# fp32_addsub_postnorm

Figure 1. Placed cells, one colour a class (fp32_addsub_postnorm).
The bar under the picture is 20 um long. Fill, decap, tap and diode cells in grey.
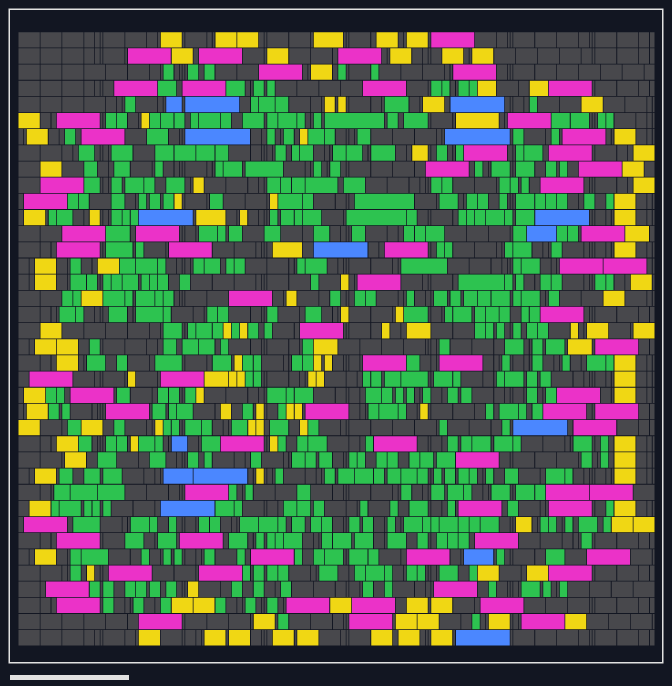
Figure 2. Met2 routing (fp32_addsub_postnorm).
The bar under the picture is 20 um long.
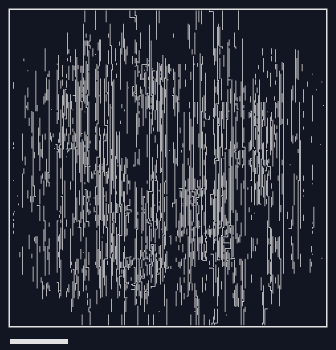
Figure 3. Floorplan with the power grid (fp32_addsub_postnorm).
Pins as bars on the die edge. Tap cells in grey.
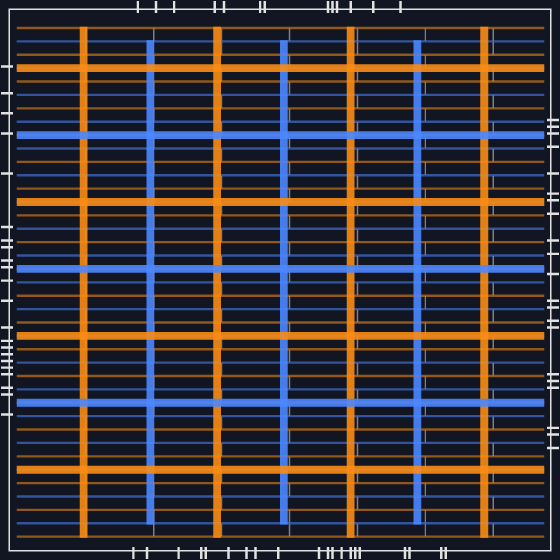
<file path="config.mk">
export PLATFORM = sky130hd
export DESIGN_NAME = fp32_addsub_postnorm
export DESIGN_NICKNAME = d
export VERILOG_FILES = /design/src/rtl/fp32_pkg.sv /design/src/rtl/fp32_round_rne.sv /design/src/rtl/fp32_addsub_postnorm.sv
export SDC_FILE = /design/constraint.sdc
export NUM_CORES = 1
export LEC_CHECK = 0
export ABC_AREA = 0
export CORE_UTILIZATION = 40
export CTS_CLUSTER_DIAMETER = 150
export CTS_CLUSTER_SIZE = 28
export DETAILED_ROUTE_END_ITERATION = 8
export GPL_TIMING_DRIVEN = 0
export SYNTH_ARGS = -nofsm -noshare
export SYNTH_HDL_FRONTEND = slang
export SYNTH_SLANG_ARGS = --single-unit
export TNS_END_PERCENT = 100
</file>
<file path="constraint.sdc">
create_clock -name clk -period 3.2 [get_ports clk]
set_input_delay 0.48 -clock clk [delete_from_list [all_inputs] [get_ports clk]]
set_output_delay 0.48 -clock clk [all_outputs]
set_load 0.02 [all_outputs]
</file>
<file path="src/rtl/fp32_pkg.sv">
// Shared FP32 constants and the post-normalizer state type for the add/sub datapath.
package fp32_pkg;
    typedef enum logic [1:0] {IDLE, NORM, ROUND, OUT} postnorm_state_t;

    localparam logic [7:0] FP32_EXP_MAX = 8'hFF;
    localparam logic [7:0] FP32_BIAS    = 8'd127;
    localparam int         FP32_MAN_W   = 23;
    localparam int         FP32_WORK_W  = 28;
endpackage

</file>
<file path="src/rtl/fp32_round_rne.sv">
// Combinational round-to-nearest-even of a 24-bit mantissa (hidden bit included),
// with exponent bump on mantissa carry-out and exponent overflow detection.
module fp32_round_rne
    import fp32_pkg::*;
(
    input  logic [FP32_MAN_W:0] mant_i,
    input  logic                guard_i,
    input  logic                rs_i,
    input  logic [7:0]          exp_i,
    output logic [FP32_MAN_W:0] mant_o,
    output logic [7:0]          exp_o,
    output logic                overflow_o
);
    logic                  round_up;
    logic [FP32_MAN_W+1:0] mant_sum;
    logic [8:0]            exp_sum;

    always_comb begin
        round_up = guard_i & (rs_i | mant_i[0]);
        mant_sum = {1'b0, mant_i} + {{(FP32_MAN_W+1){1'b0}}, round_up};
        // An all-ones mantissa rounding up lands exactly on 2^24; renormalize by one.
        if (mant_sum[FP32_MAN_W+1]) begin
            mant_o  = mant_sum[FP32_MAN_W+1:1];
            exp_sum = {1'b0, exp_i} + 9'd1;
        end else begin
            mant_o  = mant_sum[FP32_MAN_W:0];
            exp_sum = {1'b0, exp_i};
        end
        overflow_o = (exp_sum >= {1'b0, FP32_EXP_MAX});
        exp_o      = exp_sum[7:0];
    end
endmodule

</file>
<file path="src/rtl/fp32_addsub_postnorm.sv">
// FP32 add/sub back end: iterative left-shift renormalization, RNE rounding and
// IEEE-754 packing, with valid/ready handshakes on input and output.
module fp32_addsub_postnorm
    import fp32_pkg::*;
(
    input  logic        clk,
    input  logic        rst_n,
    input  logic        in_valid,
    output logic        in_ready,
    input  logic [24:0] man_sum,
    input  logic [2:0]  grs,
    input  logic [7:0]  exponent,
    input  logic        result_sign,
    output logic        out_valid,
    input  logic        out_ready,
    output logic [31:0] result,
    output logic        overflow
);
    postnorm_state_t        state_q;
    logic [FP32_WORK_W-1:0] w_q;
    logic [7:0]             e_q;
    logic                   s_q;
    logic [31:0]            result_q;
    logic                   overflow_q;

    logic [FP32_MAN_W:0]    rnd_mant;
    logic [7:0]             rnd_exp;
    logic                   rnd_ovf;
    logic [31:0]            packed_word;

    fp32_round_rne u_round (
        .mant_i     (w_q[26:3]),
        .guard_i    (w_q[2]),
        .rs_i       (w_q[1] | w_q[0]),
        .exp_i      (e_q),
        .mant_o     (rnd_mant),
        .exp_o      (rnd_exp),
        .overflow_o (rnd_ovf)
    );

    always_comb begin
        if (rnd_ovf) begin
            packed_word = {s_q, FP32_EXP_MAX, {FP32_MAN_W{1'b0}}};
        end else if (!rnd_mant[FP32_MAN_W]) begin
            packed_word = {s_q, 8'h00, rnd_mant[FP32_MAN_W-1:0]};
        end else begin
            packed_word = {s_q, rnd_exp, rnd_mant[FP32_MAN_W-1:0]};
        end
    end

    always_ff @(posedge clk) begin
        if (!rst_n) begin
            state_q    <= IDLE;
            w_q        <= '0;
            e_q        <= '0;
            s_q        <= 1'b0;
            result_q   <= '0;
            overflow_q <= 1'b0;
        end else begin
            unique case (state_q)
                IDLE: begin
                    if (in_valid) begin
                        w_q     <= {man_sum, grs};
                        e_q     <= exponent;
                        s_q     <= result_sign;
                        state_q <= NORM;
                    end
                end
                NORM: begin
                    // Carry folds the dropped bit into sticky so rounding still sees it.
                    if (w_q[27]) begin
                        w_q     <= {1'b0, w_q[27:2], w_q[1] | w_q[0]};
                        e_q     <= e_q + 8'd1;
                        state_q <= ROUND;
                    end else if (w_q == '0) begin
                        result_q   <= 32'h0;
                        overflow_q <= 1'b0;
                        state_q    <= OUT;
                    end else if (w_q[26] || (e_q <= 8'd1)) begin
                        state_q <= ROUND;
                    end else begin
                        w_q <= w_q << 1;
                        e_q <= e_q - 8'd1;
                    end
                end
                ROUND: begin
                    result_q   <= packed_word;
                    overflow_q <= rnd_ovf;
                    state_q    <= OUT;
                end
                OUT: begin
                    if (out_ready) begin
                        state_q <= IDLE;
                    end
                end
                default: state_q <= IDLE;
            endcase
        end
    end

    assign in_ready  = (state_q == IDLE) & rst_n;
    assign out_valid = (state_q == OUT);
    assign result    = result_q;
    assign overflow  = overflow_q;
endmodule

</file>
==> summary.txt <==
Physical implementation status

The register with the most flip-flops in the layout has 32 of them. The synthesis run shows the most used standard cells to be sky130_fd_sc_hd__nand2_1 (80), sky130_fd_sc_hd__o21ai_0 (80), sky130_fd_sc_hd__dfxtp_1 (72), sky130_fd_sc_hd__nand3_1 (41), sky130_fd_sc_hd__inv_1 (35). The iteration count recorded for the first detailed-route pass is 5. The flow ran to the end, and the final reports show no timing, DRC or antenna violations. The average wire per cell in the routed design stands at 18.22 um. The cell count of the worst reg-to-reg path stands at 11.

Net switching is 47.06% of the power. After synthesis the cells add up to 4643 um2. In this design, the largest share of critical-path delay is due to simple AND/OR/NAND/NOR gates.

Per the STA report, the cell with the highest stage delay on the worst path is sky130_fd_sc_hd__a211oi_1. Input and output buffers added on the ports amount to 74. The maximum clock insertion buffer count stands at 2. The count of pins on the block boundary stands at 76.

Dividing the final minimum period by the clock period gives 88.62%. Per the skew report, the later register of the worst-skew pair sees a clock latency of 0.35 ns.
Notes on Figure 1 above:
Key: registers = magenta [cells 72, share of their area 25%]; remaining buffers and delay cells = yellow [cells 127, share of their area 18%]; clock drivers and dummy loads = blue [cells 16, share of their area 6.0%]; remaining logic cells = green [cells 482, share of their area 51%]
flop share of the area: 24.39%
Design Area, Final: 5909 um2

Notes on Figure 2 above:
594 nets have wire on it. The layer carries 6830 um of wire. The longest straight run is 73.1 um. The layer holds 45% of the routed length.
number of vias in the routed layout: 4879
grt met2 use: 41.96%
final wirelength: 15250 um

Notes on Figure 3 above:
Key: VSS = orange; VDD = blue
39 met1 rails follow the rows. 140 tap cells. 7 straps on met5. 76 signal pins sit on the boundary.
VDD IR max: 0.4146 mV
floorplan core area: 11080 um2
Die Wd: 109.7 um

==> worst register-to-register path, stage by stage, from the launching register on <==
cell                        delay, ns
sky130_fd_sc_hd__dfxtp_1         0.44
sky130_fd_sc_hd__inv_1           0.09
sky130_fd_sc_hd__nor2_1          0.11
sky130_fd_sc_hd__ha_1            0.25
sky130_fd_sc_hd__nand2_1         0.14
sky130_fd_sc_hd__nor4_4          0.40
sky130_fd_sc_hd__nand2_1         0.15
sky130_fd_sc_hd__clkbuf_1        0.32
sky130_fd_sc_hd__a211oi_1        0.46
sky130_fd_sc_hd__a2111oi_4       0.07
sky130_fd_sc_hd__nand3_2         0.15
sky130_fd_sc_hd__o21ai_0         0.10
==> layout make-up <==
type                            count  area, um2
Inverter                           35      131.4
Clock buffer                       12      266.5
Clock inverter                      4      75.07
Timing Repair Buffer               74      740.7
Fill cell                        1108       5169
Tap cell                          140      175.2
Sequential cell                    72       1441
Buffer                             53      307.8
Multi-Input combinational cell    447       2771
==> routing by layer <==
metal / GRT usage, % / part of all wire [%] / vias to the layer above
met5: 0 / 0 / -
met4: 12.86 / 3.1 / 0
met3: 4.920 / 7.1 / 36
met2: 41.96 / 45 / 232
met1: 36.29 / 45 / 2250
li1: - / - / 2361

# alu_exec_ctrl_flat

Figure 4. Met2 routing (alu_exec_ctrl_flat).
The bar under the picture is 20 um long.
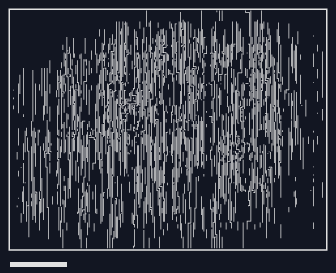
$ cat config.mk
export PLATFORM = sky130hd
export DESIGN_NAME = alu_exec_ctrl_flat
export DESIGN_NICKNAME = d
export VERILOG_FILES = /design/src/rtl/alu_pkg.sv /design/src/rtl/alu_exec_ctrl_if.sv /design/src/rtl/alu_regfile.sv /design/src/rtl/alu_exec_ctrl.sv /design/src/flat_wrapper.sv
export SDC_FILE = /design/constraint.sdc
export NUM_CORES = 1
export LEC_CHECK = 0
export ABC_AREA = 1
export CAP_MARGIN = 40
export CORE_ASPECT_RATIO = 0.75
export CORE_MARGIN = 1.5
export CORE_UTILIZATION = 49
export CTS_CLUSTER_SIZE = 8
export DETAILED_ROUTE_END_ITERATION = 7
export GPL_ROUTABILITY_DRIVEN = 0
export PLACE_DENSITY = 0.77
export SETUP_SLACK_MARGIN = 0.05
export SLEW_MARGIN = 10
export SYNTH_ARGS = -nofsm -noshare
export SYNTH_HDL_FRONTEND = slang
export SYNTH_SLANG_ARGS = --single-unit
export TNS_END_PERCENT = 5
$ cat constraint.sdc
create_clock -name clk -period 1.38 [get_ports clk]
set_input_delay 0.345 -clock clk [delete_from_list [all_inputs] [get_ports clk]]
set_output_delay 0.345 -clock clk [all_outputs]
set_load 0.05 [all_outputs]
$ cat src/rtl/alu_pkg.sv
// Shared definitions for the ALU and its execution controller: data width,
// register-file geometry, opcode encodings and the controller state encoding.
package alu_pkg;

    localparam int DATA_W = 8;
    localparam int REG_N  = 4;
    localparam int ADDR_W = 2;
    localparam int OP_W   = 3;

    localparam logic [OP_W-1:0] OP_ADD  = 3'b000;
    localparam logic [OP_W-1:0] OP_SUB  = 3'b001;
    localparam logic [OP_W-1:0] OP_MUL  = 3'b010;
    localparam logic [OP_W-1:0] OP_AND  = 3'b011;
    localparam logic [OP_W-1:0] OP_OR   = 3'b100;
    localparam logic [OP_W-1:0] OP_NAND = 3'b101;
    localparam logic [OP_W-1:0] OP_NOR  = 3'b110;
    localparam logic [OP_W-1:0] OP_XOR  = 3'b111;

    typedef enum logic [1:0] {
        ST_IDLE  = 2'd0,
        ST_EXEC  = 2'd1,
        ST_CAPT  = 2'd2,
        ST_WB_HI = 2'd3
    } exec_state_t;

    // Only arithmetic ops produce a meaningful carry/borrow.
    function automatic logic op_sets_carry(input logic [OP_W-1:0] op);
        return (op == OP_ADD) || (op == OP_SUB);
    endfunction

endpackage

$ cat src/rtl/alu_exec_ctrl_if.sv
// Instruction handshake plus the ALU operand/result bus of the execution
// controller. master = instruction source / ALU side, slave = controller.
interface alu_exec_ctrl_if;
    import alu_pkg::*;

    logic                  instr_valid;
    logic                  instr_ready;
    logic [OP_W-1:0]       instr_op;
    logic [ADDR_W-1:0]     instr_rd;
    logic [ADDR_W-1:0]     instr_rs;

    logic [DATA_W-1:0]     alu_a;
    logic [DATA_W-1:0]     alu_b;
    logic [OP_W-1:0]       alu_op;
    logic [2*DATA_W-1:0]   alu_r;
    logic                  alu_c;
    logic                  alu_z;

    modport master (
        output instr_valid, instr_op, instr_rd, instr_rs,
        input  instr_ready,
        input  alu_a, alu_b, alu_op,
        output alu_r, alu_c, alu_z
    );

    modport slave (
        input  instr_valid, instr_op, instr_rd, instr_rs,
        output instr_ready,
        output alu_a, alu_b, alu_op,
        input  alu_r, alu_c, alu_z
    );

endinterface

$ cat src/rtl/alu_regfile.sv
// 4x8 register file: two operand read ports, one debug read port, and two
// write ports where the writeback port overrides a same-register load.
module alu_regfile
    import alu_pkg::*;
(
    input  logic              clk,
    input  logic              rst_n,
    input  logic [ADDR_W-1:0] rd_addr_a,
    output logic [DATA_W-1:0] rd_data_a,
    input  logic [ADDR_W-1:0] rd_addr_b,
    output logic [DATA_W-1:0] rd_data_b,
    input  logic [ADDR_W-1:0] dbg_addr,
    output logic [DATA_W-1:0] dbg_data,
    input  logic              wb_en,
    input  logic [ADDR_W-1:0] wb_addr,
    input  logic [DATA_W-1:0] wb_data,
    input  logic              ld_en,
    input  logic [ADDR_W-1:0] ld_addr,
    input  logic [DATA_W-1:0] ld_data
);

    logic [DATA_W-1:0] regs [REG_N];

    assign rd_data_a = regs[rd_addr_a];
    assign rd_data_b = regs[rd_addr_b];
    assign dbg_data  = regs[dbg_addr];

    // register storage with writeback-over-load priority per entry
    always_ff @(posedge clk or negedge rst_n) begin
        if (!rst_n) begin
            for (int i = 0; i < REG_N; i++) regs[i] <= '0;
        end else begin
            for (int i = 0; i < REG_N; i++) begin
                if (wb_en && (wb_addr == ADDR_W'(i)))
                    regs[i] <= wb_data;
                else if (ld_en && (ld_addr == ADDR_W'(i)))
                    regs[i] <= ld_data;
            end
        end
    end

endmodule

$ cat src/rtl/alu_exec_ctrl.sv
// Execution controller in front of the 8x8 ALU: accepts one reg-reg
// instruction, launches registered operands, captures the ALU result and
// writes it back (two bytes for Mul) together with the c/z flags.
//
// state    | meaning
// ---------+-----------------------------------------------------------
// ST_IDLE  | ready for an instruction; operands launched on accept
// ST_EXEC  | ALU settling; result and flags captured at the end
// ST_CAPT  | low byte written to rd, flags updated; done unless Mul
// ST_WB_HI | Mul high byte written to rd+1 (wraps), done
module alu_exec_ctrl
    import alu_pkg::*;
(
    input  logic              clk,
    input  logic              rst_n,
    alu_exec_ctrl_if.slave    bus,
    input  logic              ld_en,
    input  logic [ADDR_W-1:0] ld_addr,
    input  logic [DATA_W-1:0] ld_data,
    output logic              flag_c,
    output logic              flag_z,
    output logic              done,
    input  logic [ADDR_W-1:0] dbg_addr,
    output logic [DATA_W-1:0] dbg_data
);

    exec_state_t         state, state_nxt;
    logic [OP_W-1:0]     op_q;
    logic [ADDR_W-1:0]   rd_q;
    logic [2*DATA_W-1:0] res_q;
    logic                res_c_q;
    logic                res_z_q;

    logic                accept;
    logic                wb_en;
    logic [ADDR_W-1:0]   wb_addr;
    logic [DATA_W-1:0]   wb_data;
    logic                done_nxt;
    logic [DATA_W-1:0]   rd_data_a;
    logic [DATA_W-1:0]   rd_data_b;

    assign bus.instr_ready = (state == ST_IDLE);

    alu_regfile u_regfile (
        .clk       (clk),
        .rst_n     (rst_n),
        .rd_addr_a (bus.instr_rd),
        .rd_data_a (rd_data_a),
        .rd_addr_b (bus.instr_rs),
        .rd_data_b (rd_data_b),
        .dbg_addr  (dbg_addr),
        .dbg_data  (dbg_data),
        .wb_en     (wb_en),
        .wb_addr   (wb_addr),
        .wb_data   (wb_data),
        .ld_en     (ld_en),
        .ld_addr   (ld_addr),
        .ld_data   (ld_data)
    );

    // state register
    always_ff @(posedge clk or negedge rst_n) begin
        if (!rst_n) state <= ST_IDLE;
        else        state <= state_nxt;
    end

    // next state, accept strobe, writeback port and done request
    always_comb begin
        state_nxt = state;
        accept    = 1'b0;
        wb_en     = 1'b0;
        wb_addr   = rd_q;
        wb_data   = res_q[DATA_W-1:0];
        done_nxt  = 1'b0;
        case (state)
            ST_IDLE: begin
                if (bus.instr_valid) begin
                    accept    = 1'b1;
                    state_nxt = ST_EXEC;
                end
            end
            ST_EXEC: state_nxt = ST_CAPT;
            ST_CAPT: begin
                wb_en = 1'b1;
                if (op_q == OP_MUL) begin
                    state_nxt = ST_WB_HI;
                end else begin
                    done_nxt  = 1'b1;
                    state_nxt = ST_IDLE;
                end
            end
            ST_WB_HI: begin
                wb_en     = 1'b1;
                wb_addr   = rd_q + ADDR_W'(1);
                wb_data   = res_q[2*DATA_W-1:DATA_W];
                done_nxt  = 1'b1;
                state_nxt = ST_IDLE;
            end
            default: state_nxt = ST_IDLE;
        endcase
    end

    // latch instruction fields and launch operands (pre-edge register values)
    always_ff @(posedge clk or negedge rst_n) begin
        if (!rst_n) begin
            op_q       <= OP_ADD;
            rd_q       <= '0;
            bus.alu_a  <= '0;
            bus.alu_b  <= '0;
            bus.alu_op <= OP_ADD;
        end else if (accept) begin
            op_q       <= bus.instr_op;
            rd_q       <= bus.instr_rd;
            bus.alu_a  <= rd_data_a;
            bus.alu_b  <= rd_data_b;
            bus.alu_op <= bus.instr_op;
        end
    end

    // capture the settled ALU outputs at the end of EXEC
    always_ff @(posedge clk or negedge rst_n) begin
        if (!rst_n) begin
            res_q   <= '0;
            res_c_q <= 1'b0;
            res_z_q <= 1'b0;
        end else if (state == ST_EXEC) begin
            res_q   <= bus.alu_r;
            res_c_q <= bus.alu_c;
            res_z_q <= bus.alu_z;
        end
    end

    // architectural flags (carry only from Add/Sub) and the done pulse
    always_ff @(posedge clk or negedge rst_n) begin
        if (!rst_n) begin
            flag_c <= 1'b0;
            flag_z <= 1'b0;
            done   <= 1'b0;
        end else begin
            done <= done_nxt;
            if (state == ST_CAPT) begin
                flag_z <= res_z_q;
                if (op_sets_carry(op_q)) flag_c <= res_c_q;
            end
        end
    end

endmodule

$ cat src/flat_wrapper.sv
// flat-port wrapper written by rule: the top's interface ports become plain ports
module alu_exec_ctrl_flat import alu_pkg::*;
  (clk, rst_n, ld_en, ld_addr, ld_data, flag_c, flag_z, done, dbg_addr, dbg_data, bus_instr_valid, bus_instr_op, bus_instr_rd, bus_instr_rs, bus_instr_ready, bus_alu_a, bus_alu_b, bus_alu_op, bus_alu_r, bus_alu_c, bus_alu_z);
  alu_exec_ctrl_if bus_i ();
  input  logic clk;
  input  logic rst_n;
  input  logic ld_en;
  input  logic [ADDR_W-1:0] ld_addr;
  input  logic [DATA_W-1:0] ld_data;
  output logic flag_c;
  output logic flag_z;
  output logic done;
  input  logic [ADDR_W-1:0] dbg_addr;
  output logic [DATA_W-1:0] dbg_data;
  input wire logic [$bits(bus_i.instr_valid)-1:0] bus_instr_valid;
  input wire logic [$bits(bus_i.instr_op)-1:0] bus_instr_op;
  input wire logic [$bits(bus_i.instr_rd)-1:0] bus_instr_rd;
  input wire logic [$bits(bus_i.instr_rs)-1:0] bus_instr_rs;
  output wire logic [$bits(bus_i.instr_ready)-1:0] bus_instr_ready;
  output wire logic [$bits(bus_i.alu_a)-1:0] bus_alu_a;
  output wire logic [$bits(bus_i.alu_b)-1:0] bus_alu_b;
  output wire logic [$bits(bus_i.alu_op)-1:0] bus_alu_op;
  input wire logic [$bits(bus_i.alu_r)-1:0] bus_alu_r;
  input wire logic [$bits(bus_i.alu_c)-1:0] bus_alu_c;
  input wire logic [$bits(bus_i.alu_z)-1:0] bus_alu_z;
  assign bus_i.instr_valid = bus_instr_valid;
  assign bus_i.instr_op = bus_instr_op;
  assign bus_i.instr_rd = bus_instr_rd;
  assign bus_i.instr_rs = bus_instr_rs;
  assign bus_instr_ready = bus_i.instr_ready;
  assign bus_alu_a = bus_i.alu_a;
  assign bus_alu_b = bus_i.alu_b;
  assign bus_alu_op = bus_i.alu_op;
  assign bus_i.alu_r = bus_alu_r;
  assign bus_i.alu_c = bus_alu_c;
  assign bus_i.alu_z = bus_alu_z;
  alu_exec_ctrl u_core (.clk(clk), .rst_n(rst_n), .bus(bus_i), .ld_en(ld_en), .ld_addr(ld_addr), .ld_data(ld_data), .flag_c(flag_c), .flag_z(flag_z), .done(done), .dbg_addr(dbg_addr), .dbg_data(dbg_data));
endmodule
==> summary.txt <==
Physical implementation status

The flow ran to the end, but the final reports show violations. The checks that failed: negative setup slack. The compound-cell area share of the yosys netlist stands at 14.54%. The hold violation total from the final report stands at 0. The met1 usage stands at 41.03%. The synthesis report gives the async set-or-reset register share as 100.0%. After Yosys synthesis, full adders, half adders and majority gates account for 0% of the synthesized area. By count the netlist is led by sky130_fd_sc_hd__nand2_1 (207), sky130_fd_sc_hd__dfrtp_1 (76), sky130_fd_sc_hd__nand3_1 (58), sky130_fd_sc_hd__a21oi_1 (50). The number of buffers inserted to repair setup after CTS stands at 4. The H-tree depth reported by CTS stands at 3. The timing-limited maximum frequency stands at 589.4 MHz. The signal on the critical path passes through inv_2 -> o21ai_2 -> a21oi_2 -> a21oi_4 -> buf_12. On the critical path the largest part of the delay comes from flip-flops. The number of OpenROAD warnings stands at 29. Cells fill 77.19% of the core in the end.

The final antenna diode tally reported by the flow is 0. The critical path's largest stage delay stands at 0.41 ns. Yosys mapped a number of flops with a built-in enable equal to 0.

The routed design uses 1659 um of met3 wire. Per the post-synthesis report, the nets total 619. TritonCTS built the clock tree. The total cell area reported by yosys after synthesis stands at 4312 um2. In the post-route analysis, the smallest setup slack over all paths is -0.3167 ns. In this run, distinct cell masters in the synthesized netlist total 24. The core region is 8491 um2. The met3 global-route usage stands at 8.087%. The final max-slew violation count recorded for this run is 0. The post-layout instance area stands at 6554 um2. Clock skew on the completed layout was measured at 0.008766 ns.

The end-of-flow timing check tallies setup violations at 39.
About Figure 4:
The wires run mostly vertical. The longest straight run is 31.3 um. The layer holds 47% of the routed length.
number of vias in the routed layout: 4728
final wirelength: 14030 um
grt met2 use: 50.59%

where the power goes:
group / switching [W] / internal, W / total (W)
clock network: 0.000891 / 0.00143 / 0.00232
registers: 0.00127 / 0.00335 / 0.00463
logic: 0.00484 / 0.00406 / 0.00890
total: 0.00701 / 0.00884 / 0.0158
final timing paths:
kind	startpoint	cells past startpoint	slack, ns	end
worst min register to register	u_core.res_q[12]	1	0.50	u_core.res_q[12]
worst max-delay path	u_core.u_regfile.regs[21]	5	-0.32	dbg_data[5]
max in group asynchronous	rst_n	2	0.98	u_core.u_regfile.regs[9]
min in group clk	u_core.res_q[12]	1	0.50	u_core.res_q[12]
worst max register to register	u_core.state[1]	8	-0.09	u_core.u_regfile.regs[1]
worst min-delay path	rst_n	2	0.02	u_core.bus.alu_op[0]
layout make-up:
type	instances	area [um2]	area share, %
repair buffers	136	1665	25.41
clock buffers	10	239.0	3.646
flip-flops and latches	76	1906	29.08
repair inverters	1	6.256	0.09546
clock inverters	4	51.30	0.7827
well taps	108	135.1	2.062
inverters	42	176.4	2.692
multi-input cells	433	2375	36.24

# pcalc_issue

`src/rtl/pcalc_issue.sv`:
```
// pcalc_issue: issue/collect wrapper around the pcalc datapath (pos = origin + t*dir).
// Rays are queued on entry, presented to pcalc one per 3-cycle v0/v1/v2 window,
// tracked through pcalc's fixed latency, and collected into a result FIFO whose
// free space is reserved in advance by issue credits, so results never overflow.
module pcalc_issue #(
  parameter int DEPTH     = 4,
  parameter int RES_DEPTH = 4,
  parameter int PCALC_LAT = 12,
  parameter int ID_W      = 8
) (
  input  logic              clk,
  input  logic              rst,
  input  logic              ray_valid,
  output logic              ray_ready,
  input  logic [191:0]      ray_in,
  input  logic [31:0]       t_in,
  input  logic [ID_W-1:0]   id_in,
  output logic [191:0]      pc_vec,
  output logic [31:0]       pc_t,
  output logic              v0,
  output logic              v1,
  output logic              v2,
  input  logic [95:0]       pc_pos,
  output logic              pos_valid,
  input  logic              pos_ready,
  output logic [95:0]       pos_out,
  output logic [ID_W-1:0]   pos_id
);

  localparam int AW = $clog2(DEPTH);
  localparam int RW = $clog2(RES_DEPTH);

  typedef enum logic [1:0] {
    PH0 = 2'd0,
    PH1 = 2'd1,
    PH2 = 2'd2
  } phase_t;

  phase_t phase, phase_nxt;

  // input FIFO storage and bookkeeping
  logic [191:0]    in_vec [DEPTH];
  logic [31:0]     in_t   [DEPTH];
  logic [ID_W-1:0] in_id  [DEPTH];
  logic [AW-1:0]   in_wr, in_rd;
  logic [AW:0]     in_cnt;
  logic            in_full, in_empty, push;

  // issue state
  logic            issue, issue_tok;
  logic [ID_W-1:0] issue_id;
  logic [RW:0]     credit;

  // latency tracking pipeline, stage k holds the ray whose pos is valid k cycles after its v0
  logic [PCALC_LAT:1] tok_sr;
  logic [ID_W-1:0]    id_sr [1:PCALC_LAT];

  // result FIFO storage and bookkeeping
  logic [95:0]     res_pos [RES_DEPTH];
  logic [ID_W-1:0] res_idm [RES_DEPTH];
  logic [RW-1:0]   res_wr, res_rd;
  logic [RW:0]     res_cnt;
  logic            res_push, res_pop;

  assign in_full   = (in_cnt == (AW+1)'(DEPTH));
  assign in_empty  = (in_cnt == '0);
  assign ray_ready = !in_full;
  assign push      = ray_valid & ray_ready;

  // a ray is launched only from the last phase, and only if a result slot is reserved for it
  assign issue     = v2 & !in_empty & (credit != '0);

  assign res_push  = tok_sr[PCALC_LAT];
  assign pos_valid = (res_cnt != '0);
  assign res_pop   = pos_valid & pos_ready;
  assign pos_out   = pos_valid ? res_pos[res_rd] : '0;
  assign pos_id    = pos_valid ? res_idm[res_rd] : '0;

  // phase register; resets to phase 0 so v0 is high throughout reset
  always_ff @(posedge clk or negedge rst) begin
    if (!rst) phase <= PH0;
    else      phase <= phase_nxt;
  end

  // phase sequencing and one-hot strobe decode
  always_comb begin
    phase_nxt = PH0;
    v0 = 1'b0;
    v1 = 1'b0;
    v2 = 1'b0;
    case (phase)
      PH0: begin v0 = 1'b1; phase_nxt = PH1; end
      PH1: begin v1 = 1'b1; phase_nxt = PH2; end
      PH2: begin v2 = 1'b1; phase_nxt = PH0; end
      default: begin v0 = 1'b1; phase_nxt = PH1; end
    endcase
  end

  // input FIFO data write; contents need no reset since occupancy is tracked separately
  always_ff @(posedge clk) begin
    if (push) begin
      in_vec[in_wr] <= ray_in;
      in_t[in_wr]   <= t_in;
      in_id[in_wr]  <= id_in;
    end
  end

  // input FIFO pointers and occupancy
  always_ff @(posedge clk or negedge rst) begin
    if (!rst) begin
      in_wr  <= '0;
      in_rd  <= '0;
      in_cnt <= '0;
    end else begin
      if (push)  in_wr <= in_wr + AW'(1);
      if (issue) in_rd <= in_rd + AW'(1);
      case ({push, issue})
        2'b10:   in_cnt <= in_cnt + (AW+1)'(1);
        2'b01:   in_cnt <= in_cnt - (AW+1)'(1);
        default: in_cnt <= in_cnt;
      endcase
    end
  end

  // issue decision at the end of phase 2; operands hold for the whole next window
  always_ff @(posedge clk or negedge rst) begin
    if (!rst) begin
      pc_vec    <= '0;
      pc_t      <= '0;
      issue_id  <= '0;
      issue_tok <= 1'b0;
    end else if (v2) begin
      issue_tok <= issue;
      if (issue) begin
        pc_vec   <= in_vec[in_rd];
        pc_t     <= in_t[in_rd];
        issue_id <= in_id[in_rd];
      end
    end
  end

  // token/id pipeline matching pcalc latency; only v0 cycles inject a (possibly bubble) token
  always_ff @(posedge clk or negedge rst) begin
    if (!rst) begin
      tok_sr <= '0;
      for (int i = 1; i <= PCALC_LAT; i++) id_sr[i] <= '0;
    end else begin
      tok_sr[1] <= v0 & issue_tok;
      id_sr[1]  <= issue_id;
      for (int i = 2; i <= PCALC_LAT; i++) begin
        tok_sr[i] <= tok_sr[i-1];
        id_sr[i]  <= id_sr[i-1];
      end
    end
  end

  // result FIFO data write when a real token meets valid pcalc output
  always_ff @(posedge clk) begin
    if (res_push) begin
      res_pos[res_wr] <= pc_pos;
      res_idm[res_wr] <= id_sr[PCALC_LAT];
    end
  end

  // result FIFO pointers and occupancy
  always_ff @(posedge clk or negedge rst) begin
    if (!rst) begin
      res_wr  <= '0;
      res_rd  <= '0;
      res_cnt <= '0;
    end else begin
      if (res_push) res_wr <= res_wr + RW'(1);
      if (res_pop)  res_rd <= res_rd + RW'(1);
      case ({res_push, res_pop})
        2'b10:   res_cnt <= res_cnt + (RW+1)'(1);
        2'b01:   res_cnt <= res_cnt - (RW+1)'(1);
        default: res_cnt <= res_cnt;
      endcase
    end
  end

  // credits reserve result slots: taken at issue, returned when a result leaves
  always_ff @(posedge clk or negedge rst) begin
    if (!rst) begin
      credit <= (RW+1)'(RES_DEPTH);
    end else begin
      case ({issue, res_pop})
        2'b10:   credit <= credit - (RW+1)'(1);
        2'b01:   credit <= credit + (RW+1)'(1);
        default: credit <= credit;
      endcase
    end
  end

endmodule

```
`config.mk`:
```
export PLATFORM = sky130hd
export DESIGN_NAME = pcalc_issue
export DESIGN_NICKNAME = d
export VERILOG_FILES = /design/src/rtl/pcalc_issue.sv
export SDC_FILE = /design/constraint.sdc
export NUM_CORES = 1
export LEC_CHECK = 0
export CORE_MARGIN = 8
export CORE_UTILIZATION = 50
export CTS_BUF_LIST = sky130_fd_sc_hd__clkbuf_16
export DETAILED_ROUTE_END_ITERATION = 6
export HOLD_SLACK_MARGIN = 0.1
export PLACE_DENSITY = 0.72
export SLEW_MARGIN = 20
export SYNTH_ARGS = -nofsm -noshare
export SYNTH_HDL_FRONTEND = slang
export SYNTH_SLANG_ARGS = --single-unit
```
`constraint.sdc`:
```
create_clock -name clk -period 16.3 [get_ports clk]
set_input_delay 3.26 -clock clk [delete_from_list [all_inputs] [get_ports clk]]
set_output_delay 3.26 -clock clk [all_outputs]
set_load 0.03 [all_outputs]
```
Figure 5. Clock distribution (pcalc_issue).
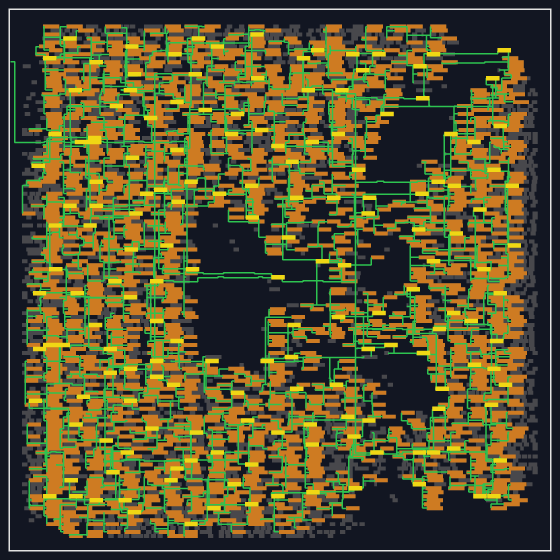
Key: clock wires = green [length 18100 um]; clock-net drivers = yellow [count 167]; flip-flops = orange [count 1704]
Position of the flops: all over the die. There are 168 routed clock nets.
share of total power in the clock network: 25.1%
final worst clock skew: 0.02655 ns
Late-Pin Clk Latency: 0.77 ns
Clk. pwr: 0.00382 W

==> summary.txt <==
Physical implementation status

The run finished with clean final reports. Broken down by cell family, the worst path's largest delay share belongs to buffers and inverters. Detailed placement reports a standard cell area of 70470 um2. The share of the clock period used by the worst path after layout stands at 47.72%. The internal reg-to-reg setup slack stands at 12.29 ns. The first global-routing pass estimated 202300 um of wire.

The cell that appears most often on the critical path is sky130_fd_sc_hd__buf_4. Clock tree synthesis found a total of 1704 sinks. The post-route worst setup slack stands at 8.522 ns. Among all cell types in the netlist, the one instantiated most often is sky130_fd_sc_hd__edfxtp_1.

The count of cells resized by post-cts repair stands at 0. Per the cell usage report, the commonest logic cell in the layout is sky130_fd_sc_hd__edfxtp_1. The data arrival time of the worst path stands at 4.52 ns. The combinational share of power stands at 32.1%. In the post-synthesis netlist, the biggest area contributors are sky130_fd_sc_hd__edfxtp_1 (65%), sky130_fd_sc_hd__dfrtp_1 (14%), sky130_fd_sc_hd__mux4_2 (12%), sky130_fd_sc_hd__mux2_4 (4.1%), sky130_fd_sc_hd__mux2_2 (1.2%).

The tapcell count stands at 1637. Per the repair_timing log after CTS, setup buffers inserted total 0. The layout report lists the combined flip-flop and latch area as 49380 um2. Entering global routing, the biggest net connects 112 pins. The synthesized netlist contains 30 unique library cells. The worst hold path begins at id_sr[18]. Ranking logic cells in the layout by count gives the top entries sky130_fd_sc_hd__edfxtp_1 (1344), sky130_fd_sc_hd__clkdlybuf4s50_1 (663), sky130_fd_sc_hd__dfrtp_1 (355), sky130_fd_sc_hd__mux4_2 (336), sky130_fd_sc_hd__clkbuf_16 (171).

The number of standard cells after synthesis stands at 2566. The worst-path maximum fanout stands at 48. The hold violation total from the final report stands at 0. Summing the areas of all and, or, nand and nor instances in the mapped netlist gives 1.242% of the synthesized area. The tree is rooted in a sky130_fd_sc_hd__clkbuf_16. Per the layout report, the design carries 171 clock buffers. The placed wire-length estimate stands at 85480 um. The critical path endpoint has a required time of 13.04 ns. The critical path is of the register to output pin type. The net total in the final layout stands at 3666. The worst path in the final design needs a cycle of 7.778 ns, including I/O delays and setup.

The number of hold buffers added after CTS stands at 0. By area, flip-flops and latches come first. The relative max-transition margin stands at 25.18%.
Figure 6. Floorplan with the power grid (pcalc_issue).
Pins as bars on the die edge. Tap cells in grey.
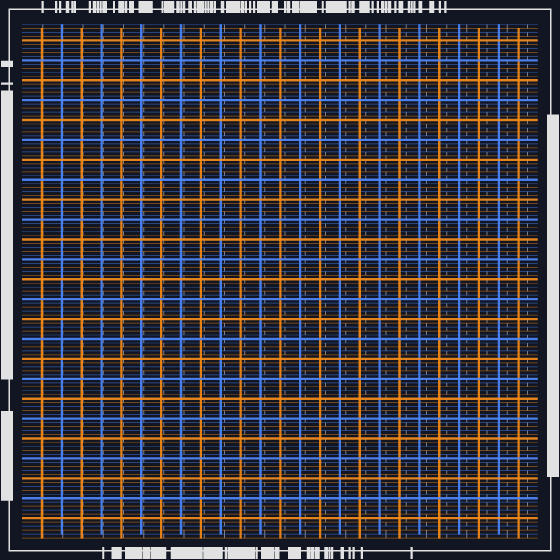
Key: VSS = orange; VDD = blue
1637 tap cells. The core has 129 rows. 25 straps on met5.
VDD IR max: 0.1771 mV
floorplan core area: 123600 um2

## sequential cells by signal, summed over array words and instances (netlist names)
name,count
tok_sr,12
res_rd,2
phase,2
in_vec,768
res_cnt,3
res_pos,384
res_idm,32
pc_t,32
res_wr,2
in_id,32
in_rd,2
issue_tok,1
issue_id,8
id_sr,96
credit,3
pc_vec,192
in_wr,2
in_t,128
in_cnt,3
## final timing paths
check,endpoint,cells past startpoint
worst max register to register,pc_vec[127],8
worst min register to register,id_sr[10],0
worst min-delay path,id_sr[10],0
worst max-delay path,pos_id[4],5
max in group asynchronous,issue_id[0],3
min in group asynchronous,pc_vec[28],1
## power by group through the flow
stage | Sequential (W) | Clock (W) | Combinational, W
floorplan | 0.00700 | 0 | 0.00266
global placement | 0.00652 | 0 | 0.00489
detailed placement | 0.00660 | 0 | 0.00494
CTS | 0.00654 | 0.00391 | 0.00496
global route | 0.00663 | 0.00408 | 0.00515
finish | 0.00652 | 0.00382 | 0.00488
## routing by layer
metal	vias up	GRT usage (%)	wire length [um]
li1	11960	-	-
met1	15000	25.50	53230
met2	1125	31.85	66990
met3	230	7.359	13410
met4	50	6.343	3352
met5	-	0	325

# waveform_generator

`src/rtl/waveform_generator.sv`:
```
// Periodic sample source for the amplitude selector: saw, triangle, square and
// reverse saw built from one phase counter, an up/down direction FSM and a prescaler.
module waveform_generator #(
    parameter int WIDTH = 8,
    parameter int DIV   = 1
) (
    input  logic             clk,
    input  logic             rst,
    input  logic             enable,
    input  logic [1:0]       waveSel,
    output logic [WIDTH-1:0] dataOut,
    output logic             periodEnd
);

    localparam logic [WIDTH-1:0] MAX      = '1;
    localparam int               PW       = (DIV > 1) ? $clog2(DIV) : 1;
    localparam logic [PW-1:0]    PRE_LAST = PW'(DIV - 1);

    typedef enum logic {
        UP   = 1'b0,
        DOWN = 1'b1
    } dirT;

    logic [WIDTH-1:0] phase;
    logic [WIDTH-1:0] nextPhase;
    dirT              dir;
    dirT              nextDir;
    logic [PW-1:0]    prescaler;
    logic [1:0]       modeReg;
    logic             step;

    assign step = enable && (prescaler == PRE_LAST);

    // Triangle turns around on the step after reaching an end, so MAX and 0
    // are each held for one step only.
    always_comb begin
        nextPhase = phase + 1'b1;
        nextDir   = dir;
        if (modeReg == 2'b01) begin
            if (dir == UP) begin
                if (phase == MAX) begin
                    nextDir   = DOWN;
                    nextPhase = MAX - 1'b1;
                end
            end else if (phase == '0) begin
                nextDir   = UP;
                nextPhase = WIDTH'(1);
            end else begin
                nextPhase = phase - 1'b1;
            end
        end
    end

    always_ff @(posedge clk) begin
        if (rst) begin
            phase     <= '0;
            dir       <= UP;
            prescaler <= '0;
            modeReg   <= 2'b00;
            periodEnd <= 1'b0;
        end else if (waveSel != modeReg) begin
            phase     <= '0;
            dir       <= UP;
            prescaler <= '0;
            modeReg   <= waveSel;
            periodEnd <= 1'b0;
        end else begin
            periodEnd <= step && (nextPhase == '0);
            if (step) begin
                phase     <= nextPhase;
                dir       <= nextDir;
                prescaler <= '0;
            end else if (enable) begin
                prescaler <= prescaler + 1'b1;
            end
        end
    end

    always_comb begin
        dataOut = phase;
        case (modeReg)
            2'b10:   dataOut = phase[WIDTH-1] ? '0 : MAX;
            2'b11:   dataOut = MAX - phase;
            default: dataOut = phase;
        endcase
    end

endmodule
```
`config.mk`:
```
export PLATFORM = sky130hd
export DESIGN_NAME = waveform_generator
export DESIGN_NICKNAME = d
export VERILOG_FILES = /design/src/rtl/waveform_generator.sv
export SDC_FILE = /design/constraint.sdc
export NUM_CORES = 1
export LEC_CHECK = 0
export CORE_MARGIN = 8
export CORE_UTILIZATION = 54
export CTS_BUF_LIST = sky130_fd_sc_hd__clkbuf_4 sky130_fd_sc_hd__clkbuf_8 sky130_fd_sc_hd__clkbuf_16
export DETAILED_ROUTE_END_ITERATION = 7
export PLACE_DENSITY = 0.86
export SYNTH_ARGS = -nofsm -noshare
export SYNTH_HDL_FRONTEND = slang
export SYNTH_SLANG_ARGS = --single-unit
```
`constraint.sdc`:
```
create_clock -name clk -period 2.2 [get_ports clk]
set_input_delay 0.44 -clock clk [delete_from_list [all_inputs] [get_ports clk]]
set_output_delay 0.44 -clock clk [all_outputs]
set_load 0.02 [all_outputs]
```
==> summary.txt <==
Physical implementation status

The critical path in this run is classified as register to output pin. The library cells used most frequently in the layout, excluding fill and tap cells, are sky130_fd_sc_hd__dfxtp_1 (13), sky130_fd_sc_hd__buf_4 (13), sky130_fd_sc_hd__o21ai_0 (12), sky130_fd_sc_hd__nand3_1 (11). The number of OpenROAD warnings stands at 28. The wire length of the first global-routing pass stands at 5043 um. The sequential group share of total power stands at 45.7%. Counting plain and timing-repair buffers in the layout gives 26. Detailed placement ended at an HPWL of 2457 um. The flop and latch count out of synthesis stands at 13.

The number of rows in the core area stands at 16. The global routing stage identified its most utilized layer as met2. The worst-margin pin slew stands at 0.4023 ns.

Data on the critical path arrives at its endpoint at 1.69 ns. The routed layout reports a DRC error count of 0. The number of nets in the synthesized netlist is 153. The flow ran to the end, and the final reports show no timing, DRC or antenna violations. The power report lists cell-internal power as 0.0003796 W. Setup repair after global routing left no endpoint under its margin. Among cell families on the critical path, the largest total delay comes from buffers and inverters. The cell sequence reported for the critical path is buf_4 -> nand2_1 -> nand3_1 -> o21ai_0 -> clkdlybuf4s50_1. The part of the total power dissipated in the clock network stands at 30.8%.

The timing-limited maximum frequency stands at 470.5 MHz. The power consumed by the clock network stands at 0.000168 W. The post-layout instance area stands at 1344 um2. Per the CTS log, the buffer count on the longest clock path is 2.

According to the cell report, flip-flops and latches in the layout number 13. Routing resource usage on met1 recorded by global route was 22.51%. The global routing report lists met3 layer usage as 2.714%. Of all flip-flops after synthesis, the portion carrying an async set or reset was 0%.
==> cells in the mapped netlist (all sizes together) (5+ instances only) <==
cell type / n / area [um2]
or3: 5 / 38.78
dfxtp: 13 / 260.3
nor4: 5 / 37.53
a21oi: 10 / 53.80
buf: 8 / 66.31
nand3: 11 / 55.05
nor2: 6 / 22.52
o21ai: 12 / 60.06
nand2: 9 / 33.78
a211oi: 5 / 37.54
inv: 9 / 33.78
==> registers in the layout (all words and copies together) (netlist names) <==
name       cells
dir            1
modeReg        2
periodEnd      1
phase          8
prescaler      1
==> repair_timing <==
item,in CTS,in global routing
pin swaps,0,1
resized,2,5
setup endpoints to repair,6,6
==> cell families after synthesis <==
family | count (synthesis) | synth area share (%)
buf+inv | 20 | 9.977
fa+ha+maj | 3 | 3.364
mux | 1 | 1.009
flops | 13 | 23.32
xor+xnor | 5 | 3.924
compound gates | 40 | 24.78
simple gates | 63 | 33.63
==> worst paths after layout <==
path                                 from  slack [ns]  cells past startpoint          to
worst max-delay path             phase[3]        0.07                      5  dataOut[3]
worst min-delay path            prescaler        0.50                      1   prescaler
worst max register to register   phase[0]        0.10                      7   periodEnd
worst min register to register  prescaler        0.50                      1   prescaler
Figure 7. Met2 routing (waveform_generator).
The bar under the picture is 20 um long.
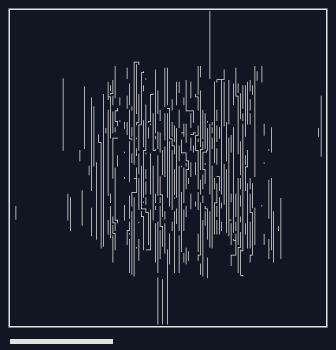
The longest straight run is 29.6 um. The wires run mostly vertical. The layer carries 1500 um of wire. 148 nets have wire on it.
grt met2 use: 28.81%
number of vias in the routed layout: 1195

Figure 8. Cell outlines without signal wires (waveform_generator).
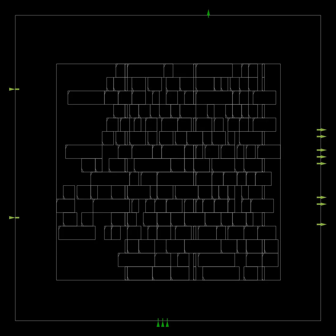
final cell count without fillers: 191
tapcells inserted: 27
floorplan core area: 1962 um2
flop share of the area: 19.37%
Fillers: 175


# seq_gen_fsm

Figure 9. Met2 routing (seq_gen_fsm).
The bar under the picture is 20 um long.
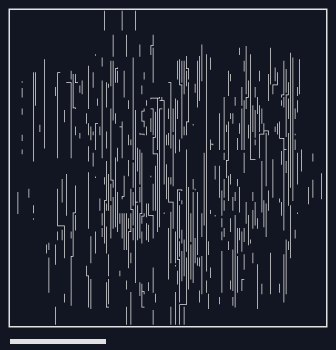
==> src/rtl/seq_gen_pkg.sv <==
// Shared state encoding and default pattern for the serial sequence generator.
package seq_gen_pkg;

    typedef enum logic [1:0] {
        IDLE = 2'b00,
        SEND = 2'b01,
        GAP  = 2'b10
    } state_t;

    localparam int unsigned DEF_PAT_W = 7;
    localparam logic [DEF_PAT_W-1:0] DEF_PAT = 7'b1011010;

endpackage

==> src/rtl/seq_gen_fsm_piso.sv <==
// Parallel-load, MSB-first shift register; zeros shift in behind the pattern.
module seq_piso
    import seq_gen_pkg::*;
#(
    parameter int unsigned PAT_W = 7
) (
    input  logic             clk,
    input  logic             rst_n,
    input  logic             load,
    input  logic             clear,
    input  logic             shift,
    input  logic [PAT_W-1:0] din,
    output logic             ser
);

    logic [PAT_W-1:0] sr_q;

    always_ff @(posedge clk or negedge rst_n) begin
        if (!rst_n) begin
            sr_q <= '0;
        end else if (clear) begin
            sr_q <= '0;
        end else if (load) begin
            sr_q <= din;
        end else if (shift) begin
            sr_q <= sr_q << 1;
        end
    end

    assign ser = sr_q[PAT_W-1];

endmodule

==> src/rtl/seq_gen_fsm.sv <==
// Burst generator: repeats a latched pattern rep_cnt times with zero-bit gaps.
module seq_gen_fsm
    import seq_gen_pkg::*;
#(
    parameter int unsigned      PAT_W   = 7,
    parameter logic [PAT_W-1:0] DEF_PAT = seq_gen_pkg::DEF_PAT
) (
    input  logic             clk,
    input  logic             rst_n,
    input  logic             start,
    input  logic             abort,
    input  logic             use_def,
    input  logic [PAT_W-1:0] pattern,
    input  logic [3:0]       rep_cnt,
    input  logic [2:0]       gap_len,
    output logic             seq_out,
    output logic             seq_valid,
    output logic             busy,
    output logic             done
);

    localparam int unsigned      BIT_W    = (PAT_W > 1) ? $clog2(PAT_W) : 1;
    localparam logic [BIT_W-1:0] LAST_BIT = BIT_W'(PAT_W - 1);

    state_t           state_q, state_d;
    logic [BIT_W-1:0] bit_cnt;
    logic [3:0]       frame_cnt;
    logic [2:0]       gap_cnt, gap_sh;
    logic [PAT_W-1:0] pat_sh, sel_pat, load_pat;
    logic             accept, last_bit, last_frame, gap_end;
    logic             piso_load, piso_clear, piso_shift;
    logic             valid_d, done_d;

    assign sel_pat    = use_def ? DEF_PAT : pattern;
    assign accept     = (state_q == IDLE) && start && !abort && (rep_cnt != 4'd0);
    assign last_bit   = (bit_cnt == LAST_BIT);
    assign last_frame = (frame_cnt <= 4'd1);
    assign gap_end    = (gap_cnt == (gap_sh - 3'd1));
    assign load_pat   = (state_q == IDLE) ? sel_pat : pat_sh;

    always_ff @(posedge clk or negedge rst_n) begin
        if (!rst_n) begin
            state_q <= IDLE;
        end else begin
            state_q <= state_d;
        end
    end

    always_comb begin
        state_d    = state_q;
        piso_load  = 1'b0;
        piso_clear = 1'b0;
        piso_shift = 1'b0;
        case (state_q)
            IDLE: begin
                if (accept) begin
                    state_d   = SEND;
                    piso_load = 1'b1;
                end
            end
            SEND: begin
                if (abort) begin
                    state_d    = IDLE;
                    piso_clear = 1'b1;
                end else if (last_bit) begin
                    if (last_frame) begin
                        state_d    = IDLE;
                        piso_shift = 1'b1;
                    end else if (gap_sh != 3'd0) begin
                        state_d    = GAP;
                        piso_shift = 1'b1;
                    end else begin
                        piso_load = 1'b1;
                    end
                end else begin
                    piso_shift = 1'b1;
                end
            end
            GAP: begin
                if (abort) begin
                    state_d    = IDLE;
                    piso_clear = 1'b1;
                end else if (gap_end) begin
                    state_d   = SEND;
                    piso_load = 1'b1;
                end
            end
            default: begin
                state_d    = IDLE;
                piso_clear = 1'b1;
            end
        endcase
    end

    always_comb begin
        valid_d = (state_d == SEND) || (state_d == GAP);
        done_d  = 1'b0;
        if ((state_q == IDLE) && start && !abort && (rep_cnt == 4'd0)) begin
            done_d = 1'b1;
        end
        if ((state_q == SEND) && !abort && last_bit && last_frame) begin
            done_d = 1'b1;
        end
    end

    always_ff @(posedge clk or negedge rst_n) begin
        if (!rst_n) begin
            seq_valid <= 1'b0;
            busy      <= 1'b0;
            done      <= 1'b0;
        end else begin
            seq_valid <= valid_d;
            busy      <= valid_d;
            done      <= done_d;
        end
    end

    // bit_cnt restarts on every frame load; frame_cnt counts frames still to finish
    always_ff @(posedge clk or negedge rst_n) begin
        if (!rst_n) begin
            pat_sh    <= '0;
            frame_cnt <= '0;
            gap_sh    <= '0;
            bit_cnt   <= '0;
            gap_cnt   <= '0;
        end else begin
            if (accept) begin
                pat_sh    <= sel_pat;
                frame_cnt <= rep_cnt;
                gap_sh    <= gap_len;
            end else if ((state_q == SEND) && last_bit && !abort) begin
                frame_cnt <= frame_cnt - 4'd1;
            end
            bit_cnt <= ((state_q == SEND) && (state_d == SEND) && !piso_load) ? bit_cnt + 1'b1 : '0;
            gap_cnt <= ((state_q == GAP) && (state_d == GAP)) ? gap_cnt + 3'd1 : '0;
        end
    end

    seq_piso #(
        .PAT_W(PAT_W)
    ) u_piso (
        .clk  (clk),
        .rst_n(rst_n),
        .load (piso_load),
        .clear(piso_clear),
        .shift(piso_shift),
        .din  (load_pat),
        .ser  (seq_out)
    );

endmodule

==> config.mk <==
export PLATFORM = sky130hd
export DESIGN_NAME = seq_gen_fsm
export DESIGN_NICKNAME = d
export VERILOG_FILES = /design/src/rtl/seq_gen_pkg.sv /design/src/rtl/seq_gen_fsm_piso.sv /design/src/rtl/seq_gen_fsm.sv
export SDC_FILE = /design/constraint.sdc
export NUM_CORES = 1
export LEC_CHECK = 0
export CAP_MARGIN = 10
export CORE_UTILIZATION = 50
export DETAILED_ROUTE_END_ITERATION = 10
export PLACE_DENSITY = 0.79
export SYNTH_ARGS = -nofsm -noshare
export SYNTH_HDL_FRONTEND = slang
export SYNTH_SLANG_ARGS = --single-unit
==> constraint.sdc <==
create_clock -name clk -period 4.5 [get_ports clk]
set_input_delay 1.35 -clock clk [delete_from_list [all_inputs] [get_ports clk]]
set_output_delay 1.35 -clock clk [all_outputs]
set_load 0.05 [all_outputs]
==> summary.txt <==
Physical implementation status

The flop and latch count out of synthesis stands at 31. In this run, the synthesized area fraction spent on AND-OR/OR-AND gates is recorded as 21.02%. Across all register-to-register paths, the minimum setup slack is 1.82 ns. The worst-margin pin slew stands at 0.6107 ns. The via count normalized by instance count stands at 5.750.

The portion of synthesized cell area occupied by the leading cell type stands at 38.44%. The final core utilization stands at 61.68%. In the placement report, post-DP HPWL is listed as 3158 um. For the worst-skew pair, the clock arrives at the later sink with an insertion delay of 0.28 ns. The TritonCTS sink count stands at 31. The area taken by multi-input logic gates stands at 1126 um2.

Averaged over all synthesized cells, the footprint is 9.050 um2. The mux share of post-synthesis cell area stands at 1.736%. The flow ran to the end, and the final reports show no timing, DRC or antenna violations. Among all cell types in the netlist, the one instantiated most often is sky130_fd_sc_hd__dfrtp_1. The non-clock buffering overhead in the final layout stands at 10.44%. The flip-flop and latch count stands at 31. OpenSTA lists the critical path endpoint as gap_cnt[2]. The setup slack after placement stands at 0.8724 ns. The power report puts the leakage power at 0.9999 nW. By startpoint and endpoint, the worst setup path is classified as input port to register. The number of clock buffers inserted by TritonCTS stands at 5. The initial antenna violation count was 0. The main area contributors are sky130_fd_sc_hd__dfrtp_1 (38%), sky130_fd_sc_hd__ha_1 (8.1%), sky130_fd_sc_hd__nand2_1 (4.1%), sky130_fd_sc_hd__o21ai_0 (3.5%), sky130_fd_sc_hd__a211oi_1 (3.3%). The antenna cell count stands at 0. Per the synthesis report, the dominant area consumer among library cells is sky130_fd_sc_hd__dfrtp_1. Dividing total power by cell area gives a power density of 483.5 nW/um2.

STA lists the startpoint of the worst register-to-register path as state_q[0]. Across the whole layout, multi-input logic makes up 48.41% of the cell area. Summing every instance area after synthesis gives 2018 um2. For this run, the chip area from Yosys synthesis comes to 2018 um2. The post-route antenna net violation count stands at 0.
About Figure 9:
The longest straight run is 44.9 um. The layer holds 45% of the routed length. The wires run mostly vertical. 212 nets have wire on it. The layer carries 1880 um of wire.
final wirelength: 4156 um
grt met2 use: 34.15%
number of vias in the routed layout: 1656

-- routing by layer --
metal  track usage, %  wire length, um  vias to the layer above
li1                 -                -                      835
met1            32.15             2086                      782
met2            34.15             1880                       30
met3            4.167              116                        9
met4            8.424               72                        0
met5                0                0                        -
-- how the worst min path moves through the flow --
stage                             to       start  depth (start not counted)
after CTS                 bit_cnt[0]  bit_cnt[0]                          1
after detailed placement  bit_cnt[0]  bit_cnt[0]                          1
after global routing      gap_cnt[0]  gap_cnt[0]                          1
after floorplan           bit_cnt[0]  bit_cnt[0]                          1
final                     bit_cnt[0]  bit_cnt[0]                          1
after global placement    bit_cnt[0]  bit_cnt[0]                          1
-- flip-flops by register name (all words and copies together), names as in the netlist --
| signal | cells |
|---|---|
| frame_cnt | 4 |
| done | 1 |
| busy | 1 |
| bit_cnt | 3 |
| gap_cnt | 3 |
| gap_sh | 3 |
| pat_sh | 7 |
| state_q | 2 |
| u_piso.sr_q | 7 |
-- cell usage in the layout, fill, tap and decap left out, drive strengths merged, types with 9 or more instances in the layout --
cell and count:
nand2 22, nor2 17, a211oi 9, a21oi 9, dfrtp 31, clkdlybuf4s50 22, o21ai 14, ha 13
inv 13

# mulpop_bus_driver

**src/rtl/mulpop_bus_driver.sv**
```systemverilog
// mulpop_bus_driver: bus-master sequencer for the multiply/popcount peripheral.
// Takes an A1/A2 operand pair, writes A1, A2 and start, polls status, then
// reads back W and L and presents them on an output valid/ready stream.
// Every bus access takes three clocks: SETUP, STROBE, HOLD.
// Optional feature macro: CHECK_POP_EN. When defined, a local popcount of the
// returned W is compared with the returned L, and out_lerr flags a mismatch.
module mulpop_bus_driver #(
  parameter logic [15:0] ADDR_A1    = 16'h037F,
  parameter logic [15:0] ADDR_A2    = 16'h0388,
  parameter logic [15:0] ADDR_CTRL  = 16'h03A0,
  parameter logic [15:0] ADDR_W     = 16'h0390,
  parameter logic [15:0] ADDR_L     = 16'h0398,
  parameter int          START_WAIT = 4,
  parameter int          POLL_LIMIT = 255
) (
  input  logic        clk,
  input  logic        n_reset,
  input  logic        in_valid,
  output logic        in_ready,
  input  logic [23:0] in_a1,
  input  logic [23:0] in_a2,
  output logic        out_valid,
  input  logic        out_ready,
  output logic [31:0] out_w,
  output logic [5:0]  out_l,
  output logic        out_ovf,
  output logic        out_tmo,
  output logic        out_lerr,
  output logic [15:0] saddress,
  output logic        swr,
  output logic        srd,
  output logic [31:0] sdata_wr,
  input  logic [31:0] sdata_rd
);

  typedef enum logic [3:0] {
    S_IDLE, S_WR_A1, S_WR_A2, S_WR_GO, S_WAIT, S_POLL, S_RD_W, S_RD_L, S_OUT
  } state_t;

  typedef enum logic [1:0] {PH_SETUP, PH_STROBE, PH_HOLD} phase_t;

  // WAIT counts down from START_WAIT-1 to 0, giving START_WAIT idle clocks.
  localparam logic [7:0] WAIT_LOAD = 8'(START_WAIT - 1);
  localparam logic [7:0] POLL_LIM8 = 8'(POLL_LIMIT);

  state_t      r_state;
  phase_t      r_phase;
  logic [23:0] r_a2;
  logic [7:0]  r_wait;
  logic [7:0]  r_polls;
  logic        r_in_ready;
  logic        r_out_valid;
  logic [31:0] r_w;
  logic [5:0]  r_l;
  logic        r_ovf;
  logic        r_tmo;
  logic [15:0] r_saddress;
  logic        r_swr;
  logic        r_srd;
  logic [31:0] r_sdata_wr;

  logic        w_is_write;
  logic [7:0]  w_polls_inc;

`ifdef CHECK_POP_EN
  logic        r_lerr;

  function automatic logic [5:0] popcount32(input logic [31:0] v);
    logic [5:0] c;
    c = '0;
    for (int i = 0; i < 32; i++) c = c + {5'd0, v[i]};
    return c;
  endfunction
`endif

  // The three register writes use swr; every other access state reads.
  assign w_is_write  = (r_state == S_WR_A1) || (r_state == S_WR_A2) || (r_state == S_WR_GO);
  // Poll counter saturates instead of wrapping.
  assign w_polls_inc = (r_polls == 8'hFF) ? r_polls : r_polls + 8'd1;

  // Sequencer: state, bus phase and all registered outputs.
  always_ff @(posedge clk or negedge n_reset) begin
    if (!n_reset) begin
      r_state     <= S_IDLE;
      r_phase     <= PH_SETUP;
      r_a2        <= '0;
      r_wait      <= '0;
      r_polls     <= '0;
      r_in_ready  <= 1'b1;
      r_out_valid <= 1'b0;
      r_w         <= '0;
      r_l         <= '0;
      r_ovf       <= 1'b0;
      r_tmo       <= 1'b0;
      r_saddress  <= '0;
      r_swr       <= 1'b0;
      r_srd       <= 1'b0;
      r_sdata_wr  <= '0;
`ifdef CHECK_POP_EN
      r_lerr      <= 1'b0;
`endif
    end else begin
      case (r_state)
        S_IDLE: begin
          if (in_valid && r_in_ready) begin
            r_a2       <= in_a2;
            r_polls    <= '0;
            r_in_ready <= 1'b0;
            r_state    <= S_WR_A1;
            r_phase    <= PH_SETUP;
            r_saddress <= ADDR_A1;
            r_sdata_wr <= {8'h00, in_a1};
          end
        end

        S_WAIT: begin
          if (r_wait == 8'd0) begin
            r_state    <= S_POLL;
            r_phase    <= PH_SETUP;
            r_saddress <= ADDR_CTRL;
          end else begin
            r_wait <= r_wait - 8'd1;
          end
        end

        S_OUT: begin
          // Result stays stable until the consumer takes it.
          if (out_ready) begin
            r_out_valid <= 1'b0;
            r_w         <= '0;
            r_l         <= '0;
            r_ovf       <= 1'b0;
            r_tmo       <= 1'b0;
`ifdef CHECK_POP_EN
            r_lerr      <= 1'b0;
`endif
            r_in_ready  <= 1'b1;
            r_state     <= S_IDLE;
          end
        end

        default: begin
          // Bus access states share the SETUP/STROBE/HOLD sequencing.
          case (r_phase)
            PH_SETUP: begin
              r_phase <= PH_STROBE;
              r_swr   <= w_is_write;
              r_srd   <= ~w_is_write;
            end
            PH_STROBE: begin
              r_phase <= PH_HOLD;
              r_swr   <= 1'b0;
              r_srd   <= 1'b0;
            end
            default: begin
              // End of HOLD: read data is sampled here and the next access is set up.
              r_phase <= PH_SETUP;
              case (r_state)
                S_WR_A1: begin
                  r_state    <= S_WR_A2;
                  r_saddress <= ADDR_A2;
                  r_sdata_wr <= {8'h00, r_a2};
                end
                S_WR_A2: begin
                  r_state    <= S_WR_GO;
                  r_saddress <= ADDR_CTRL;
                  r_sdata_wr <= 32'h0;
                end
                S_WR_GO: begin
                  r_state    <= S_WAIT;
                  r_saddress <= '0;
                  r_sdata_wr <= 32'h0;
                  r_wait     <= WAIT_LOAD;
                end
                S_POLL: begin
                  r_polls <= w_polls_inc;
                  if (sdata_rd[1]) begin
                    r_ovf      <= ~sdata_rd[0];
                    r_state    <= S_RD_W;
                    r_saddress <= ADDR_W;
                  end else if (w_polls_inc < POLL_LIM8) begin
                    r_state    <= S_WAIT;
                    r_saddress <= '0;
                    r_wait     <= WAIT_LOAD;
                  end else begin
                    // Gave up: report timeout with zeroed results, no W/L reads.
                    r_tmo       <= 1'b1;
                    r_w         <= '0;
                    r_l         <= '0;
                    r_state     <= S_OUT;
                    r_out_valid <= 1'b1;
                    r_saddress  <= '0;
                  end
                end
                S_RD_W: begin
                  r_w        <= sdata_rd;
                  r_state    <= S_RD_L;
                  r_saddress <= ADDR_L;
                end
                S_RD_L: begin
                  r_l         <= sdata_rd[5:0];
`ifdef CHECK_POP_EN
                  r_lerr      <= (popcount32(r_w) != sdata_rd[5:0]);
`endif
                  r_state     <= S_OUT;
                  r_out_valid <= 1'b1;
                  r_saddress  <= '0;
                end
                default: begin
                  r_state    <= S_IDLE;
                  r_saddress <= '0;
                end
              endcase
            end
          endcase
        end
      endcase
    end
  end

  assign in_ready  = r_in_ready;
  assign out_valid = r_out_valid;
  assign out_w     = r_w;
  assign out_l     = r_l;
  assign out_ovf   = r_ovf;
  assign out_tmo   = r_tmo;
  assign saddress  = r_saddress;
  assign swr       = r_swr;
  assign srd       = r_srd;
  assign sdata_wr  = r_sdata_wr;
`ifdef CHECK_POP_EN
  assign out_lerr  = r_lerr;
`else
  assign out_lerr  = 1'b0;
`endif

endmodule

```
**config.mk**
```make
export PLATFORM = sky130hd
export DESIGN_NAME = mulpop_bus_driver
export DESIGN_NICKNAME = d
export VERILOG_FILES = /design/src/rtl/mulpop_bus_driver.sv
export SDC_FILE = /design/constraint.sdc
export NUM_CORES = 1
export LEC_CHECK = 0
export CAP_MARGIN = 20
export CORE_ASPECT_RATIO = 0.5
export CORE_MARGIN = 2
export CORE_UTILIZATION = 40
export CTS_CLUSTER_SIZE = 8
export DETAILED_ROUTE_END_ITERATION = 6
export DONT_BUFFER_PORTS = 1
export PLACE_DENSITY = 0.6
export SLEW_MARGIN = 20
export SYNTH_ARGS = -nofsm -noshare
export SYNTH_HDL_FRONTEND = slang
export SYNTH_SLANG_ARGS = --single-unit
```
**constraint.sdc**
```tcl
create_clock -name clk -period 4.4 [get_ports clk]
set_clock_uncertainty 0.15 [all_clocks]
set_input_delay 0.88 -clock clk [delete_from_list [all_inputs] [get_ports clk]]
set_output_delay 0.88 -clock clk [all_outputs]
set_load 0.005 [all_outputs]
```
Figure 10. Met2 routing (mulpop_bus_driver).
The bar under the picture is 50 um long.
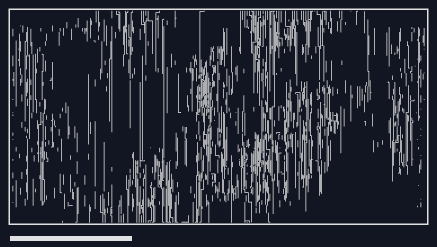
The layer holds 45% of the routed length. The wires run mostly vertical. 481 nets have wire on it. The longest straight run is 53.7 um.
number of vias in the routed layout: 3885
final wirelength: 12900 um

==> summary.txt <==
Physical implementation status

Counting the fill cells in the layout gives 1243. The worst register-to-register path ends at out_w[15]. The portion of the layout cell area used by clock cells stands at 10.64%. The startpoint identified for the worst register-to-register timing path is r_polls[0]. For this run, the leading register cell type out of synthesis is sky130_fd_sc_hd__dfrtp_1. In the detailed route, the total length drawn on met2 is 5864 um. The critical path in this run is classified as register to register.

The data arrival time of the worst path stands at 3.19 ns. Sequential power for this build is 0.00110 W. Across all checked pins, the minimum headroom to the slew limit is 38.43%.

The TritonCTS sink count stands at 120. Summing the areas of all fa, ha and maj instances in the mapped netlist gives 0.4529% of the synthesized area. The final-report setup violation count stands at 0.

The via count of the first global-routing pass stands at 3754. The run finished with clean final reports. The sequential cell area in the final layout stands at 3004 um2.

The maximum number of pins on one net before global-route repair stands at 121. In this run, the synthesized area fraction spent on AND-OR/OR-AND gates is recorded as 22.44%. The pre-antenna-repair detailed-routing pass consisted of 5 iterations.

The initial standard-cell utilization of the core stands at 40.89%. The flow reports power dissipated in the clock network as 0.00156 W. Counting cells, the worst reg-to-reg path comes to 7. The number of clock buffers added by TritonCTS is 17.

In the final layout, multi-input gates take up 35.51% of the cell area.
Figure 11. Floorplan with the power grid (mulpop_bus_driver).
Pins as bars on the die edge. Tap cells in grey.
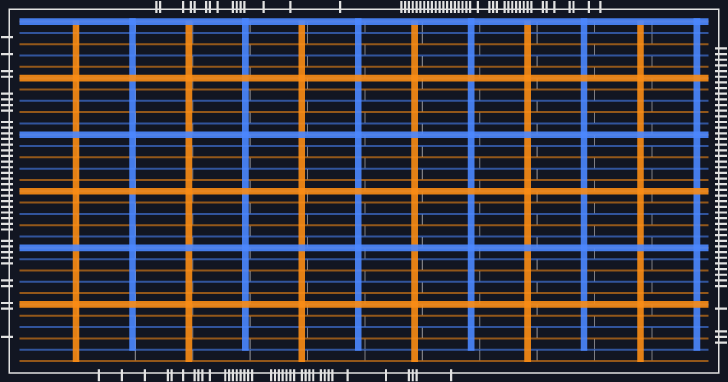
Key: VSS = orange; VDD = blue
12 straps on met4. 31 met1 rails follow the rows.
floorplan core area: 13510 um2
overall die height: 87.11 um

-- stage by stage --
step                hold WS (ns)  std cells
floorplan                 0.3167        524
global placement          0.3411        648
detailed placement        0.3441        648
CTS                     0.001075        680
global route            0.001973        683
finish                   0.02112        684
-- worst max-delay path, stage by stage (launching register included) --
cell                      delay, ns
sky130_fd_sc_hd__dfrtp_1       0.46
sky130_fd_sc_hd__ha_1          0.31
sky130_fd_sc_hd__and4_1        0.25
sky130_fd_sc_hd__and4_1        0.27
sky130_fd_sc_hd__a22o_1        0.19
sky130_fd_sc_hd__and4_1        0.34
sky130_fd_sc_hd__o21ai_4       0.71
sky130_fd_sc_hd__a22o_1        0.25
-- cells in the final DEF (no fill, tap or decap), drive strengths merged, types with 2 or more instances in the layout --
cell type	n
a211o	4
a211oi	4
a21o	4
a21oi	23
a22o	41
a22oi	26
a31oi	6
a32o	4
a41oi	4
and2	2
and3	3
and4	3
buf	5
bufinv	5
clkbuf	17
clkinv	2
clkinvlp	2
conb	15
dfrtp	119
ha	2
inv	19
mux2	27
nand2	45
nand2b	5
nand3	8
nor2	27
nor2b	4
nor3	8
nor3b	3
nor4	5
o211ai	3
o21ai	45
o31ai	2
or3	2

# ifetch_unit

$ cat src/rtl/ifetch_unit.sv
// Instruction-fetch stage: owns the PC, keeps one bus request in flight, holds the
// returned word while fetch is stalled and discards responses made stale by a redirect.
module ifetch_unit #(
  parameter logic [63:0] RESET_PC = 64'h8000_0000
) (
  input  logic        clk,
  input  logic        resetn,
  output logic        ireq_valid,
  output logic [63:0] ireq_addr,
  input  logic        ireq_addr_ok,
  input  logic        iresp_data_ok,
  input  logic [31:0] iresp_data,
  input  logic        stallF,
  input  logic        redirect_valid,
  input  logic [63:0] redirect_pc,
  output logic        i_data_ok,
  output logic [63:0] fetch_pc,
  output logic [31:0] fetch_instr
);

  typedef enum logic [1:0] {
    ST_IDLE = 2'd0,
    ST_REQ  = 2'd1,
    ST_WAIT = 2'd2,
    ST_HOLD = 2'd3
  } state_t;

  state_t      state_r;
  logic [63:0] pc_r;
  logic        drop_r;
  logic [31:0] buf_r;
  logic [63:0] target_s;

  assign target_s = redirect_pc & ~64'h3;

  // Presented instruction and bus request; i_data_ok never looks at stallF.
  always_comb begin
    ireq_valid  = 1'b0;
    i_data_ok   = 1'b0;
    fetch_instr = 32'h0;
    ireq_addr   = pc_r;
    fetch_pc    = pc_r;
    case (state_r)
      ST_REQ: begin
        ireq_valid = 1'b1;
      end
      ST_WAIT: begin
        if (iresp_data_ok && !drop_r && !redirect_valid) begin
          i_data_ok   = 1'b1;
          fetch_instr = iresp_data;
        end else begin
          i_data_ok   = 1'b0;
        end
      end
      ST_HOLD: begin
        if (!redirect_valid) begin
          i_data_ok   = 1'b1;
          fetch_instr = buf_r;
        end else begin
          i_data_ok   = 1'b0;
        end
      end
      default: begin
        ireq_valid = 1'b0;
      end
    endcase
  end

  // Fetch state machine, PC, drop flag and stall buffer; redirect wins every transition.
  always_ff @(posedge clk or negedge resetn) begin
    if (!resetn) begin
      state_r <= ST_IDLE;
      pc_r    <= RESET_PC;
      drop_r  <= 1'b0;
      buf_r   <= 32'h0;
    end else begin
      case (state_r)
        ST_IDLE: begin
          if (redirect_valid) begin
            pc_r <= target_s;
          end
          state_r <= ST_REQ;
        end
        ST_REQ: begin
          if (redirect_valid) begin
            pc_r <= target_s;
            if (ireq_addr_ok) begin
              state_r <= ST_WAIT;
              drop_r  <= 1'b1;
            end
          end else if (ireq_addr_ok) begin
            state_r <= ST_WAIT;
            drop_r  <= 1'b0;
          end
        end
        ST_WAIT: begin
          if (redirect_valid) begin
            pc_r <= target_s;
            if (iresp_data_ok) begin
              state_r <= ST_REQ;
              drop_r  <= 1'b0;
            end else begin
              drop_r  <= 1'b1;
            end
          end else if (iresp_data_ok) begin
            if (drop_r) begin
              drop_r  <= 1'b0;
              state_r <= ST_REQ;
            end else if (!stallF) begin
              pc_r    <= pc_r + 64'd4;
              state_r <= ST_REQ;
            end else begin
              buf_r   <= iresp_data;
              state_r <= ST_HOLD;
            end
          end
        end
        ST_HOLD: begin
          if (redirect_valid) begin
            pc_r    <= target_s;
            state_r <= ST_REQ;
          end else if (!stallF) begin
            pc_r    <= pc_r + 64'd4;
            state_r <= ST_REQ;
          end
        end
        default: begin
          state_r <= ST_IDLE;
        end
      endcase
    end
  end

endmodule

$ cat config.mk
export PLATFORM = sky130hd
export DESIGN_NAME = ifetch_unit
export DESIGN_NICKNAME = d
export VERILOG_FILES = /design/src/rtl/ifetch_unit.sv
export SDC_FILE = /design/constraint.sdc
export NUM_CORES = 1
export LEC_CHECK = 0
export CAP_MARGIN = 20
export CORE_ASPECT_RATIO = 0.6
export CORE_MARGIN = 2
export CORE_UTILIZATION = 47
export DETAILED_ROUTE_END_ITERATION = 8
export HOLD_SLACK_MARGIN = 0.08
export PLACE_DENSITY = 0.95
export SETUP_SLACK_MARGIN = 0.3
export SLEW_MARGIN = 20
export SYNTH_ARGS = -nofsm -noshare
export SYNTH_HDL_FRONTEND = slang
export SYNTH_SLANG_ARGS = --single-unit
$ cat constraint.sdc
create_clock -name clk -period 6.7 [get_ports clk]
set_input_delay 0.67 -clock clk [delete_from_list [all_inputs] [get_ports clk]]
set_output_delay 0.67 -clock clk [all_outputs]
set_load 0.02 [all_outputs]
==> summary.txt <==
Physical implementation status

Per the run report, area growth between synthesis and finish was 38.47%. The net switching share of the total power stands at 46.75%. Looking at the gate-level netlist, the highest instance count belongs to sky130_fd_sc_hd__dfrtp_1.

The final worst hold slack stands at 0.2016 ns. The final-report setup violation count stands at 0. The area recorded from the Yosys report for this design is 6420 um2. The number of cell instances after yosys synthesis stands at 742. TritonCTS built the clock tree. According to the dpl log, the detail-placed design has an HPWL of 15660 um. Cell internal power was estimated by the tool at 0.002191 W. The clock slew seen by the registers of the worst setup and hold paths stands at 0.07 ns.

Buffers placed on the I/O ports in this run total 257. The data arrival time of the worst path stands at 3.20 ns. The count of cells resized by post-cts repair stands at 0. The power report lists the combinational group at 0.00233 W. The via count normalized by instance count stands at 6.232.

The final hold violation count recorded for this run is 0. The H-tree depth reported by CTS stands at 3. CTS placed an instance of sky130_fd_sc_hd__clkbuf_16 at the clock tree root. For reference, the top logic cell family by area is AND-OR/OR-AND gates. The synthesized instance count is 742.

The post-route worst setup slack stands at 2.830 ns. The most common logic cells in the final layout are sky130_fd_sc_hd__clkdlybuf4s50_1 (256), sky130_fd_sc_hd__dfrtp_1 (96), sky130_fd_sc_hd__a21oi_1 (62), sky130_fd_sc_hd__nor2_1 (56), sky130_fd_sc_hd__nand2_1 (53). The finished layout reports a core utilization of 65.84%. The sequential logic power stands at 0.00130 W. The flow ran to the end, and the final reports show no timing, DRC or antenna violations. For the pin with the worst max-slew slack, the measured transition is 1.127 ns.

Of all power groups, the one with the highest power is combinational cells. The cell total after placement stands at 1068. In the final report, the number of pins over their slew limit comes to 0.

The placeable core region stands at 13500 um2.
==> path summary, 6_finish.rpt <==
| kind | slack [ns] | depth (start not counted) | end | from |
|---|---|---|---|---|
| worst min-delay path | 0.20 | 1 | buf_r[18] | resetn |
| worst min register to register | 0.51 | 1 | buf_r[4] | buf_r[4] |
| worst max register to register | 3.28 | 7 | fetch_pc[62] | fetch_pc[2] |
| min in group clk | 0.51 | 1 | buf_r[4] | buf_r[4] |
| worst max-delay path | 2.83 | 6 | fetch_instr[21] | redirect_valid |
| max in group asynchronous | 5.49 | 2 | fetch_pc[49] | resetn |
==> area by class of cell <==
type	instances	area share (%)
clock inverter	5	0.4645
multi-input combinational	519	36.96
clock buffer	11	2.618
sequential	97	27.32
timing repair buffer	266	29.71
tap	175	2.463
inverter	11	0.4645
==> per-layer routing <==
metal	global-route usage (%)	wire length, um	vias up
met5	0	0	-
met2	43.07	9483	426
met4	6.481	284	0
met3	7.802	2307	30
met1	41.59	9760	3264
li1	-	-	3036
==> worst max-delay path: cells and delay by family <==
family                 cells  cell delay [ns]
AOI/OAI and AO/OA          1             0.21
and+or+nand+nor            2             0.68
buffers and inverters      3             1.63
Figure 12. Cell outlines without signal wires (ifetch_unit).
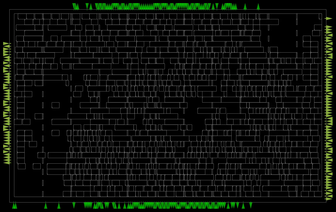
final cell count without fillers: 1084
Fillers: 1109

Figure 13. Floorplan with the power grid (ifetch_unit).
Pins as bars on the die edge. Tap cells in grey.
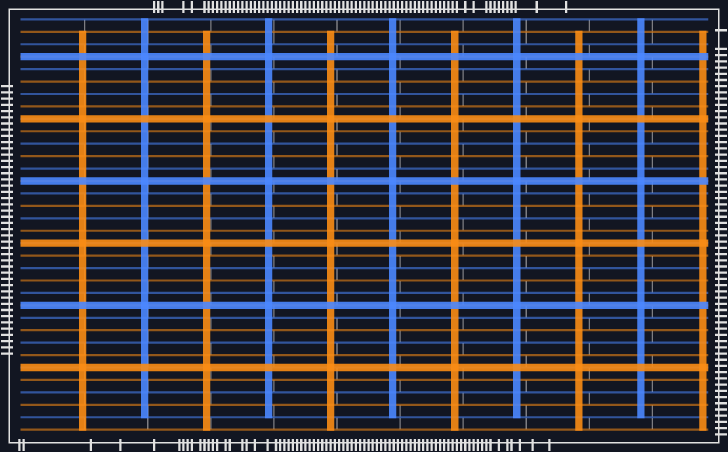
Key: VDD = blue; VSS = orange
11 straps on met4. 6 straps on met5.
VDD IR max: 0.2248 mV
overall die height: 94.53 um


# demux18_deser

Figure 14. Clock distribution (demux18_deser).
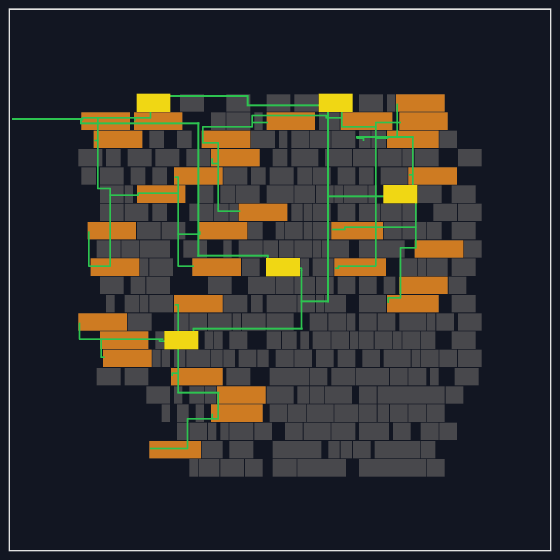
Figure 15. Placed cells, one colour a class (demux18_deser).
The bar under the picture is 20 um long. Fill, decap, tap and diode cells in grey.
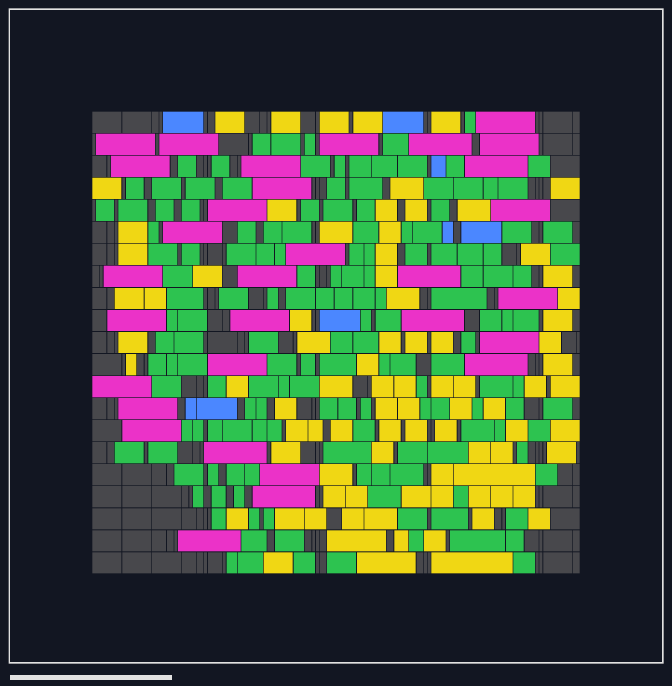
Figure 16. Cell outlines without signal wires (demux18_deser).
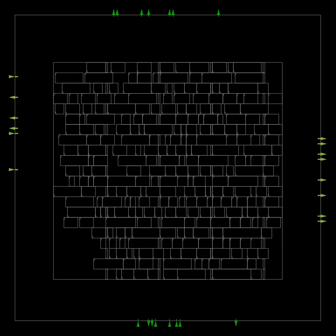
## src/rtl/demux18_deser.sv

```systemverilog
// Serial-to-parallel frame assembler: steers each incoming bit of `c` into a frame
// position (external select or internal scan counter) and emits the byte once all positions are written.
module demux18_deser #(
    parameter int N  = 8,
    parameter int SW = 3
) (
    input  logic          clk,
    input  logic          rst,
    input  logic          c,
    input  logic [SW-1:0] s,
    input  logic          wr_en,
    input  logic          mode,
    output logic [N-1:0]  a,
    output logic          a_valid,
    output logic [N-1:0]  wmask,
    output logic          dup,
    output logic [SW-1:0] cnt
);

    typedef enum logic {IDLE, FILL} state_t;

    state_t        state_q, state_d;
    logic [N-1:0]  a_q, a_d;
    logic          a_valid_q, a_valid_d;
    logic [N-1:0]  wmask_q, wmask_d;
    logic [N-1:0]  shadow_q, shadow_d;
    logic          dup_q, dup_d;
    logic [SW-1:0] cnt_q, cnt_d;
    logic          mode_q, mode_d;

    logic          mode_chg;
    logic [N-1:0]  base_mask, base_shadow, onehot, new_mask, new_shadow;
    logic [SW-1:0] base_cnt, pos;

    always_comb begin
        // A mode change discards the partial frame before this cycle's write lands.
        mode_chg    = (mode != mode_q);
        base_mask   = (state_q == IDLE || mode_chg) ? '0 : wmask_q;
        base_shadow = mode_chg ? '0 : shadow_q;
        base_cnt    = mode_chg ? '0 : cnt_q;
        pos         = mode ? base_cnt : s;
        onehot      = N'(1) << pos;
        new_mask    = base_mask | onehot;
        new_shadow  = base_shadow;
        new_shadow[pos] = c;

        a_d       = a_q;
        a_valid_d = 1'b0;
        dup_d     = 1'b0;
        wmask_d   = base_mask;
        shadow_d  = base_shadow;
        cnt_d     = base_cnt;
        mode_d    = mode;

        if (wr_en) begin
            dup_d = ((base_mask & onehot) != '0);
            cnt_d = mode ? base_cnt + SW'(1) : base_cnt;
            if (&new_mask) begin
                a_d       = new_shadow;
                a_valid_d = 1'b1;
                wmask_d   = '0;
                shadow_d  = '0;
            end else begin
                wmask_d  = new_mask;
                shadow_d = new_shadow;
            end
        end

        state_d = (wmask_d != '0) ? FILL : IDLE;
    end

    always_ff @(posedge clk) begin
        if (rst) begin
            state_q   <= IDLE;
            a_q       <= '0;
            a_valid_q <= 1'b0;
            wmask_q   <= '0;
            shadow_q  <= '0;
            dup_q     <= 1'b0;
            cnt_q     <= '0;
            mode_q    <= 1'b0;
        end else begin
            state_q   <= state_d;
            a_q       <= a_d;
            a_valid_q <= a_valid_d;
            wmask_q   <= wmask_d;
            shadow_q  <= shadow_d;
            dup_q     <= dup_d;
            cnt_q     <= cnt_d;
            mode_q    <= mode_d;
        end
    end

    assign a       = a_q;
    assign a_valid = a_valid_q;
    assign wmask   = wmask_q;
    assign dup     = dup_q;
    assign cnt     = cnt_q;

endmodule

```

## config.mk

```make
export PLATFORM = sky130hd
export DESIGN_NAME = demux18_deser
export DESIGN_NICKNAME = d
export VERILOG_FILES = /design/src/rtl/demux18_deser.sv
export SDC_FILE = /design/constraint.sdc
export NUM_CORES = 1
export LEC_CHECK = 0
export CORE_MARGIN = 10
export CORE_UTILIZATION = 48
export DETAILED_ROUTE_END_ITERATION = 8
export PLACE_DENSITY = 0.76
export RECOVER_POWER = 25
export SETUP_SLACK_MARGIN = 0.15
export SKIP_LAST_GASP = 1
export SYNTH_ARGS = -nofsm -noshare
export SYNTH_HDL_FRONTEND = slang
export SYNTH_SLANG_ARGS = --single-unit
```

## constraint.sdc

```tcl
create_clock -name clk -period 2.1 [get_ports clk]
set_input_delay 0.63 -clock clk [delete_from_list [all_inputs] [get_ports clk]]
set_output_delay 0.63 -clock clk [all_outputs]
set_load 0.005 [all_outputs]
```

==> summary.txt <==
Physical implementation status

The worst hold path belongs to the class register to register. The mux share of post-synthesis cell area stands at 11.47%. In this run the critical register-to-register path is launched from mode_q.

Per the detail_route report, vias per standard cell equal 6.400. On the reported timing paths, the clock transition at the registers reads 0.06 ns. The fraction of registers with async set/reset stands at 0%. The worst-margin pin slew stands at 0.5094 ns. The shortest clock period the worst path allows after layout stands at 2.176 ns. The power density of the placed cells stands at 483.2 nW/um2.

The final-report setup violation count stands at 16. In the hold report, the worst path ends at shadow_q[0]. According to the dpl log, the detail-placed design has an HPWL of 4047 um. The net switching power in the latest report is 0.0003558 W. The checks that failed: negative setup slack. Of all power groups, the one with the highest power is sequential cells. The data arrival time of the worst path stands at 2.39 ns. Of the post-synthesis cell area, the dominant cell type holds 35.33%. Per the OpenROAD floorplan log, the width of the die is 80.50 um. The max-slew violation count stands at 0. The run finished, with violations left. TritonCTS built the clock tree.

Setup slack on the critical path of the routed design comes to -0.07608 ns. The routed design shows a wire length per standard cell of 20.52 um. The length of the first detailed-routing pass in iterations stands at 6. The flow inserted 46 tap cells. Counting the clock-network buffers in the layout gives 7. The first global-routing pass estimated 10610 um of wire. The maximum number of pins on one net before global-route repair stands at 26.

The total cell area reported by yosys after synthesis stands at 1757 um2. The cell type that accounts for the most area after synthesis is sky130_fd_sc_hd__dfxtp_1. The area growth from synthesis to layout is 53.99%. Per the cell usage report, the commonest logic cells after layout are sky130_fd_sc_hd__buf_4 (46), sky130_fd_sc_hd__dfxtp_1 (23), sky130_fd_sc_hd__nand2_1 (21), sky130_fd_sc_hd__clkdlybuf4s50_1 (21), sky130_fd_sc_hd__mux2i_1 (19).
Notes on Figure 14 above:
Key: clock-net drivers = yellow [count 5]; flip-flops = orange [count 31]; clock wires = green [length 449 um]
There are 6 routed clock nets.
Clk. pwr: 0.000458 W
final worst clock skew: 0.007347 ns
Late-Pin Clk Latency: 0.29 ns
share of total power in the clock network: 35.1%

Notes on Figure 15 above:
Key: remaining buffers and delay cells = yellow [cells 85, share of their area 30%]; clock drivers and dummy loads = blue [cells 8, share of their area 3.1%]; remaining logic cells = green [cells 155, share of their area 43%]; registers = magenta [cells 31, share of their area 24%]
Design Area, Final: 2705 um2
flop share of the area: 23.31%
floorplan core area: 3442 um2

Notes on Figure 16 above:
utilization after layout: 78.59%
final sequential cell count: 31
final cell count without fillers: 325

==> per-stage QoR <==
| step | hold WS [ns] | total power (W) |
|---|---|---|
| after global placement | 0.4473 | 0.0008022 |
| after detailed placement | 0.4546 | 0.0008104 |
| final | 0.4685 | 0.001307 |
| after CTS | 0.4703 | 0.001289 |
| after global routing | 0.4998 | 0.001350 |
| after floorplan | 0.4418 | 0.0007240 |
==> flip-flops by register name, indices dropped and copies added (netlist names) <==
name      cells
mode_q        1
a             8
dup           1
a_valid       1
cnt           3
state_q       1
shadow_q      8
wmask         8
==> metal layers <==
| layer | vias up | global-route usage [%] | part of all wire [%] |
|---|---|---|---|
| met5 | - | 0 | 0 |
| li1 | 907 | - | - |
| met4 | 0 | 10.21 | 6.5 |
| met2 | 131 | 36.46 | 48 |
| met1 | 988 | 22.00 | 38 |
| met3 | 54 | 6.459 | 7.6 |
==> what timing repair did <==
action                     4_1_cts  5_1_grt
resized                         46        8
setup endpoints to repair       29       33
hold buffers                     0        0
gates cloned                     3        0
pin swaps                       14        4
setup buffers                   14        2
==> critical path: cells and delay by family <==
kind / cells / cell delay (ns)
AND-OR/OR-AND: 1 / 0.31
buffers and inverters: 5 / 0.80
AND/OR/NAND/NOR: 4 / 0.63

# vga_fetch_engine

==> src/rtl/vga_fetch_engine.sv <==
// vga_fetch_engine: walks a linear frame buffer over a one-outstanding SRAM req/ack link into a show-ahead pixel FIFO
// Optional build macro VGA_FETCH_UNDERFLOW_CNT_EN adds a 16-bit saturating underflow counter on underflow_cnt.
module vga_fetch_engine #(
  parameter int unsigned DATA_W = 32,
  parameter int unsigned ADDR_W = 32,
  parameter logic [ADDR_W-1:0] FB_BASE = 'h3E80,
  parameter int unsigned WORDS_PER_FRAME = 9600,
  parameter int unsigned FIFO_DEPTH = 8
) (
  input  logic              clk,
  input  logic              nrst,
  input  logic              frame_start,
  output logic              mem_req,
  output logic [ADDR_W-1:0] mem_addr,
  output logic [3:0]        mem_byte_sel,
  input  logic              mem_ack,
  input  logic [DATA_W-1:0] mem_rdata,
  input  logic              pix_rd,
  output logic              pix_valid,
  output logic [DATA_W-1:0] pix_data,
  output logic              frame_done,
  output logic              underflow,
  output logic [15:0]       underflow_cnt
);
  localparam int unsigned CW = $clog2(WORDS_PER_FRAME + 1);
  localparam int unsigned AW = $clog2(FIFO_DEPTH);
  typedef enum logic [1:0] {IDLE, FETCH, STALL, DONE} state_t;
  state_t state, state_n;
  logic [ADDR_W-1:0] addr;
  logic [CW-1:0] wcnt;
  logic drop;
  logic [DATA_W-1:0] fifo_mem [FIFO_DEPTH];
  logic [AW-1:0] wp, rp;
  logic [AW:0] cnt, cnt_n;
  logic ack, push, pop, uf, last, full_n, uflag;
  assign ack = mem_req & mem_ack;
  assign push = ack & ~drop & ~frame_start;
  assign pop = pix_rd & pix_valid;
  assign uf = pix_rd & ~pix_valid;
  assign cnt_n = cnt + (AW+1)'(push) - (AW+1)'(pop);
  assign last = wcnt == CW'(WORDS_PER_FRAME - 1);
  assign full_n = cnt_n == (AW+1)'(FIFO_DEPTH);
  assign mem_addr = addr;
  assign mem_byte_sel = 4'b1111;
  assign pix_valid = cnt != '0;
  assign pix_data = pix_valid ? fifo_mem[rp] : '0;
  assign underflow = uflag;
  // State register
  always_ff @(posedge clk or negedge nrst)
    if (!nrst) state <= IDLE;
    else state <= state_n;
  // Next state: restart wins; an accepted word may end the frame or fill the FIFO
  always_comb begin
    state_n = state;
    if (frame_start) state_n = FETCH;
    else if (state == FETCH && push) state_n = last ? DONE : full_n ? STALL : FETCH;
    else if (state == STALL && cnt != (AW+1)'(FIFO_DEPTH)) state_n = FETCH;
  end
  // Handshake and status outputs decoded from state
  always_comb begin
    mem_req = state == FETCH;
    frame_done = state == DONE;
  end
  // Address, word count, FIFO pointers and sticky underflow; a restart during a pending request keeps its address until the ack, which is then dropped
  always_ff @(posedge clk or negedge nrst)
    if (!nrst) begin
      addr <= FB_BASE;
      wcnt <= '0;
      drop <= 1'b0;
      wp <= '0;
      rp <= '0;
      cnt <= '0;
      uflag <= 1'b0;
    end else if (frame_start) begin
      drop <= mem_req & ~mem_ack;
      addr <= (mem_req & ~mem_ack) ? addr : FB_BASE;
      wcnt <= '0;
      wp <= '0;
      rp <= '0;
      cnt <= '0;
      uflag <= 1'b0;
    end else begin
      if (ack) addr <= drop ? FB_BASE : addr + ADDR_W'(1);
      if (ack) drop <= 1'b0;
      if (push) wp <= wp + AW'(1);
      if (push) wcnt <= wcnt + CW'(1);
      if (pop) rp <= rp + AW'(1);
      cnt <= cnt_n;
      if (uf) uflag <= 1'b1;
    end
  // FIFO storage write
  always_ff @(posedge clk)
    if (push) fifo_mem[wp] <= mem_rdata;
`ifdef VGA_FETCH_UNDERFLOW_CNT_EN
  logic [15:0] ucnt;
  // Saturating count of reads attempted on an empty FIFO
  always_ff @(posedge clk or negedge nrst)
    if (!nrst) ucnt <= '0;
    else if (frame_start) ucnt <= '0;
    else if (uf && ucnt != 16'hFFFF) ucnt <= ucnt + 16'd1;
  assign underflow_cnt = ucnt;
`else
  assign underflow_cnt = '0;
`endif
endmodule

==> config.mk <==
export PLATFORM = sky130hd
export DESIGN_NAME = vga_fetch_engine
export DESIGN_NICKNAME = d
export VERILOG_FILES = /design/src/rtl/vga_fetch_engine.sv
export SDC_FILE = /design/constraint.sdc
export NUM_CORES = 1
export LEC_CHECK = 0
export CAP_MARGIN = 40
export CORE_ASPECT_RATIO = 0.7
export CORE_UTILIZATION = 52
export DETAILED_ROUTE_END_ITERATION = 12
export PLACE_DENSITY = 0.87
export RECOVER_POWER = 50
export SLEW_MARGIN = 20
export SYNTH_ARGS = -nofsm -noshare
export SYNTH_HDL_FRONTEND = slang
export SYNTH_SLANG_ARGS = --single-unit
==> constraint.sdc <==
create_clock -name clk -period 4.3 [get_ports clk]
set_input_delay 0.86 -clock clk [delete_from_list [all_inputs] [get_ports clk]]
set_output_delay 0.86 -clock clk [all_outputs]
set_load 0.05 [all_outputs]
Figure 17. Floorplan with the power grid (vga_fetch_engine).
Pins as bars on the die edge. Tap cells in grey.
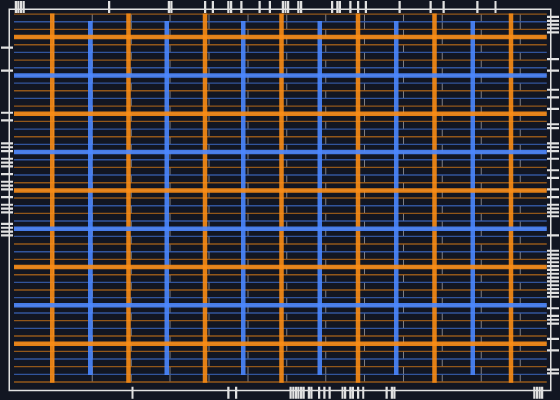
Key: VDD = blue; VSS = orange
The core has 48 rows. 9 straps on met5. 49 met1 rails follow the rows. 325 tap cells.
floorplan core area: 24680 um2
VDD IR max: 0.5649 mV
overall die height: 134.7 um
Die Wd: 191.6 um

Figure 18. Met2 routing (vga_fetch_engine).
The bar under the picture is 50 um long.
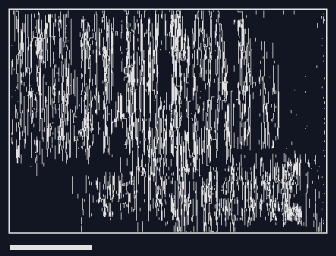
The longest straight run is 63.2 um. 809 nets have wire on it. The layer carries 12100 um of wire. The wires run mostly vertical.
number of vias in the routed layout: 7128
grt met2 use: 31.26%

Figure 19. Cell outlines without signal wires (vga_fetch_engine).
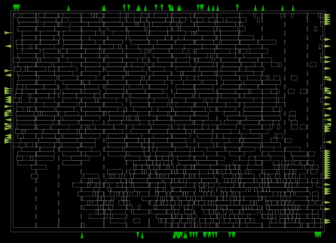
flop share of the area: 59.64%
cell row count: 48

==> summary.txt <==
Physical implementation status

By instance count after routing, the leading logic cell type is sky130_fd_sc_hd__edfxtp_1. The power consumed by the clock network stands at 0.00239 W. The antenna cell count stands at 2. Sequential cells account for 39.9% of the total power. Of all nets on the critical path, the largest fanout is 31. For this block, wires on met1 add up to 11530 um. The clock slew seen by the registers of the worst setup and hold paths stands at 0.06 ns.

The final reports fail on max-capacitance violations, max-slew violations. The max-slew violation count stands at 32. The via count of the first global-routing pass was 6928. The synthesized netlist has a Yosys-reported chip area of 13090 um2. Summed over all nets, wire length on met2 after detailed routing comes to 12080 um.

The pin closest to its max-slew limit shows a slew of 1.663 ns. STA shows the worst reg2reg path with a cell count of 12. The via count normalized by instance count stands at 5.767. The number of clock buffers inserted by TritonCTS stands at 29. Of the cells placed in the final design, the portion with a size suffix greater than 1 is 16.17%. The flow ran to the end, but the final reports show violations. Non-clock buffers in the final layout number 125. Across the run, the number of max-cap violations was 1. Wire segments on met3 add up to 1769 um in the final route. The critical path's largest stage delay stands at 0.74 ns.

Clock latency on the worst-skew pair, taken at its later pin, is 0.55 ns. The wire length of the first global-routing pass stands at 40090 um. Looking at the reg2reg group, the worst path ends at state[0]. The maximum clock insertion buffer count stands at 3. The non-clock buffering overhead in the final layout stands at 7.954%.

The hold violation total from the final report stands at 0. The internal portion of the total power is 0.005971 W. The data arrival time of the worst path stands at 3.14 ns.

STA classifies the critical path endpoint as an output pin. In the final layout, the fill cell count is 1707. Counting distinct cell types in the post-synthesis netlist gives 54. For this run, the detailed router's first-pass iteration total came to 5. Sequential cells placed in the final layout were counted as 316. met3 track demand over resource after global routing is 3.976%.
cell usage after synthesis (9+ instances only):
master	number	area, um2
sky130_fd_sc_hd__buf_4	22	165.2
sky130_fd_sc_hd__a21oi_1	10	50.05
sky130_fd_sc_hd__xnor2_1	9	78.83
sky130_fd_sc_hd__edfxtp_1	256	7687
sky130_fd_sc_hd__ha_1	10	125.1
sky130_fd_sc_hd__nand2_1	21	78.83
sky130_fd_sc_hd__o21ai_0	21	105.1
sky130_fd_sc_hd__clkbuf_1	17	63.81
sky130_fd_sc_hd__nand3_1	22	110.1
sky130_fd_sc_hd__nand4_1	14	87.58
sky130_fd_sc_hd__nor2_1	76	285.3
sky130_fd_sc_hd__dfrtp_1	54	1351
sky130_fd_sc_hd__mux2i_1	36	360.4
sky130_fd_sc_hd__inv_1	10	37.54
sky130_fd_sc_hd__xor2_1	17	148.9
sky130_fd_sc_hd__mux4_2	64	1441
sky130_fd_sc_hd__buf_2	11	55.05
cells by family after synthesis:
| kind of cell | synth area share (%) |
|---|---|
| xor+xnor | 1.740 |
| compound gates | 2.907 |
| other cells | 0.05739 |
| flops | 70.27 |
| buf+inv | 2.648 |
| simple gates | 7.410 |
| fa+ha+maj | 1.109 |
| mux | 13.85 |

# fetch_unit

### config.mk
export PLATFORM = sky130hd
export DESIGN_NAME = fetch_unit
export DESIGN_NICKNAME = d
export VERILOG_FILES = /design/src/rtl/fetch_unit.sv
export SDC_FILE = /design/constraint.sdc
export NUM_CORES = 1
export LEC_CHECK = 0
export CAP_MARGIN = 10
export CORE_UTILIZATION = 57
export DETAILED_ROUTE_END_ITERATION = 8
export GPL_ROUTABILITY_DRIVEN = 0
export PLACE_DENSITY_LB_ADDON = 0.08
export SLEW_MARGIN = 20
export SYNTH_ARGS = -nofsm -noshare
export SYNTH_HDL_FRONTEND = slang
export SYNTH_SLANG_ARGS = --single-unit
### constraint.sdc
create_clock -name clk -period 5.4 [get_ports clk]
set_input_delay 1.08 -clock clk [delete_from_list [all_inputs] [get_ports clk]]
set_output_delay 1.08 -clock clk [all_outputs]
set_load 0.02 [all_outputs]
### src/rtl/fetch_unit.sv
// fetch_unit: instruction fetch stage in front of the datapath.
//
// Fetches instructions over a level req/ack handshake and holds them in a
// small queue of {addr, inst} entries. The queue head goes to the datapath.
// A redirect flushes the queue. A fetch that is still outstanding when a
// redirect arrives runs to completion and its data is then dropped.
//
// Optional feature macro: FETCH_DROP_CNT_EN
//   When defined, adds the drop_cnt output. It counts discarded responses
//   and saturates at 255.
//
// Ports
//   clk          clock, rising edge
//   rst          asynchronous reset, active-low
//   pc           redirect target, used when pc_redirect=1
//   pc_redirect  taken branch/jump: flush and refetch from pc
//   advance      datapath consumes the head instruction
//   imem_req     fetch request, held until imem_ack
//   imem_addr    fetch address, stable while imem_req=1
//   imem_ack     memory response, sampled while imem_req=1
//   imem_rdata   returned instruction, valid with imem_ack
//   inst         queue head instruction (0 when empty)
//   inst_pc      queue head address (0 when empty)
//   inst_valid   queue non-empty
//   drop_cnt     discarded-response counter (FETCH_DROP_CNT_EN only)
//
// DEPTH must be 2 or 4. The queue pointers wrap by truncation, so DEPTH
// has to be a power of two.

module fetch_unit #(
  parameter int ADDR_W = 8,
  parameter int INST_W = 9,
  parameter int DEPTH  = 2
) (
  input  logic              clk,
  input  logic              rst,
  input  logic [ADDR_W-1:0] pc,
  input  logic              pc_redirect,
  input  logic              advance,
  output logic              imem_req,
  output logic [ADDR_W-1:0] imem_addr,
  input  logic              imem_ack,
  input  logic [INST_W-1:0] imem_rdata,
  output logic [INST_W-1:0] inst,
  output logic [ADDR_W-1:0] inst_pc,
  output logic              inst_valid
`ifdef FETCH_DROP_CNT_EN
  ,
  output logic [7:0]        drop_cnt
`endif
);

  localparam int PTR_W = (DEPTH > 1) ? $clog2(DEPTH) : 1;
  localparam int CNT_W = $clog2(DEPTH + 1);
  localparam logic [CNT_W-1:0] FULL = CNT_W'(DEPTH);

  typedef enum logic {
    S_IDLE = 1'b0,
    S_REQ  = 1'b1
  } state_t;

  state_t            state_q;
  logic [ADDR_W-1:0] fa_q;
  logic [ADDR_W-1:0] pend_q;
  logic              discard_q;
  logic [ADDR_W-1:0] q_addr_q [DEPTH];
  logic [INST_W-1:0] q_inst_q [DEPTH];
  logic [PTR_W-1:0]  head_q;
  logic [CNT_W-1:0]  count_q;

  logic              ack_c;
  logic              push_c;
  logic              pop_c;
  logic [CNT_W-1:0]  count_d;
  logic [PTR_W-1:0]  wr_idx_c;

  always_comb begin
    ack_c  = (state_q == S_REQ) && imem_ack;
    // A redirect always flushes the queue, so it blocks both the pop and
    // the push on that edge.
    push_c = ack_c && !discard_q && !pc_redirect;
    pop_c  = advance && (count_q != '0) && !pc_redirect;
    count_d = count_q - CNT_W'(pop_c) + CNT_W'(push_c);
    // When the queue is full, count's low bits are zero, so the write slot
    // is the head slot that is being popped on the same edge.
    wr_idx_c = head_q + count_q[PTR_W-1:0];
  end

  always_ff @(posedge clk or negedge rst) begin
    if (!rst) begin
      state_q   <= S_IDLE;
      fa_q      <= '0;
      pend_q    <= '0;
      discard_q <= 1'b0;
      head_q    <= '0;
      count_q   <= '0;
      for (int i = 0; i < DEPTH; i++) begin
        q_addr_q[i] <= '0;
        q_inst_q[i] <= '0;
      end
    end else begin
      // queue
      if (pc_redirect) begin
        count_q <= '0;
      end else begin
        if (push_c) begin
          q_addr_q[wr_idx_c] <= fa_q;
          q_inst_q[wr_idx_c] <= imem_rdata;
        end
        if (pop_c) begin
          head_q <= head_q + PTR_W'(1);
        end
        count_q <= count_d;
      end

      // fetch FSM
      case (state_q)
        S_IDLE: begin
          if (pc_redirect) begin
            fa_q    <= pc;
            state_q <= S_REQ;
          end else if (count_q < FULL) begin
            state_q <= S_REQ;
          end
        end
        S_REQ: begin
          if (ack_c) begin
            if (pc_redirect) begin
              fa_q      <= pc;
              discard_q <= 1'b0;
            end else if (discard_q) begin
              fa_q      <= pend_q;
              discard_q <= 1'b0;
            end else begin
              fa_q <= fa_q + ADDR_W'(1);
              if (count_d == FULL) begin
                state_q <= S_IDLE;
              end
            end
          end else if (pc_redirect) begin
            // The outstanding fetch must finish at its original address.
            // Hold the target until that fetch is acked.
            discard_q <= 1'b1;
            pend_q    <= pc;
          end
        end
        default: state_q <= S_IDLE;
      endcase
    end
  end

`ifdef FETCH_DROP_CNT_EN
  logic [7:0] drop_cnt_q;
  logic       drop_c;

  always_comb begin
    drop_c = ack_c && (discard_q || pc_redirect);
  end

  always_ff @(posedge clk or negedge rst) begin
    if (!rst) begin
      drop_cnt_q <= '0;
    end else if (drop_c && (drop_cnt_q != 8'hFF)) begin
      drop_cnt_q <= drop_cnt_q + 8'd1;
    end
  end

  assign drop_cnt = drop_cnt_q;
`endif

  assign imem_req   = (state_q == S_REQ);
  assign imem_addr  = fa_q;
  assign inst_valid = (count_q != '0);
  assign inst       = inst_valid ? q_inst_q[head_q] : '0;
  assign inst_pc    = inst_valid ? q_addr_q[head_q] : '0;

endmodule
Figure 20. Clock distribution (fetch_unit).
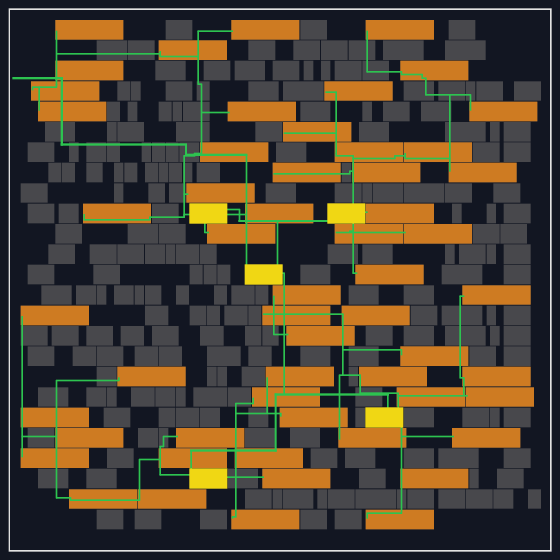
Key: clock-net drivers = yellow [count 5]; flip-flops = orange [count 55]; clock wires = green [length 570 um]
Position of the flops: all over the die.
Clk. pwr: 0.000211 W
share of total power in the clock network: 14.5%
final worst clock skew: 0.004360 ns
Late-Pin Clk Latency: 0.30 ns

Figure 21. Placed cells, one colour a class (fetch_unit).
The bar under the picture is 20 um long. Fill, decap, tap and diode cells in grey.
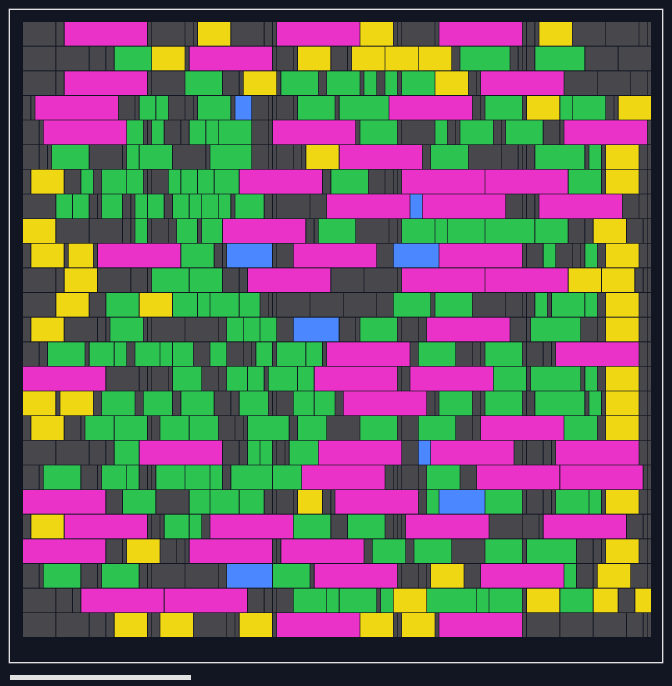
Key: remaining buffers and delay cells = yellow [cells 51, share of their area 15%]; registers = magenta [cells 55, share of their area 42%]; clock drivers and dummy loads = blue [cells 8, share of their area 2.5%]; remaining logic cells = green [cells 162, share of their area 40%]
floorplan core area: 4723 um2
utilization after layout: 71.15%
Design Area, Final: 3361 um2

Figure 22. Met2 routing (fetch_unit).
The bar under the picture is 20 um long.
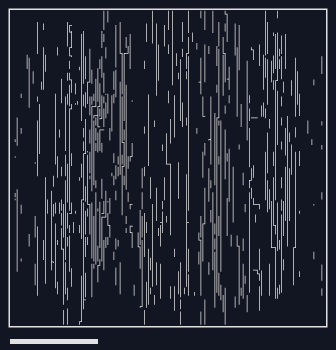
The layer holds 48% of the routed length. The wires run mostly vertical. 253 nets have wire on it. The longest straight run is 39.8 um. The layer carries 2490 um of wire.
grt met2 use: 35.64%
number of vias in the routed layout: 1884
final wirelength: 5137 um

==> summary.txt <==
Physical implementation status

The flow ran to the end, and the final reports show no timing, DRC or antenna violations. In this run the critical register-to-register path is launched from head_q. The sequential group share of total power stands at 48.4%.

Leaving out fill and tap cells, the most frequent cells in the layout are sky130_fd_sc_hd__dfrtp_1 (55), sky130_fd_sc_hd__clkdlybuf4s50_1 (47), sky130_fd_sc_hd__mux2_2 (31), sky130_fd_sc_hd__mux2i_1 (25), sky130_fd_sc_hd__nor2_1 (24). The part of the Yosys area used for sequential elements stands at 49.28%. The worst register-to-register path has a depth of 3. The number of clock buffers inserted by TritonCTS stands at 5. The count of filler cells inserted in the layout stands at 367.

Looking at the global route congestion table, the highest-usage layer is met2. The script logs the mean routed wire length per placed instance as 14.98 um. The launch point of the worst min-delay path is recorded as pend_q[3]. The timing report shows that the slowest cell on the worst path is sky130_fd_sc_hd__dfrtp_1. The most common logic cell in the final layout is sky130_fd_sc_hd__dfrtp_1. In this run the clock root is driven by a sky130_fd_sc_hd__clkbuf_8. The net count of the mapped netlist stands at 258. The relative max-transition margin stands at 30.37%. The net total in the final layout stands at 300. In this build the clock could be raised as far as 295.7 MHz. The script computed the net switching share of total power as 32.48%.

Measured on the final layout, the clock distribution area share stands at 2.420%. The initial antenna violation count came to 0. The cell type that accounts for the most area after synthesis is sky130_fd_sc_hd__dfrtp_1. The fraction of final layout cells sized beyond drive strength 1 stands at 18.48%.

The aggregate global-route resource usage stands at 22.05%. The top cell type by area accounts for 49.28% of the synthesized area.
[power by group through the flow]
stage,registers (W),clock network [W],logic (W)
floorplan,0.000657,0,0.000417
global placement,0.000708,0,0.000534
detailed placement,0.000716,0,0.000545
CTS,0.000708,0.000222,0.000547
global route,0.000734,0.000232,0.000595
finish,0.000708,0.000211,0.000542
[stage by stage]
step	cell area (um2)	std cells
after floorplan	2793	233
after global placement	3279	335
after detailed placement	3279	335
after CTS	3361	343
after global routing	3361	343
final	3361	343
[flip-flops by register name, summed over array words and instances, names as in the netlist]
| register | count |
|---|---|
| q_addr_q | 16 |
| count_q | 2 |
| pend_q | 8 |
| discard_q | 1 |
| imem_addr | 8 |
| q_inst_q | 18 |
| head_q | 1 |
| imem_req | 1 |
[logic make-up after synthesis]
group                      Yosys count  synth area share, %
DFF                                 55                49.28
adders and majority gates            3                1.344
muxes                               67                27.24
and+or+nand+nor                     52                8.468
buffers and inverters               18                3.674
xor gates and xnor gates            10                3.136
AOI/OAI and AO/OA                   28                6.855
[layer usage]
| layer | part of all wire (%) | routed length [um] |
|---|---|---|
| met5 | 0 | 0 |
| met4 | 0.31 | 16 |
| met3 | 3.8 | 196 |
| met2 | 48 | 2484 |
| met1 | 47 | 2439 |

# tl_conflict_monitor

Figure 23. Cell outlines without signal wires (tl_conflict_monitor).
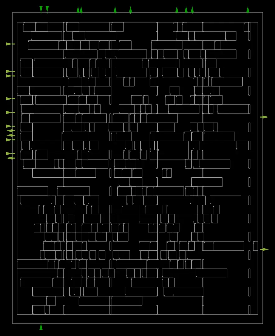
Figure 24. Clock distribution (tl_conflict_monitor).
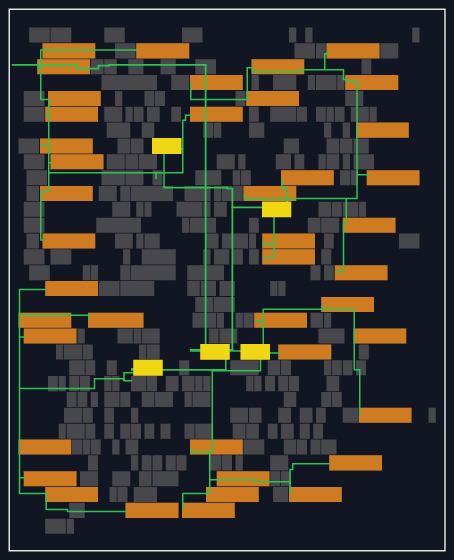
Figure 25. Floorplan with the power grid (tl_conflict_monitor).
Pins as bars on the die edge. Tap cells in grey.
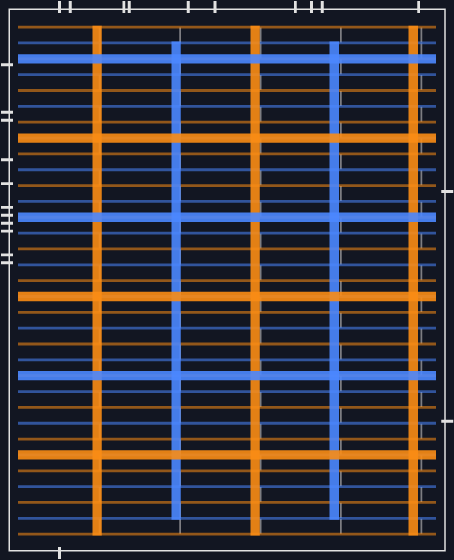
===== src/rtl/tl_conflict_monitor.sv =====
// Lamp-bus safety monitor: checks sampled TL1..TL4 against intersection rules, blanks lamps to RED and latches a fault code.
// Define TLM_WATCHDOG_EN to compile in the stuck-phase watchdog (fault code 6).
module tl_conflict_monitor #(
  parameter int unsigned RED_MIN    = 3,
  parameter int unsigned GREEN_MIN  = 10,
  parameter int unsigned WATCHDOG   = 63,
  parameter int unsigned FLASH_HALF = 8
) (
  input  logic       clk,
  input  logic       rst,
  input  logic [1:0] TL1,
  input  logic [1:0] TL2,
  input  logic [1:0] TL3,
  input  logic [1:0] TL4,
  input  logic       fault_clear,
  output logic [1:0] LAMP1,
  output logic [1:0] LAMP2,
  output logic [1:0] LAMP3,
  output logic [1:0] LAMP4,
  output logic       fault,
  output logic [2:0] fault_code,
  output logic       flash
);

  localparam logic [1:0] RED   = 2'b00;
  localparam logic [1:0] GREEN = 2'b01;
  localparam logic [7:0] RED_MIN_L   = 8'(RED_MIN);
  localparam logic [7:0] GREEN_MIN_L = 8'(GREEN_MIN);
  localparam logic [7:0] FLASH_LAST  = 8'(FLASH_HALF - 1);

  typedef enum logic [2:0] {ST_UNARMED, ST_G13, ST_G24, ST_AR, ST_FAULT} state_e;
  typedef enum logic [1:0] {CL_AR, CL_G13, CL_G24, CL_ILL} cls_e;
  typedef enum logic [1:0] {LG_NONE, LG_13, LG_24} last_e;

  state_e     state_q, state_d;
  last_e      last_green_q, last_green_d;
  logic [7:0] tl_q, tl_d;
  logic [7:0] red_cnt_q, red_cnt_d;
  logic [7:0] green_cnt_q, green_cnt_d;
  logic [7:0] flash_cnt_q, flash_cnt_d;
  logic       exempt_q, exempt_d;
  logic [2:0] fault_code_q, fault_code_d;
  logic       flash_q, flash_d;

  logic [1:0] tl1, tl2, tl3, tl4;
  cls_e       cls;
  logic       same_cls, enters_g13, enters_g24, green_end, tracking;
  logic       v1, v2, v3, v4, v5, v6;
  logic [2:0] code_now;
  logic       viol, arm, blank;

  function automatic logic [7:0] sat_inc(input logic [7:0] v);
    return (v == '1) ? v : v + 8'd1;
  endfunction

  assign tl1 = tl_q[7:6];
  assign tl2 = tl_q[5:4];
  assign tl3 = tl_q[3:2];
  assign tl4 = tl_q[1:0];

  always_comb begin
    tl_d = {TL1, TL2, TL3, TL4};
  end

  always_comb begin
    cls = CL_ILL;
    if (tl_q == '0)
      cls = CL_AR;
    else if (tl1 == GREEN && tl3 == GREEN && tl2 == RED && tl4 == RED)
      cls = CL_G13;
    else if (tl2 == GREEN && tl4 == GREEN && tl1 == RED && tl3 == RED)
      cls = CL_G24;
  end

  assign same_cls   = (cls == CL_G13 && state_q == ST_G13) ||
                      (cls == CL_G24 && state_q == ST_G24) ||
                      (cls == CL_AR  && state_q == ST_AR);
  assign enters_g13 = (cls == CL_G13) && (state_q != ST_G13);
  assign enters_g24 = (cls == CL_G24) && (state_q != ST_G24);
  assign green_end  = (state_q == ST_G13 && cls != CL_G13) ||
                      (state_q == ST_G24 && cls != CL_G24);
  // Sequence rules only apply while tracking; a latched fault must not block its own clear.
  assign tracking   = (state_q != ST_FAULT);

  assign v1 = (tl1 == GREEN || tl3 == GREEN) && (tl2 == GREEN || tl4 == GREEN);
  assign v2 = (tl1 != tl3) || (tl2 != tl4);
  assign v3 = tl1[1] | tl2[1] | tl3[1] | tl4[1];
  assign v4 = tracking && (red_cnt_q < RED_MIN_L) &&
              ((enters_g13 && last_green_q == LG_24) || (enters_g24 && last_green_q == LG_13));
  assign v5 = tracking && green_end && !exempt_q && (green_cnt_q < GREEN_MIN_L);

`ifdef TLM_WATCHDOG_EN
  localparam logic [7:0] WATCHDOG_L = 8'(WATCHDOG);
  logic [7:0] stay_cnt_q, stay_cnt_d;

  assign v6 = tracking && (stay_cnt_q >= WATCHDOG_L);

  always_comb begin
    stay_cnt_d = stay_cnt_q;
    if (arm)
      stay_cnt_d = '0;
    else if (tracking && !viol)
      stay_cnt_d = same_cls ? sat_inc(stay_cnt_q) : '0;
  end

  always_ff @(posedge clk or posedge rst) begin
    if (rst) stay_cnt_q <= '0;
    else     stay_cnt_q <= stay_cnt_d;
  end
`else
  logic wd_unused;
  assign wd_unused = ^WATCHDOG;
  assign v6 = 1'b0;
`endif

  always_comb begin
    code_now = 3'd0;
    if      (v1) code_now = 3'd1;
    else if (v2) code_now = 3'd2;
    else if (v3) code_now = 3'd3;
    else if (v4) code_now = 3'd4;
    else if (v5) code_now = 3'd5;
    else if (v6) code_now = 3'd6;
  end

  assign viol = (code_now != 3'd0);
  assign arm  = fault_clear && !viol;

  always_comb begin
    state_d      = state_q;
    last_green_d = last_green_q;
    red_cnt_d    = red_cnt_q;
    green_cnt_d  = green_cnt_q;
    exempt_d     = exempt_q;
    fault_code_d = fault_code_q;
    flash_d      = flash_q;
    flash_cnt_d  = flash_cnt_q;
    if (arm) begin
      state_d      = ST_UNARMED;
      last_green_d = LG_NONE;
      red_cnt_d    = '0;
      green_cnt_d  = '0;
      exempt_d     = 1'b1;
      fault_code_d = '0;
      flash_d      = 1'b0;
      flash_cnt_d  = '0;
    end else if (state_q == ST_FAULT) begin
      if (flash_cnt_q == FLASH_LAST) begin
        flash_d     = ~flash_q;
        flash_cnt_d = '0;
      end else begin
        flash_cnt_d = flash_cnt_q + 8'd1;
      end
    end else if (viol) begin
      state_d      = ST_FAULT;
      fault_code_d = code_now;
      flash_d      = 1'b1;
      flash_cnt_d  = '0;
    end else begin
      red_cnt_d   = (cls == CL_AR) ? sat_inc(red_cnt_q) : '0;
      green_cnt_d = '0;
      if (cls == CL_G13 || cls == CL_G24)
        green_cnt_d = same_cls ? sat_inc(green_cnt_q) : 8'd1;
      if (green_end)
        exempt_d = 1'b0;
      case (cls)
        CL_G13: begin
          state_d      = ST_G13;
          last_green_d = LG_13;
        end
        CL_G24: begin
          state_d      = ST_G24;
          last_green_d = LG_24;
        end
        CL_AR:   state_d = ST_AR;
        default: state_d = state_q;
      endcase
    end
  end

  always_ff @(posedge clk or posedge rst) begin
    if (rst) begin
      state_q      <= ST_UNARMED;
      last_green_q <= LG_NONE;
      tl_q         <= '0;
      red_cnt_q    <= '0;
      green_cnt_q  <= '0;
      flash_cnt_q  <= '0;
      exempt_q     <= 1'b1;
      fault_code_q <= '0;
      flash_q      <= 1'b0;
    end else begin
      state_q      <= state_d;
      last_green_q <= last_green_d;
      tl_q         <= tl_d;
      red_cnt_q    <= red_cnt_d;
      green_cnt_q  <= green_cnt_d;
      flash_cnt_q  <= flash_cnt_d;
      exempt_q     <= exempt_d;
      fault_code_q <= fault_code_d;
      flash_q      <= flash_d;
    end
  end

  assign fault      = (state_q == ST_FAULT);
  assign fault_code = fault_code_q;
  assign flash      = flash_q;
  assign blank      = fault || viol;
  assign LAMP1      = blank ? RED : tl1;
  assign LAMP2      = blank ? RED : tl2;
  assign LAMP3      = blank ? RED : tl3;
  assign LAMP4      = blank ? RED : tl4;

endmodule


===== config.mk =====
export PLATFORM = sky130hd
export DESIGN_NAME = tl_conflict_monitor
export DESIGN_NICKNAME = d
export VERILOG_FILES = /design/src/rtl/tl_conflict_monitor.sv
export SDC_FILE = /design/constraint.sdc
export NUM_CORES = 1
export LEC_CHECK = 0
export CAP_MARGIN = 5
export CORE_ASPECT_RATIO = 1.25
export CORE_UTILIZATION = 40
export CTS_CLUSTER_SIZE = 16
export DETAILED_ROUTE_END_ITERATION = 16
export PLACE_DENSITY = 0.57
export SKIP_LAST_GASP = 1
export SYNTH_ARGS = -nofsm -noshare
export SYNTH_HDL_FRONTEND = slang
export SYNTH_SLANG_ARGS = --single-unit

===== constraint.sdc =====
create_clock -name clk -period 5.9 [get_ports clk]
set_input_delay 1.18 -clock clk [delete_from_list [all_inputs] [get_ports clk]]
set_output_delay 1.18 -clock clk [all_outputs]
set_load 0.01 [all_outputs]

==> summary.txt <==
Physical implementation status

For this design the static power due to leakage is 1.206 nW. Per the post-CTS timing run, clock transition at the registers of the reported paths is 0.08 ns. 230 cells are multi-input combinational gates. The number of design rule violations left after detail routing stands at 0.

The via count normalized by instance count stands at 5.711. For this run, the final setup violation count is recorded as 0. The critical path contains buffers and inverters numbering 2 combined. Across the run, the number of max-cap violations was 0. The total of clock buffers placed in the layout stands at 6. Entering global routing, the biggest net connects 43 pins. The number of hold buffers added after CTS stands at 0. The main area contributors are sky130_fd_sc_hd__dfrtp_1 (39%), sky130_fd_sc_hd__nand3_1 (4.2%), sky130_fd_sc_hd__o21ai_0 (4.2%), sky130_fd_sc_hd__nand2_1 (4.1%), sky130_fd_sc_hd__ha_1 (3.3%).

Wires add up to 6019 um. The average wire per cell in the routed design stands at 15.28 um. The flow ran to the end, and the final reports show no timing, DRC or antenna violations. Pins over their slew limit in the final report were tallied at 0.

Looking at the critical path, the highest net fanout was 16. The hold violation total from the final report stands at 0.
Notes on Figure 23 above:
tapcells inserted: 85
flop share of the area: 35.44%
Fillers: 632
final sequential cell count: 42
floorplan core area: 6246 um2

Notes on Figure 24 above:
Key: clock wires = green [length 601 um]; clock-net drivers = yellow [count 5]; flip-flops = orange [count 42]
There are 6 routed clock nets.
Late-Pin Clk Latency: 0.30 ns
final worst clock skew: 0.008468 ns

Notes on Figure 25 above:
Key: VDD = blue; VSS = orange
24 signal pins sit on the boundary. 6 straps on met5.
VDD IR max: 0.1392 mV
overall die height: 92.70 um
Die Wd: 74.56 um

kinds of logic (layout without fill, tap and decap cells):
kind of cell / after synthesis / count (layout) / share of synthesized area (%)
adder cells (fa/ha/maj): 7 / 7 / 3.327
AND/OR/NAND/NOR: 135 / 135 / 29.18
XOR/XNOR: 4 / 4 / 1.331
flip-flops: 42 / 42 / 39.97
buffers and inverters: 22 / 37 / 4.087
AND-OR/OR-AND: 74 / 74 / 19.54
other: 1 / 4 / 0.1424
multiplexers: 6 / 6 / 2.424
worst paths after layout:
check	startpoint	end	slack, ns	cells after the start
setup / recovery	tl_q[7]	LAMP3[0]	0.59	10
hold / removal	fault_code[1]	fault_code[1]	0.49	1
setup reg to reg	tl_q[7]	flash_cnt_q[6]	2.15	10
hold reg to reg	fault_code[1]	fault_code[1]	0.49	1
max in group asynchronous	rst	last_green_q[0]	4.23	3
min in group asynchronous	rst	green_cnt_q[0]	1.31	3
metal layers:
metal  wire [um]  up-vias
met2        2996       32
met4          94        0
li1            -     1125
met3         127        7
met1        2801     1086
met5           0        -

# reg_bank_3p

Figure 26. Clock distribution (reg_bank_3p).
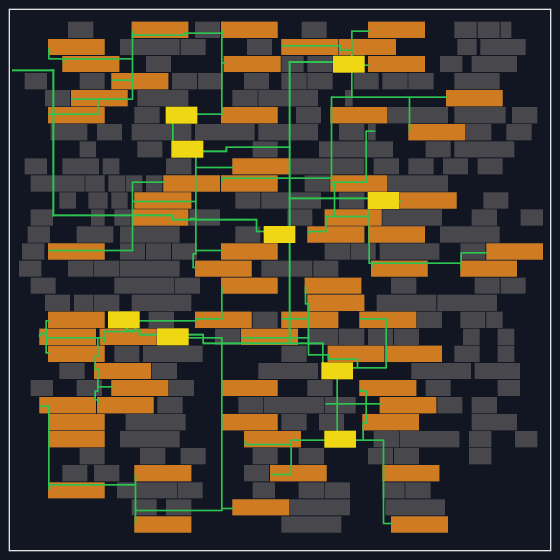
Figure 27. Met2 routing (reg_bank_3p).
The bar under the picture is 20 um long.
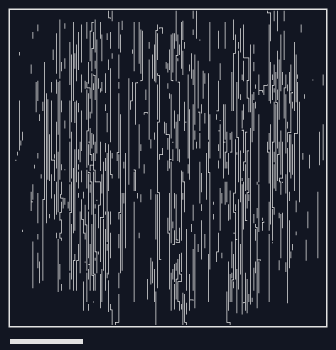
Figure 28. Placed cells, one colour a class (reg_bank_3p).
The bar under the picture is 20 um long. Fill, decap, tap and diode cells in grey.
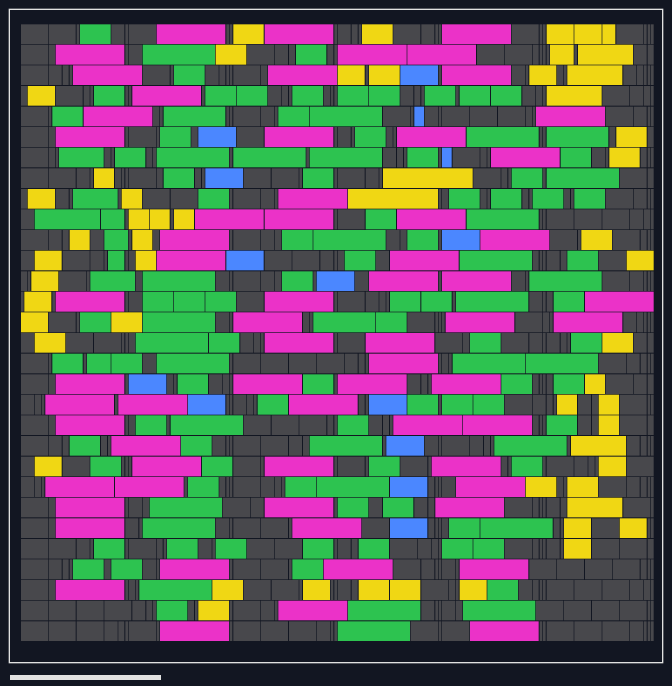
File: src/rtl/reg_bank_pkg.sv
// Shared sizing constants and types for the three-port register bank.
package reg_bank_pkg;

    localparam int unsigned DATA_W   = 8;
    localparam int unsigned ADDR_W   = 3;
    localparam int unsigned NUM_REGS = 2 ** ADDR_W;

    typedef logic [DATA_W-1:0] data_t;
    typedef logic [ADDR_W-1:0] addr_t;

endpackage

File: src/rtl/reg_bank_3p.sv
// Three-port register bank: one synchronous write port, two combinational read ports.
// Reset is asynchronous and active-low and clears every register.
// Optional build macro REG_BANK_ZERO_REG_EN: when defined, register 0 is hardwired to zero
// (writes to address 0 are dropped and reads of address 0 return 0).
module reg_bank_3p
    import reg_bank_pkg::*;
(
    input  logic              clk,
    input  logic              reset,
    input  logic              we3,
    input  logic [ADDR_W-1:0] wa3,
    input  logic [DATA_W-1:0] wd3,
    input  logic [ADDR_W-1:0] ra1,
    input  logic [ADDR_W-1:0] ra2,
    output logic [DATA_W-1:0] rd1,
    output logic [DATA_W-1:0] rd2
);

    data_t [NUM_REGS-1:0] regs_q;
    data_t [NUM_REGS-1:0] regs_d;
    logic                 wr_en;

`ifdef REG_BANK_ZERO_REG_EN
    assign wr_en = we3 && (wa3 != '0);
`else
    assign wr_en = we3;
`endif

    // Write decoder: only the addressed register takes new data, others hold.
    always_comb begin
        regs_d = regs_q;
        if (wr_en) begin
            regs_d[wa3] = wd3;
        end
    end

    // Storage update; reset wins over any write at the same edge.
    always_ff @(posedge clk or negedge reset) begin
        if (!reset) begin
            regs_q <= '0;
        end else begin
            regs_q <= regs_d;
        end
    end

    // Read muxes straight off the stored array; no write-to-read bypass.
    always_comb begin
`ifdef REG_BANK_ZERO_REG_EN
        rd1 = (ra1 == '0) ? '0 : regs_q[ra1];
        rd2 = (ra2 == '0) ? '0 : regs_q[ra2];
`else
        rd1 = regs_q[ra1];
        rd2 = regs_q[ra2];
`endif
    end

endmodule

File: config.mk
export PLATFORM = sky130hd
export DESIGN_NAME = reg_bank_3p
export DESIGN_NICKNAME = d
export VERILOG_FILES = /design/src/rtl/reg_bank_pkg.sv /design/src/rtl/reg_bank_3p.sv
export SDC_FILE = /design/constraint.sdc
export NUM_CORES = 1
export LEC_CHECK = 0
export CORE_UTILIZATION = 50
export CTS_CLUSTER_SIZE = 16
export DETAILED_ROUTE_END_ITERATION = 8
export PLACE_DENSITY_LB_ADDON = 0.15
export REMOVE_ABC_BUFFERS = 1
export SYNTH_ARGS = -nofsm -noshare
export SYNTH_HDL_FRONTEND = slang
export SYNTH_SLANG_ARGS = --single-unit
export TNS_END_PERCENT = 30
File: constraint.sdc
create_clock -name clk -period 2.23 [get_ports clk]
set_input_delay 0.223 -clock clk [delete_from_list [all_inputs] [get_ports clk]]
set_output_delay 0.223 -clock clk [all_outputs]
set_load 0.03 [all_outputs]
==> summary.txt <==
Physical implementation status

Per the detail_route report, DRC violations left total 0. The initial standard-cell utilization of the core stands at 51.81%. Power comes to 0.003601 W.

The first detailed-routing pass took 4 iterations. The pre-CTS setup check shows a worst slack of -0.3884 ns. In the post-synthesis netlist, the cell with the most instances is sky130_fd_sc_hd__mux2_2.

The routability congestion estimate from global placement stands at 0.7463. Looking at the reg2reg group, the worst path starts from regs_q[19]. Detailed routing placed a total of 4008 um of wire on met2. The number of distinct library cell variants in the gate-level netlist after synthesis stands at 13. The cell type that accounts for the most area after synthesis is sky130_fd_sc_hd__dfrtp_1.

The data required time at the worst endpoint stands at 2.01 ns. The number of clock buffers inserted by TritonCTS stands at 9. The worst register-to-register path ends at regs_q[19]. After clock tree synthesis, the clock-pin slew on the worst setup and hold paths is 0.07 ns. Per the synth log, the flip-flop and latch total comes to 64. The flow ran to the end, and the final reports show no timing, DRC or antenna violations. The initial antenna violation count stands at 0. The fraction of final layout cells sized beyond drive strength 1 stands at 53.36%. The maximum clock insertion buffer count stands at 2.

The die is 86.14 um tall. By startpoint and endpoint, the worst setup path is classified as input port to output pin. The antenna cell count stands at 0. For the final routed database, the setup TNS stands at 0 ns.

A synthesized cell averages 17.61 um2. The portion of synthesized cell area occupied by the leading cell type stands at 45.25%. The via count of the first global-routing pass is 2316.

The aggregate global-route resource usage stands at 23.93%. The internal power of the cells totals 0.002566 W. For the worst flop-to-flop path, the logic depth is 1. The synthesized cell area stands at 3540 um2. The register with the most flip-flops in the final layout is regs_q.

The relative max-transition margin stands at 75.31%. Ranking logic cells in the layout by count gives the top entries sky130_fd_sc_hd__mux2_2 (80), sky130_fd_sc_hd__dfrtp_1 (64), sky130_fd_sc_hd__mux4_1 (29), sky130_fd_sc_hd__clkdlybuf4s50_1 (16), sky130_fd_sc_hd__clkdlybuf4s15_2 (16). The placed wire-length estimate stands at 5157 um.
## Picture notes: Figure 26
Key: flip-flops = orange [count 64]; clock wires = green [length 783 um]; clock-net drivers = yellow [count 9]
There are 10 routed clock nets. Position of the flops: all over the die.
Clk. pwr: 0.000885 W
share of total power in the clock network: 24.6%
Late-Pin Clk Latency: 0.33 ns

## Picture notes: Figure 27
260 nets have wire on it. The layer holds 50% of the routed length. The longest straight run is 47.9 um. The layer carries 4010 um of wire.
grt met2 use: 39.32%
number of vias in the routed layout: 2116
final wirelength: 7964 um

## Picture notes: Figure 28
Key: registers = magenta [cells 64, share of their area 38%]; remaining buffers and delay cells = yellow [cells 55, share of their area 15%]; clock drivers and dummy loads = blue [cells 14, share of their area 4.1%]; remaining logic cells = green [cells 120, share of their area 43%]
utilization after layout: 63.81%
cell row count: 30
flop share of the area: 36.74%
Design Area, Final: 4359 um2

## metrics by stage
stage | hold WS [ns] | instances | util, %
after detailed placement | 0.2637 | 332 | 59.91
after global routing | 0.4601 | 349 | 63.81
final | 0.4184 | 349 | 63.81
after CTS | 0.4412 | 349 | 63.79
after floorplan | -0.07259 | 184 | -
after global placement | 0.2523 | 332 | 59.91
## logic make-up (layout without fill, tap and decap cells)
group                  Yosys count  in the layout  share of synthesized area, %
buffers and inverters           17             69                         3.429
muxes                          112            112                         48.89
and+or+nand+nor                  8              8                         2.439
DFF                             64             64                         45.25
## power groups by stage
stage               logic [W]  clock network, W  registers [W]
detailed placement    0.00114                 0        0.00162
finish                0.00112          0.000885        0.00160
floorplan            0.000756                 0        0.00154
CTS                   0.00113          0.000902        0.00160
global route          0.00119          0.000970        0.00163
global placement      0.00109                 0        0.00158
## layout make-up
cell class / count / area [um2] / area share [%]
clock buffers: 14 / 172.7 / 3.961
repair buffers: 55 / 629.4 / 14.44
well taps: 96 / 120.1 / 2.755
flip-flops and latches: 64 / 1602 / 36.74
multi-input cells: 120 / 1836 / 42.11

# hlink_rx_ctrl

[src/rtl/hlink_rx_ctrl_pkg.sv]
// Shared definitions for the hlink receive controller: default sizes and FSM encoding.
package hlink_rx_ctrl_pkg;

   // One activation word is 16 MACs x 8 bit.
   localparam int unsigned HLINK_CACHE_DATA_WIDTH = 128;
   localparam int unsigned HLINK_FIFO_DEPTH       = 4;
   localparam int unsigned HLINK_CNT_WIDTH        = 8;

   typedef enum logic [1:0] {
      StIdle  = 2'd0,
      StRecv  = 2'd1,
      StDrain = 2'd2,
      StDone  = 2'd3
   } hlink_rx_state_e;

endpackage

[src/rtl/hlink_fwft_fifo.sv]
// Synchronous first-word-fall-through buffer. Pointers carry one extra wrap bit so that
// full and empty are told apart without a separate counter.
module hlink_fwft_fifo #(
   parameter int unsigned WIDTH = 128,
   parameter int unsigned DEPTH = 4
) (
   input  logic                     clk,
   input  logic                     rstn,
   input  logic                     push,
   input  logic [WIDTH-1:0]         wdata,
   input  logic                     pop,
   output logic [WIDTH-1:0]         rdata,
   output logic                     full,
   output logic                     empty,
   output logic [$clog2(DEPTH):0]   level
);

   localparam int unsigned PtrW = $clog2(DEPTH);

   logic [WIDTH-1:0] mem_q [DEPTH];
   logic [PtrW:0]    wr_ptr_q;
   logic [PtrW:0]    rd_ptr_q;
   logic             push_ok;
   logic             pop_ok;

   // Status flags and guarded push/pop; a push into a full buffer is allowed only when a
   // pop frees the head slot in the same cycle.
   always_comb begin
      empty   = (wr_ptr_q == rd_ptr_q);
      full    = (wr_ptr_q[PtrW] != rd_ptr_q[PtrW]) &&
                (wr_ptr_q[PtrW-1:0] == rd_ptr_q[PtrW-1:0]);
      level   = wr_ptr_q - rd_ptr_q;
      pop_ok  = pop && !empty;
      push_ok = push && (!full || pop_ok);
      rdata   = empty ? '0 : mem_q[rd_ptr_q[PtrW-1:0]];
   end

   // Storage and pointer update; reset clears stored words so nothing stale survives.
   always_ff @(posedge clk or negedge rstn) begin
      if (!rstn) begin
         wr_ptr_q <= '0;
         rd_ptr_q <= '0;
         for (int i = 0; i < int'(DEPTH); i++) begin
            mem_q[i] <= '0;
         end
      end else begin
         if (push_ok) begin
            mem_q[wr_ptr_q[PtrW-1:0]] <= wdata;
            wr_ptr_q                  <= wr_ptr_q + (PtrW+1)'(1);
         end
         if (pop_ok) begin
            rd_ptr_q <= rd_ptr_q + (PtrW+1)'(1);
         end
      end
   end

endmodule

[src/rtl/hlink_rx_ctrl.sv]
// Receive controller for one inter-core link hop: counts a configured number of words,
// buffers them for the local MAC array and optionally forwards them to the next core.
module hlink_rx_ctrl
   import hlink_rx_ctrl_pkg::*;
#(
   parameter int unsigned CACHE_DATA_WIDTH = HLINK_CACHE_DATA_WIDTH,
   parameter int unsigned FIFO_DEPTH       = HLINK_FIFO_DEPTH,
   parameter int unsigned CNT_WIDTH        = HLINK_CNT_WIDTH
) (
   input  logic                        clk,
   input  logic                        rstn,
   input  logic                        start,
   input  logic [CNT_WIDTH-1:0]        cfg_word_num,
   input  logic                        cfg_fwd_en,
   input  logic [CACHE_DATA_WIDTH-1:0] in_rdata,
   input  logic                        in_rvalid,
   output logic [CACHE_DATA_WIDTH-1:0] fwd_wdata,
   output logic                        fwd_wen,
   output logic [CACHE_DATA_WIDTH-1:0] act_data,
   output logic                        act_valid,
   input  logic                        act_ready,
   output logic                        busy,
   output logic                        done,
   output logic                        ovf_err
);

   localparam int unsigned LvlW = $clog2(FIFO_DEPTH) + 1;

   hlink_rx_state_e             state_q, state_d;
   logic [CNT_WIDTH-1:0]        word_num_q, word_num_d;
   logic                        fwd_en_q, fwd_en_d;
   logic [CNT_WIDTH-1:0]        cnt_q, cnt_d;
   logic [CNT_WIDTH-1:0]        cnt_inc;
   logic                        ovf_q, ovf_d;
   logic                        fwd_wen_q;
   logic [CACHE_DATA_WIDTH-1:0] fwd_wdata_q;

   logic                        rx_word;
   logic                        fifo_push;
   logic                        fifo_pop;
   logic                        fifo_full;
   logic                        fifo_empty;
   logic [LvlW-1:0]             fifo_level;
   logic                        drop;

   hlink_fwft_fifo #(
      .WIDTH (CACHE_DATA_WIDTH),
      .DEPTH (FIFO_DEPTH)
   ) u_fifo (
      .clk   (clk),
      .rstn  (rstn),
      .push  (fifo_push),
      .wdata (in_rdata),
      .pop   (fifo_pop),
      .rdata (act_data),
      .full  (fifo_full),
      .empty (fifo_empty),
      .level (fifo_level)
   );

   // Word acceptance: only RECV takes words; a word that finds the buffer full with no
   // pop this cycle is dropped but still counted and forwarded.
   always_comb begin
      rx_word   = (state_q == StRecv) && in_rvalid;
      fifo_pop  = !fifo_empty && act_ready;
      fifo_push = rx_word && (!fifo_full || fifo_pop);
      drop      = rx_word && fifo_full && !fifo_pop;
      cnt_inc   = cnt_q + CNT_WIDTH'(1);
   end

   // Next-state logic and configuration/counter updates.
   always_comb begin
      state_d    = state_q;
      word_num_d = word_num_q;
      fwd_en_d   = fwd_en_q;
      cnt_d      = cnt_q;
      ovf_d      = ovf_q || drop;
      unique case (state_q)
         StIdle: begin
            if (start) begin
               word_num_d = cfg_word_num;
               fwd_en_d   = cfg_fwd_en;
               cnt_d      = '0;
               ovf_d      = 1'b0;
               state_d    = (cfg_word_num == '0) ? StDone : StRecv;
            end
         end
         StRecv: begin
            if (in_rvalid) begin
               cnt_d = cnt_inc;
               if (cnt_inc == word_num_q) begin
                  state_d = StDrain;
               end
            end
         end
         StDrain: begin
            // Leave as the last word is popped so DONE coincides with the buffer going empty.
            if (fifo_empty || (fifo_pop && (fifo_level == LvlW'(1)))) begin
               state_d = StDone;
            end
         end
         StDone: begin
            state_d = StIdle;
         end
         default: begin
            state_d = StIdle;
         end
      endcase
   end

   // State, latched configuration, counter and sticky overflow flag.
   always_ff @(posedge clk or negedge rstn) begin
      if (!rstn) begin
         state_q    <= StIdle;
         word_num_q <= '0;
         fwd_en_q   <= 1'b0;
         cnt_q      <= '0;
         ovf_q      <= 1'b0;
      end else begin
         state_q    <= state_d;
         word_num_q <= word_num_d;
         fwd_en_q   <= fwd_en_d;
         cnt_q      <= cnt_d;
         ovf_q      <= ovf_d;
      end
   end

   // Forward path: one-cycle registered copy of accepted words toward the next core.
   always_ff @(posedge clk or negedge rstn) begin
      if (!rstn) begin
         fwd_wen_q   <= 1'b0;
         fwd_wdata_q <= '0;
      end else begin
         fwd_wen_q <= rx_word && fwd_en_q;
         if (rx_word && fwd_en_q) begin
            fwd_wdata_q <= in_rdata;
         end
      end
   end

   // Output decode; ovf_err also reflects a drop in the current cycle.
   always_comb begin
      fwd_wen   = fwd_wen_q;
      fwd_wdata = fwd_wdata_q;
      act_valid = !fifo_empty;
      busy      = (state_q == StRecv) || (state_q == StDrain);
      done      = (state_q == StDone);
      ovf_err   = ovf_q || drop;
   end

endmodule

[config.mk]
export PLATFORM = sky130hd
export DESIGN_NAME = hlink_rx_ctrl
export DESIGN_NICKNAME = d
export VERILOG_FILES = /design/src/rtl/hlink_rx_ctrl_pkg.sv /design/src/rtl/hlink_fwft_fifo.sv /design/src/rtl/hlink_rx_ctrl.sv
export SDC_FILE = /design/constraint.sdc
export NUM_CORES = 1
export LEC_CHECK = 0
export CAP_MARGIN = 20
export CORE_MARGIN = 2
export CORE_UTILIZATION = 53
export CTS_CLUSTER_DIAMETER = 80
export CTS_CLUSTER_SIZE = 24
export DETAILED_ROUTE_END_ITERATION = 8
export GPL_ROUTABILITY_DRIVEN = 1
export PLACE_DENSITY = 0.82
export SYNTH_ARGS = -nofsm -noshare
export SYNTH_HDL_FRONTEND = slang
export SYNTH_SLANG_ARGS = --single-unit
[constraint.sdc]
create_clock -name clk -period 3.75 [get_ports clk]
set_input_delay 0.75 -clock clk [delete_from_list [all_inputs] [get_ports clk]]
set_output_delay 0.75 -clock clk [all_outputs]
set_load 0.01 [all_outputs]
==> summary.txt <==
Physical implementation status

The synth_stat.txt file lists the number of cells as 1818. TritonCTS built the clock tree. The most critical min-delay path falls under input port to asynchronous set/reset pin. The synthesis report names the predominant flop master as sky130_fd_sc_hd__dfrtp_1. The synthesis report lists the Yosys warning total as 0.

The mux share of post-synthesis cell area stands at 34.76%. The flip-flop and latch count stands at 667. The count of filler cells inserted in the layout stands at 3916. The flop and latch count out of synthesis stands at 667. The part of the Yosys area used for sequential elements stands at 56.63%. The layout has 7 inverters outside the clock class. For reference, the critical path is launched at u_fifo.rd_ptr_q[0].

The violation tally recorded at the end of detailed-routing iteration 0 is 721. Clock-pin slew was measured on the worst setup and hold paths at 0.09 ns. The flow ran to the end, and the final reports show no timing, DRC or antenna violations.

The synthesized design spends more area on one cell type than any other, namely sky130_fd_sc_hd__dfrtp_1. The fraction of registers with async set/reset stands at 100.0%. The clock passes through at most 3 buffers.
power by group through the flow:
stage | sequential (W) | combinational [W] | clock [W]
6_report | 0.0125 | 0.0170 | 0.00418
5_1_grt | 0.0129 | 0.0182 | 0.00457
4_1_cts | 0.0125 | 0.0173 | 0.00431
3_5_place_dp | 0.0127 | 0.0171 | 0
3_3_place_gp | 0.0124 | 0.0168 | 0
2_1_floorplan | 0.0124 | 0.00956 | 0
sequential cells by signal (all words and copies together), names as in the netlist:
| register | cells |
|---|---|
| cnt_q | 8 |
| fwd_en_q | 1 |
| fwd_wdata | 128 |
| fwd_wen | 1 |
| ovf_q | 1 |
| state_q | 2 |
| u_fifo.mem_q | 512 |
| u_fifo.rd_ptr_q | 3 |
| u_fifo.wr_ptr_q | 3 |
| word_num_q | 8 |
kinds of logic after synthesis:
logic type               count (synthesis)
AND/OR/NAND/NOR                        183
multiplexers                           782
AND-OR/OR-AND                           30
XOR/XNOR                                17
buffers and inverters                  125
flip-flops                             667
adder cells (fa/ha/maj)                 14
Figure 29. Floorplan with the power grid (hlink_rx_ctrl).
Pins as bars on the die edge. Tap cells in grey.
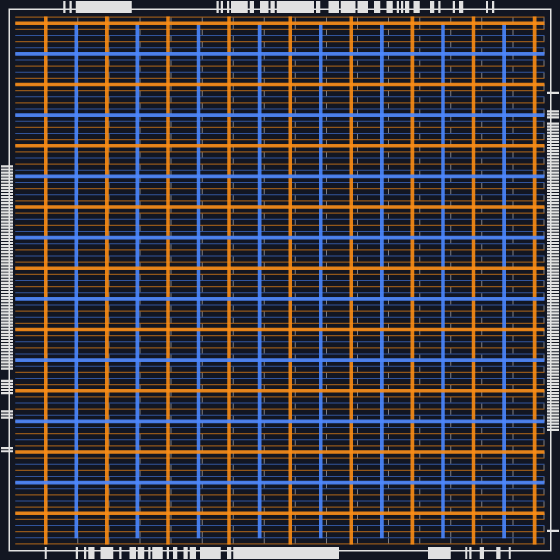
Key: VDD = blue; VSS = orange
17 straps on met4. 87 met1 rails follow the rows. 17 straps on met5. 748 tap cells. The core has 86 rows.
overall die height: 239.8 um
floorplan core area: 54990 um2

Figure 30. Clock distribution (hlink_rx_ctrl).
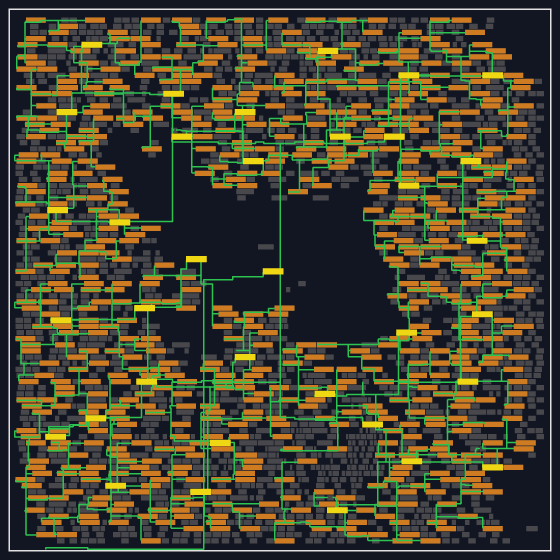
Key: clock wires = green [length 7080 um]; clock-net drivers = yellow [count 35]; flip-flops = orange [count 667]
Position of the flops: all over the die.
Late-Pin Clk Latency: 0.58 ns
final worst clock skew: 0.02268 ns
share of total power in the clock network: 12.4%
Clk. pwr: 0.00418 W

Figure 31. Placed cells, one colour a class (hlink_rx_ctrl).
The bar under the picture is 50 um long. Fill, decap, tap and diode cells in grey.
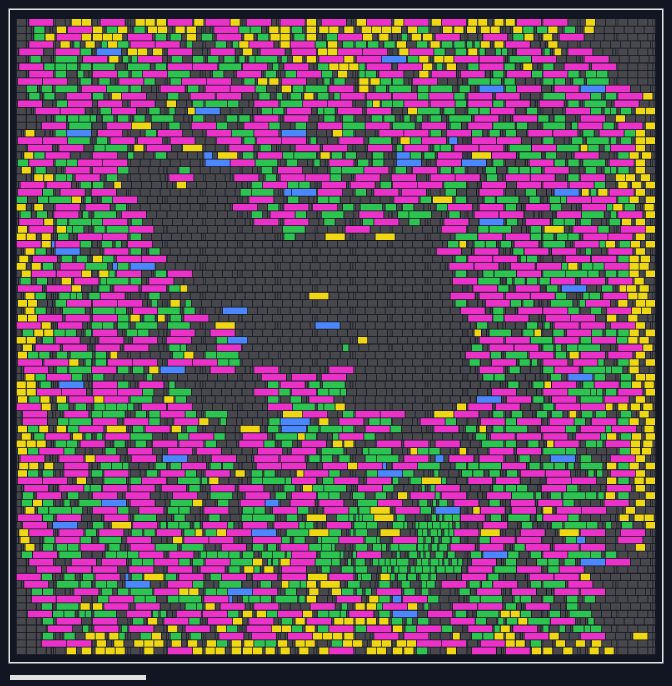
Key: registers = magenta [cells 667, share of their area 48%]; clock drivers and dummy loads = blue [cells 50, share of their area 3.0%]; remaining buffers and delay cells = yellow [cells 454, share of their area 14%]; remaining logic cells = green [cells 1033, share of their area 35%]
utilization after layout: 64.34%
flop share of the area: 47.20%
cell row count: 86
Design Area, Final: 35380 um2


# call_dispatcher

Figure 32. Met2 routing (call_dispatcher).
The bar under the picture is 100 um long.
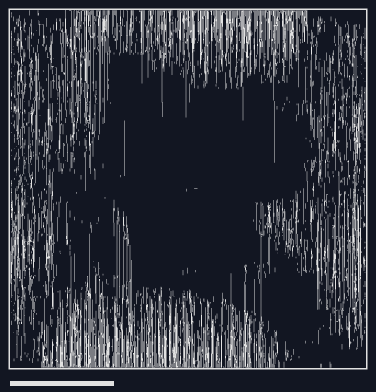
===== src/rtl/call_dispatcher.sv =====
// Sequences one eBPF CALL into the helper call handler: latches the helper ID and
// arguments, holds a strobe until the handler acks or a timeout expires, then reports R0 or a fault.
module call_dispatcher #(
    parameter int TIMEOUT = 16,
    parameter int TW      = 16
) (
    input  logic        clk,
    input  logic        rst,
    input  logic        start,
    input  logic [31:0] imm,
    input  logic [63:0] r1,
    input  logic [63:0] r2,
    input  logic [63:0] r3,
    input  logic [63:0] r4,
    input  logic [63:0] r5,
    output logic [63:0] func,
    output logic [63:0] a1,
    output logic [63:0] a2,
    output logic [63:0] a3,
    output logic [63:0] a4,
    output logic [63:0] a5,
    output logic        stb,
    input  logic [63:0] ret,
    input  logic        ack,
    input  logic        err,
    output logic        busy,
    output logic        done,
    output logic        r0_we,
    output logic [63:0] r0_out,
    output logic        fault,
    output logic [1:0]  fault_code
);

    typedef enum logic {
        S_IDLE,
        S_WAIT
    } state_t;

    localparam logic [TW-1:0] TIMER_LAST = TW'(TIMEOUT - 1);

    localparam logic [1:0] CODE_NONE    = 2'd0;
    localparam logic [1:0] CODE_HANDLER = 2'd1;
    localparam logic [1:0] CODE_TIMEOUT = 2'd2;

    state_t        state;
    logic [TW-1:0] timer;

    // Strobe drops in the ack cycle itself so a multi-cycle helper never sees a second request.
    assign busy = (state == S_WAIT);
    assign stb  = busy && !ack;

    always_ff @(posedge clk or posedge rst) begin
        if (rst) begin
            state      <= S_IDLE;
            timer      <= '0;
            func       <= '0;
            a1         <= '0;
            a2         <= '0;
            a3         <= '0;
            a4         <= '0;
            a5         <= '0;
            r0_out     <= '0;
            done       <= 1'b0;
            r0_we      <= 1'b0;
            fault      <= 1'b0;
            fault_code <= CODE_NONE;
        end else begin
            done  <= 1'b0;
            r0_we <= 1'b0;
            fault <= 1'b0;
            case (state)
                S_IDLE: begin
                    if (start) begin
                        func  <= {32'h0, imm};
                        a1    <= r1;
                        a2    <= r2;
                        a3    <= r3;
                        a4    <= r4;
                        a5    <= r5;
                        timer <= '0;
                        state <= S_WAIT;
                    end
                end
                S_WAIT: begin
                    // An ack always beats a timeout landing on the same edge.
                    if (ack) begin
                        done  <= 1'b1;
                        state <= S_IDLE;
                        if (err) begin
                            fault      <= 1'b1;
                            fault_code <= CODE_HANDLER;
                        end else begin
                            r0_out     <= ret;
                            r0_we      <= 1'b1;
                            fault_code <= CODE_NONE;
                        end
                    end else if (timer == TIMER_LAST) begin
                        done       <= 1'b1;
                        fault      <= 1'b1;
                        fault_code <= CODE_TIMEOUT;
                        state      <= S_IDLE;
                    end else begin
                        timer <= timer + 1'b1;
                    end
                end
                default: state <= S_IDLE;
            endcase
        end
    end

endmodule


===== config.mk =====
export PLATFORM = sky130hd
export DESIGN_NAME = call_dispatcher
export DESIGN_NICKNAME = d
export VERILOG_FILES = /design/src/rtl/call_dispatcher.sv
export SDC_FILE = /design/constraint.sdc
export NUM_CORES = 1
export LEC_CHECK = 0
export CORE_AREA = 2 2 340 342
export CTS_CLUSTER_SIZE = 30
export DETAILED_ROUTE_END_ITERATION = 8
export DIE_AREA = 0 0 342 344
export PLACE_DENSITY = 0.38
export REMOVE_ABC_BUFFERS = 1
export SYNTH_ARGS = -nofsm -noshare
export SYNTH_HDL_FRONTEND = slang
export SYNTH_SLANG_ARGS = --single-unit

===== constraint.sdc =====
create_clock -name clk -period 29.9 [get_ports clk]
set_input_delay 4.485 -clock clk [delete_from_list [all_inputs] [get_ports clk]]
set_output_delay 4.485 -clock clk [all_outputs]
set_load 0.03 [all_outputs]

==> summary.txt <==
Physical implementation status

The run finished with clean final reports. Across all checked pins, the minimum headroom to the slew limit is 20.28%. The power density of the placed cells stands at 79.22 nW/um2. Net switching is 35.92% of the power. Looking at the reg2reg group, the worst path starts from busy. The via count of the first global-routing pass came to 15410.

The timing-limited maximum frequency stands at 92.06 MHz. The placed wire-length estimate stands at 52830 um. The sequential logic power stands at 0.000783 W.

Of all power groups, the one with the highest power is sequential cells. The clock passes through at most 3 buffers. Dividing the detail-routed via count by the number of cells gives 3.500.

The area fraction in xor and xnor cells stands at 0%. The most used flip-flop cell after synthesis is sky130_fd_sc_hd__dfrtp_1. The count of buffers inserted at the top-level ports stands at 843. Looking at the clock tree report, the H-tree level count equals 2.

Entering global routing, the biggest net connects 185 pins. Leaving out filler cells and counting taps, the final layout contains 4282. The number of different library cells used by synthesis comes to 34. For this sky-water flow run, the detailed-routed wirelength per cell is reported as 17.27 um.

Looking at hold timing, the worst path starts from a1[13]. The worst VDD IR drop from the latest analysis is 0.04064 mV. The count of pins on the block boundary stands at 876.

In this run, the clock network consumes 32.2% of the power. With fillers left out, the area of the finished cells amounts to 28780 um2. The worst setup path is launched from an input port. Post-CTS repair ended up resizing 0 cells. The worst path in the final design needs a cycle of 10.86 ns, including I/O delays and setup. The final core utilization stands at 25.27%. The sum of overflow across all layers after global routing stands at 0.

In this run the layout overhead on the synthesized area is reported as 71.44%. Nets still carrying antenna violations after routing amount to 0. The cell sitting at the root of the clock tree is a sky130_fd_sc_hd__clkbuf_16.

The power consumed by the clock network stands at 0.000735 W. The leakage component of the power was reported as 13.61 nW. The endpoint identified for the worst register-to-register timing path is a3[6].

In this run the standard cell core region covers 113900 um2. At the pin with the least slew margin, the transition time is 1.196 ns. Summing every instance area after synthesis gives 16790 um2. Yosys mapped a number of flops with a built-in enable equal to 0. The number of maximum-capacitance violations recorded for the run is 0. Counting the fill cells in the layout gives 12360. The setup clock skew after layout stands at 0.01518 ns. The most common cell in the synthesized netlist is sky130_fd_sc_hd__nand2_1. The synthesis report lists the most area-consuming cells as sky130_fd_sc_hd__dfrtp_1 (65%), sky130_fd_sc_hd__nand2_1 (28%), sky130_fd_sc_hd__clkbuf_1 (2.0%), sky130_fd_sc_hd__buf_4 (1.5%), sky130_fd_sc_hd__mux2i_1 (0.60%).
Notes on Figure 32 above:
The layer carries 35.9 mm of wire. The longest straight run is 114 um. The layer holds 48% of the routed length. The wires run mostly vertical.
number of vias in the routed layout: 14990
final wirelength: 73970 um
grt met2 use: 20.58%

metal layers:
layer / GRT usage (%) / routed length (um) / vias to the layer above
met5: 0 / 23 / -
met4: 3.061 / 1419 / 4
met1: 13.96 / 28960 / 7007
li1: - / - / 7346
met3: 5.297 / 7717 / 95
met2: 20.58 / 35850 / 535
registers in the layout (all words and copies together) (netlist names):
name and flops:
a5 64, a3 64, r0_out 64, done 1
fault_code 2, timer 16, a2 64, r0_we 1
func 32, a4 64, a1 64, fault 1
busy 1
area by class of cell:
cell class | count | share of cell area [%]
flip-flops and latches | 438 | 38.09
inverters | 6 | 0.1043
well taps | 1512 | 6.574
repair buffers | 860 | 29.81
clock inverters | 21 | 0.8478
diodes | 3 | 0.02609
clock buffers | 87 | 6.061
multi-input cells | 1355 | 18.49
worst max-delay path, cell delays in order:
cell	delay, ns
sky130_fd_sc_hd__clkdlybuf4s50_1	0.52
sky130_fd_sc_hd__nand2b_1	0.36
sky130_fd_sc_hd__inv_1	0.26
sky130_fd_sc_hd__clkdlybuf4s50_1	0.76

# hamming_serial_rx_flat

Figure 33. Met2 routing (hamming_serial_rx_flat).
The bar under the picture is 20 um long.
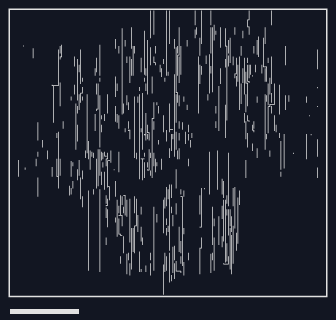
Figure 34. Placed cells, one colour a class (hamming_serial_rx_flat).
The bar under the picture is 20 um long. Fill, decap, tap and diode cells in grey.
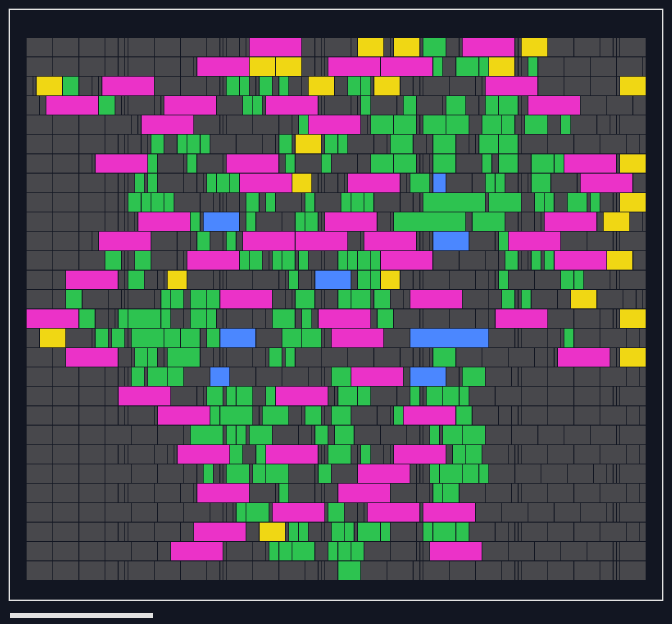
### config.mk
export PLATFORM = sky130hd
export DESIGN_NAME = hamming_serial_rx_flat
export DESIGN_NICKNAME = d
export VERILOG_FILES = /design/src/rtl/hamming_serial_rx_if.sv /design/src/rtl/hamming_serial_rx.sv /design/src/flat_wrapper.sv
export SDC_FILE = /design/constraint.sdc
export NUM_CORES = 1
export LEC_CHECK = 0
export CAP_MARGIN = 20
export CORE_ASPECT_RATIO = 0.9
export CORE_MARGIN = 2
export CORE_UTILIZATION = 35
export CTS_BUF_LIST = sky130_fd_sc_hd__clkbuf_8
export DETAILED_ROUTE_END_ITERATION = 6
export SETUP_SLACK_MARGIN = 0.5
export SLEW_MARGIN = 20
export SYNTH_ARGS = -nofsm -noshare
export SYNTH_HDL_FRONTEND = slang
export SYNTH_SLANG_ARGS = --single-unit
### constraint.sdc
create_clock -name clk -period 3.2 [get_ports clk]
set_input_delay 0.32 -clock clk [delete_from_list [all_inputs] [get_ports clk]]
set_output_delay 0.32 -clock clk [all_outputs]
set_load 0.1 [all_outputs]
### src/rtl/hamming_serial_rx_if.sv
// Serial link bundle between the error-injection stage and the Hamming(7,4) receiver.
// The master side drives the serial pair; the slave side returns the decoded word.
interface hamming_serial_rx_if;
  logic       d_in;
  logic       strobe_in;
  logic [3:0] data_out;
  logic       valid_out;
  logic       err_detected;
  logic [2:0] err_pos;
  logic [6:0] codeword_out;
  logic       frame_err;

  modport master (
    output d_in, strobe_in,
    input  data_out, valid_out, err_detected, err_pos, codeword_out, frame_err
  );

  modport slave (
    input  d_in, strobe_in,
    output data_out, valid_out, err_detected, err_pos, codeword_out, frame_err
  );
endinterface

### src/rtl/hamming_serial_rx.sv
// Serial Hamming(7,4) receiver: synchronises strobe/data, assembles codewords MSB first,
// corrects single-bit errors and presents the nibble with a one-cycle valid pulse.
module hamming_serial_rx #(
  parameter int unsigned TIMEOUT = 1000,
  parameter int unsigned TO_W    = 16
) (
  input logic                 clk,
  input logic                 rst,
  hamming_serial_rx_if.slave  bus
);

  typedef enum logic [1:0] {IDLE, RECV, DECODE, OUT} state_t;

  state_t          state;
  logic            s1_strobe, s2_strobe, s3_strobe;
  logic            s1_d, s2_d;
  logic [6:0]      sr;
  logic [6:0]      cw;
  logic [2:0]      bit_cnt;
  logic [TO_W-1:0] to_cnt;

  logic [3:0]      data_q;
  logic            valid_q;
  logic            err_q;
  logic [2:0]      pos_q;
  logic [6:0]      cw_q;
  logic            frame_q;

  logic            accept;
  logic            last_bit;
  logic            to_hit;
  logic [2:0]      syn;
  logic [6:0]      fixed;

  assign accept   = ~s2_strobe & s3_strobe;
  assign last_bit = accept && (bit_cnt == 3'd6);
  assign to_hit   = !accept && (bit_cnt != 3'd0) && (to_cnt == TO_W'(TIMEOUT));

  always_comb begin
    syn[0] = cw[0] ^ cw[2] ^ cw[4] ^ cw[6];
    syn[1] = cw[1] ^ cw[2] ^ cw[5] ^ cw[6];
    syn[2] = cw[3] ^ cw[4] ^ cw[5] ^ cw[6];
    fixed  = cw;
    for (int unsigned i = 0; i < 7; i++) begin
      if (syn == 3'(i + 1)) fixed[i] = ~cw[i];
    end
  end

  always_ff @(posedge clk) begin
    if (rst) begin
      state     <= IDLE;
      s1_strobe <= 1'b0;
      s2_strobe <= 1'b0;
      s3_strobe <= 1'b0;
      s1_d      <= 1'b0;
      s2_d      <= 1'b0;
      sr        <= '0;
      cw        <= '0;
      bit_cnt   <= '0;
      to_cnt    <= '0;
      data_q    <= '0;
      valid_q   <= 1'b0;
      err_q     <= 1'b0;
      pos_q     <= '0;
      cw_q      <= '0;
      frame_q   <= 1'b0;
    end else begin
      s1_strobe <= bus.strobe_in;
      s2_strobe <= s1_strobe;
      s3_strobe <= s2_strobe;
      s1_d      <= bus.d_in;
      s2_d      <= s1_d;
      valid_q   <= 1'b0;
      frame_q   <= 1'b0;

      // Bit counting runs independently of the decode path so that bits
      // arriving during DECODE/OUT already belong to the next word.
      if (accept) begin
        sr     <= {sr[5:0], s2_d};
        to_cnt <= '0;
        if (last_bit) begin
          bit_cnt <= '0;
          cw      <= {sr[5:0], s2_d};
        end else begin
          bit_cnt <= bit_cnt + 3'd1;
        end
      end else if (to_hit) begin
        frame_q <= 1'b1;
        bit_cnt <= '0;
        to_cnt  <= '0;
      end else if (bit_cnt != 3'd0) begin
        to_cnt <= to_cnt + TO_W'(1);
      end else begin
        to_cnt <= '0;
      end

      unique case (state)
        IDLE:   if (accept) state <= RECV;
        RECV: begin
          if (last_bit)    state <= DECODE;
          else if (to_hit) state <= IDLE;
        end
        DECODE: begin
          data_q  <= {fixed[6], fixed[5], fixed[4], fixed[2]};
          err_q   <= (syn != 3'd0);
          pos_q   <= (syn != 3'd0) ? syn - 3'd1 : 3'd0;
          cw_q    <= cw;
          valid_q <= 1'b1;
          state   <= OUT;
        end
        OUT:    state <= (accept || bit_cnt != 3'd0) ? RECV : IDLE;
        default: state <= IDLE;
      endcase
    end
  end

  assign bus.data_out     = data_q;
  assign bus.valid_out    = valid_q;
  assign bus.err_detected = err_q;
  assign bus.err_pos      = pos_q;
  assign bus.codeword_out = cw_q;
  assign bus.frame_err    = frame_q;

endmodule

### src/flat_wrapper.sv
// flat-port wrapper written by rule: the top's interface ports become plain ports
module hamming_serial_rx_flat 
#(
  parameter int unsigned TIMEOUT = 1000,
  parameter int unsigned TO_W    = 16
)
  (clk, rst, bus_d_in, bus_strobe_in, bus_data_out, bus_valid_out, bus_err_detected, bus_err_pos, bus_codeword_out, bus_frame_err);
  hamming_serial_rx_if bus_i ();
  input logic clk;
  input logic rst;
  input wire logic [$bits(bus_i.d_in)-1:0] bus_d_in;
  input wire logic [$bits(bus_i.strobe_in)-1:0] bus_strobe_in;
  output wire logic [$bits(bus_i.data_out)-1:0] bus_data_out;
  output wire logic [$bits(bus_i.valid_out)-1:0] bus_valid_out;
  output wire logic [$bits(bus_i.err_detected)-1:0] bus_err_detected;
  output wire logic [$bits(bus_i.err_pos)-1:0] bus_err_pos;
  output wire logic [$bits(bus_i.codeword_out)-1:0] bus_codeword_out;
  output wire logic [$bits(bus_i.frame_err)-1:0] bus_frame_err;
  assign bus_i.d_in = bus_d_in;
  assign bus_i.strobe_in = bus_strobe_in;
  assign bus_data_out = bus_i.data_out;
  assign bus_valid_out = bus_i.valid_out;
  assign bus_err_detected = bus_i.err_detected;
  assign bus_err_pos = bus_i.err_pos;
  assign bus_codeword_out = bus_i.codeword_out;
  assign bus_frame_err = bus_i.frame_err;
  hamming_serial_rx #(.TIMEOUT(TIMEOUT), .TO_W(TO_W)) u_core (.clk(clk), .rst(rst), .bus(bus_i));
endmodule
==> summary.txt <==
Physical implementation status

The run finished with clean final reports. By instance count, the leading cell after synthesis is sky130_fd_sc_hd__dfxtp_1. The critical path maximum fanout is 15. The launch point of the worst min-delay path is recorded as u_core.s1_d.

The synthesized cell area stands at 2411 um2. The number of warnings printed during yosys synthesis stands at 0. Per the placement log, port buffering inserted 20 buffers.

After its last routability iteration, the placer logged a weighted congestion of 0.7652. The flip-flop and latch count stands at 56. Counting pins that exceed their max-slew limit in the final report gives 0. The tapcell count stands at 90. Summed over all cells, the static leakage comes to 0.8637 nW. The final-report setup violation count stands at 0. STA classifies the critical path endpoint as a register. In the synthesized netlist the async set-or-reset flop fraction comes to 0%. Looking at area per cell type in the netlist, the leader is sky130_fd_sc_hd__dfxtp_1. The timing report attributes the biggest portion of critical-path delay to simple AND/OR/NAND/NOR gates. The power density of the placed cells stands at 424.5 nW/um2.

Sequential cells consume a total of 0.000702 W. The length of the first detailed-routing pass in iterations stands at 4. The post-route antenna net violation count stands at 0.

The violation count after the first detailed-routing iteration stands at 96. The x dimension of the die stands at 91.49 um. Looking at the power breakdown, sequential logic takes 59.4% of the total.

The net total in the final layout stands at 306. The highest metal layer carrying signal wires in the routed design is met4. The cell sitting at the root of the clock tree is a sky130_fd_sc_hd__clkbuf_8. Clock tree buffers and inverters occupy 3.996% of the routed design's cell area. The initial standard-cell utilization of the core stands at 36.41%.

The path with the worst hold slack has its endpoint at u_core.s2_d. Per the synth stats, the flop cell with the highest instance count is sky130_fd_sc_hd__dfxtp_1. For reference, the top logic cell family by area is simple AND/OR/NAND/NOR gates. The hold violation total from the final report stands at 0. The combinational-cell power consumption stands at 0.0000238 W. The relative max-transition margin stands at 34.67%. The placed wire-length estimate stands at 3028 um. The internal cell power stands at 0.0009408 W. The share of the clock period used by the worst path after layout stands at 70.96%. The total of plain and repair buffers excluding clock buffers stands at 23.

Summing all multi-input logic gate instances after layout gives 1181 um2. The portion of synthesized cell area occupied by the leading cell type stands at 46.50%. The layout report lists the non-clock buffer share of cell area as 7.993%. Looking at the setup timing report, the critical path kind is register to register.
About Figure 33:
The wires run mostly vertical. The layer holds 43% of the routed length. 232 nets have wire on it.
grt met2 use: 20.81%
number of vias in the routed layout: 1877

About Figure 34:
Key: remaining logic cells = green [cells 209, share of their area 46%]; clock drivers and dummy loads = blue [cells 8, share of their area 4.2%]; remaining buffers and delay cells = yellow [cells 23, share of their area 8.3%]; registers = magenta [cells 56, share of their area 42%]
floorplan core area: 6621 um2
Design Area, Final: 2786 um2
utilization after layout: 42.08%
cell row count: 28

==> cells in the final DEF (no fill, tap or decap), drive strengths merged <==
cell type / Yosys / final
dfxtp: 56 / 56
nand2: 49 / 49
a21oi: 27 / 27
nor2: 26 / 26
clkdlybuf4s50: 0 / 20
xnor2: 19 / 19
nand3: 11 / 11
inv: 10 / 10
nor2b: 8 / 8
ha: 7 / 7
nor4: 6 / 6
or4: 6 / 6
o31ai: 5 / 5
nor3: 5 / 5
clkbuf: 11 / 5
a311oi: 4 / 4
nand2b: 3 / 3
xor2: 3 / 3
buf: 3 / 3
nand3b: 2 / 2
nand4: 2 / 2
o211ai: 2 / 2
a211oi: 2 / 2
and3: 2 / 2
xnor3: 1 / 1
or4b: 1 / 1
a21boi: 1 / 1
nor3b: 1 / 1
o311ai: 1 / 1
a22oi: 1 / 1
or3: 1 / 1
o21ai: 1 / 1
or2: 1 / 1
a31oi: 1 / 1
clkinvlp: 0 / 1
bufinv: 0 / 1
clkinv: 0 / 1
==> worst register-to-register path: cells and delay by family (launching register included) <==
kind	cells	cell delay, ns
AND/OR/NAND/NOR	4	1.61
flip-flops	1	0.35
adder cells (fa/ha/maj)	1	0.12
buffers and inverters	1	0.06

# mod_inv_engine

Figure 35. Met2 routing (mod_inv_engine).
The bar under the picture is 100 um long.
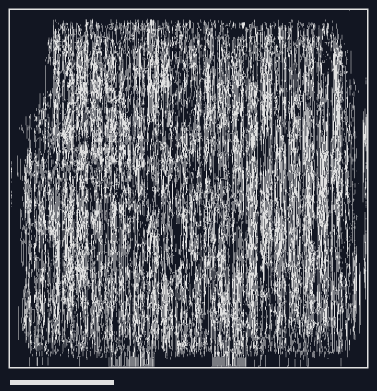
**src/rtl/mod_inv_engine.sv**
```systemverilog
// Modular inverse engine: a^-1 mod m by the extended Euclidean algorithm with a
// shift-subtract divider. Define MOD_INV_NEG_EN to add the ninv = -a^-1 mod m output.
module mod_inv_engine #(
  parameter int W = 64
) (
  input  logic         clk,
  input  logic         rst_n,
  input  logic         start,
  input  logic [W-1:0] a,
  input  logic [W-1:0] m,
  output logic         busy,
  output logic         done,
  output logic         err,
  output logic [W-1:0] inv,
`ifdef MOD_INV_NEG_EN
  output logic [W-1:0] ninv,
`endif
  output logic [2:0]   dbg_state
);

  // Handshake: start is sampled only in IDLE (busy=0, done=0); busy is high from the
  // edge after an accepted start until the DONE cycle, where done pulses once and
  // inv/err are valid. inv/err then hold until the next accepted start.
  localparam int CW = $clog2(W);

`ifdef MOD_INV_NEG_EN
  typedef enum logic [2:0] {
    S_IDLE = 3'd0, S_INIT = 3'd1, S_DIV = 3'd2, S_UPDATE = 3'd3,
    S_FIX = 3'd4, S_NEG = 3'd5, S_DONE = 3'd6
  } state_t;
`else
  typedef enum logic [2:0] {
    S_IDLE = 3'd0, S_INIT = 3'd1, S_DIV = 3'd2, S_UPDATE = 3'd3,
    S_FIX = 3'd4, S_DONE = 3'd6
  } state_t;
`endif

  state_t state, state_nxt;

  logic [W-1:0]        m_q, r_prev, r, rem, div_sh;
  logic signed [W+1:0] t_prev, t, prod;
  logic [CW-1:0]       cnt;
  logic [W:0]          trial, trial_sub;
  logic                ge;
  logic                degenerate;
  logic signed [W+1:0] m_ext, t_fix;

  // One restoring-division step: bring in the next dividend bit and try to subtract.
  assign trial      = {rem, div_sh[W-1]};
  assign ge         = trial >= {1'b0, r};
  assign trial_sub  = trial - {1'b0, r};
  assign degenerate = (r_prev[W-1:1] == '0) || (r == '0);
  assign m_ext      = $signed({2'b00, m_q});
  assign t_fix      = t_prev[W+1] ? (t_prev + m_ext) : t_prev;

  always_ff @(posedge clk) begin
    if (!rst_n) state <= S_IDLE;
    else        state <= state_nxt;
  end

  always_comb begin
    state_nxt = state;
    case (state)
      S_IDLE:   if (start) state_nxt = S_INIT;
      S_INIT:   state_nxt = degenerate ? S_DONE : S_DIV;
      S_DIV:    if (cnt == CW'(W-1)) state_nxt = S_UPDATE;
      S_UPDATE: state_nxt = (rem != '0) ? S_DIV : S_FIX;
`ifdef MOD_INV_NEG_EN
      S_FIX:    state_nxt = S_NEG;
      S_NEG:    state_nxt = S_DONE;
`else
      S_FIX:    state_nxt = S_DONE;
`endif
      S_DONE:   state_nxt = S_IDLE;
      default:  state_nxt = S_IDLE;
    endcase
  end

  always_comb begin
    busy      = !(state == S_IDLE || state == S_DONE);
    done      = (state == S_DONE);
    dbg_state = state;
  end

  always_ff @(posedge clk) begin
    if (!rst_n) begin
      m_q    <= '0;
      r_prev <= '0;
      r      <= '0;
      rem    <= '0;
      div_sh <= '0;
      t_prev <= '0;
      t      <= '0;
      prod   <= '0;
      cnt    <= '0;
      err    <= 1'b0;
      inv    <= '0;
`ifdef MOD_INV_NEG_EN
      ninv   <= '0;
`endif
    end else begin
      case (state)
        S_IDLE: begin
          if (start) begin
            m_q    <= m;
            r_prev <= m;
            r      <= a;
          end
        end
        S_INIT: begin
          if (degenerate) begin
            err  <= 1'b1;
            inv  <= '0;
`ifdef MOD_INV_NEG_EN
            ninv <= '0;
`endif
          end else begin
            t_prev <= '0;
            t      <= (W+2)'(1);
            rem    <= '0;
            div_sh <= r_prev;
            prod   <= '0;
            cnt    <= '0;
          end
        end
        S_DIV: begin
          // prod accumulates q*t MSB-first alongside the quotient bits.
          rem    <= ge ? trial_sub[W-1:0] : trial[W-1:0];
          div_sh <= div_sh << 1;
          prod   <= (prod <<< 1) + (ge ? t : '0);
          cnt    <= cnt + CW'(1);
        end
        S_UPDATE: begin
          r_prev <= r;
          r      <= rem;
          t_prev <= t;
          t      <= t_prev - prod;
          div_sh <= r;
          rem    <= '0;
          prod   <= '0;
          cnt    <= '0;
        end
        S_FIX: begin
          if (r_prev != W'(1)) begin
            err <= 1'b1;
            inv <= '0;
          end else begin
            err <= 1'b0;
            inv <= t_fix[W-1:0];
          end
        end
`ifdef MOD_INV_NEG_EN
        S_NEG: begin
          ninv <= (err || inv == '0) ? '0 : (m_q - inv);
        end
`endif
        default: begin
        end
      endcase
    end
  end

endmodule

```
**config.mk**
```make
export PLATFORM = sky130hd
export DESIGN_NAME = mod_inv_engine
export DESIGN_NICKNAME = d
export VERILOG_FILES = /design/src/rtl/mod_inv_engine.sv
export SDC_FILE = /design/constraint.sdc
export NUM_CORES = 2
export LEC_CHECK = 0
export ABC_AREA = 1
export CORE_MARGIN = 8
export CORE_UTILIZATION = 40
export DETAILED_ROUTE_END_ITERATION = 10
export SLEW_MARGIN = 10
export SYNTH_ARGS = -nofsm -noshare
export SYNTH_HDL_FRONTEND = slang
export SYNTH_SLANG_ARGS = --single-unit
```
**constraint.sdc**
```tcl
create_clock -name clk -period 3.8 [get_ports clk]
set_input_delay 0.95 -clock clk [delete_from_list [all_inputs] [get_ports clk]]
set_output_delay 0.95 -clock clk [all_outputs]
set_load 0.02 [all_outputs]
```
==> summary.txt <==
Physical implementation status

The initial antenna violation count came to 10. The cell count of the worst reg-to-reg path stands at 30. The final-report setup violation count stands at 55.

The endpoint identified for the worst register-to-register timing path is prod[64]. Cell internal power was estimated by the tool at 0.01618 W. In the post-route analysis, the smallest setup slack over all paths is -0.3045 ns.

Sequential cells account for 28.1% of the total power. The flow ran to the end, but the final reports show violations. The number of cells on the critical path stands at 30.

In this run switching power makes up 40.88% of total power. According to the timing report, the critical path is captured at prod[64]. The portion of synthesized cell area occupied by the leading cell type stands at 27.78%. Tracing the worst setup path back leads to its startpoint at r[63]. The part of the total power dissipated in the clock network stands at 27.9%. The final reports fail on negative setup slack. The tapcell count stands at 1403.
About Figure 35:
The longest straight run is 83.5 um. The wires run mostly vertical. The layer holds 41% of the routed length. 6834 nets have wire on it.
grt met2 use: 52.31%
final wirelength: 222100 um
number of vias in the routed layout: 52950

[state kept, by name (all words and copies together), names as in the netlist]
register	count
inv	64
div_sh	64
m_q	64
err	1
t	66
prod	66
cnt	6
t_prev	66
r_prev	64
r	64
rem	64
dbg_state	3
[how the worst min path moves through the flow]
stage	start	end	slack, ns
after CTS	t[6]	t_prev[6]	0.45
final	t[6]	t_prev[6]	0.45
after global placement	t[28]	t_prev[28]	0.43
after floorplan	div_sh[11]	div_sh[11]	0.42
after detailed placement	t[6]	t_prev[6]	0.44
after global routing	t[31]	t_prev[31]	0.47
[per-stage QoR]
stage	cells	instance area, um2	util (%)
CTS	9228	56580	53.15
global route	9280	59350	55.76
floorplan	6904	43070	-
finish	9281	59360	55.76
global placement	9012	51580	48.46
detailed placement	9012	51580	48.46
[metal layers]
metal	GRT usage, %	share of wire (%)	routed length [um]
met5	0	0.022	49
met1	49.98	43	96140
met4	13.52	4.8	10670
met3	7.740	11	23650
met2	52.31	41	91620
[kinds of logic after synthesis]
family,Yosys count,share of synthesized area [%]
buf+inv,1096,9.946
compound gates,1808,23.41
flops,592,27.78
simple gates,3078,29.73
fa+ha+maj,261,7.725
xor+xnor,69,1.417

# idle_ctrl

File: src/rtl/idle_ctrl.sv
// CPU idle entry/exit sequencer around the core PLL: drains the bus, drives the
// PLL bypass level, waits for relock on wake and keeps idle-cycle statistics.
module idle_ctrl #(
  parameter int ENTRY_DELAY  = 4,
  parameter int MIN_IDLE     = 8,
  parameter int LOCK_TIMEOUT = 64,
  parameter int CNT_W        = 32
) (
  input  logic             clk_ref,
  input  logic             rst,
  input  logic             wfi_req,
  input  logic             irq_pending,
  input  logic             bus_busy,
  input  logic             pll_lock,
  input  logic             clr_stats,
  output logic             wfi,
  output logic             core_hold,
  output logic             wake_ack,
  output logic             lock_timeout_err,
  output logic [CNT_W-1:0] idle_cycles
);

  localparam int DCW = $clog2(ENTRY_DELAY + 1);
  localparam int ICW = $clog2(MIN_IDLE + 1);
  localparam int TCW = $clog2(LOCK_TIMEOUT + 1);

  localparam logic [DCW-1:0] DRAIN_LAST = DCW'(ENTRY_DELAY - 1);
  localparam logic [ICW-1:0] DWELL_LAST = ICW'(MIN_IDLE - 1);
  localparam logic [TCW-1:0] TMO_LAST   = TCW'(LOCK_TIMEOUT - 1);

  typedef enum logic [1:0] {
    RUN    = 2'd0,
    DRAIN  = 2'd1,
    IDLE   = 2'd2,
    RELOCK = 2'd3
  } state_t;

  state_t           state_reg, state_next;
  logic [DCW-1:0]   drain_cnt_reg, drain_cnt_next;
  logic [ICW-1:0]   dwell_cnt_reg, dwell_cnt_next;
  logic [TCW-1:0]   tmo_cnt_reg, tmo_cnt_next;
  logic             wake_ack_reg, wake_ack_next;
  logic             err_reg, err_next;
  logic [CNT_W-1:0] idle_cnt_reg, idle_cnt_next;
  logic             lock_meta_reg, lock_s_reg;
  logic             wake;
  logic             timeout_hit;

  // pll_lock comes from the PLL's own domain; two flops before use.
  always_ff @(posedge clk_ref) begin
    if (rst) begin
      lock_meta_reg <= 1'b0;
      lock_s_reg    <= 1'b0;
    end else begin
      lock_meta_reg <= pll_lock;
      lock_s_reg    <= lock_meta_reg;
    end
  end

  assign wake = irq_pending | ~wfi_req;

  always_ff @(posedge clk_ref) begin
    if (rst) begin
      state_reg     <= RUN;
      drain_cnt_reg <= '0;
      dwell_cnt_reg <= '0;
      tmo_cnt_reg   <= '0;
      wake_ack_reg  <= 1'b0;
      err_reg       <= 1'b0;
      idle_cnt_reg  <= '0;
    end else begin
      state_reg     <= state_next;
      drain_cnt_reg <= drain_cnt_next;
      dwell_cnt_reg <= dwell_cnt_next;
      tmo_cnt_reg   <= tmo_cnt_next;
      wake_ack_reg  <= wake_ack_next;
      err_reg       <= err_next;
      idle_cnt_reg  <= idle_cnt_next;
    end
  end

  always_comb begin
    state_next     = state_reg;
    drain_cnt_next = drain_cnt_reg;
    dwell_cnt_next = dwell_cnt_reg;
    tmo_cnt_next   = tmo_cnt_reg;
    timeout_hit    = 1'b0;

    case (state_reg)
      RUN: begin
        if (wfi_req && !irq_pending) begin
          state_next     = DRAIN;
          drain_cnt_next = '0;
        end
      end
      DRAIN: begin
        if (wake) begin
          state_next = RUN;
        end else if (bus_busy) begin
          drain_cnt_next = '0;
        end else begin
          drain_cnt_next = drain_cnt_reg + 1'b1;
          if (drain_cnt_reg == DRAIN_LAST) begin
            state_next     = IDLE;
            dwell_cnt_next = '0;
          end
        end
      end
      IDLE: begin
        // Wake is masked until the minimum dwell has run out.
        if (dwell_cnt_reg != DWELL_LAST) begin
          dwell_cnt_next = dwell_cnt_reg + 1'b1;
        end else if (wake) begin
          state_next   = RELOCK;
          tmo_cnt_next = '0;
        end
      end
      RELOCK: begin
        if (lock_s_reg) begin
          state_next = RUN;
        end else if (tmo_cnt_reg == TMO_LAST) begin
          state_next  = RUN;
          timeout_hit = 1'b1;
        end else begin
          tmo_cnt_next = tmo_cnt_reg + 1'b1;
        end
      end
      default: state_next = RUN;
    endcase
  end

  always_comb begin
    wake_ack_next = (state_next == RUN) && (state_reg != RUN);
    err_next      = err_reg | timeout_hit;

    idle_cnt_next = idle_cnt_reg;
    if (clr_stats) begin
      idle_cnt_next = '0;
    end else if ((state_reg == IDLE) && (idle_cnt_reg != {CNT_W{1'b1}})) begin
      idle_cnt_next = idle_cnt_reg + 1'b1;
    end
  end

  assign wfi              = (state_reg == IDLE);
  assign core_hold        = (state_reg != RUN);
  assign wake_ack         = wake_ack_reg;
  assign lock_timeout_err = err_reg;
  assign idle_cycles      = idle_cnt_reg;

endmodule

File: config.mk
export PLATFORM = sky130hd
export DESIGN_NAME = idle_ctrl
export DESIGN_NICKNAME = d
export VERILOG_FILES = /design/src/rtl/idle_ctrl.sv
export SDC_FILE = /design/constraint.sdc
export NUM_CORES = 1
export LEC_CHECK = 0
export CORE_ASPECT_RATIO = 0.6
export CORE_MARGIN = 4
export CORE_UTILIZATION = 45
export CTS_CLUSTER_DIAMETER = 80
export DETAILED_ROUTE_END_ITERATION = 8
export GPL_ROUTABILITY_DRIVEN = 0
export PLACE_DENSITY = 0.7
export SETUP_SLACK_MARGIN = 0.3
export SLEW_MARGIN = 25
export SYNTH_ARGS = -nofsm -noshare
export SYNTH_HDL_FRONTEND = slang
export SYNTH_SLANG_ARGS = --single-unit
File: constraint.sdc
create_clock -name clk_ref -period 6.9 [get_ports clk_ref]
set_input_delay 0.69 -clock clk_ref [delete_from_list [all_inputs] [get_ports clk_ref]]
set_output_delay 0.69 -clock clk_ref [all_outputs]
set_load 0.005 [all_outputs]
Figure 36. Met2 routing (idle_ctrl).
The bar under the picture is 20 um long.
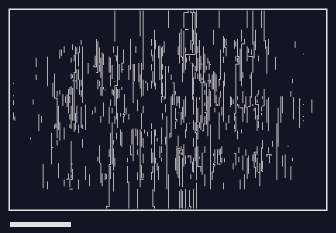
The wires run mostly vertical. 270 nets have wire on it. The layer holds 38% of the routed length. The layer carries 2140 um of wire. The longest straight run is 23.8 um.
grt met2 use: 23.00%
final wirelength: 5636 um
number of vias in the routed layout: 2199

Figure 37. Cell outlines without signal wires (idle_ctrl).
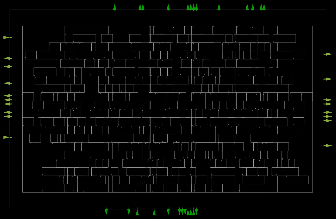
Fillers: 478
cell row count: 20
floorplan core area: 5155 um2
tapcells inserted: 66

==> summary.txt <==
Physical implementation status

The finished layout holds 398 standard cells, fillers aside. The detail route stage leaves a number of antenna-violating nets equal to 0. The violation count after the first detailed-routing iteration stands at 142. Grouping non-sequential cells by family puts the most area in simple AND/OR/NAND/NOR gates. The design draws 0.0005502 W. In the post-route analysis, the smallest setup slack over all paths is 4.446 ns.

The die is 103.3 um wide. Per the synthesis report, the dominant area consumer among library cells is sky130_fd_sc_hd__dfxtp_1. The number of design rule violations left after detail routing stands at 0. The final report lists the setup-violating endpoint count as 0. The run finished with clean final reports. For reference, the top cells by count after synthesis are sky130_fd_sc_hd__dfxtp_1 (52), sky130_fd_sc_hd__nor2_1 (41), sky130_fd_sc_hd__nand2_1 (22), sky130_fd_sc_hd__a21oi_1 (20), sky130_fd_sc_hd__xnor2_1 (18). Cells fill 59.03% of the core in the end. The hold violation total from the final report stands at 0. Measured along the y axis, the die boundary spans 65.16 um. The clock slew seen by the registers of the worst setup and hold paths stands at 0.09 ns. The placed wire-length estimate stands at 4114 um. In this run the power density over the cells is 180.8 nW/um2. The clock H-tree reported by CTS has 2 levels. Looking at the cell usage after synthesis, the top flip-flop cell is sky130_fd_sc_hd__dfxtp_1. Of the total synthesized cell area, the portion taken by full adders, half adders and majority gates is 2.554%. The shortest clock period the worst path allows after layout stands at 2.454 ns. In the post-synthesis netlist, the biggest area contributors are sky130_fd_sc_hd__dfxtp_1 (42%), sky130_fd_sc_hd__xnor2_1 (6.4%), sky130_fd_sc_hd__nor2_1 (6.3%), sky130_fd_sc_hd__a21oi_1 (4.1%), sky130_fd_sc_hd__nand3_1 (3.5%). The met3 global-route usage stands at 4.242%.

The TritonCTS sink count stands at 52. The flip-flop count of the largest register after layout stands at 32. The synthesized netlist has a Yosys-reported chip area of 2450 um2.

The via count of the first global-routing pass came to 1941.
==> where the power goes <==
part	internal [W]	switching [W]
Clock	0.000128	0.0000973
Sequential	0.000302	0.00000178
Combinational	0.00000868	0.0000126
Total	0.000438	0.000112
==> path summary, 6_finish.rpt <==
check                                    start              end  slack, ns  cells after the start
worst max-delay path                       rst  idle_cycles[19]       4.45                      4
worst min-delay path             lock_meta_reg       lock_s_reg       0.44                      1
worst max register to register  idle_cycles[0]  idle_cycles[20]       4.50                      6
worst min register to register   lock_meta_reg       lock_s_reg       0.44                      1
==> area by class of cell <==
cell class / instances / area [um2] / area share, %
inverter: 6 / 22.52 / 0.7401
timing repair buffer: 43 / 427.9 / 14.06
clock inverter: 1 / 30.03 / 0.9868
multi-input combinational: 223 / 1343 / 44.12
sequential: 52 / 1041 / 34.21
tap: 66 / 82.58 / 2.714
clock buffer: 7 / 96.34 / 3.166
==> routing by layer <==
layer / vias up / wire, um / part of all wire [%]
met5: - / 0 / 0
met4: 0 / 32 / 0.57
met3: 4 / 279 / 5.0
met2: 43 / 2142 / 38
met1: 1016 / 3181 / 56
li1: 1136 / - / -

# instr_fetch_unit

$ cat src/rtl/instr_fetch_unit_pkg.sv
`default_nettype none
// ============================================================================
// Module      : instr_fetch_unit_pkg
// Description : Shared constants and state encoding for the fetch unit and CPU.
// Revision    : 1.0 - initial release
// ============================================================================
package instr_fetch_unit_pkg;

    localparam int         ADDR_W    = 8;
    localparam logic [7:0] NOP_INSTR = 8'hC0;

    typedef enum logic [1:0] {
        ST_EMPTY = 2'd0,
        ST_LOAD  = 2'd1,
        ST_READY = 2'd2,
        ST_RUN   = 2'd3
    } ifu_state_t;

endpackage
`default_nettype wire

$ cat src/rtl/instr_fetch_unit_ram.sv
`default_nettype none
// ============================================================================
// Module      : instr_ram
// Description : Instruction RAM, one synchronous write port, one async read port.
// Revision    : 1.0 - initial release
// ============================================================================
module instr_ram #(
    parameter int ADDR_W = 8,
    parameter int DATA_W = 8
) (
    input  logic              clk,
    input  logic              we,
    input  logic [ADDR_W-1:0] waddr,
    input  logic [DATA_W-1:0] wdata,
    input  logic [ADDR_W-1:0] raddr,
    output logic [DATA_W-1:0] rdata
);

    logic [DATA_W-1:0] mem [2**ADDR_W];

    always_ff @(posedge clk) begin
        if (we) begin
            mem[waddr] <= wdata;
        end
    end

    assign rdata = mem[raddr];

endmodule
`default_nettype wire

$ cat src/rtl/instr_fetch_unit.sv
`default_nettype none
// ============================================================================
// Module      : instr_fetch_unit
// Description : Loads a program over a byte stream and feeds it to the CPU by pc.
// Revision    : 1.0 - initial release
// ============================================================================
module instr_fetch_unit
    import instr_fetch_unit_pkg::*;
#(
    parameter int         ADDR_W    = instr_fetch_unit_pkg::ADDR_W,
    parameter logic [7:0] NOP_INSTR = instr_fetch_unit_pkg::NOP_INSTR
) (
    input  logic              clk,
    input  logic              reset,
    input  logic              load_valid,
    input  logic [7:0]        load_data,
    input  logic              load_last,
    output logic              load_ready,
    input  logic              start,
    input  logic              stop,
    input  logic [ADDR_W-1:0] pc,
    output logic [7:0]        instruction,
    output logic              run_en,
    output logic              done,
    output logic [ADDR_W:0]   prog_len,
    output logic              load_err,
    output logic [1:0]        state
);

    localparam logic [ADDR_W:0] LAST_PTR = {1'b0, {ADDR_W{1'b1}}};
    localparam logic [ADDR_W:0] FULL_LEN = {1'b1, {ADDR_W{1'b0}}};
    localparam logic [ADDR_W:0] ONE      = {{ADDR_W{1'b0}}, 1'b1};

    ifu_state_t          cur_state;
    logic [ADDR_W:0]     wr_ptr;
    logic                accept;
    logic [ADDR_W-1:0]   waddr;
    logic [7:0]          rdata;
    logic                in_range;

    assign load_ready = (cur_state != ST_RUN);
    assign accept     = load_valid && load_ready;
    // Any accept outside LOAD begins a fresh program at address 0.
    assign waddr      = (cur_state == ST_LOAD) ? wr_ptr[ADDR_W-1:0] : '0;

    always_ff @(posedge clk or posedge reset) begin
        if (reset) begin
            cur_state <= ST_EMPTY;
            wr_ptr    <= '0;
            prog_len  <= '0;
            load_err  <= 1'b0;
        end else begin
            case (cur_state)
                ST_EMPTY, ST_READY: begin
                    if (accept) begin
                        wr_ptr   <= ONE;
                        load_err <= 1'b0;
                        if (load_last) begin
                            prog_len  <= ONE;
                            cur_state <= ST_READY;
                        end else begin
                            prog_len  <= '0;
                            cur_state <= ST_LOAD;
                        end
                    end else if (start && cur_state == ST_READY) begin
                        cur_state <= ST_RUN;
                    end
                end
                ST_LOAD: begin
                    if (accept) begin
                        wr_ptr <= wr_ptr + ONE;
                        if (load_last) begin
                            prog_len  <= wr_ptr + ONE;
                            cur_state <= ST_READY;
                        end else if (wr_ptr == LAST_PTR) begin
                            prog_len  <= FULL_LEN;
                            load_err  <= 1'b1;
                            cur_state <= ST_READY;
                        end
                    end
                end
                ST_RUN: begin
                    if (stop) begin
                        cur_state <= ST_READY;
                    end
                end
                default: cur_state <= ST_EMPTY;
            endcase
        end
    end

    instr_ram #(
        .ADDR_W (ADDR_W),
        .DATA_W (8)
    ) u_ram (
        .clk   (clk),
        .we    (accept),
        .waddr (waddr),
        .wdata (load_data),
        .raddr (pc),
        .rdata (rdata)
    );

    // 9-bit compare so a full 256-byte program never reports done.
    assign in_range    = ({1'b0, pc} < prog_len);
    assign run_en      = (cur_state == ST_RUN);
    assign done        = run_en && !in_range;
    assign instruction = (run_en && in_range) ? rdata : NOP_INSTR;
    assign state       = cur_state;

endmodule
`default_nettype wire

$ cat config.mk
export PLATFORM = sky130hd
export DESIGN_NAME = instr_fetch_unit
export DESIGN_NICKNAME = d
export VERILOG_FILES = /design/src/rtl/instr_fetch_unit_pkg.sv /design/src/rtl/instr_fetch_unit_ram.sv /design/src/rtl/instr_fetch_unit.sv
export SDC_FILE = /design/constraint.sdc
export NUM_CORES = 2
export LEC_CHECK = 0
export ABC_AREA = 1
export CELL_PAD_IN_SITES_DETAIL_PLACEMENT = 1
export CELL_PAD_IN_SITES_GLOBAL_PLACEMENT = 2
export CORE_ASPECT_RATIO = 1.5
export CORE_MARGIN = 3
export CORE_UTILIZATION = 40
export DETAILED_ROUTE_END_ITERATION = 6
export PLACE_DENSITY_LB_ADDON = 0.1
export SYNTH_ARGS = -nofsm -noshare
export SYNTH_HDL_FRONTEND = slang
export SYNTH_SLANG_ARGS = --single-unit
$ cat constraint.sdc
create_clock -name clk -period 2.2 [get_ports clk]
set_input_delay 0.33 -clock clk [delete_from_list [all_inputs] [get_ports clk]]
set_output_delay 0.33 -clock clk [all_outputs]
set_load 0.02 [all_outputs]
Figure 38. Met2 routing (instr_fetch_unit).
The bar under the picture is 100 um long.
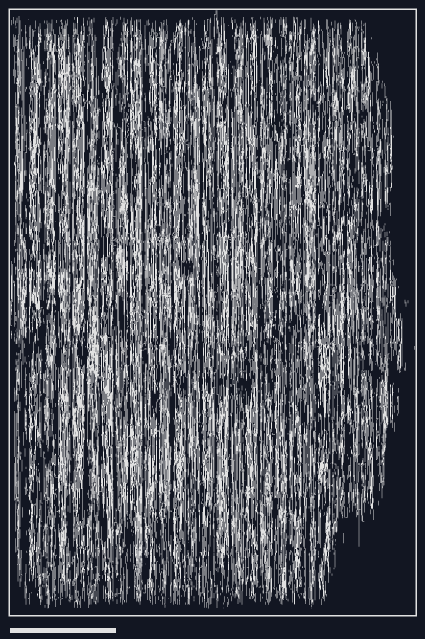
The wires run mostly vertical. The layer holds 52% of the routed length.
grt met2 use: 47.21%
number of vias in the routed layout: 59110
final wirelength: 294200 um

Figure 39. Clock distribution (instr_fetch_unit).
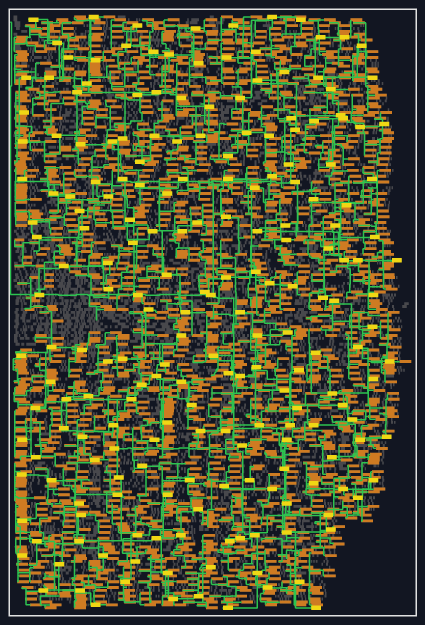
Key: clock-net drivers = yellow [count 208]; clock wires = green [length 26.6 mm]; flip-flops = orange [count 2069]
Position of the flops: all over the die.
Late-Pin Clk Latency: 0.85 ns
Clk. pwr: 0.0357 W
final worst clock skew: 0.02939 ns
share of total power in the clock network: 40.9%

==> summary.txt <==
Physical implementation status

TritonCTS built the clock tree. The worst VDD IR drop from the latest analysis is 0.7767 mV. The share of the Yosys chip area taken by registers is 73.60%. The antenna cell count stands at 1. The final-report setup violation count stands at 1988. The wire length of the first global-routing pass stands at 419300 um. Warnings reported by Yosys during synthesis add up to 0. Overall power consumption after layout is estimated at 0.08742 W.

Per the post-place timing report, worst setup slack is -1.303 ns. The worst-margin pin slew stands at 0.6563 ns. The via count of the first global-routing pass is 61370. The flow reported a cell area power density of 813.9 nW/um2. The largest cell class by area is flip-flops and latches.

The total area inside the core boundary comes to 208800 um2. The portion of synthesized cell area occupied by the leading cell type stands at 72.98%. Measured along the y axis, the die boundary spans 568.2 um. For reference, the final report shows the hold violation count at 0. The via count normalized by instance count stands at 5.476. In the post-route analysis, the smallest setup slack over all paths is -0.9439 ns. In the hold timing report, the worst path depth is 3. The checks that failed: negative setup slack.

For the final routed database, the setup TNS stands at -218.89 ns. The cell total after placement stands at 10310. The largest individual stage delay along the critical path comes from the cell sky130_fd_sc_hd__dfrtp_1. The number of nets handed over by synthesis was 7163. Yosys reported a register bit count of 2069. The flow ran to the end, but the final reports show violations.
## report_power, final
group	switching [W]	total, W	internal (W)
sequential	0.0000585	0.0435	0.0434
clock	0.0154	0.0357	0.0203
combinational	0.00548	0.00822	0.00274
total	0.0209	0.0874	0.0665
## registers in the layout, summed over array words and instances (netlist names)
register and flops:
state 2, u_ram.mem 2048, prog_len 9, load_err 1
wr_ptr 9
## how the worst max path moves through the flow
stage / start / end / slack [ns] / depth (start not counted)
floorplan: state[1] / u_ram.mem[133][0] / -0.1 / 10
global placement: pc[0] / instruction[1] / -1.30 / 17
detailed placement: pc[0] / instruction[1] / -1.30 / 17
CTS: prog_len[2] / instruction[2] / -0.99 / 11
global route: prog_len[7] / instruction[2] / -1.05 / 11
finish: prog_len[7] / instruction[2] / -0.94 / 11
## layer usage
metal	vias to the layer above	share of wire, %	GRT usage [%]
met5	-	0	0
met2	1399	52	47.21
met3	440	4.1	2.772
met4	0	4.2	9.252
li1	26780	-	-
met1	30500	40	32.50
## cell families after synthesis
family,Yosys count,share of synthesized area [%]
simple gates,4468,22.94
flops,2069,73.60
buf+inv,547,3.027
compound gates,33,0.2331
fa+ha+maj,9,0.1336
xor+xnor,6,0.06236

# bp_table_arbiter

## src/rtl/bp_table_arbiter.sv

```systemverilog
// Branch-predictor table port arbiter: shares one single-ported RAM between fetch lookups
// and queued read-modify-write counter training, after a post-reset init sweep.
module bp_table_arbiter #(
    parameter int unsigned IDX_W      = 10,
    parameter int unsigned FIFO_DEPTH = 4,
    parameter int unsigned STARVE_MAX = 8,
    parameter logic [1:0]  INIT_CTR   = 2'b01
) (
    input  logic             clk,
    input  logic             reset,
    input  logic             lookup_req,
    input  logic [IDX_W-1:0] lookup_idx,
    output logic             lookup_stall,
    output logic             lookup_valid,
    output logic             pred_taken,
    output logic [15:0]      pred_target,
    input  logic             upd_valid,
    input  logic [IDX_W-1:0] upd_idx,
    input  logic             upd_taken,
    input  logic [15:0]      upd_target,
    output logic             upd_ready,
    output logic             init_busy,
    output logic             ram_en,
    output logic             ram_we,
    output logic             ram_we_tgt,
    output logic [IDX_W-1:0] ram_addr,
    output logic [1:0]       ram_wdata_ctr,
    output logic [15:0]      ram_wdata_tgt,
    input  logic [1:0]       ram_rdata_ctr,
    input  logic [15:0]      ram_rdata_tgt
);

    localparam int unsigned TGT_W = 16;
    localparam int unsigned PTR_W = (FIFO_DEPTH > 1) ? $clog2(FIFO_DEPTH) : 1;
    localparam int unsigned CNT_W = PTR_W + 1;
    localparam int unsigned STV_W = $clog2(STARVE_MAX + 1);
    localparam logic [IDX_W-1:0] LAST_IDX = {IDX_W{1'b1}};

    typedef enum logic [1:0] {ST_INIT, ST_IDLE, ST_UPD_WR} state_t;

    typedef struct packed {
        logic [IDX_W-1:0] idx;
        logic             taken;
        logic [TGT_W-1:0] target;
    } upd_t;

    state_t            state_q, state_d;
    logic [IDX_W-1:0]  init_addr;
    upd_t              fifo_q [FIFO_DEPTH];
    logic [PTR_W-1:0]  wr_ptr, rd_ptr;
    logic [CNT_W-1:0]  count;
    logic [STV_W-1:0]  starve_cnt;
    upd_t              head;
    logic              empty, full, push, pop, lookup_grant;
    logic [1:0]        new_ctr;

    logic              ram_en_c, ram_we_c, ram_we_tgt_c;
    logic [IDX_W-1:0]  ram_addr_c;
    logic [1:0]        ram_wdata_ctr_c;
    logic [TGT_W-1:0]  ram_wdata_tgt_c;

    assign head      = fifo_q[rd_ptr];
    assign empty     = (count == '0);
    assign full      = (count == CNT_W'(FIFO_DEPTH));
    assign upd_ready = !full && (state_q != ST_INIT);
    assign push      = upd_valid && upd_ready;
    assign init_busy = (state_q == ST_INIT);

    // Saturating 2-bit counter training
    always_comb begin
        new_ctr = ram_rdata_ctr;
        if (head.taken) begin
            if (ram_rdata_ctr != 2'b11) new_ctr = ram_rdata_ctr + 2'd1;
        end else begin
            if (ram_rdata_ctr != 2'b00) new_ctr = ram_rdata_ctr - 2'd1;
        end
    end

    always_ff @(posedge clk or posedge reset) begin
        if (reset) state_q <= ST_INIT;
        else       state_q <= state_d;
    end

    always_comb begin
        state_d         = state_q;
        ram_en_c        = 1'b0;
        ram_we_c        = 1'b0;
        ram_we_tgt_c    = 1'b0;
        ram_addr_c      = '0;
        ram_wdata_ctr_c = 2'b00;
        ram_wdata_tgt_c = '0;
        lookup_stall    = lookup_req;
        lookup_grant    = 1'b0;
        pop             = 1'b0;
        case (state_q)
            ST_INIT: begin
                ram_en_c        = 1'b1;
                ram_we_c        = 1'b1;
                ram_we_tgt_c    = 1'b1;
                ram_addr_c      = init_addr;
                ram_wdata_ctr_c = INIT_CTR;
                if (init_addr == LAST_IDX) state_d = ST_IDLE;
            end
            ST_IDLE: begin
                if (!empty && (full || starve_cnt == STV_W'(STARVE_MAX) || !lookup_req)) begin
                    ram_en_c   = 1'b1;
                    ram_addr_c = head.idx;
                    state_d    = ST_UPD_WR;
                end else if (lookup_req) begin
                    ram_en_c     = 1'b1;
                    ram_addr_c   = lookup_idx;
                    lookup_stall = 1'b0;
                    lookup_grant = 1'b1;
                end
            end
            ST_UPD_WR: begin
                ram_en_c        = 1'b1;
                ram_we_c        = 1'b1;
                ram_we_tgt_c    = head.taken;
                ram_addr_c      = head.idx;
                ram_wdata_ctr_c = new_ctr;
                ram_wdata_tgt_c = head.target;
                pop             = 1'b1;
                state_d         = ST_IDLE;
            end
            default: state_d = ST_INIT;
        endcase
    end

    // RAM strobes are held quiet while reset is asserted
    assign ram_en        = ram_en_c && !reset;
    assign ram_we        = ram_we_c && !reset;
    assign ram_we_tgt    = ram_we_tgt_c && !reset;
    assign ram_addr      = reset ? '0 : ram_addr_c;
    assign ram_wdata_ctr = reset ? 2'b00 : ram_wdata_ctr_c;
    assign ram_wdata_tgt = reset ? '0 : ram_wdata_tgt_c;

    assign pred_taken  = lookup_valid && ram_rdata_ctr[1];
    assign pred_target = lookup_valid ? ram_rdata_tgt : '0;

    always_ff @(posedge clk or posedge reset) begin
        if (reset) begin
            init_addr    <= '0;
            wr_ptr       <= '0;
            rd_ptr       <= '0;
            count        <= '0;
            starve_cnt   <= '0;
            lookup_valid <= 1'b0;
        end else begin
            lookup_valid <= lookup_grant;
            if (state_q == ST_INIT) init_addr <= init_addr + IDX_W'(1);
            if (push) wr_ptr <= wr_ptr + PTR_W'(1);
            if (pop)  rd_ptr <= rd_ptr + PTR_W'(1);
            count <= count + CNT_W'(push) - CNT_W'(pop);
            if (pop) begin
                starve_cnt <= '0;
            end else if (lookup_grant) begin
                if (empty)                                starve_cnt <= '0;
                else if (starve_cnt != STV_W'(STARVE_MAX)) starve_cnt <= starve_cnt + STV_W'(1);
            end
        end
    end

    // Queue storage needs no reset; occupancy is tracked by count
    always_ff @(posedge clk) begin
        if (push) fifo_q[wr_ptr] <= {upd_idx, upd_taken, upd_target};
    end

endmodule

```

## config.mk

```make
export PLATFORM = sky130hd
export DESIGN_NAME = bp_table_arbiter
export DESIGN_NICKNAME = d
export VERILOG_FILES = /design/src/rtl/bp_table_arbiter.sv
export SDC_FILE = /design/constraint.sdc
export NUM_CORES = 1
export LEC_CHECK = 0
export CAP_MARGIN = 20
export CORE_MARGIN = 5
export CORE_UTILIZATION = 30
export CTS_CLUSTER_SIZE = 30
export DETAILED_ROUTE_END_ITERATION = 8
export GPL_ROUTABILITY_DRIVEN = 0
export SLEW_MARGIN = 40
export SYNTH_ARGS = -nofsm -noshare
export SYNTH_HDL_FRONTEND = slang
export SYNTH_SLANG_ARGS = --single-unit
```

## constraint.sdc

```tcl
create_clock -name clk -period 3.7 [get_ports clk]
set_input_delay 0.74 -clock clk [delete_from_list [all_inputs] [get_ports clk]]
set_output_delay 0.74 -clock clk [all_outputs]
set_load 0.005 [all_outputs]
```

==> summary.txt <==
Physical implementation status

Per STA, the worst path accumulates the most delay in the family buffers and inverters. Ranking logic cells in the layout by count gives the top entries sky130_fd_sc_hd__clkdlybuf4s50_1 (110), sky130_fd_sc_hd__edfxtp_1 (108), sky130_fd_sc_hd__and2_1 (28), sky130_fd_sc_hd__dfrtp_1 (23). Counting flops with a built-in enable in the synthesized netlist gives 108.

The max-slew violation count stands at 0. According to the dpl log, the detail-placed design has an HPWL of 8798 um. The final layout contains 523 nets. The count of buffers inserted at the top-level ports stands at 110.

The maximum ir drop on the vdd rail stands at 0.5699 mV. The worst setup path is launched from an input port. The post-layout instance area stands at 7682 um2. The number of rows in the core area stands at 50. Per the finish-stage timing summary, setup violations number 0. The initial antenna violation count stands at 0.

The synthesized cell area stands at 5707 um2. The number of warnings printed during yosys synthesis stands at 0. The antenna cell count stands at 0. The vertical die dimension stands at 147.9 um. The post-route worst setup slack stands at 0.1747 ns. The highest metal layer carrying signal wires in the routed design is met4. The flow ran to the end, and the final reports show no timing, DRC or antenna violations. The shortest clock period the worst path allows after layout stands at 3.525 ns.

met2 is the most crowded layer. Multiplexer cells account for 12.15% of the synthesized area. The net count of the mapped netlist stands at 397.
layout make-up:
class,count,area (um2)
Sequential cell,132,3845
Clock buffer,17,425.4
Clock inverter,15,156.4
Fill cell,1670,11020
Tap cell,234,292.8
Timing Repair Buffer,120,1176
Multi-Input combinational cell,168,1730
Inverter,15,56.30
registers in the layout, indices dropped and copies added, names as in the netlist:
name	flops
state_q	2
starve_cnt	4
rd_ptr	2
fifo_q	108
count	3
lookup_valid	1
init_addr	10
wr_ptr	2
final timing paths:
path | startpoint | endpoint | slack, ns | cells after the start
setup reg to reg | state_q[0] | count[2] | 1.12 | 9
hold / removal | init_addr[8] | init_addr[8] | 0.51 | 1
min in group asynchronous | reset | starve_cnt[3] | 0.90 | 4
setup / recovery | lookup_req | ram_addr[0] | 0.17 | 7
hold reg to reg | init_addr[8] | init_addr[8] | 0.51 | 1
max in group asynchronous | reset | init_addr[6] | 2.44 | 5
power by group:
group	internal [W]	leakage, nW	switching [W]	total [W]
Sequential	0.00179	1.27	0.000221	0.00201
Clock	0.000995	0.272	0.000653	0.00165
Combinational	0.000730	1.22	0.000555	0.00128
Total	0.00352	2.77	0.00143	0.00495
Figure 40. Met2 routing (bp_table_arbiter).
The bar under the picture is 50 um long.
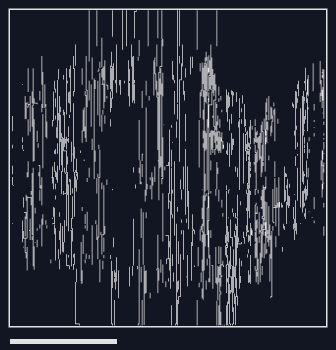
The layer holds 50% of the routed length. 476 nets have wire on it. The wires run mostly vertical. The layer carries 6600 um of wire. The longest straight run is 84.4 um.
number of vias in the routed layout: 3378
final wirelength: 13210 um
grt met2 use: 21.82%


# readout_sequencer

Figure 41. Clock distribution (readout_sequencer).
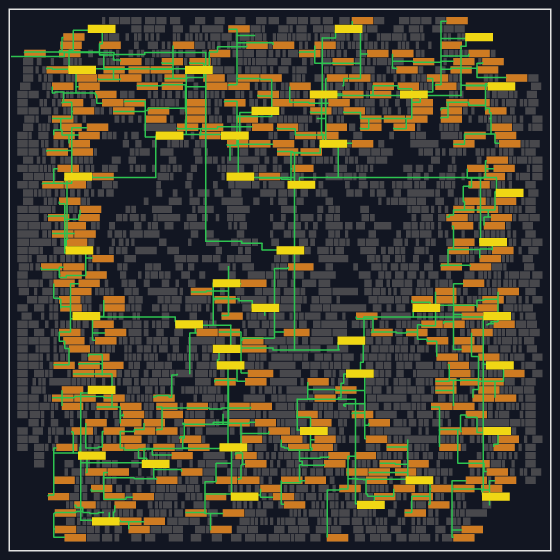
Figure 42. Cell outlines without signal wires (readout_sequencer).
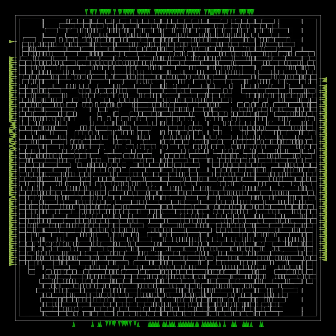
### src/rtl/readout_sequencer.sv
// readout_sequencer: counts sample_pulse strobes into integration periods.
// At the end of each period it clears the counter bank and streams the
// captured snapshot as a framed byte sequence: SYNC, SEQ, then the payload.
// Ports: clk, reset (sync, active-high), enable, sample_pulse, counts,
//        counter_clear, tx_data/tx_valid/tx_ready (byte stream), busy,
//        overrun (sticky), frame_seq.
// Option: define READOUT_CHECKSUM_EN to append an XOR checksum byte.
module readout_sequencer #(
    parameter int RESOLUTION          = 8,
    parameter int NUM_WORDS           = 36,
    parameter int INTEGRATION_SAMPLES = 1024,
    parameter logic [7:0] SYNC_BYTE   = 8'hA5
) (
    input  logic                            clk,
    input  logic                            reset,
    input  logic                            enable,
    input  logic                            sample_pulse,
    input  logic [NUM_WORDS*RESOLUTION-1:0] counts,
    output logic                            counter_clear,
    output logic [7:0]                      tx_data,
    output logic                            tx_valid,
    input  logic                            tx_ready,
    output logic                            busy,
    output logic                            overrun,
    output logic [7:0]                      frame_seq
);

    localparam int PAYLOAD_W     = NUM_WORDS * RESOLUTION;
    localparam int PAYLOAD_BYTES = PAYLOAD_W / 8;
    localparam int IDX_W  = (PAYLOAD_BYTES > 1) ? $clog2(PAYLOAD_BYTES) : 1;
    localparam int SCNT_W = $clog2(INTEGRATION_SAMPLES);

`ifdef READOUT_CHECKSUM_EN
    typedef enum logic [2:0] {IDLE, SYNC, SEQ, DATA, CSUM} state_t;
`else
    typedef enum logic [1:0] {IDLE, SYNC, SEQ, DATA} state_t;
`endif

    state_t              state;
    state_t              state_next;
    logic                enable_q;
    logic [SCNT_W-1:0]   scnt;
    logic [IDX_W-1:0]    byte_idx;
    logic [PAYLOAD_W-1:0] shadow;
    logic [7:0]          seq_latch;
    logic [7:0]          payload_byte;
    logic                rise;
    logic                wrap;
    logic                eoi;
    logic                last_byte;
`ifdef READOUT_CHECKSUM_EN
    logic [7:0]          csum;
`endif

    // A fresh enable edge restarts the period; it takes priority over a
    // coincident sample pulse, so it can never also produce an EOI.
    assign rise      = enable & ~enable_q;
    assign wrap      = (scnt == SCNT_W'(INTEGRATION_SAMPLES - 1));
    assign eoi       = enable & ~rise & sample_pulse & wrap;
    assign last_byte = (byte_idx == IDX_W'(PAYLOAD_BYTES - 1));
    assign busy      = (state != IDLE);

    // Flat snapshot byte i is already word-major, LSB byte first.
    always_comb begin
        payload_byte = '0;
        for (int i = 0; i < PAYLOAD_BYTES; i++) begin
            if (byte_idx == IDX_W'(i)) begin
                payload_byte = shadow[i*8 +: 8];
            end
        end
    end

    always_ff @(posedge clk) begin
        if (reset) begin
            state         <= IDLE;
            enable_q      <= 1'b0;
            scnt          <= '0;
            counter_clear <= 1'b0;
            frame_seq     <= '0;
            overrun       <= 1'b0;
            byte_idx      <= '0;
            shadow        <= '0;
            seq_latch     <= '0;
        end else begin
            state         <= state_next;
            enable_q      <= enable;
            counter_clear <= rise | eoi;

            if (!enable || rise) begin
                scnt <= '0;
            end else if (sample_pulse) begin
                scnt <= wrap ? '0 : scnt + 1'b1;
            end

            if (eoi) begin
                frame_seq <= frame_seq + 8'd1;
                if (state == IDLE) begin
                    shadow    <= counts;
                    seq_latch <= frame_seq + 8'd1;
                end else begin
                    overrun <= 1'b1;
                end
            end

            if (state == DATA && tx_ready) begin
                byte_idx <= last_byte ? '0 : byte_idx + 1'b1;
            end
        end
    end

`ifdef READOUT_CHECKSUM_EN
    // Running XOR over the SEQ byte and every accepted payload byte.
    always_ff @(posedge clk) begin
        if (reset) begin
            csum <= '0;
        end else if (state == SEQ && tx_ready) begin
            csum <= seq_latch;
        end else if (state == DATA && tx_ready) begin
            csum <= csum ^ payload_byte;
        end
    end
`endif

    always_comb begin
        state_next = state;
        tx_valid   = 1'b0;
        tx_data    = '0;
        unique case (state)
            IDLE: begin
                if (eoi) state_next = SYNC;
            end
            SYNC: begin
                tx_valid = 1'b1;
                tx_data  = SYNC_BYTE;
                if (tx_ready) state_next = SEQ;
            end
            SEQ: begin
                tx_valid = 1'b1;
                tx_data  = seq_latch;
                if (tx_ready) state_next = DATA;
            end
            DATA: begin
                tx_valid = 1'b1;
                tx_data  = payload_byte;
                if (tx_ready && last_byte) begin
`ifdef READOUT_CHECKSUM_EN
                    state_next = CSUM;
`else
                    state_next = IDLE;
`endif
                end
            end
`ifdef READOUT_CHECKSUM_EN
            CSUM: begin
                tx_valid = 1'b1;
                tx_data  = csum;
                if (tx_ready) state_next = IDLE;
            end
`endif
            default: state_next = IDLE;
        endcase
    end

endmodule

### config.mk
export PLATFORM = sky130hd
export DESIGN_NAME = readout_sequencer
export DESIGN_NICKNAME = d
export VERILOG_FILES = /design/src/rtl/readout_sequencer.sv
export SDC_FILE = /design/constraint.sdc
export NUM_CORES = 1
export LEC_CHECK = 0
export CORE_MARGIN = 2
export CORE_UTILIZATION = 50
export CTS_BUF_LIST = sky130_fd_sc_hd__clkbuf_16
export CTS_CLUSTER_DIAMETER = 40
export DETAILED_ROUTE_END_ITERATION = 10
export PLACE_DENSITY = 0.84
export SLEW_MARGIN = 10
export SYNTH_ARGS = -nofsm -noshare
export SYNTH_HDL_FRONTEND = slang
export SYNTH_SLANG_ARGS = --single-unit
### constraint.sdc
create_clock -name clk -period 3.55 [get_ports clk]
set_input_delay 0.71 -clock clk [delete_from_list [all_inputs] [get_ports clk]]
set_output_delay 0.71 -clock clk [all_outputs]
set_load 0.05 [all_outputs]
==> summary.txt <==
Physical implementation status

The run finished, with violations left. The checks that failed: negative setup slack. The worst register-to-register path begins at scnt[0]. The commonest register cell is sky130_fd_sc_hd__dfxtp_1. In the final report, the number of endpoints failing setup comes to 8.

Setup repair after global routing could not meet its margin everywhere. In this run the top signal layer used is met5. The relative max-transition margin stands at 28.50%. Per the OpenROAD floorplan log, the height of the die is 179.0 um. The internal cell power stands at 0.006629 W. Looking at the group totals, the largest power group turns out to be the clock network.

The number of cell instances after yosys synthesis stands at 2085. The worst-path maximum fanout stands at 6. The post-place instance area stands at 19280 um2. For this block, the initial DRC count from the detailed router was 1958. The data required time at the worst endpoint stands at 2.84 ns.

The combinational share of power stands at 9.6%. The mean area per synthesized cell stands at 7.341 um2. The number of logic inverters in the finished layout stands at 14. The routed length on met3 stands at 4575 um.

STA lists the endpoint of the worst register-to-register path as shadow[171]. In this design, the critical path's most frequently occurring cell is sky130_fd_sc_hd__a211oi_2. The worst hold path belongs to the class register to register. Dividing the detail-routed wire length by the instance count gives 19.47 um. The synthesis-to-layout area growth stands at 42.16%.

The fraction of final cell area spent on non-clock buffers in this run is 21.80%. At the end of routability-driven placement, the weighted congestion stood at 1.047. The portion of synthesized cell area occupied by the leading cell type stands at 42.51%.

The critical path is of the register to output pin type. The post-route worst setup slack stands at -0.2135 ns. The net switching component of the power stands at 0.002082 W. The most frequently used library cell after synthesis is sky130_fd_sc_hd__nand2_1.

The cell family contributing the most delay on the critical path is AND-OR/OR-AND gates.
## Picture notes: Figure 41
Key: clock wires = green [length 3780 um]; flip-flops = orange [count 325]; clock-net drivers = yellow [count 41]
Position of the flops: all over the die. There are 42 routed clock nets.
Late-Pin Clk Latency: 0.54 ns
Clk. pwr: 0.00421 W
final worst clock skew: 0.02009 ns
share of total power in the clock network: 48.3%

## Picture notes: Figure 42
final sequential cell count: 325
cell row count: 64
final cell count without fillers: 2855
tapcells inserted: 396

## worst register-to-register path: cells and delay by family (launching register included)
kind	cells	cell delay, ns
AOI/OAI and AO/OA	1	0.10
adders and majority gates	1	0.25
buffers and inverters	1	0.26
DFF	1	0.40
and+or+nand+nor	4	1.43
## through the flow
| stage | setup slack, ns | util [%] | TNS [ns] | hold WS [ns] |
|---|---|---|---|---|
| finish | -0.2135 | 71.69 | -1.261 | 0.4500 |
| global route | -0.3001 | 71.69 | -1.931 | 0.4730 |
| CTS | -0.1985 | 70.47 | -1.131 | 0.4514 |
| detailed placement | -0.01115 | 63.53 | -0.01115 | 0.4436 |
| global placement | 0.03840 | 63.53 | 0 | 0.4395 |
| floorplan | 0.03920 | - | 0 | 0.4311 |
## logic make-up (layout without fill, tap and decap cells)
family | Yosys count | count (layout) | synth area share, %
multiplexers | 2 | 2 | 0.1308
adder cells (fa/ha/maj) | 11 | 11 | 0.8992
buffers and inverters | 178 | 552 | 5.117
XOR/XNOR | 20 | 20 | 1.144
AND/OR/NAND/NOR | 960 | 960 | 27.11
AND-OR/OR-AND | 589 | 589 | 23.09
flip-flops | 325 | 325 | 42.51

# serial_parallel_aligner

==> src/rtl/serial_parallel_pkg.sv <==
// Shared definitions for the serial link: COM alignment symbol, byte width, aligner states.
package serial_parallel_pkg;

  localparam int unsigned BYTE_W = 8;
  localparam logic [BYTE_W-1:0] COM = 8'hBC;

  typedef enum logic [1:0] {
    SEEK,
    ALIGN,
    LOCKED
  } state_t;

endpackage

==> src/rtl/serial_parallel_aligner.sv <==
// Byte aligner/deserializer for the MSB-first clk_32f stream: hunts COM, locks, emits bytes.
// Optional macro SP_REALIGN_EN: a misplaced COM while locked drops lock and re-anchors the boundary.
module serial_parallel_aligner
  import serial_parallel_pkg::*;
#(
  parameter logic [BYTE_W-1:0] COM_SYMBOL = COM,
  parameter int unsigned       COM_LOCK   = 4
) (
  input  logic              clk_32f,
  input  logic              reset,
  input  logic              data_in,
  output logic [BYTE_W-1:0] data_out,
  output logic              valid_out,
  output logic              active
);

  localparam logic [3:0] LOCK_N = 4'(COM_LOCK);

  state_t            state_reg;
  logic [BYTE_W-2:0] sr_reg;
  logic [2:0]        bit_cnt_reg;
  logic [3:0]        com_cnt_reg;

  logic [BYTE_W-1:0] window;
  logic              is_com;
  logic              boundary;

  // The byte ending on the current bit, so a match can act in the same cycle it arrives.
  assign window   = {sr_reg, data_in};
  assign is_com   = (window == COM_SYMBOL);
  assign boundary = (bit_cnt_reg == 3'd7);

  always_ff @(posedge clk_32f) begin
    if (reset) begin
      state_reg   <= SEEK;
      sr_reg      <= '0;
      bit_cnt_reg <= '0;
      com_cnt_reg <= '0;
      data_out    <= '0;
      valid_out   <= 1'b0;
      active      <= 1'b0;
    end else begin
      sr_reg      <= window[BYTE_W-2:0];
      bit_cnt_reg <= bit_cnt_reg + 3'd1;
      valid_out   <= 1'b0;

      case (state_reg)
        SEEK: begin
          if (is_com) begin
            bit_cnt_reg <= '0;
            com_cnt_reg <= 4'd1;
            if (LOCK_N == 4'd1) begin
              state_reg <= LOCKED;
              active    <= 1'b1;
            end else begin
              state_reg <= ALIGN;
            end
          end
        end

        ALIGN: begin
          // A miss returns to SEEK without re-hunting this window.
          if (boundary) begin
            if (is_com) begin
              if (com_cnt_reg + 4'd1 >= LOCK_N) begin
                com_cnt_reg <= LOCK_N;
                state_reg   <= LOCKED;
                active      <= 1'b1;
              end else begin
                com_cnt_reg <= com_cnt_reg + 4'd1;
              end
            end else begin
              com_cnt_reg <= '0;
              state_reg   <= SEEK;
            end
          end
        end

        LOCKED: begin
          if (boundary) begin
            data_out  <= window;
            valid_out <= !is_com;
          end
`ifdef SP_REALIGN_EN
          else if (is_com) begin
            active      <= 1'b0;
            state_reg   <= ALIGN;
            com_cnt_reg <= 4'd1;
            bit_cnt_reg <= '0;
          end
`endif
        end

        default: begin
          state_reg <= SEEK;
        end
      endcase
    end
  end

endmodule

==> config.mk <==
export PLATFORM = sky130hd
export DESIGN_NAME = serial_parallel_aligner
export DESIGN_NICKNAME = d
export VERILOG_FILES = /design/src/rtl/serial_parallel_pkg.sv /design/src/rtl/serial_parallel_aligner.sv
export SDC_FILE = /design/constraint.sdc
export NUM_CORES = 1
export LEC_CHECK = 0
export ABC_CLOCK_PERIOD_IN_PS = 1750
export CORE_UTILIZATION = 46
export DETAILED_ROUTE_END_ITERATION = 8
export GPL_ROUTABILITY_DRIVEN = 1
export GPL_TIMING_DRIVEN = 0
export PLACE_DENSITY = 0.81
export SYNTH_ARGS = -nofsm -noshare
export SYNTH_HDL_FRONTEND = slang
export SYNTH_SLANG_ARGS = --single-unit
==> constraint.sdc <==
create_clock -name clk_32f -period 1.75 [get_ports clk_32f]
set_input_delay 0.525 -clock clk_32f [delete_from_list [all_inputs] [get_ports clk_32f]]
set_output_delay 0.525 -clock clk_32f [all_outputs]
set_load 0.05 [all_outputs]
Figure 43. Placed cells, one colour a class (serial_parallel_aligner).
The bar under the picture is 10 um long. Fill, decap, tap and diode cells in grey.
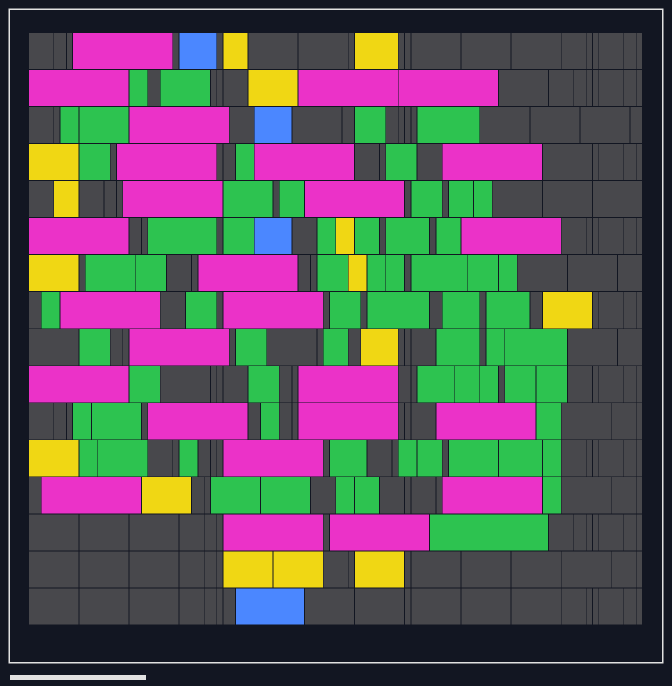
Key: remaining buffers and delay cells = yellow [cells 15, share of their area 11%]; remaining logic cells = green [cells 66, share of their area 40%]; registers = magenta [cells 26, share of their area 46%]; clock drivers and dummy loads = blue [cells 4, share of their area 3.2%]
cell row count: 16
utilization after layout: 59.38%

Figure 44. Met2 routing (serial_parallel_aligner).
The bar under the picture is 10 um long.
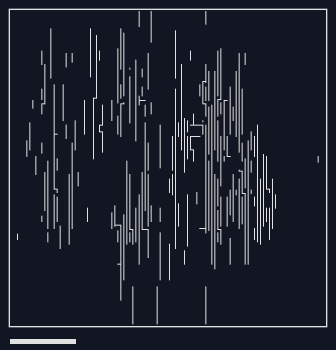
The layer carries 840 um of wire. The longest straight run is 24.1 um. The layer holds 49% of the routed length.
number of vias in the routed layout: 707
final wirelength: 1723 um
grt met2 use: 30.27%

==> summary.txt <==
Physical implementation status

The number of hold buffers added after CTS stands at 0. The data required time at the worst endpoint stands at 1.97 ns. The run finished with clean final reports.

In the synthesized netlist the async set-or-reset flop fraction comes to 0%. In the per-layer summary, the met1 wirelength comes to 814 um. At the end of the flow, the number of nets in the layout was 118. The insertion delay at the late pin of the worst-skew pair stands at 0.31 ns. By area, the combinational part of the netlist is dominated by simple AND/OR/NAND/NOR gates. The area fraction in full adders, half adders and majority gates stands at 3.876%. In this run the maximum-capacitance check reported violations numbering 0. The share of total power dissipated in combinational logic is 3.0%. According to the dpl log, the detail-placed design has an HPWL of 1204 um. The most common logic cell in the final layout is sky130_fd_sc_hd__dfxtp_1. Looking at the power breakdown, the clock network takes 31.7% of the total. The sum of overflow across all layers after global routing stands at 0.

On the final layout, the worst hold slack is 0.4430 ns. The compound-cell area share of the yosys netlist stands at 9.819%.
-- power groups by stage --
stage                     clock (W)  sequential [W]  combinational (W)
after floorplan                   0        0.000618          0.0000163
after global placement            0        0.000619          0.0000262
after detailed placement          0        0.000619          0.0000288
after CTS                  0.000303        0.000606          0.0000286
after global routing       0.000328        0.000608          0.0000320
final                      0.000295        0.000607          0.0000283
-- worst max-delay path, cell delays in order (launching register included) --
cell                      delay, ns
sky130_fd_sc_hd__dfxtp_1       0.35
sky130_fd_sc_hd__or4b_4        0.53
sky130_fd_sc_hd__o31a_1        0.34
sky130_fd_sc_hd__o211a_1       0.21
sky130_fd_sc_hd__a31o_1        0.18
-- area by class of cell --
cell class / instances / share of cell area (%)
Timing Repair Buffer: 13 / 9.989
Multi-Input combinational cell: 63 / 37.70
Inverter: 3 / 0.9667
Tap cell: 27 / 2.900
Sequential cell: 26 / 44.68
Buffer: 2 / 0.6445
Clock buffer: 4 / 3.115
-- what timing repair did --
item,CTS,global route
endpoints found under the setup margin,17,11
setup buffers,1,0
resized,17,10
pin swaps,5,0

# fft_stage_sequencer_flat

File: config.mk
export PLATFORM = sky130hd
export DESIGN_NAME = fft_stage_sequencer_flat
export DESIGN_NICKNAME = d
export VERILOG_FILES = /design/src/rtl/fft_stage_sequencer_if.sv /design/src/rtl/fft_stage_sequencer.sv /design/src/flat_wrapper.sv
export SDC_FILE = /design/constraint.sdc
export NUM_CORES = 1
export LEC_CHECK = 0
export CAP_MARGIN = 25
export CORE_MARGIN = 2
export CORE_UTILIZATION = 55
export DETAILED_ROUTE_END_ITERATION = 6
export PLACE_DENSITY = 0.87
export SETUP_SLACK_MARGIN = 0.3
export SLEW_MARGIN = 20
export SYNTH_ARGS = -nofsm -noshare
export SYNTH_HDL_FRONTEND = slang
export SYNTH_SLANG_ARGS = --single-unit
File: constraint.sdc
create_clock -name clk_rstn_i_clk -period 3.4 [get_ports clk_rstn_i_clk]
set_input_delay 0.68 -clock clk_rstn_i_clk [delete_from_list [all_inputs] [get_ports clk_rstn_i_clk]]
set_output_delay 0.68 -clock clk_rstn_i_clk [all_outputs]
set_load 0.01 [all_outputs]
File: src/rtl/fft_stage_sequencer_if.sv
// fft_stage_sequencer_if: clock and active-high asynchronous reset bundle
interface fft_stage_sequencer_if;
  logic clk;
  logic rst;
  modport sink (input clk, rst);
endinterface

File: src/rtl/fft_stage_sequencer.sv
// fft_stage_sequencer: issues radix-2 DIT butterfly commands stage by stage with an outstanding cap and stage barrier
module fft_stage_sequencer #(
  parameter int N_LOG2 = 3,
  parameter int ADDR_W = N_LOG2,
  parameter int TW_W = N_LOG2 - 1,
  parameter int MAX_OUTSTANDING = 4
) (
  fft_stage_sequencer_if.sink clk_rstn_i,
  input  logic                     start_i,
  output logic                     busy_o,
  output logic                     done_o,
  output logic                     err_o,
  output logic [$clog2(N_LOG2):0]  stage_o,
  output logic                     bf_valid_o,
  input  logic                     bf_ready_i,
  output logic [ADDR_W-1:0]        rd_addr0_o,
  output logic [ADDR_W-1:0]        rd_addr1_o,
  output logic [TW_W-1:0]          tw_addr_o,
  output logic                     bf_last_o,
  input  logic                     wb_valid_i
);
  localparam int SW = $clog2(N_LOG2) + 1;
  localparam int KW = N_LOG2 - 1;
  localparam int OW = $clog2(MAX_OUTSTANDING + 1);
  localparam logic [KW-1:0] K_LAST = '1;
  localparam logic [SW-1:0] S_LAST = SW'(N_LOG2 - 1);
  typedef enum logic [1:0] {IDLE, ISSUE, DRAIN, DONE} state_t;
  state_t state;
  logic [KW-1:0] k;
  logic [OW-1:0] outstanding, out_next;
  logic hs, spurious, can_issue;
  function automatic logic [2*ADDR_W+TW_W:0] cmd_f(input logic [SW-1:0] s, input logic [KW-1:0] kc);
    logic [ADDR_W-1:0] kk, half, pos, a0;
    kk = ADDR_W'(kc);
    half = ADDR_W'(1) << s;
    pos = kk & (half - 1'b1);
    a0 = ((kk >> s) << (s + 1'b1)) | pos;
    return {a0, a0 | half, TW_W'(pos << (SW'(KW) - s)), kc == K_LAST};
  endfunction
  always_comb begin
    hs = bf_valid_o & bf_ready_i;
    spurious = wb_valid_i & ~hs & (outstanding == '0);
    out_next = (hs & ~wb_valid_i) ? outstanding + 1'b1 :
               (~hs & wb_valid_i & (outstanding != '0)) ? outstanding - 1'b1 : outstanding;
    can_issue = out_next < OW'(MAX_OUTSTANDING);
  end
  always_ff @(posedge clk_rstn_i.clk or posedge clk_rstn_i.rst) begin
    if (clk_rstn_i.rst) begin
      state <= IDLE;
      busy_o <= 1'b0;
      done_o <= 1'b0;
      err_o <= 1'b0;
      stage_o <= '0;
      bf_valid_o <= 1'b0;
      {rd_addr0_o, rd_addr1_o, tw_addr_o, bf_last_o} <= '0;
      k <= '0;
      outstanding <= '0;
    end else begin
      outstanding <= out_next;
      if (spurious) err_o <= 1'b1;
      case (state)
        IDLE: if (start_i) begin
          state <= ISSUE;
          busy_o <= 1'b1;
          err_o <= 1'b0;
          stage_o <= '0;
          k <= '0;
          bf_valid_o <= can_issue;
          {rd_addr0_o, rd_addr1_o, tw_addr_o, bf_last_o} <= cmd_f('0, '0);
        end
        ISSUE: if (hs && k == K_LAST) begin
          state <= DRAIN;
          k <= '0;
          bf_valid_o <= 1'b0;
        end else if (hs) begin
          k <= k + 1'b1;
          bf_valid_o <= can_issue;
          {rd_addr0_o, rd_addr1_o, tw_addr_o, bf_last_o} <= cmd_f(stage_o, k + 1'b1);
        end else if (!bf_valid_o) begin
          bf_valid_o <= can_issue;
        end
        // the stage barrier: next stage opens on the cycle the last writeback lands
        DRAIN: if (out_next == '0 && stage_o == S_LAST) begin
          state <= DONE;
          busy_o <= 1'b0;
          done_o <= 1'b1;
        end else if (out_next == '0) begin
          state <= ISSUE;
          stage_o <= stage_o + 1'b1;
          bf_valid_o <= 1'b1;
          {rd_addr0_o, rd_addr1_o, tw_addr_o, bf_last_o} <= cmd_f(stage_o + 1'b1, '0);
        end
        DONE: begin
          state <= IDLE;
          done_o <= 1'b0;
        end
      endcase
    end
  end
endmodule

File: src/flat_wrapper.sv
// flat-port wrapper written by rule: the top's interface ports become plain ports
module fft_stage_sequencer_flat 
#(
  parameter int N_LOG2 = 3,
  parameter int ADDR_W = N_LOG2,
  parameter int TW_W = N_LOG2 - 1,
  parameter int MAX_OUTSTANDING = 4
)
  (start_i, busy_o, done_o, err_o, stage_o, bf_valid_o, bf_ready_i, rd_addr0_o, rd_addr1_o, tw_addr_o, bf_last_o, wb_valid_i, clk_rstn_i_clk, clk_rstn_i_rst);
  fft_stage_sequencer_if clk_rstn_i_i ();
  input  logic start_i;
  output logic busy_o;
  output logic done_o;
  output logic err_o;
  output logic [$clog2(N_LOG2):0] stage_o;
  output logic bf_valid_o;
  input  logic bf_ready_i;
  output logic [ADDR_W-1:0] rd_addr0_o;
  output logic [ADDR_W-1:0] rd_addr1_o;
  output logic [TW_W-1:0] tw_addr_o;
  output logic bf_last_o;
  input  logic wb_valid_i;
  input wire logic [$bits(clk_rstn_i_i.clk)-1:0] clk_rstn_i_clk;
  input wire logic [$bits(clk_rstn_i_i.rst)-1:0] clk_rstn_i_rst;
  assign clk_rstn_i_i.clk = clk_rstn_i_clk;
  assign clk_rstn_i_i.rst = clk_rstn_i_rst;
  fft_stage_sequencer #(.N_LOG2(N_LOG2), .ADDR_W(ADDR_W), .TW_W(TW_W), .MAX_OUTSTANDING(MAX_OUTSTANDING)) u_core (.clk_rstn_i(clk_rstn_i_i), .start_i(start_i), .busy_o(busy_o), .done_o(done_o), .err_o(err_o), .stage_o(stage_o), .bf_valid_o(bf_valid_o), .bf_ready_i(bf_ready_i), .rd_addr0_o(rd_addr0_o), .rd_addr1_o(rd_addr1_o), .tw_addr_o(tw_addr_o), .bf_last_o(bf_last_o), .wb_valid_i(wb_valid_i));
endmodule
Figure 45. Clock distribution (fft_stage_sequencer_flat).
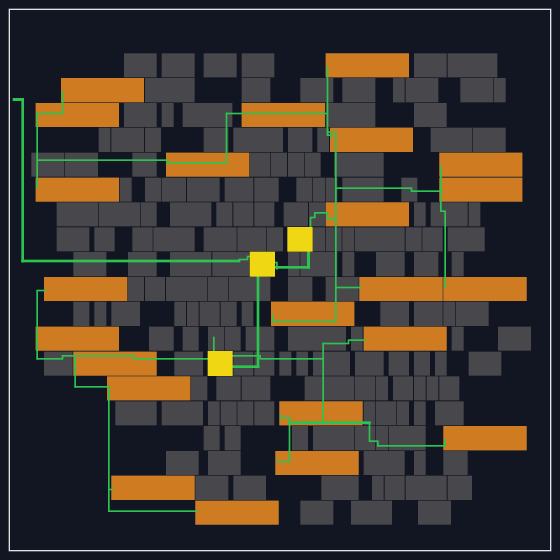
Key: clock wires = green [length 312 um]; clock-net drivers = yellow [count 3]; flip-flops = orange [count 23]
Position of the flops: all over the die. There are 4 routed clock nets.
Late-Pin Clk Latency: 0.32 ns
Clk. pwr: 0.000134 W

Figure 46. Cell outlines without signal wires (fft_stage_sequencer_flat).
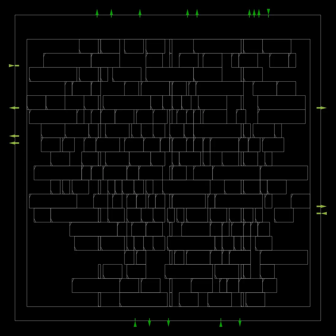
utilization after layout: 68.02%
final sequential cell count: 23

==> summary.txt <==
Physical implementation status

The fraction of area in registers stands at 29.91%. The floorplan report lists the tap cell count as 31. Setup repair after global routing left no endpoint under its margin. The sum of internal, switching and leakage power stands at 0.001744 W. The synthesized netlist was found by Yosys to have 173 cells. The cell total after placement stands at 219.

The type recorded for the worst min-delay path is register to register. The report shows a maximum critical-path fanout of 9. The final layout report lists a non-clock inverter count of 17. The sequential group share of total power stands at 27.8%. The length of the first detailed-routing pass in iterations stands at 7.

The warning tally printed by Yosys for this design is 0. The flow ran to the end, and the final reports show no timing, DRC or antenna violations. The data required time at the worst endpoint stands at 3.62 ns. The violation tally recorded at the end of detailed-routing iteration 0 is 64. Setup slack on the worst path after placement came out at 0.1079 ns. The area fraction in full adders, half adders and majority gates stands at 10.49%. The max-slew violation count stands at 0. The count of cells resized by post-cts repair stands at 0.

The total of clock buffers placed in the layout stands at 3. The average wire per cell in the routed design stands at 17.58 um. For the worst min-delay path, the startpoint reported by OpenROAD is u_core.bf_last_o. The cell count of the worst reg-to-reg path stands at 8. For this design the static power due to leakage is 0.9012 nW. The cell-mix breakdown from Yosys lists the XOR/XNOR area share as 2.624%. The placeable core region stands at 2829 um2. Power spread over the standard cell area amounts to 906.2 nW/um2. The net count of the mapped netlist stands at 192.

Summing all non-filler instances in the final layout gives an area of 1924 um2. Cell internal power was estimated by the tool at 0.0009170 W. The net switching component of the power stands at 0.0008268 W.
## cells in the mapped netlist (all sizes together), types with 2 or more instances
master   n  share of area, %
a2111o   2               1.3
a21oi   14               4.2
a22o     3               1.6
a22oi    2              0.90
and2     2              0.75
clkbuf   4              0.90
dfrtp   23                34
ha      14                10
inv     17               3.8
mux2     9               7.4
mux2i    5               3.0
nand2   12               2.7
nand2b   5               1.9
nand3    4               1.9
nand4    5               1.9
nor2     7               1.6
nor2b    2              0.75
nor3     2              0.60
nor4     2              0.75
o21ai    7               2.1
o21bai   2              0.90
or3      2              0.75
or4      2              0.90
xnor2    4               2.1
## flip-flops by register name, indices dropped and copies added (netlist names)
name	count
u_core.rd_addr0_o	3
u_core.tw_addr_o	2
u_core.bf_valid_o	1
u_core.rd_addr1_o	3
u_core.err_o	1
u_core.k	2
u_core.bf_last_o	1
u_core.busy_o	1
u_core.done_o	1
u_core.state	2
u_core.stage_o	3
u_core.outstanding	3
## metal layers
layer / GRT usage (%) / part of all wire [%]
met4: 7.468 / 1.3
met2: 40.63 / 49
met3: 2.620 / 6.4
met1: 33.19 / 43
met5: 0 / 0

# pattern_lfsr

$ cat config.mk
export PLATFORM = sky130hd
export DESIGN_NAME = pattern_lfsr
export DESIGN_NICKNAME = d
export VERILOG_FILES = /design/src/rtl/platform_pkg.sv /design/src/rtl/pattern_lfsr.sv
export SDC_FILE = /design/constraint.sdc
export NUM_CORES = 1
export LEC_CHECK = 0
export CORE_AREA = 2 2 39 41
export CTS_BUF_LIST = sky130_fd_sc_hd__clkbuf_2 sky130_fd_sc_hd__clkbuf_4 sky130_fd_sc_hd__clkbuf_8
export DETAILED_ROUTE_END_ITERATION = 7
export DIE_AREA = 0 0 41 43
export PLACE_DENSITY = 0.6
export SYNTH_ARGS = -nofsm -noshare
export SYNTH_HDL_FRONTEND = slang
export SYNTH_SLANG_ARGS = --single-unit
$ cat constraint.sdc
create_clock -name clk -period 3.1 [get_ports clk]
set_clock_uncertainty 0.2 [all_clocks]
set_input_delay 0.62 -clock clk [delete_from_list [all_inputs] [get_ports clk]]
set_output_delay 0.62 -clock clk [all_outputs]
set_load 0.02 [all_outputs]
$ cat src/rtl/platform_pkg.sv
// Shared platform definitions: checker FSM encoding and the test-pattern LFSR
// (x^8+x^6+x^5+x^4+1) used by both the pattern writer and the result checker.
package platform_pkg;

    typedef enum logic [1:0] {
        ST_IDLE  = 2'd0,
        ST_CHECK = 2'd1,
        ST_DONE  = 2'd2
    } chk_state_e;

    // Feedback taps for x^8+x^6+x^5+x^4+1 in a left-shifting Fibonacci LFSR.
    localparam logic [7:0] LFSR_TAPS         = 8'hB8;
    localparam logic [7:0] LFSR_DEFAULT_SEED = 8'hA5;

    function automatic logic [7:0] lfsr_next(input logic [7:0] v);
        return {v[6:0], ^(v & LFSR_TAPS)};
    endfunction

endpackage

$ cat src/rtl/pattern_lfsr.sv
// 8-bit expected-pattern generator: synchronous load of SEED, one step per advance.
module pattern_lfsr
    import platform_pkg::*;
#(
    parameter logic [7:0] SEED = LFSR_DEFAULT_SEED
) (
    input  logic       clk,
    input  logic       rst_n,
    input  logic       i_load,
    input  logic       i_adv,
    output logic [7:0] o_value
);

    logic [7:0] r_value;

    // Pattern state register; load wins over advance.
    always_ff @(posedge clk or negedge rst_n) begin
        if (!rst_n) begin
            r_value <= SEED;
        end else if (i_load) begin
            r_value <= SEED;
        end else if (i_adv) begin
            r_value <= lfsr_next(r_value);
        end else begin
            r_value <= r_value;
        end
    end

    assign o_value = r_value;

endmodule

==> summary.txt <==
Physical implementation status

The flow ran to the end, and the final reports show no timing, DRC or antenna violations. The count of pins on the block boundary stands at 12. CTS placed an instance of sky130_fd_sc_hd__clkbuf_4 at the clock tree root.

CTS built an H-tree with a depth of 1. For the pin with the worst max-slew slack, the measured transition is 0.4508 ns. In the final layout, the share of cells above drive strength 1 is 18.60%. The number of clock buffers added by TritonCTS is 3. The internal reg-to-reg setup slack stands at 1.89 ns. The worst setup path is launched from a register. The insertion delay at the late pin of the worst-skew pair stands at 0.25 ns.

The logs give a warning total of 26. The number of buffers inserted to repair setup after CTS stands at 0. For reference, the post-synthesis area per instance comes to 11.99 um2. The final-report setup violation count stands at 0. Summing every instance area after synthesis gives 347.8 um2. The detailed router used layers up to and including met3. After global routing, the most crowded layer is met1. The final layout reports a setup TNS of 0 ns. The area fraction in full adders, half adders and majority gates stands at 0%. For reference, simple AND, OR, NAND and NOR cells occupy 8.993% of the area reported after synthesis.
## cell type report
type / instances / area share (%)
clock buffer: 4 / 5.970
inverter: 1 / 0.7463
multi-input combinational: 19 / 26.62
sequential: 8 / 40.80
tap: 16 / 3.980
timing repair buffer: 11 / 21.89
## how the worst max path moves through the flow
stage / end / cells after the start / slack (ns) / from
floorplan: o_value[5] / 0 / 1.69 / o_value[5]
global placement: o_value[1] / 3 / 1.10 / i_adv
global route: o_value[5] / 1 / 0.80 / o_value[5]
detailed placement: o_value[1] / 3 / 1.11 / i_adv
finish: o_value[5] / 1 / 0.86 / o_value[5]
CTS: o_value[5] / 1 / 0.85 / o_value[5]
## cells in the mapped netlist (all sizes together)
cell type | number | area [um2]
dfstp | 4 | 105.1
xnor2 | 3 | 26.28
nor2 | 4 | 15.01
inv | 1 | 3.750
nor3 | 1 | 5.000
nand2 | 3 | 11.26
mux2i | 7 | 70.07
a31oi | 1 | 6.260
buf | 1 | 5.000
dfrtp | 4 | 100.1
## tightest hold or removal path, delay by kind of cell (launching register included)
family        cells  cell delay (ns)
flops             1             0.36
mux               1             0.09
simple gates      1             0.07
Figure 47. Met2 routing (pattern_lfsr).
The bar under the picture is 10 um long.
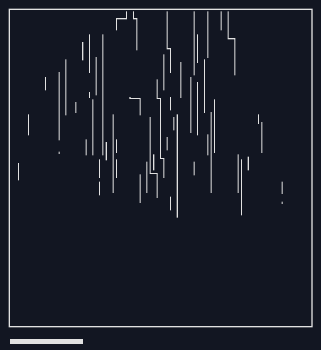
The layer holds 44% of the routed length. The layer carries 269 um of wire. The longest straight run is 16.3 um. 39 nets have wire on it. The wires run mostly vertical.
final wirelength: 617 um
grt met2 use: 10.31%


# int_controller_flat

Figure 48. Cell outlines without signal wires (int_controller_flat).
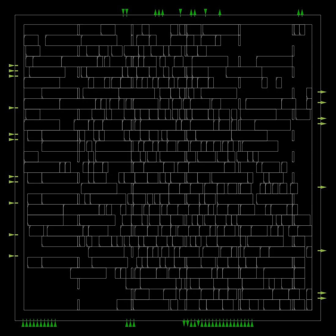
Figure 49. Met2 routing (int_controller_flat).
The bar under the picture is 20 um long.
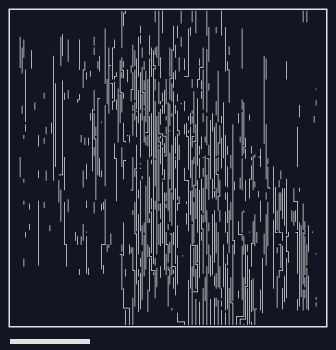
==> config.mk <==
export PLATFORM = sky130hd
export DESIGN_NAME = int_controller_flat
export DESIGN_NICKNAME = d
export VERILOG_FILES = /design/src/rtl/intc_pkg.sv /design/src/rtl/int_controller_if.sv /design/src/rtl/irq_sync_edge.sv /design/src/rtl/int_controller.sv /design/src/flat_wrapper.sv
export SDC_FILE = /design/constraint.sdc
export NUM_CORES = 1
export LEC_CHECK = 0
export ABC_AREA = 1
export CAP_MARGIN = 5
export CORE_MARGIN = 2
export CORE_UTILIZATION = 44
export DETAILED_ROUTE_END_ITERATION = 8
export PLACE_DENSITY = 0.72
export SETUP_SLACK_MARGIN = 0.05
export SLEW_MARGIN = 40
export SYNTH_ARGS = -nofsm -noshare
export SYNTH_HDL_FRONTEND = slang
export SYNTH_SLANG_ARGS = --single-unit
==> constraint.sdc <==
create_clock -name CLK -period 1.61 [get_ports CLK]
set_input_delay 0.322 -clock CLK [delete_from_list [all_inputs] [get_ports CLK]]
set_output_delay 0.322 -clock CLK [all_outputs]
set_load 0.01 [all_outputs]
==> src/rtl/intc_pkg.sv <==
// Shared definitions for the memory-mapped interrupt controller: register offsets,
// vector-register layout, bus FSM states and the source priority encoder.
package intc_pkg;

  // Register select values taken from ADDR[2:1]
  localparam logic [1:0] INTC_PEND = 2'd0;
  localparam logic [1:0] INTC_MASK = 2'd1;
  localparam logic [1:0] INTC_VEC  = 2'd2;
  localparam logic [1:0] INTC_CTRL = 2'd3;

  localparam int unsigned INTC_VEC_V_BIT = 7;

  typedef enum logic [1:0] {
    StIdle,
    StRd,
    StWr
  } bus_state_e;

  // Lowest-numbered set bit wins; returns 0 when nothing is set.
  function automatic logic [2:0] prio_idx(input logic [7:0] req);
    logic [2:0] idx;
    idx = 3'd0;
    for (int i = 7; i >= 0; i--) begin
      if (req[i]) idx = 3'(i);
    end
    return idx;
  endfunction

endpackage

==> src/rtl/int_controller_if.sv <==
// Core external-bus signals seen by the interrupt controller (ADDR_BUF, DOUT_BUF,
// RDN_BUF, WRN0_BUF, WRN1_BUF) plus its read-data and DIN-mux select returns.
interface int_controller_if;
  logic [15:0] ADDR;
  logic [15:0] WDATA;
  logic        RDN;
  logic        WRN0;
  logic        WRN1;
  logic [15:0] RDATA;
  logic        SEL;

  modport master (
    output ADDR, WDATA, RDN, WRN0, WRN1,
    input  RDATA, SEL
  );

  modport slave (
    input  ADDR, WDATA, RDN, WRN0, WRN1,
    output RDATA, SEL
  );
endinterface

==> src/rtl/irq_sync_edge.sv <==
// One IRQ line: two-flop synchroniser followed by a history flop for rising-edge
// detection. rise is high for exactly one cycle per synchronised low-to-high edge.
module irq_sync_edge (
  input  logic CLK,
  input  logic RESETN,
  input  logic irq,
  output logic rise
);

  logic sync1_q, sync2_q, prev_q;

  always_ff @(posedge CLK or negedge RESETN) begin
    if (!RESETN) begin
      sync1_q <= 1'b0;
      sync2_q <= 1'b0;
      prev_q  <= 1'b0;
    end else begin
      sync1_q <= irq;
      sync2_q <= sync1_q;
      prev_q  <= sync2_q;
    end
  end

  assign rise = sync2_q & ~prev_q;

endmodule

==> src/rtl/int_controller.sv <==
// Interrupt controller in front of the core: latches IRQ edges as pending, masks them,
// and exposes PEND/MASK/VEC/CTRL on the core bus. Reading VEC acknowledges the winner.
module int_controller
  import intc_pkg::*;
#(
  parameter logic [15:0] BASE = 16'hFF00,
  parameter int unsigned NSRC = 8
) (
  input  logic             CLK,
  input  logic             RESETN,
  input  logic [7:0]       IRQ,
  int_controller_if.slave  bus,
  output logic             INT0,
  output logic             INT1
);

  logic [7:0] rise;

  for (genvar i = 0; i < NSRC; i++) begin : gen_sync
    irq_sync_edge u_sync (
      .CLK    (CLK),
      .RESETN (RESETN),
      .irq    (IRQ[i]),
      .rise   (rise[i])
    );
  end

  bus_state_e state_q;
  logic [7:0] pend_q, pend_d, mask_q, clr;
  logic       gen_q;
  logic       int0_q, int1_q;
  logic       rdn_q, rdn_prev_q, wrn0_q, wrn0_prev_q;
  logic       ack_vec_q, ack_v_q;
  logic [2:0] ack_idx_q;

  logic       in_win;
  logic [1:0] reg_sel;
  logic [7:0] eligible;
  logic       vec_v;
  logic [2:0] vec_idx;
  logic [15:0] vec_word;
  logic       rd_fall, rd_rise, wr_fall, wr_rise;
  logic       start_rd, start_wr, ack;
  logic       unused_bits;

  // WRN1 and the high write byte carry nothing: every register lives in the low byte.
  assign unused_bits = ^{bus.WRN1, bus.WDATA[15:8], bus.ADDR[0]};

  assign in_win   = (bus.ADDR[15:3] == BASE[15:3]);
  assign reg_sel  = bus.ADDR[2:1];
  assign eligible = pend_q & mask_q;
  assign vec_v    = |eligible;
  assign vec_idx  = prio_idx(eligible);

  always_comb begin
    vec_word                 = '0;
    vec_word[INTC_VEC_V_BIT] = vec_v;
    vec_word[2:0]            = vec_idx;
  end

  // Edges are taken on the registered strobes so each access commits exactly once.
  assign rd_fall = ~rdn_q & rdn_prev_q;
  assign rd_rise = rdn_q & ~rdn_prev_q;
  assign wr_fall = ~wrn0_q & wrn0_prev_q;
  assign wr_rise = wrn0_q & ~wrn0_prev_q;

  assign bus.SEL = in_win & ~bus.RDN;

  always_comb begin
    bus.RDATA = '0;
    if (bus.SEL) begin
      case (reg_sel)
        INTC_PEND: bus.RDATA = {8'h00, pend_q};
        INTC_MASK: bus.RDATA = {8'h00, mask_q};
        INTC_VEC:  bus.RDATA = vec_word;
        default:   bus.RDATA = {15'h0000, gen_q};
      endcase
    end
  end

  always_comb begin
    start_rd = (state_q == StIdle) && rd_fall && in_win;
    // A read strobe already low blocks the write entirely.
    start_wr = (state_q == StIdle) && wr_fall && in_win && rdn_q;
    ack      = (state_q == StRd) && rd_rise && ack_vec_q && ack_v_q;
    clr      = '0;
    if (start_wr && (reg_sel == INTC_PEND)) clr = bus.WDATA[7:0];
    if (ack) clr = clr | (8'd1 << ack_idx_q);
    // New edges override any clear landing on the same bit.
    pend_d   = (pend_q & ~clr) | rise;
  end

  always_ff @(posedge CLK or negedge RESETN) begin
    if (!RESETN) begin
      state_q     <= StIdle;
      pend_q      <= '0;
      mask_q      <= '0;
      gen_q       <= 1'b0;
      int0_q      <= 1'b0;
      int1_q      <= 1'b0;
      rdn_q       <= 1'b0;
      rdn_prev_q  <= 1'b0;
      wrn0_q      <= 1'b0;
      wrn0_prev_q <= 1'b0;
      ack_vec_q   <= 1'b0;
      ack_v_q     <= 1'b0;
      ack_idx_q   <= '0;
    end else begin
      rdn_q       <= bus.RDN;
      rdn_prev_q  <= rdn_q;
      wrn0_q      <= bus.WRN0;
      wrn0_prev_q <= wrn0_q;
      pend_q      <= pend_d;
      int0_q      <= gen_q & |(pend_q[3:0] & mask_q[3:0]);
      int1_q      <= gen_q & |(pend_q[7:4] & mask_q[7:4]);
      case (state_q)
        StIdle: begin
          if (start_rd) begin
            state_q   <= StRd;
            // Snapshot the vector the core is about to sample; this is what gets cleared.
            ack_vec_q <= (reg_sel == INTC_VEC);
            ack_v_q   <= vec_v;
            ack_idx_q <= vec_idx;
          end else if (start_wr) begin
            state_q <= StWr;
            if (reg_sel == INTC_MASK) mask_q <= bus.WDATA[7:0];
            if (reg_sel == INTC_CTRL) gen_q <= bus.WDATA[0];
          end
        end
        StRd: begin
          if (rd_rise) state_q <= StIdle;
        end
        StWr: begin
          if (wr_rise) state_q <= StIdle;
        end
        default: state_q <= StIdle;
      endcase
    end
  end

  assign INT0 = int0_q;
  assign INT1 = int1_q;

endmodule
==> src/flat_wrapper.sv <==
// flat-port wrapper written by rule: the top's interface ports become plain ports
module int_controller_flat import intc_pkg::*;
#(
  parameter logic [15:0] BASE = 16'hFF00,
  parameter int unsigned NSRC = 8
)
  (CLK, RESETN, IRQ, INT0, INT1, bus_ADDR, bus_WDATA, bus_RDN, bus_WRN0, bus_WRN1, bus_RDATA, bus_SEL);
  int_controller_if bus_i ();
  input  logic CLK;
  input  logic RESETN;
  input  logic [7:0] IRQ;
  output logic INT0;
  output logic INT1;
  input wire logic [$bits(bus_i.ADDR)-1:0] bus_ADDR;
  input wire logic [$bits(bus_i.WDATA)-1:0] bus_WDATA;
  input wire logic [$bits(bus_i.RDN)-1:0] bus_RDN;
  input wire logic [$bits(bus_i.WRN0)-1:0] bus_WRN0;
  input wire logic [$bits(bus_i.WRN1)-1:0] bus_WRN1;
  output wire logic [$bits(bus_i.RDATA)-1:0] bus_RDATA;
  output wire logic [$bits(bus_i.SEL)-1:0] bus_SEL;
  assign bus_i.ADDR = bus_ADDR;
  assign bus_i.WDATA = bus_WDATA;
  assign bus_i.RDN = bus_RDN;
  assign bus_i.WRN0 = bus_WRN0;
  assign bus_i.WRN1 = bus_WRN1;
  assign bus_RDATA = bus_i.RDATA;
  assign bus_SEL = bus_i.SEL;
  int_controller #(.BASE(BASE), .NSRC(NSRC)) u_core (.CLK(CLK), .RESETN(RESETN), .IRQ(IRQ), .bus(bus_i), .INT0(INT0), .INT1(INT1));
endmodule
==> summary.txt <==
Physical implementation status

The synth_stat.txt file lists the number of cells as 281. Of the total power, the clock network draws 31.0%. The checks that failed: negative setup slack.

Before placement the cells fill 45.04% of the core. The flow ran to the end, but the final reports show violations. In this run the worst setup path terminates at bus_RDATA[1].

The via count normalized by instance count stands at 4.816. For reference, simple AND, OR, NAND and NOR cells occupy 27.07% of the area reported after synthesis. Leaving out fill and tap cells, the most frequent cell in the layout is sky130_fd_sc_hd__nand2_1.

0 antenna diodes ended up in the layout. The post-route worst setup slack stands at -0.2921 ns. The H-tree depth reported by CTS stands at 2. The last timing report of the flow puts the setup violation total at 9.

The routed length on met3 stands at 257 um. The layout contains a multi-input combinational cell count of 178. Setup repair after global routing could not meet its margin everywhere. Per STA, the startpoint of the critical path is u_core.pend_q[7]. Counting pins that exceed their max-slew limit in the final report gives 0.
## Picture notes: Figure 48
flop share of the area: 36.49%
final sequential cell count: 54
Fillers: 391
floorplan core area: 5439 um2
tapcells inserted: 72

## Picture notes: Figure 49
357 nets have wire on it. The longest straight run is 48.6 um. The wires run mostly vertical. The layer carries 3170 um of wire. The layer holds 51% of the routed length.
grt met2 use: 38.46%
final wirelength: 6148 um
number of vias in the routed layout: 2254

## Yosys cell counts, drive strengths merged
cell type / instances / share of area, %
o21ai: 10 / 3.3
or2: 1 / 0.26
nand4: 21 / 5.6
a22oi: 1 / 0.31
a21oi: 9 / 2.0
conb: 1 / 0.15
clkbuf: 1 / 0.15
dfrtp: 54 / 55
nor3: 3 / 1.1
inv: 45 / 6.9
nand3: 12 / 3.0
nor4: 1 / 0.26
nand2: 91 / 14
buf: 11 / 3.4
o211ai: 2 / 0.61
a22o: 2 / 0.72
nor3b: 1 / 0.51
a31oi: 1 / 0.26
nor2: 14 / 2.2
## state kept, by name (all words and copies together), names as in the netlist
name / flops
u_core.wrn0_q: 1
u_core.rdn_prev_q: 1
u_core.pend_q: 8
u_core.INT1: 1
u_core.wrn0_prev_q: 1
u_core.state_q: 2
u_core.ack_vec_q: 1
u_core.rdn_q: 1
u_core.gen_sync.u_sync.sync2_q: 8
u_core.mask_q: 8
u_core.gen_q: 1
u_core.ack_idx_q: 3
u_core.ack_v_q: 1
u_core.gen_sync.u_sync.sync1_q: 8
u_core.gen_sync.u_sync.prev_q: 8
u_core.INT0: 1

# uart_tx_core

Figure 50. Placed cells, one colour a class (uart_tx_core).
The bar under the picture is 20 um long. Fill, decap, tap and diode cells in grey.
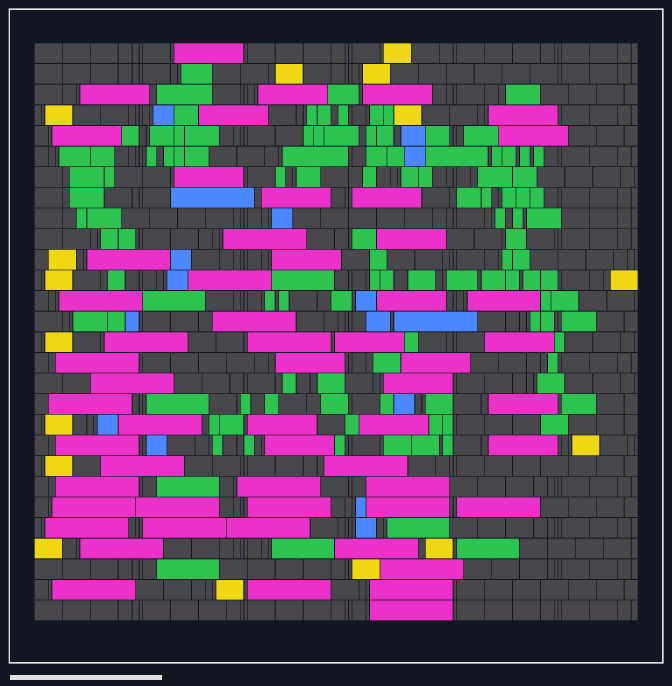
Figure 51. Met2 routing (uart_tx_core).
The bar under the picture is 20 um long.
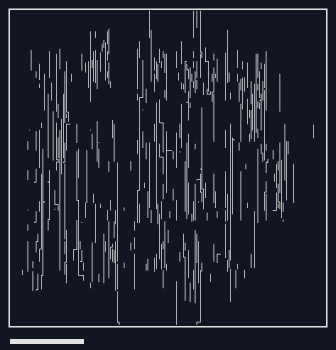
Figure 52. Floorplan with the power grid (uart_tx_core).
Pins as bars on the die edge. Tap cells in grey.
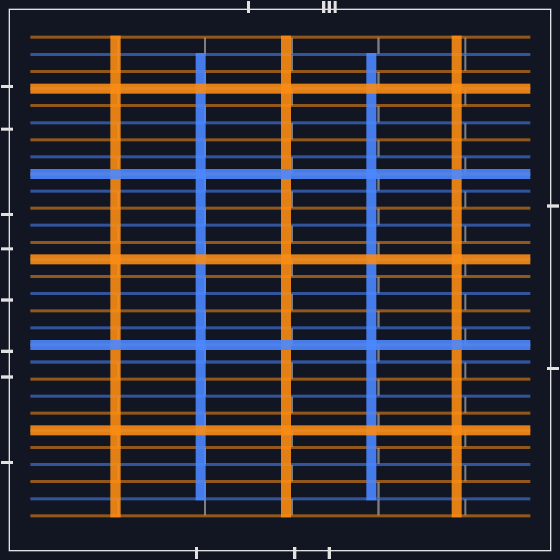
$ cat src/rtl/uart_pkg.sv
// Shared types and helpers for the UART transmit path.
// UART_TX_PARITY_EN adds the PARITY state to the transmit FSM (8E1 frames).
package uart_pkg;

    localparam int UART_DATA_BITS = 8;

    typedef enum logic [2:0] {
        ST_IDLE,
        ST_START,
        ST_DATA,
`ifdef UART_TX_PARITY_EN
        ST_PARITY,
`endif
        ST_STOP
    } uart_tx_state_e;

    function automatic logic uart_even_parity(input logic [7:0] d);
        return ^d;
    endfunction

endpackage

$ cat src/rtl/uart_sync_fifo.sv
// Single-clock FIFO; pointers wrap naturally and count tells full from empty.
module uart_sync_fifo #(
    parameter int WIDTH = 8,
    parameter int DEPTH = 4,
    localparam int AW = $clog2(DEPTH),
    localparam int CW = $clog2(DEPTH + 1)
) (
    input  logic             clk,
    input  logic             resetn,
    input  logic             push,
    input  logic             pop,
    input  logic [WIDTH-1:0] wdata,
    output logic [WIDTH-1:0] rdata,
    output logic             full,
    output logic             empty,
    output logic [CW-1:0]    count
);

    logic [WIDTH-1:0] mem [DEPTH];
    logic [AW-1:0]    wptr, rptr;
    logic             do_push, do_pop;

    // A full FIFO refuses the push even when a pop frees a slot this cycle.
    assign do_push = push && !full;
    assign do_pop  = pop && !empty;
    assign full    = (count == CW'(DEPTH));
    assign empty   = (count == '0);
    assign rdata   = mem[rptr];

    always_ff @(posedge clk or negedge resetn) begin
        if (!resetn) begin
            wptr  <= '0;
            rptr  <= '0;
            count <= '0;
        end else begin
            if (do_push) wptr <= wptr + AW'(1);
            if (do_pop)  rptr <= rptr + AW'(1);
            case ({do_push, do_pop})
                2'b10:   count <= count + CW'(1);
                2'b01:   count <= count - CW'(1);
                default: count <= count;
            endcase
        end
    end

    always_ff @(posedge clk) begin
        if (do_push) mem[wptr] <= wdata;
    end

endmodule

$ cat src/rtl/uart_tx_core.sv
// Baud-timed UART transmitter fed from a byte FIFO; 8N1, or 8E1 when
// UART_TX_PARITY_EN is defined.
module uart_tx_core
    import uart_pkg::*;
#(
    parameter int CLK_DIV    = 16,
    parameter int FIFO_DEPTH = 4,
    localparam int CW = $clog2(FIFO_DEPTH + 1)
) (
    input  logic          clk,
    input  logic          resetn,
    input  logic [7:0]    tx_data,
    input  logic          tx_valid,
    output logic          tx_ready,
    output logic          tx_busy,
    output logic [CW-1:0] fifo_count,
    output logic          uart_tx
);

    localparam int             DW       = $clog2(CLK_DIV);
    localparam logic [DW-1:0]  DIV_LAST = DW'(CLK_DIV - 1);
    localparam logic [2:0]     BIT_LAST = 3'(UART_DATA_BITS - 1);

    uart_tx_state_e state;
    logic [DW-1:0]  div_cnt;
    logic [2:0]     bit_cnt;
    logic [7:0]     shift;
    logic [7:0]     head;
    logic           full, empty;
    logic           bit_end, pop;
`ifdef UART_TX_PARITY_EN
    logic           parity;
`endif

    assign bit_end  = (div_cnt == DIV_LAST);
    // Popping on the last STOP cycle chains frames with no idle gap.
    assign pop      = !empty && (state == ST_IDLE || (state == ST_STOP && bit_end));
    assign tx_ready = !full;
    assign tx_busy  = (state != ST_IDLE) || !empty;

    uart_sync_fifo #(.WIDTH(8), .DEPTH(FIFO_DEPTH)) u_fifo (
        .clk    (clk),
        .resetn (resetn),
        .push   (tx_valid),
        .pop    (pop),
        .wdata  (tx_data),
        .rdata  (head),
        .full   (full),
        .empty  (empty),
        .count  (fifo_count)
    );

    // uart_tx is loaded with the level of the state being entered.
    always_ff @(posedge clk or negedge resetn) begin
        if (!resetn) begin
            state   <= ST_IDLE;
            div_cnt <= '0;
            bit_cnt <= '0;
            shift   <= '0;
            uart_tx <= 1'b1;
`ifdef UART_TX_PARITY_EN
            parity  <= 1'b0;
`endif
        end else begin
            if (state != ST_IDLE) div_cnt <= bit_end ? '0 : div_cnt + DW'(1);
            if (pop) begin
                state   <= ST_START;
                div_cnt <= '0;
                shift   <= head;
                uart_tx <= 1'b0;
`ifdef UART_TX_PARITY_EN
                parity  <= uart_even_parity(head);
`endif
            end else if (bit_end) begin
                case (state)
                    ST_START: begin
                        state   <= ST_DATA;
                        bit_cnt <= '0;
                        uart_tx <= shift[0];
                    end
                    ST_DATA: begin
                        if (bit_cnt == BIT_LAST) begin
`ifdef UART_TX_PARITY_EN
                            state   <= ST_PARITY;
                            uart_tx <= parity;
`else
                            state   <= ST_STOP;
                            uart_tx <= 1'b1;
`endif
                        end else begin
                            bit_cnt <= bit_cnt + 3'd1;
                            shift   <= shift >> 1;
                            uart_tx <= shift[1];
                        end
                    end
`ifdef UART_TX_PARITY_EN
                    ST_PARITY: begin
                        state   <= ST_STOP;
                        uart_tx <= 1'b1;
                    end
`endif
                    default: begin
                        state   <= ST_IDLE;
                        uart_tx <= 1'b1;
                    end
                endcase
            end
        end
    end

endmodule

$ cat config.mk
export PLATFORM = sky130hd
export DESIGN_NAME = uart_tx_core
export DESIGN_NICKNAME = d
export VERILOG_FILES = /design/src/rtl/uart_pkg.sv /design/src/rtl/uart_sync_fifo.sv /design/src/rtl/uart_tx_core.sv
export SDC_FILE = /design/constraint.sdc
export NUM_CORES = 1
export LEC_CHECK = 0
export ABC_CLOCK_PERIOD_IN_PS = 5600
export CORE_MARGIN = 3
export CORE_UTILIZATION = 40
export CTS_BUF_LIST = sky130_fd_sc_hd__clkbuf_4
export DETAILED_ROUTE_END_ITERATION = 8
export PLACE_DENSITY_LB_ADDON = 0.08
export SYNTH_ARGS = -nofsm -noshare
export SYNTH_HDL_FRONTEND = slang
export SYNTH_SLANG_ARGS = --single-unit
$ cat constraint.sdc
create_clock -name clk -period 5.6 [get_ports clk]
set_clock_uncertainty 0.1 [all_clocks]
set_input_delay 1.12 -clock clk [delete_from_list [all_inputs] [get_ports clk]]
set_output_delay 1.12 -clock clk [all_outputs]
set_load 0.02 [all_outputs]
==> summary.txt <==
Physical implementation status

The flow ran to the end, and the final reports show no timing, DRC or antenna violations. In this run the most critical hold path is launched from bit_cnt[2]. The H-tree depth reported by CTS stands at 3.

The number of OpenROAD warnings stands at 32. The insertion delay at the late pin of the worst-skew pair stands at 0.39 ns. The flip-flop and latch count stands at 57. In the post-route analysis, the smallest setup slack over all paths is 2.115 ns. The initial standard-cell utilization of the core stands at 42.18%.

Headroom to the max-slew limit came out at 24.03%. Setup repair after global routing left no endpoint under its margin. The layout has 548 filler cells. The TritonCTS sink count stands at 57. Looking at the max-slew report, the worst-margin pin has a slew of 1.136 ns. The number of gates resized after CTS was 0. Looking at the clock tree report, the root buffer type is sky130_fd_sc_hd__clkbuf_4. In the post-synthesis netlist, the biggest area contributors are sky130_fd_sc_hd__edfxtp_1 (38%), sky130_fd_sc_hd__dfrtp_1 (23%), sky130_fd_sc_hd__mux4_2 (7.0%), sky130_fd_sc_hd__ha_1 (5.9%), sky130_fd_sc_hd__nand2_1 (3.2%). The flow measured a signed area growth from synthesis to layout of 15.47%. The routability congestion estimate from global placement stands at 0.7249. Across the run, the number of max-cap violations was 0. Yosys reported that registers with async set or reset make up 43.86%.
Notes on Figure 50 above:
Key: remaining buffers and delay cells = yellow [cells 16, share of their area 5.6%]; registers = magenta [cells 57, share of their area 56%]; remaining logic cells = green [cells 114, share of their area 33%]; clock drivers and dummy loads = blue [cells 16, share of their area 5.6%]
flop share of the area: 53.79%
utilization after layout: 48.70%
floorplan core area: 6061 um2
Design Area, Final: 2952 um2

Notes on Figure 51 above:
The layer holds 49% of the routed length. 182 nets have wire on it. The longest straight run is 38.1 um. The layer carries 2120 um of wire.
number of vias in the routed layout: 1447
grt met2 use: 20.04%

Notes on Figure 52 above:
Key: VDD = blue; VSS = orange
75 tap cells. 29 met1 rails follow the rows. 17 signal pins sit on the boundary. 5 straps on met4.
Die Wd: 85.94 um
VDD IR max: 0.2777 mV
overall die height: 85.94 um

[worst max path at each step]
stage / start / cells past startpoint / slack [ns] / end
floorplan: tx_valid / 7 / 3.11 / u_fifo.count[2]
global placement: tx_valid / 8 / 2.54 / u_fifo.count[2]
detailed placement: tx_valid / 8 / 2.48 / u_fifo.count[2]
CTS: state[0] / 5 / 2.09 / tx_busy
global route: state[0] / 5 / 1.96 / tx_busy
finish: state[0] / 5 / 2.11 / tx_busy
[power by group]
part	switching (W)	internal, W	total [W]
combinational	0.000199	0.000219	0.000418
clock	0.000157	0.000181	0.000338
sequential	0.000124	0.000570	0.000693
[metal layers]
layer  track usage [%]  wire length [um]
met5                 0                 0
met4             6.475                82
met3             3.939               175
met2             20.04              2116
met1             17.00              1979
[kinds of logic after synthesis]
| group | after synthesis | share of synthesized area, % |
|---|---|---|
| flops | 57 | 62.11 |
| simple gates | 43 | 8.664 |
| compound gates | 25 | 6.755 |
| mux | 19 | 11.50 |
| fa+ha+maj | 13 | 6.657 |
| buf+inv | 10 | 1.909 |
| xor+xnor | 7 | 2.398 |


==> layout pictures side by side <==
Placed cells, one colour a class.
Plate I
The bar under the picture is 100 um long. Fill, decap, tap and diode cells in grey.
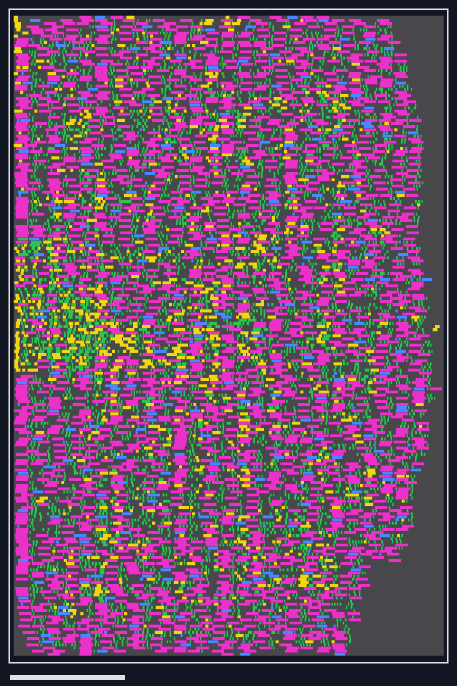
Plate II
The bar under the picture is 20 um long. Fill, decap, tap and diode cells in grey.
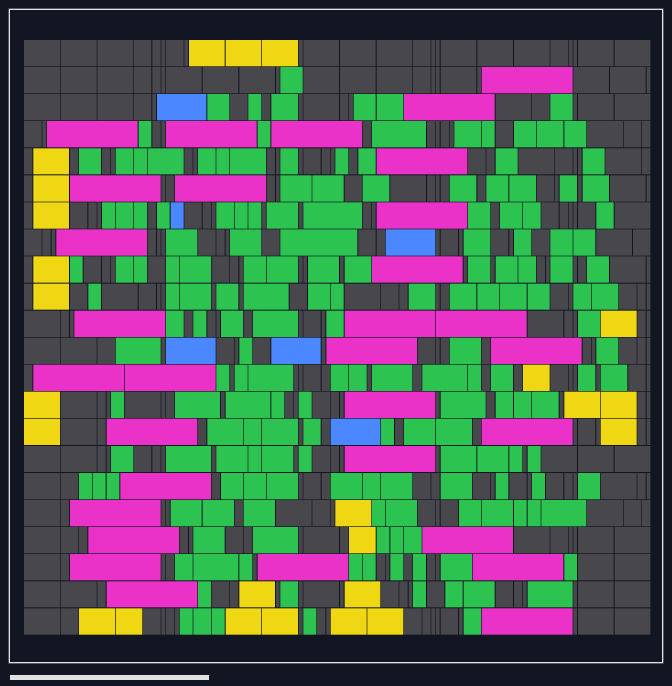
Plate III
The bar under the picture is 20 um long. Fill, decap, tap and diode cells in grey.
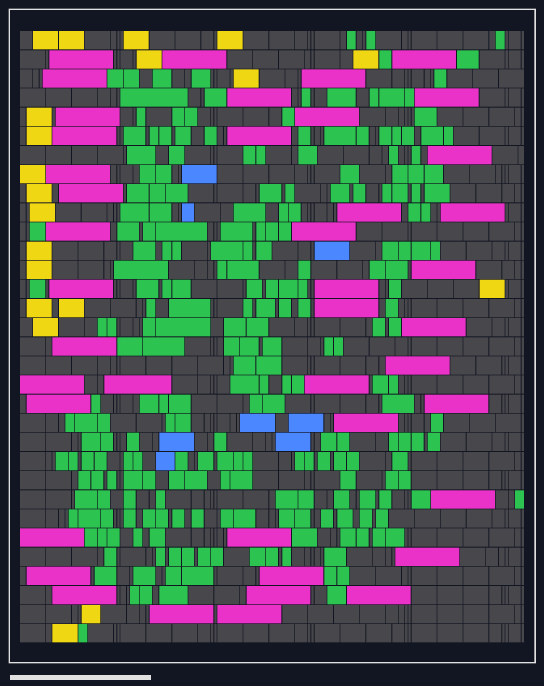
Plate IV
The bar under the picture is 50 um long. Fill, decap, tap and diode cells in grey.
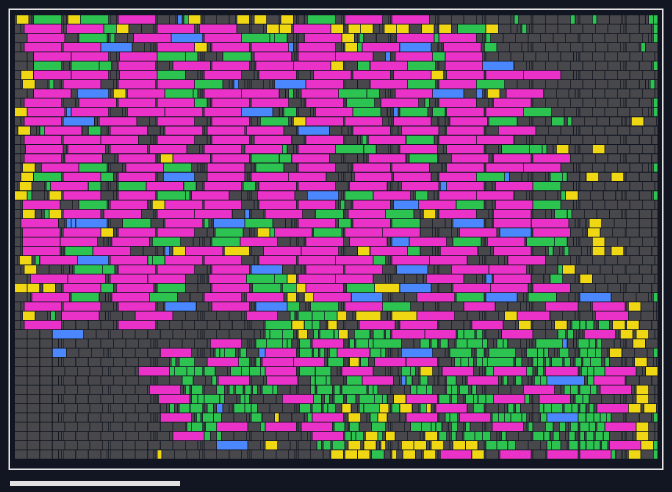
Plate V
The bar under the picture is 20 um long. Fill, decap, tap and diode cells in grey.
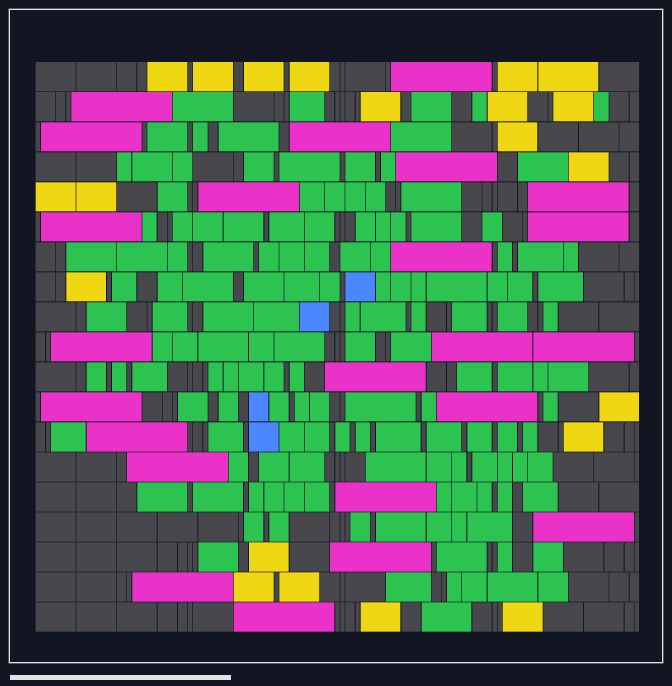
Plate VI
The bar under the picture is 100 um long. Fill, decap, tap and diode cells in grey.
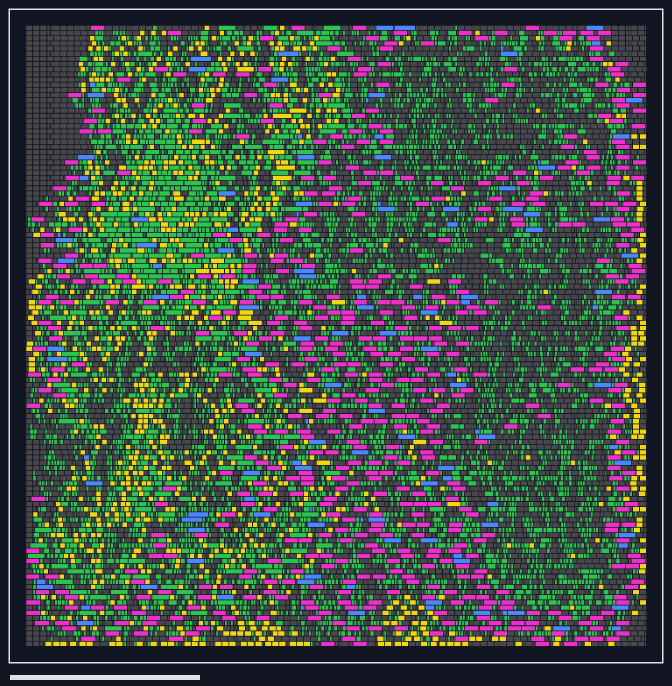
Plate I -> instr_fetch_unit
Plate V -> fft_stage_sequencer_flat
Plate VI -> mod_inv_engine
Plate III -> tl_conflict_monitor
Plate II -> seq_gen_fsm
Plate IV -> vga_fetch_engine
Of these, smallest die: Plate V

Power is estimated from default activity; no workload was simulated.
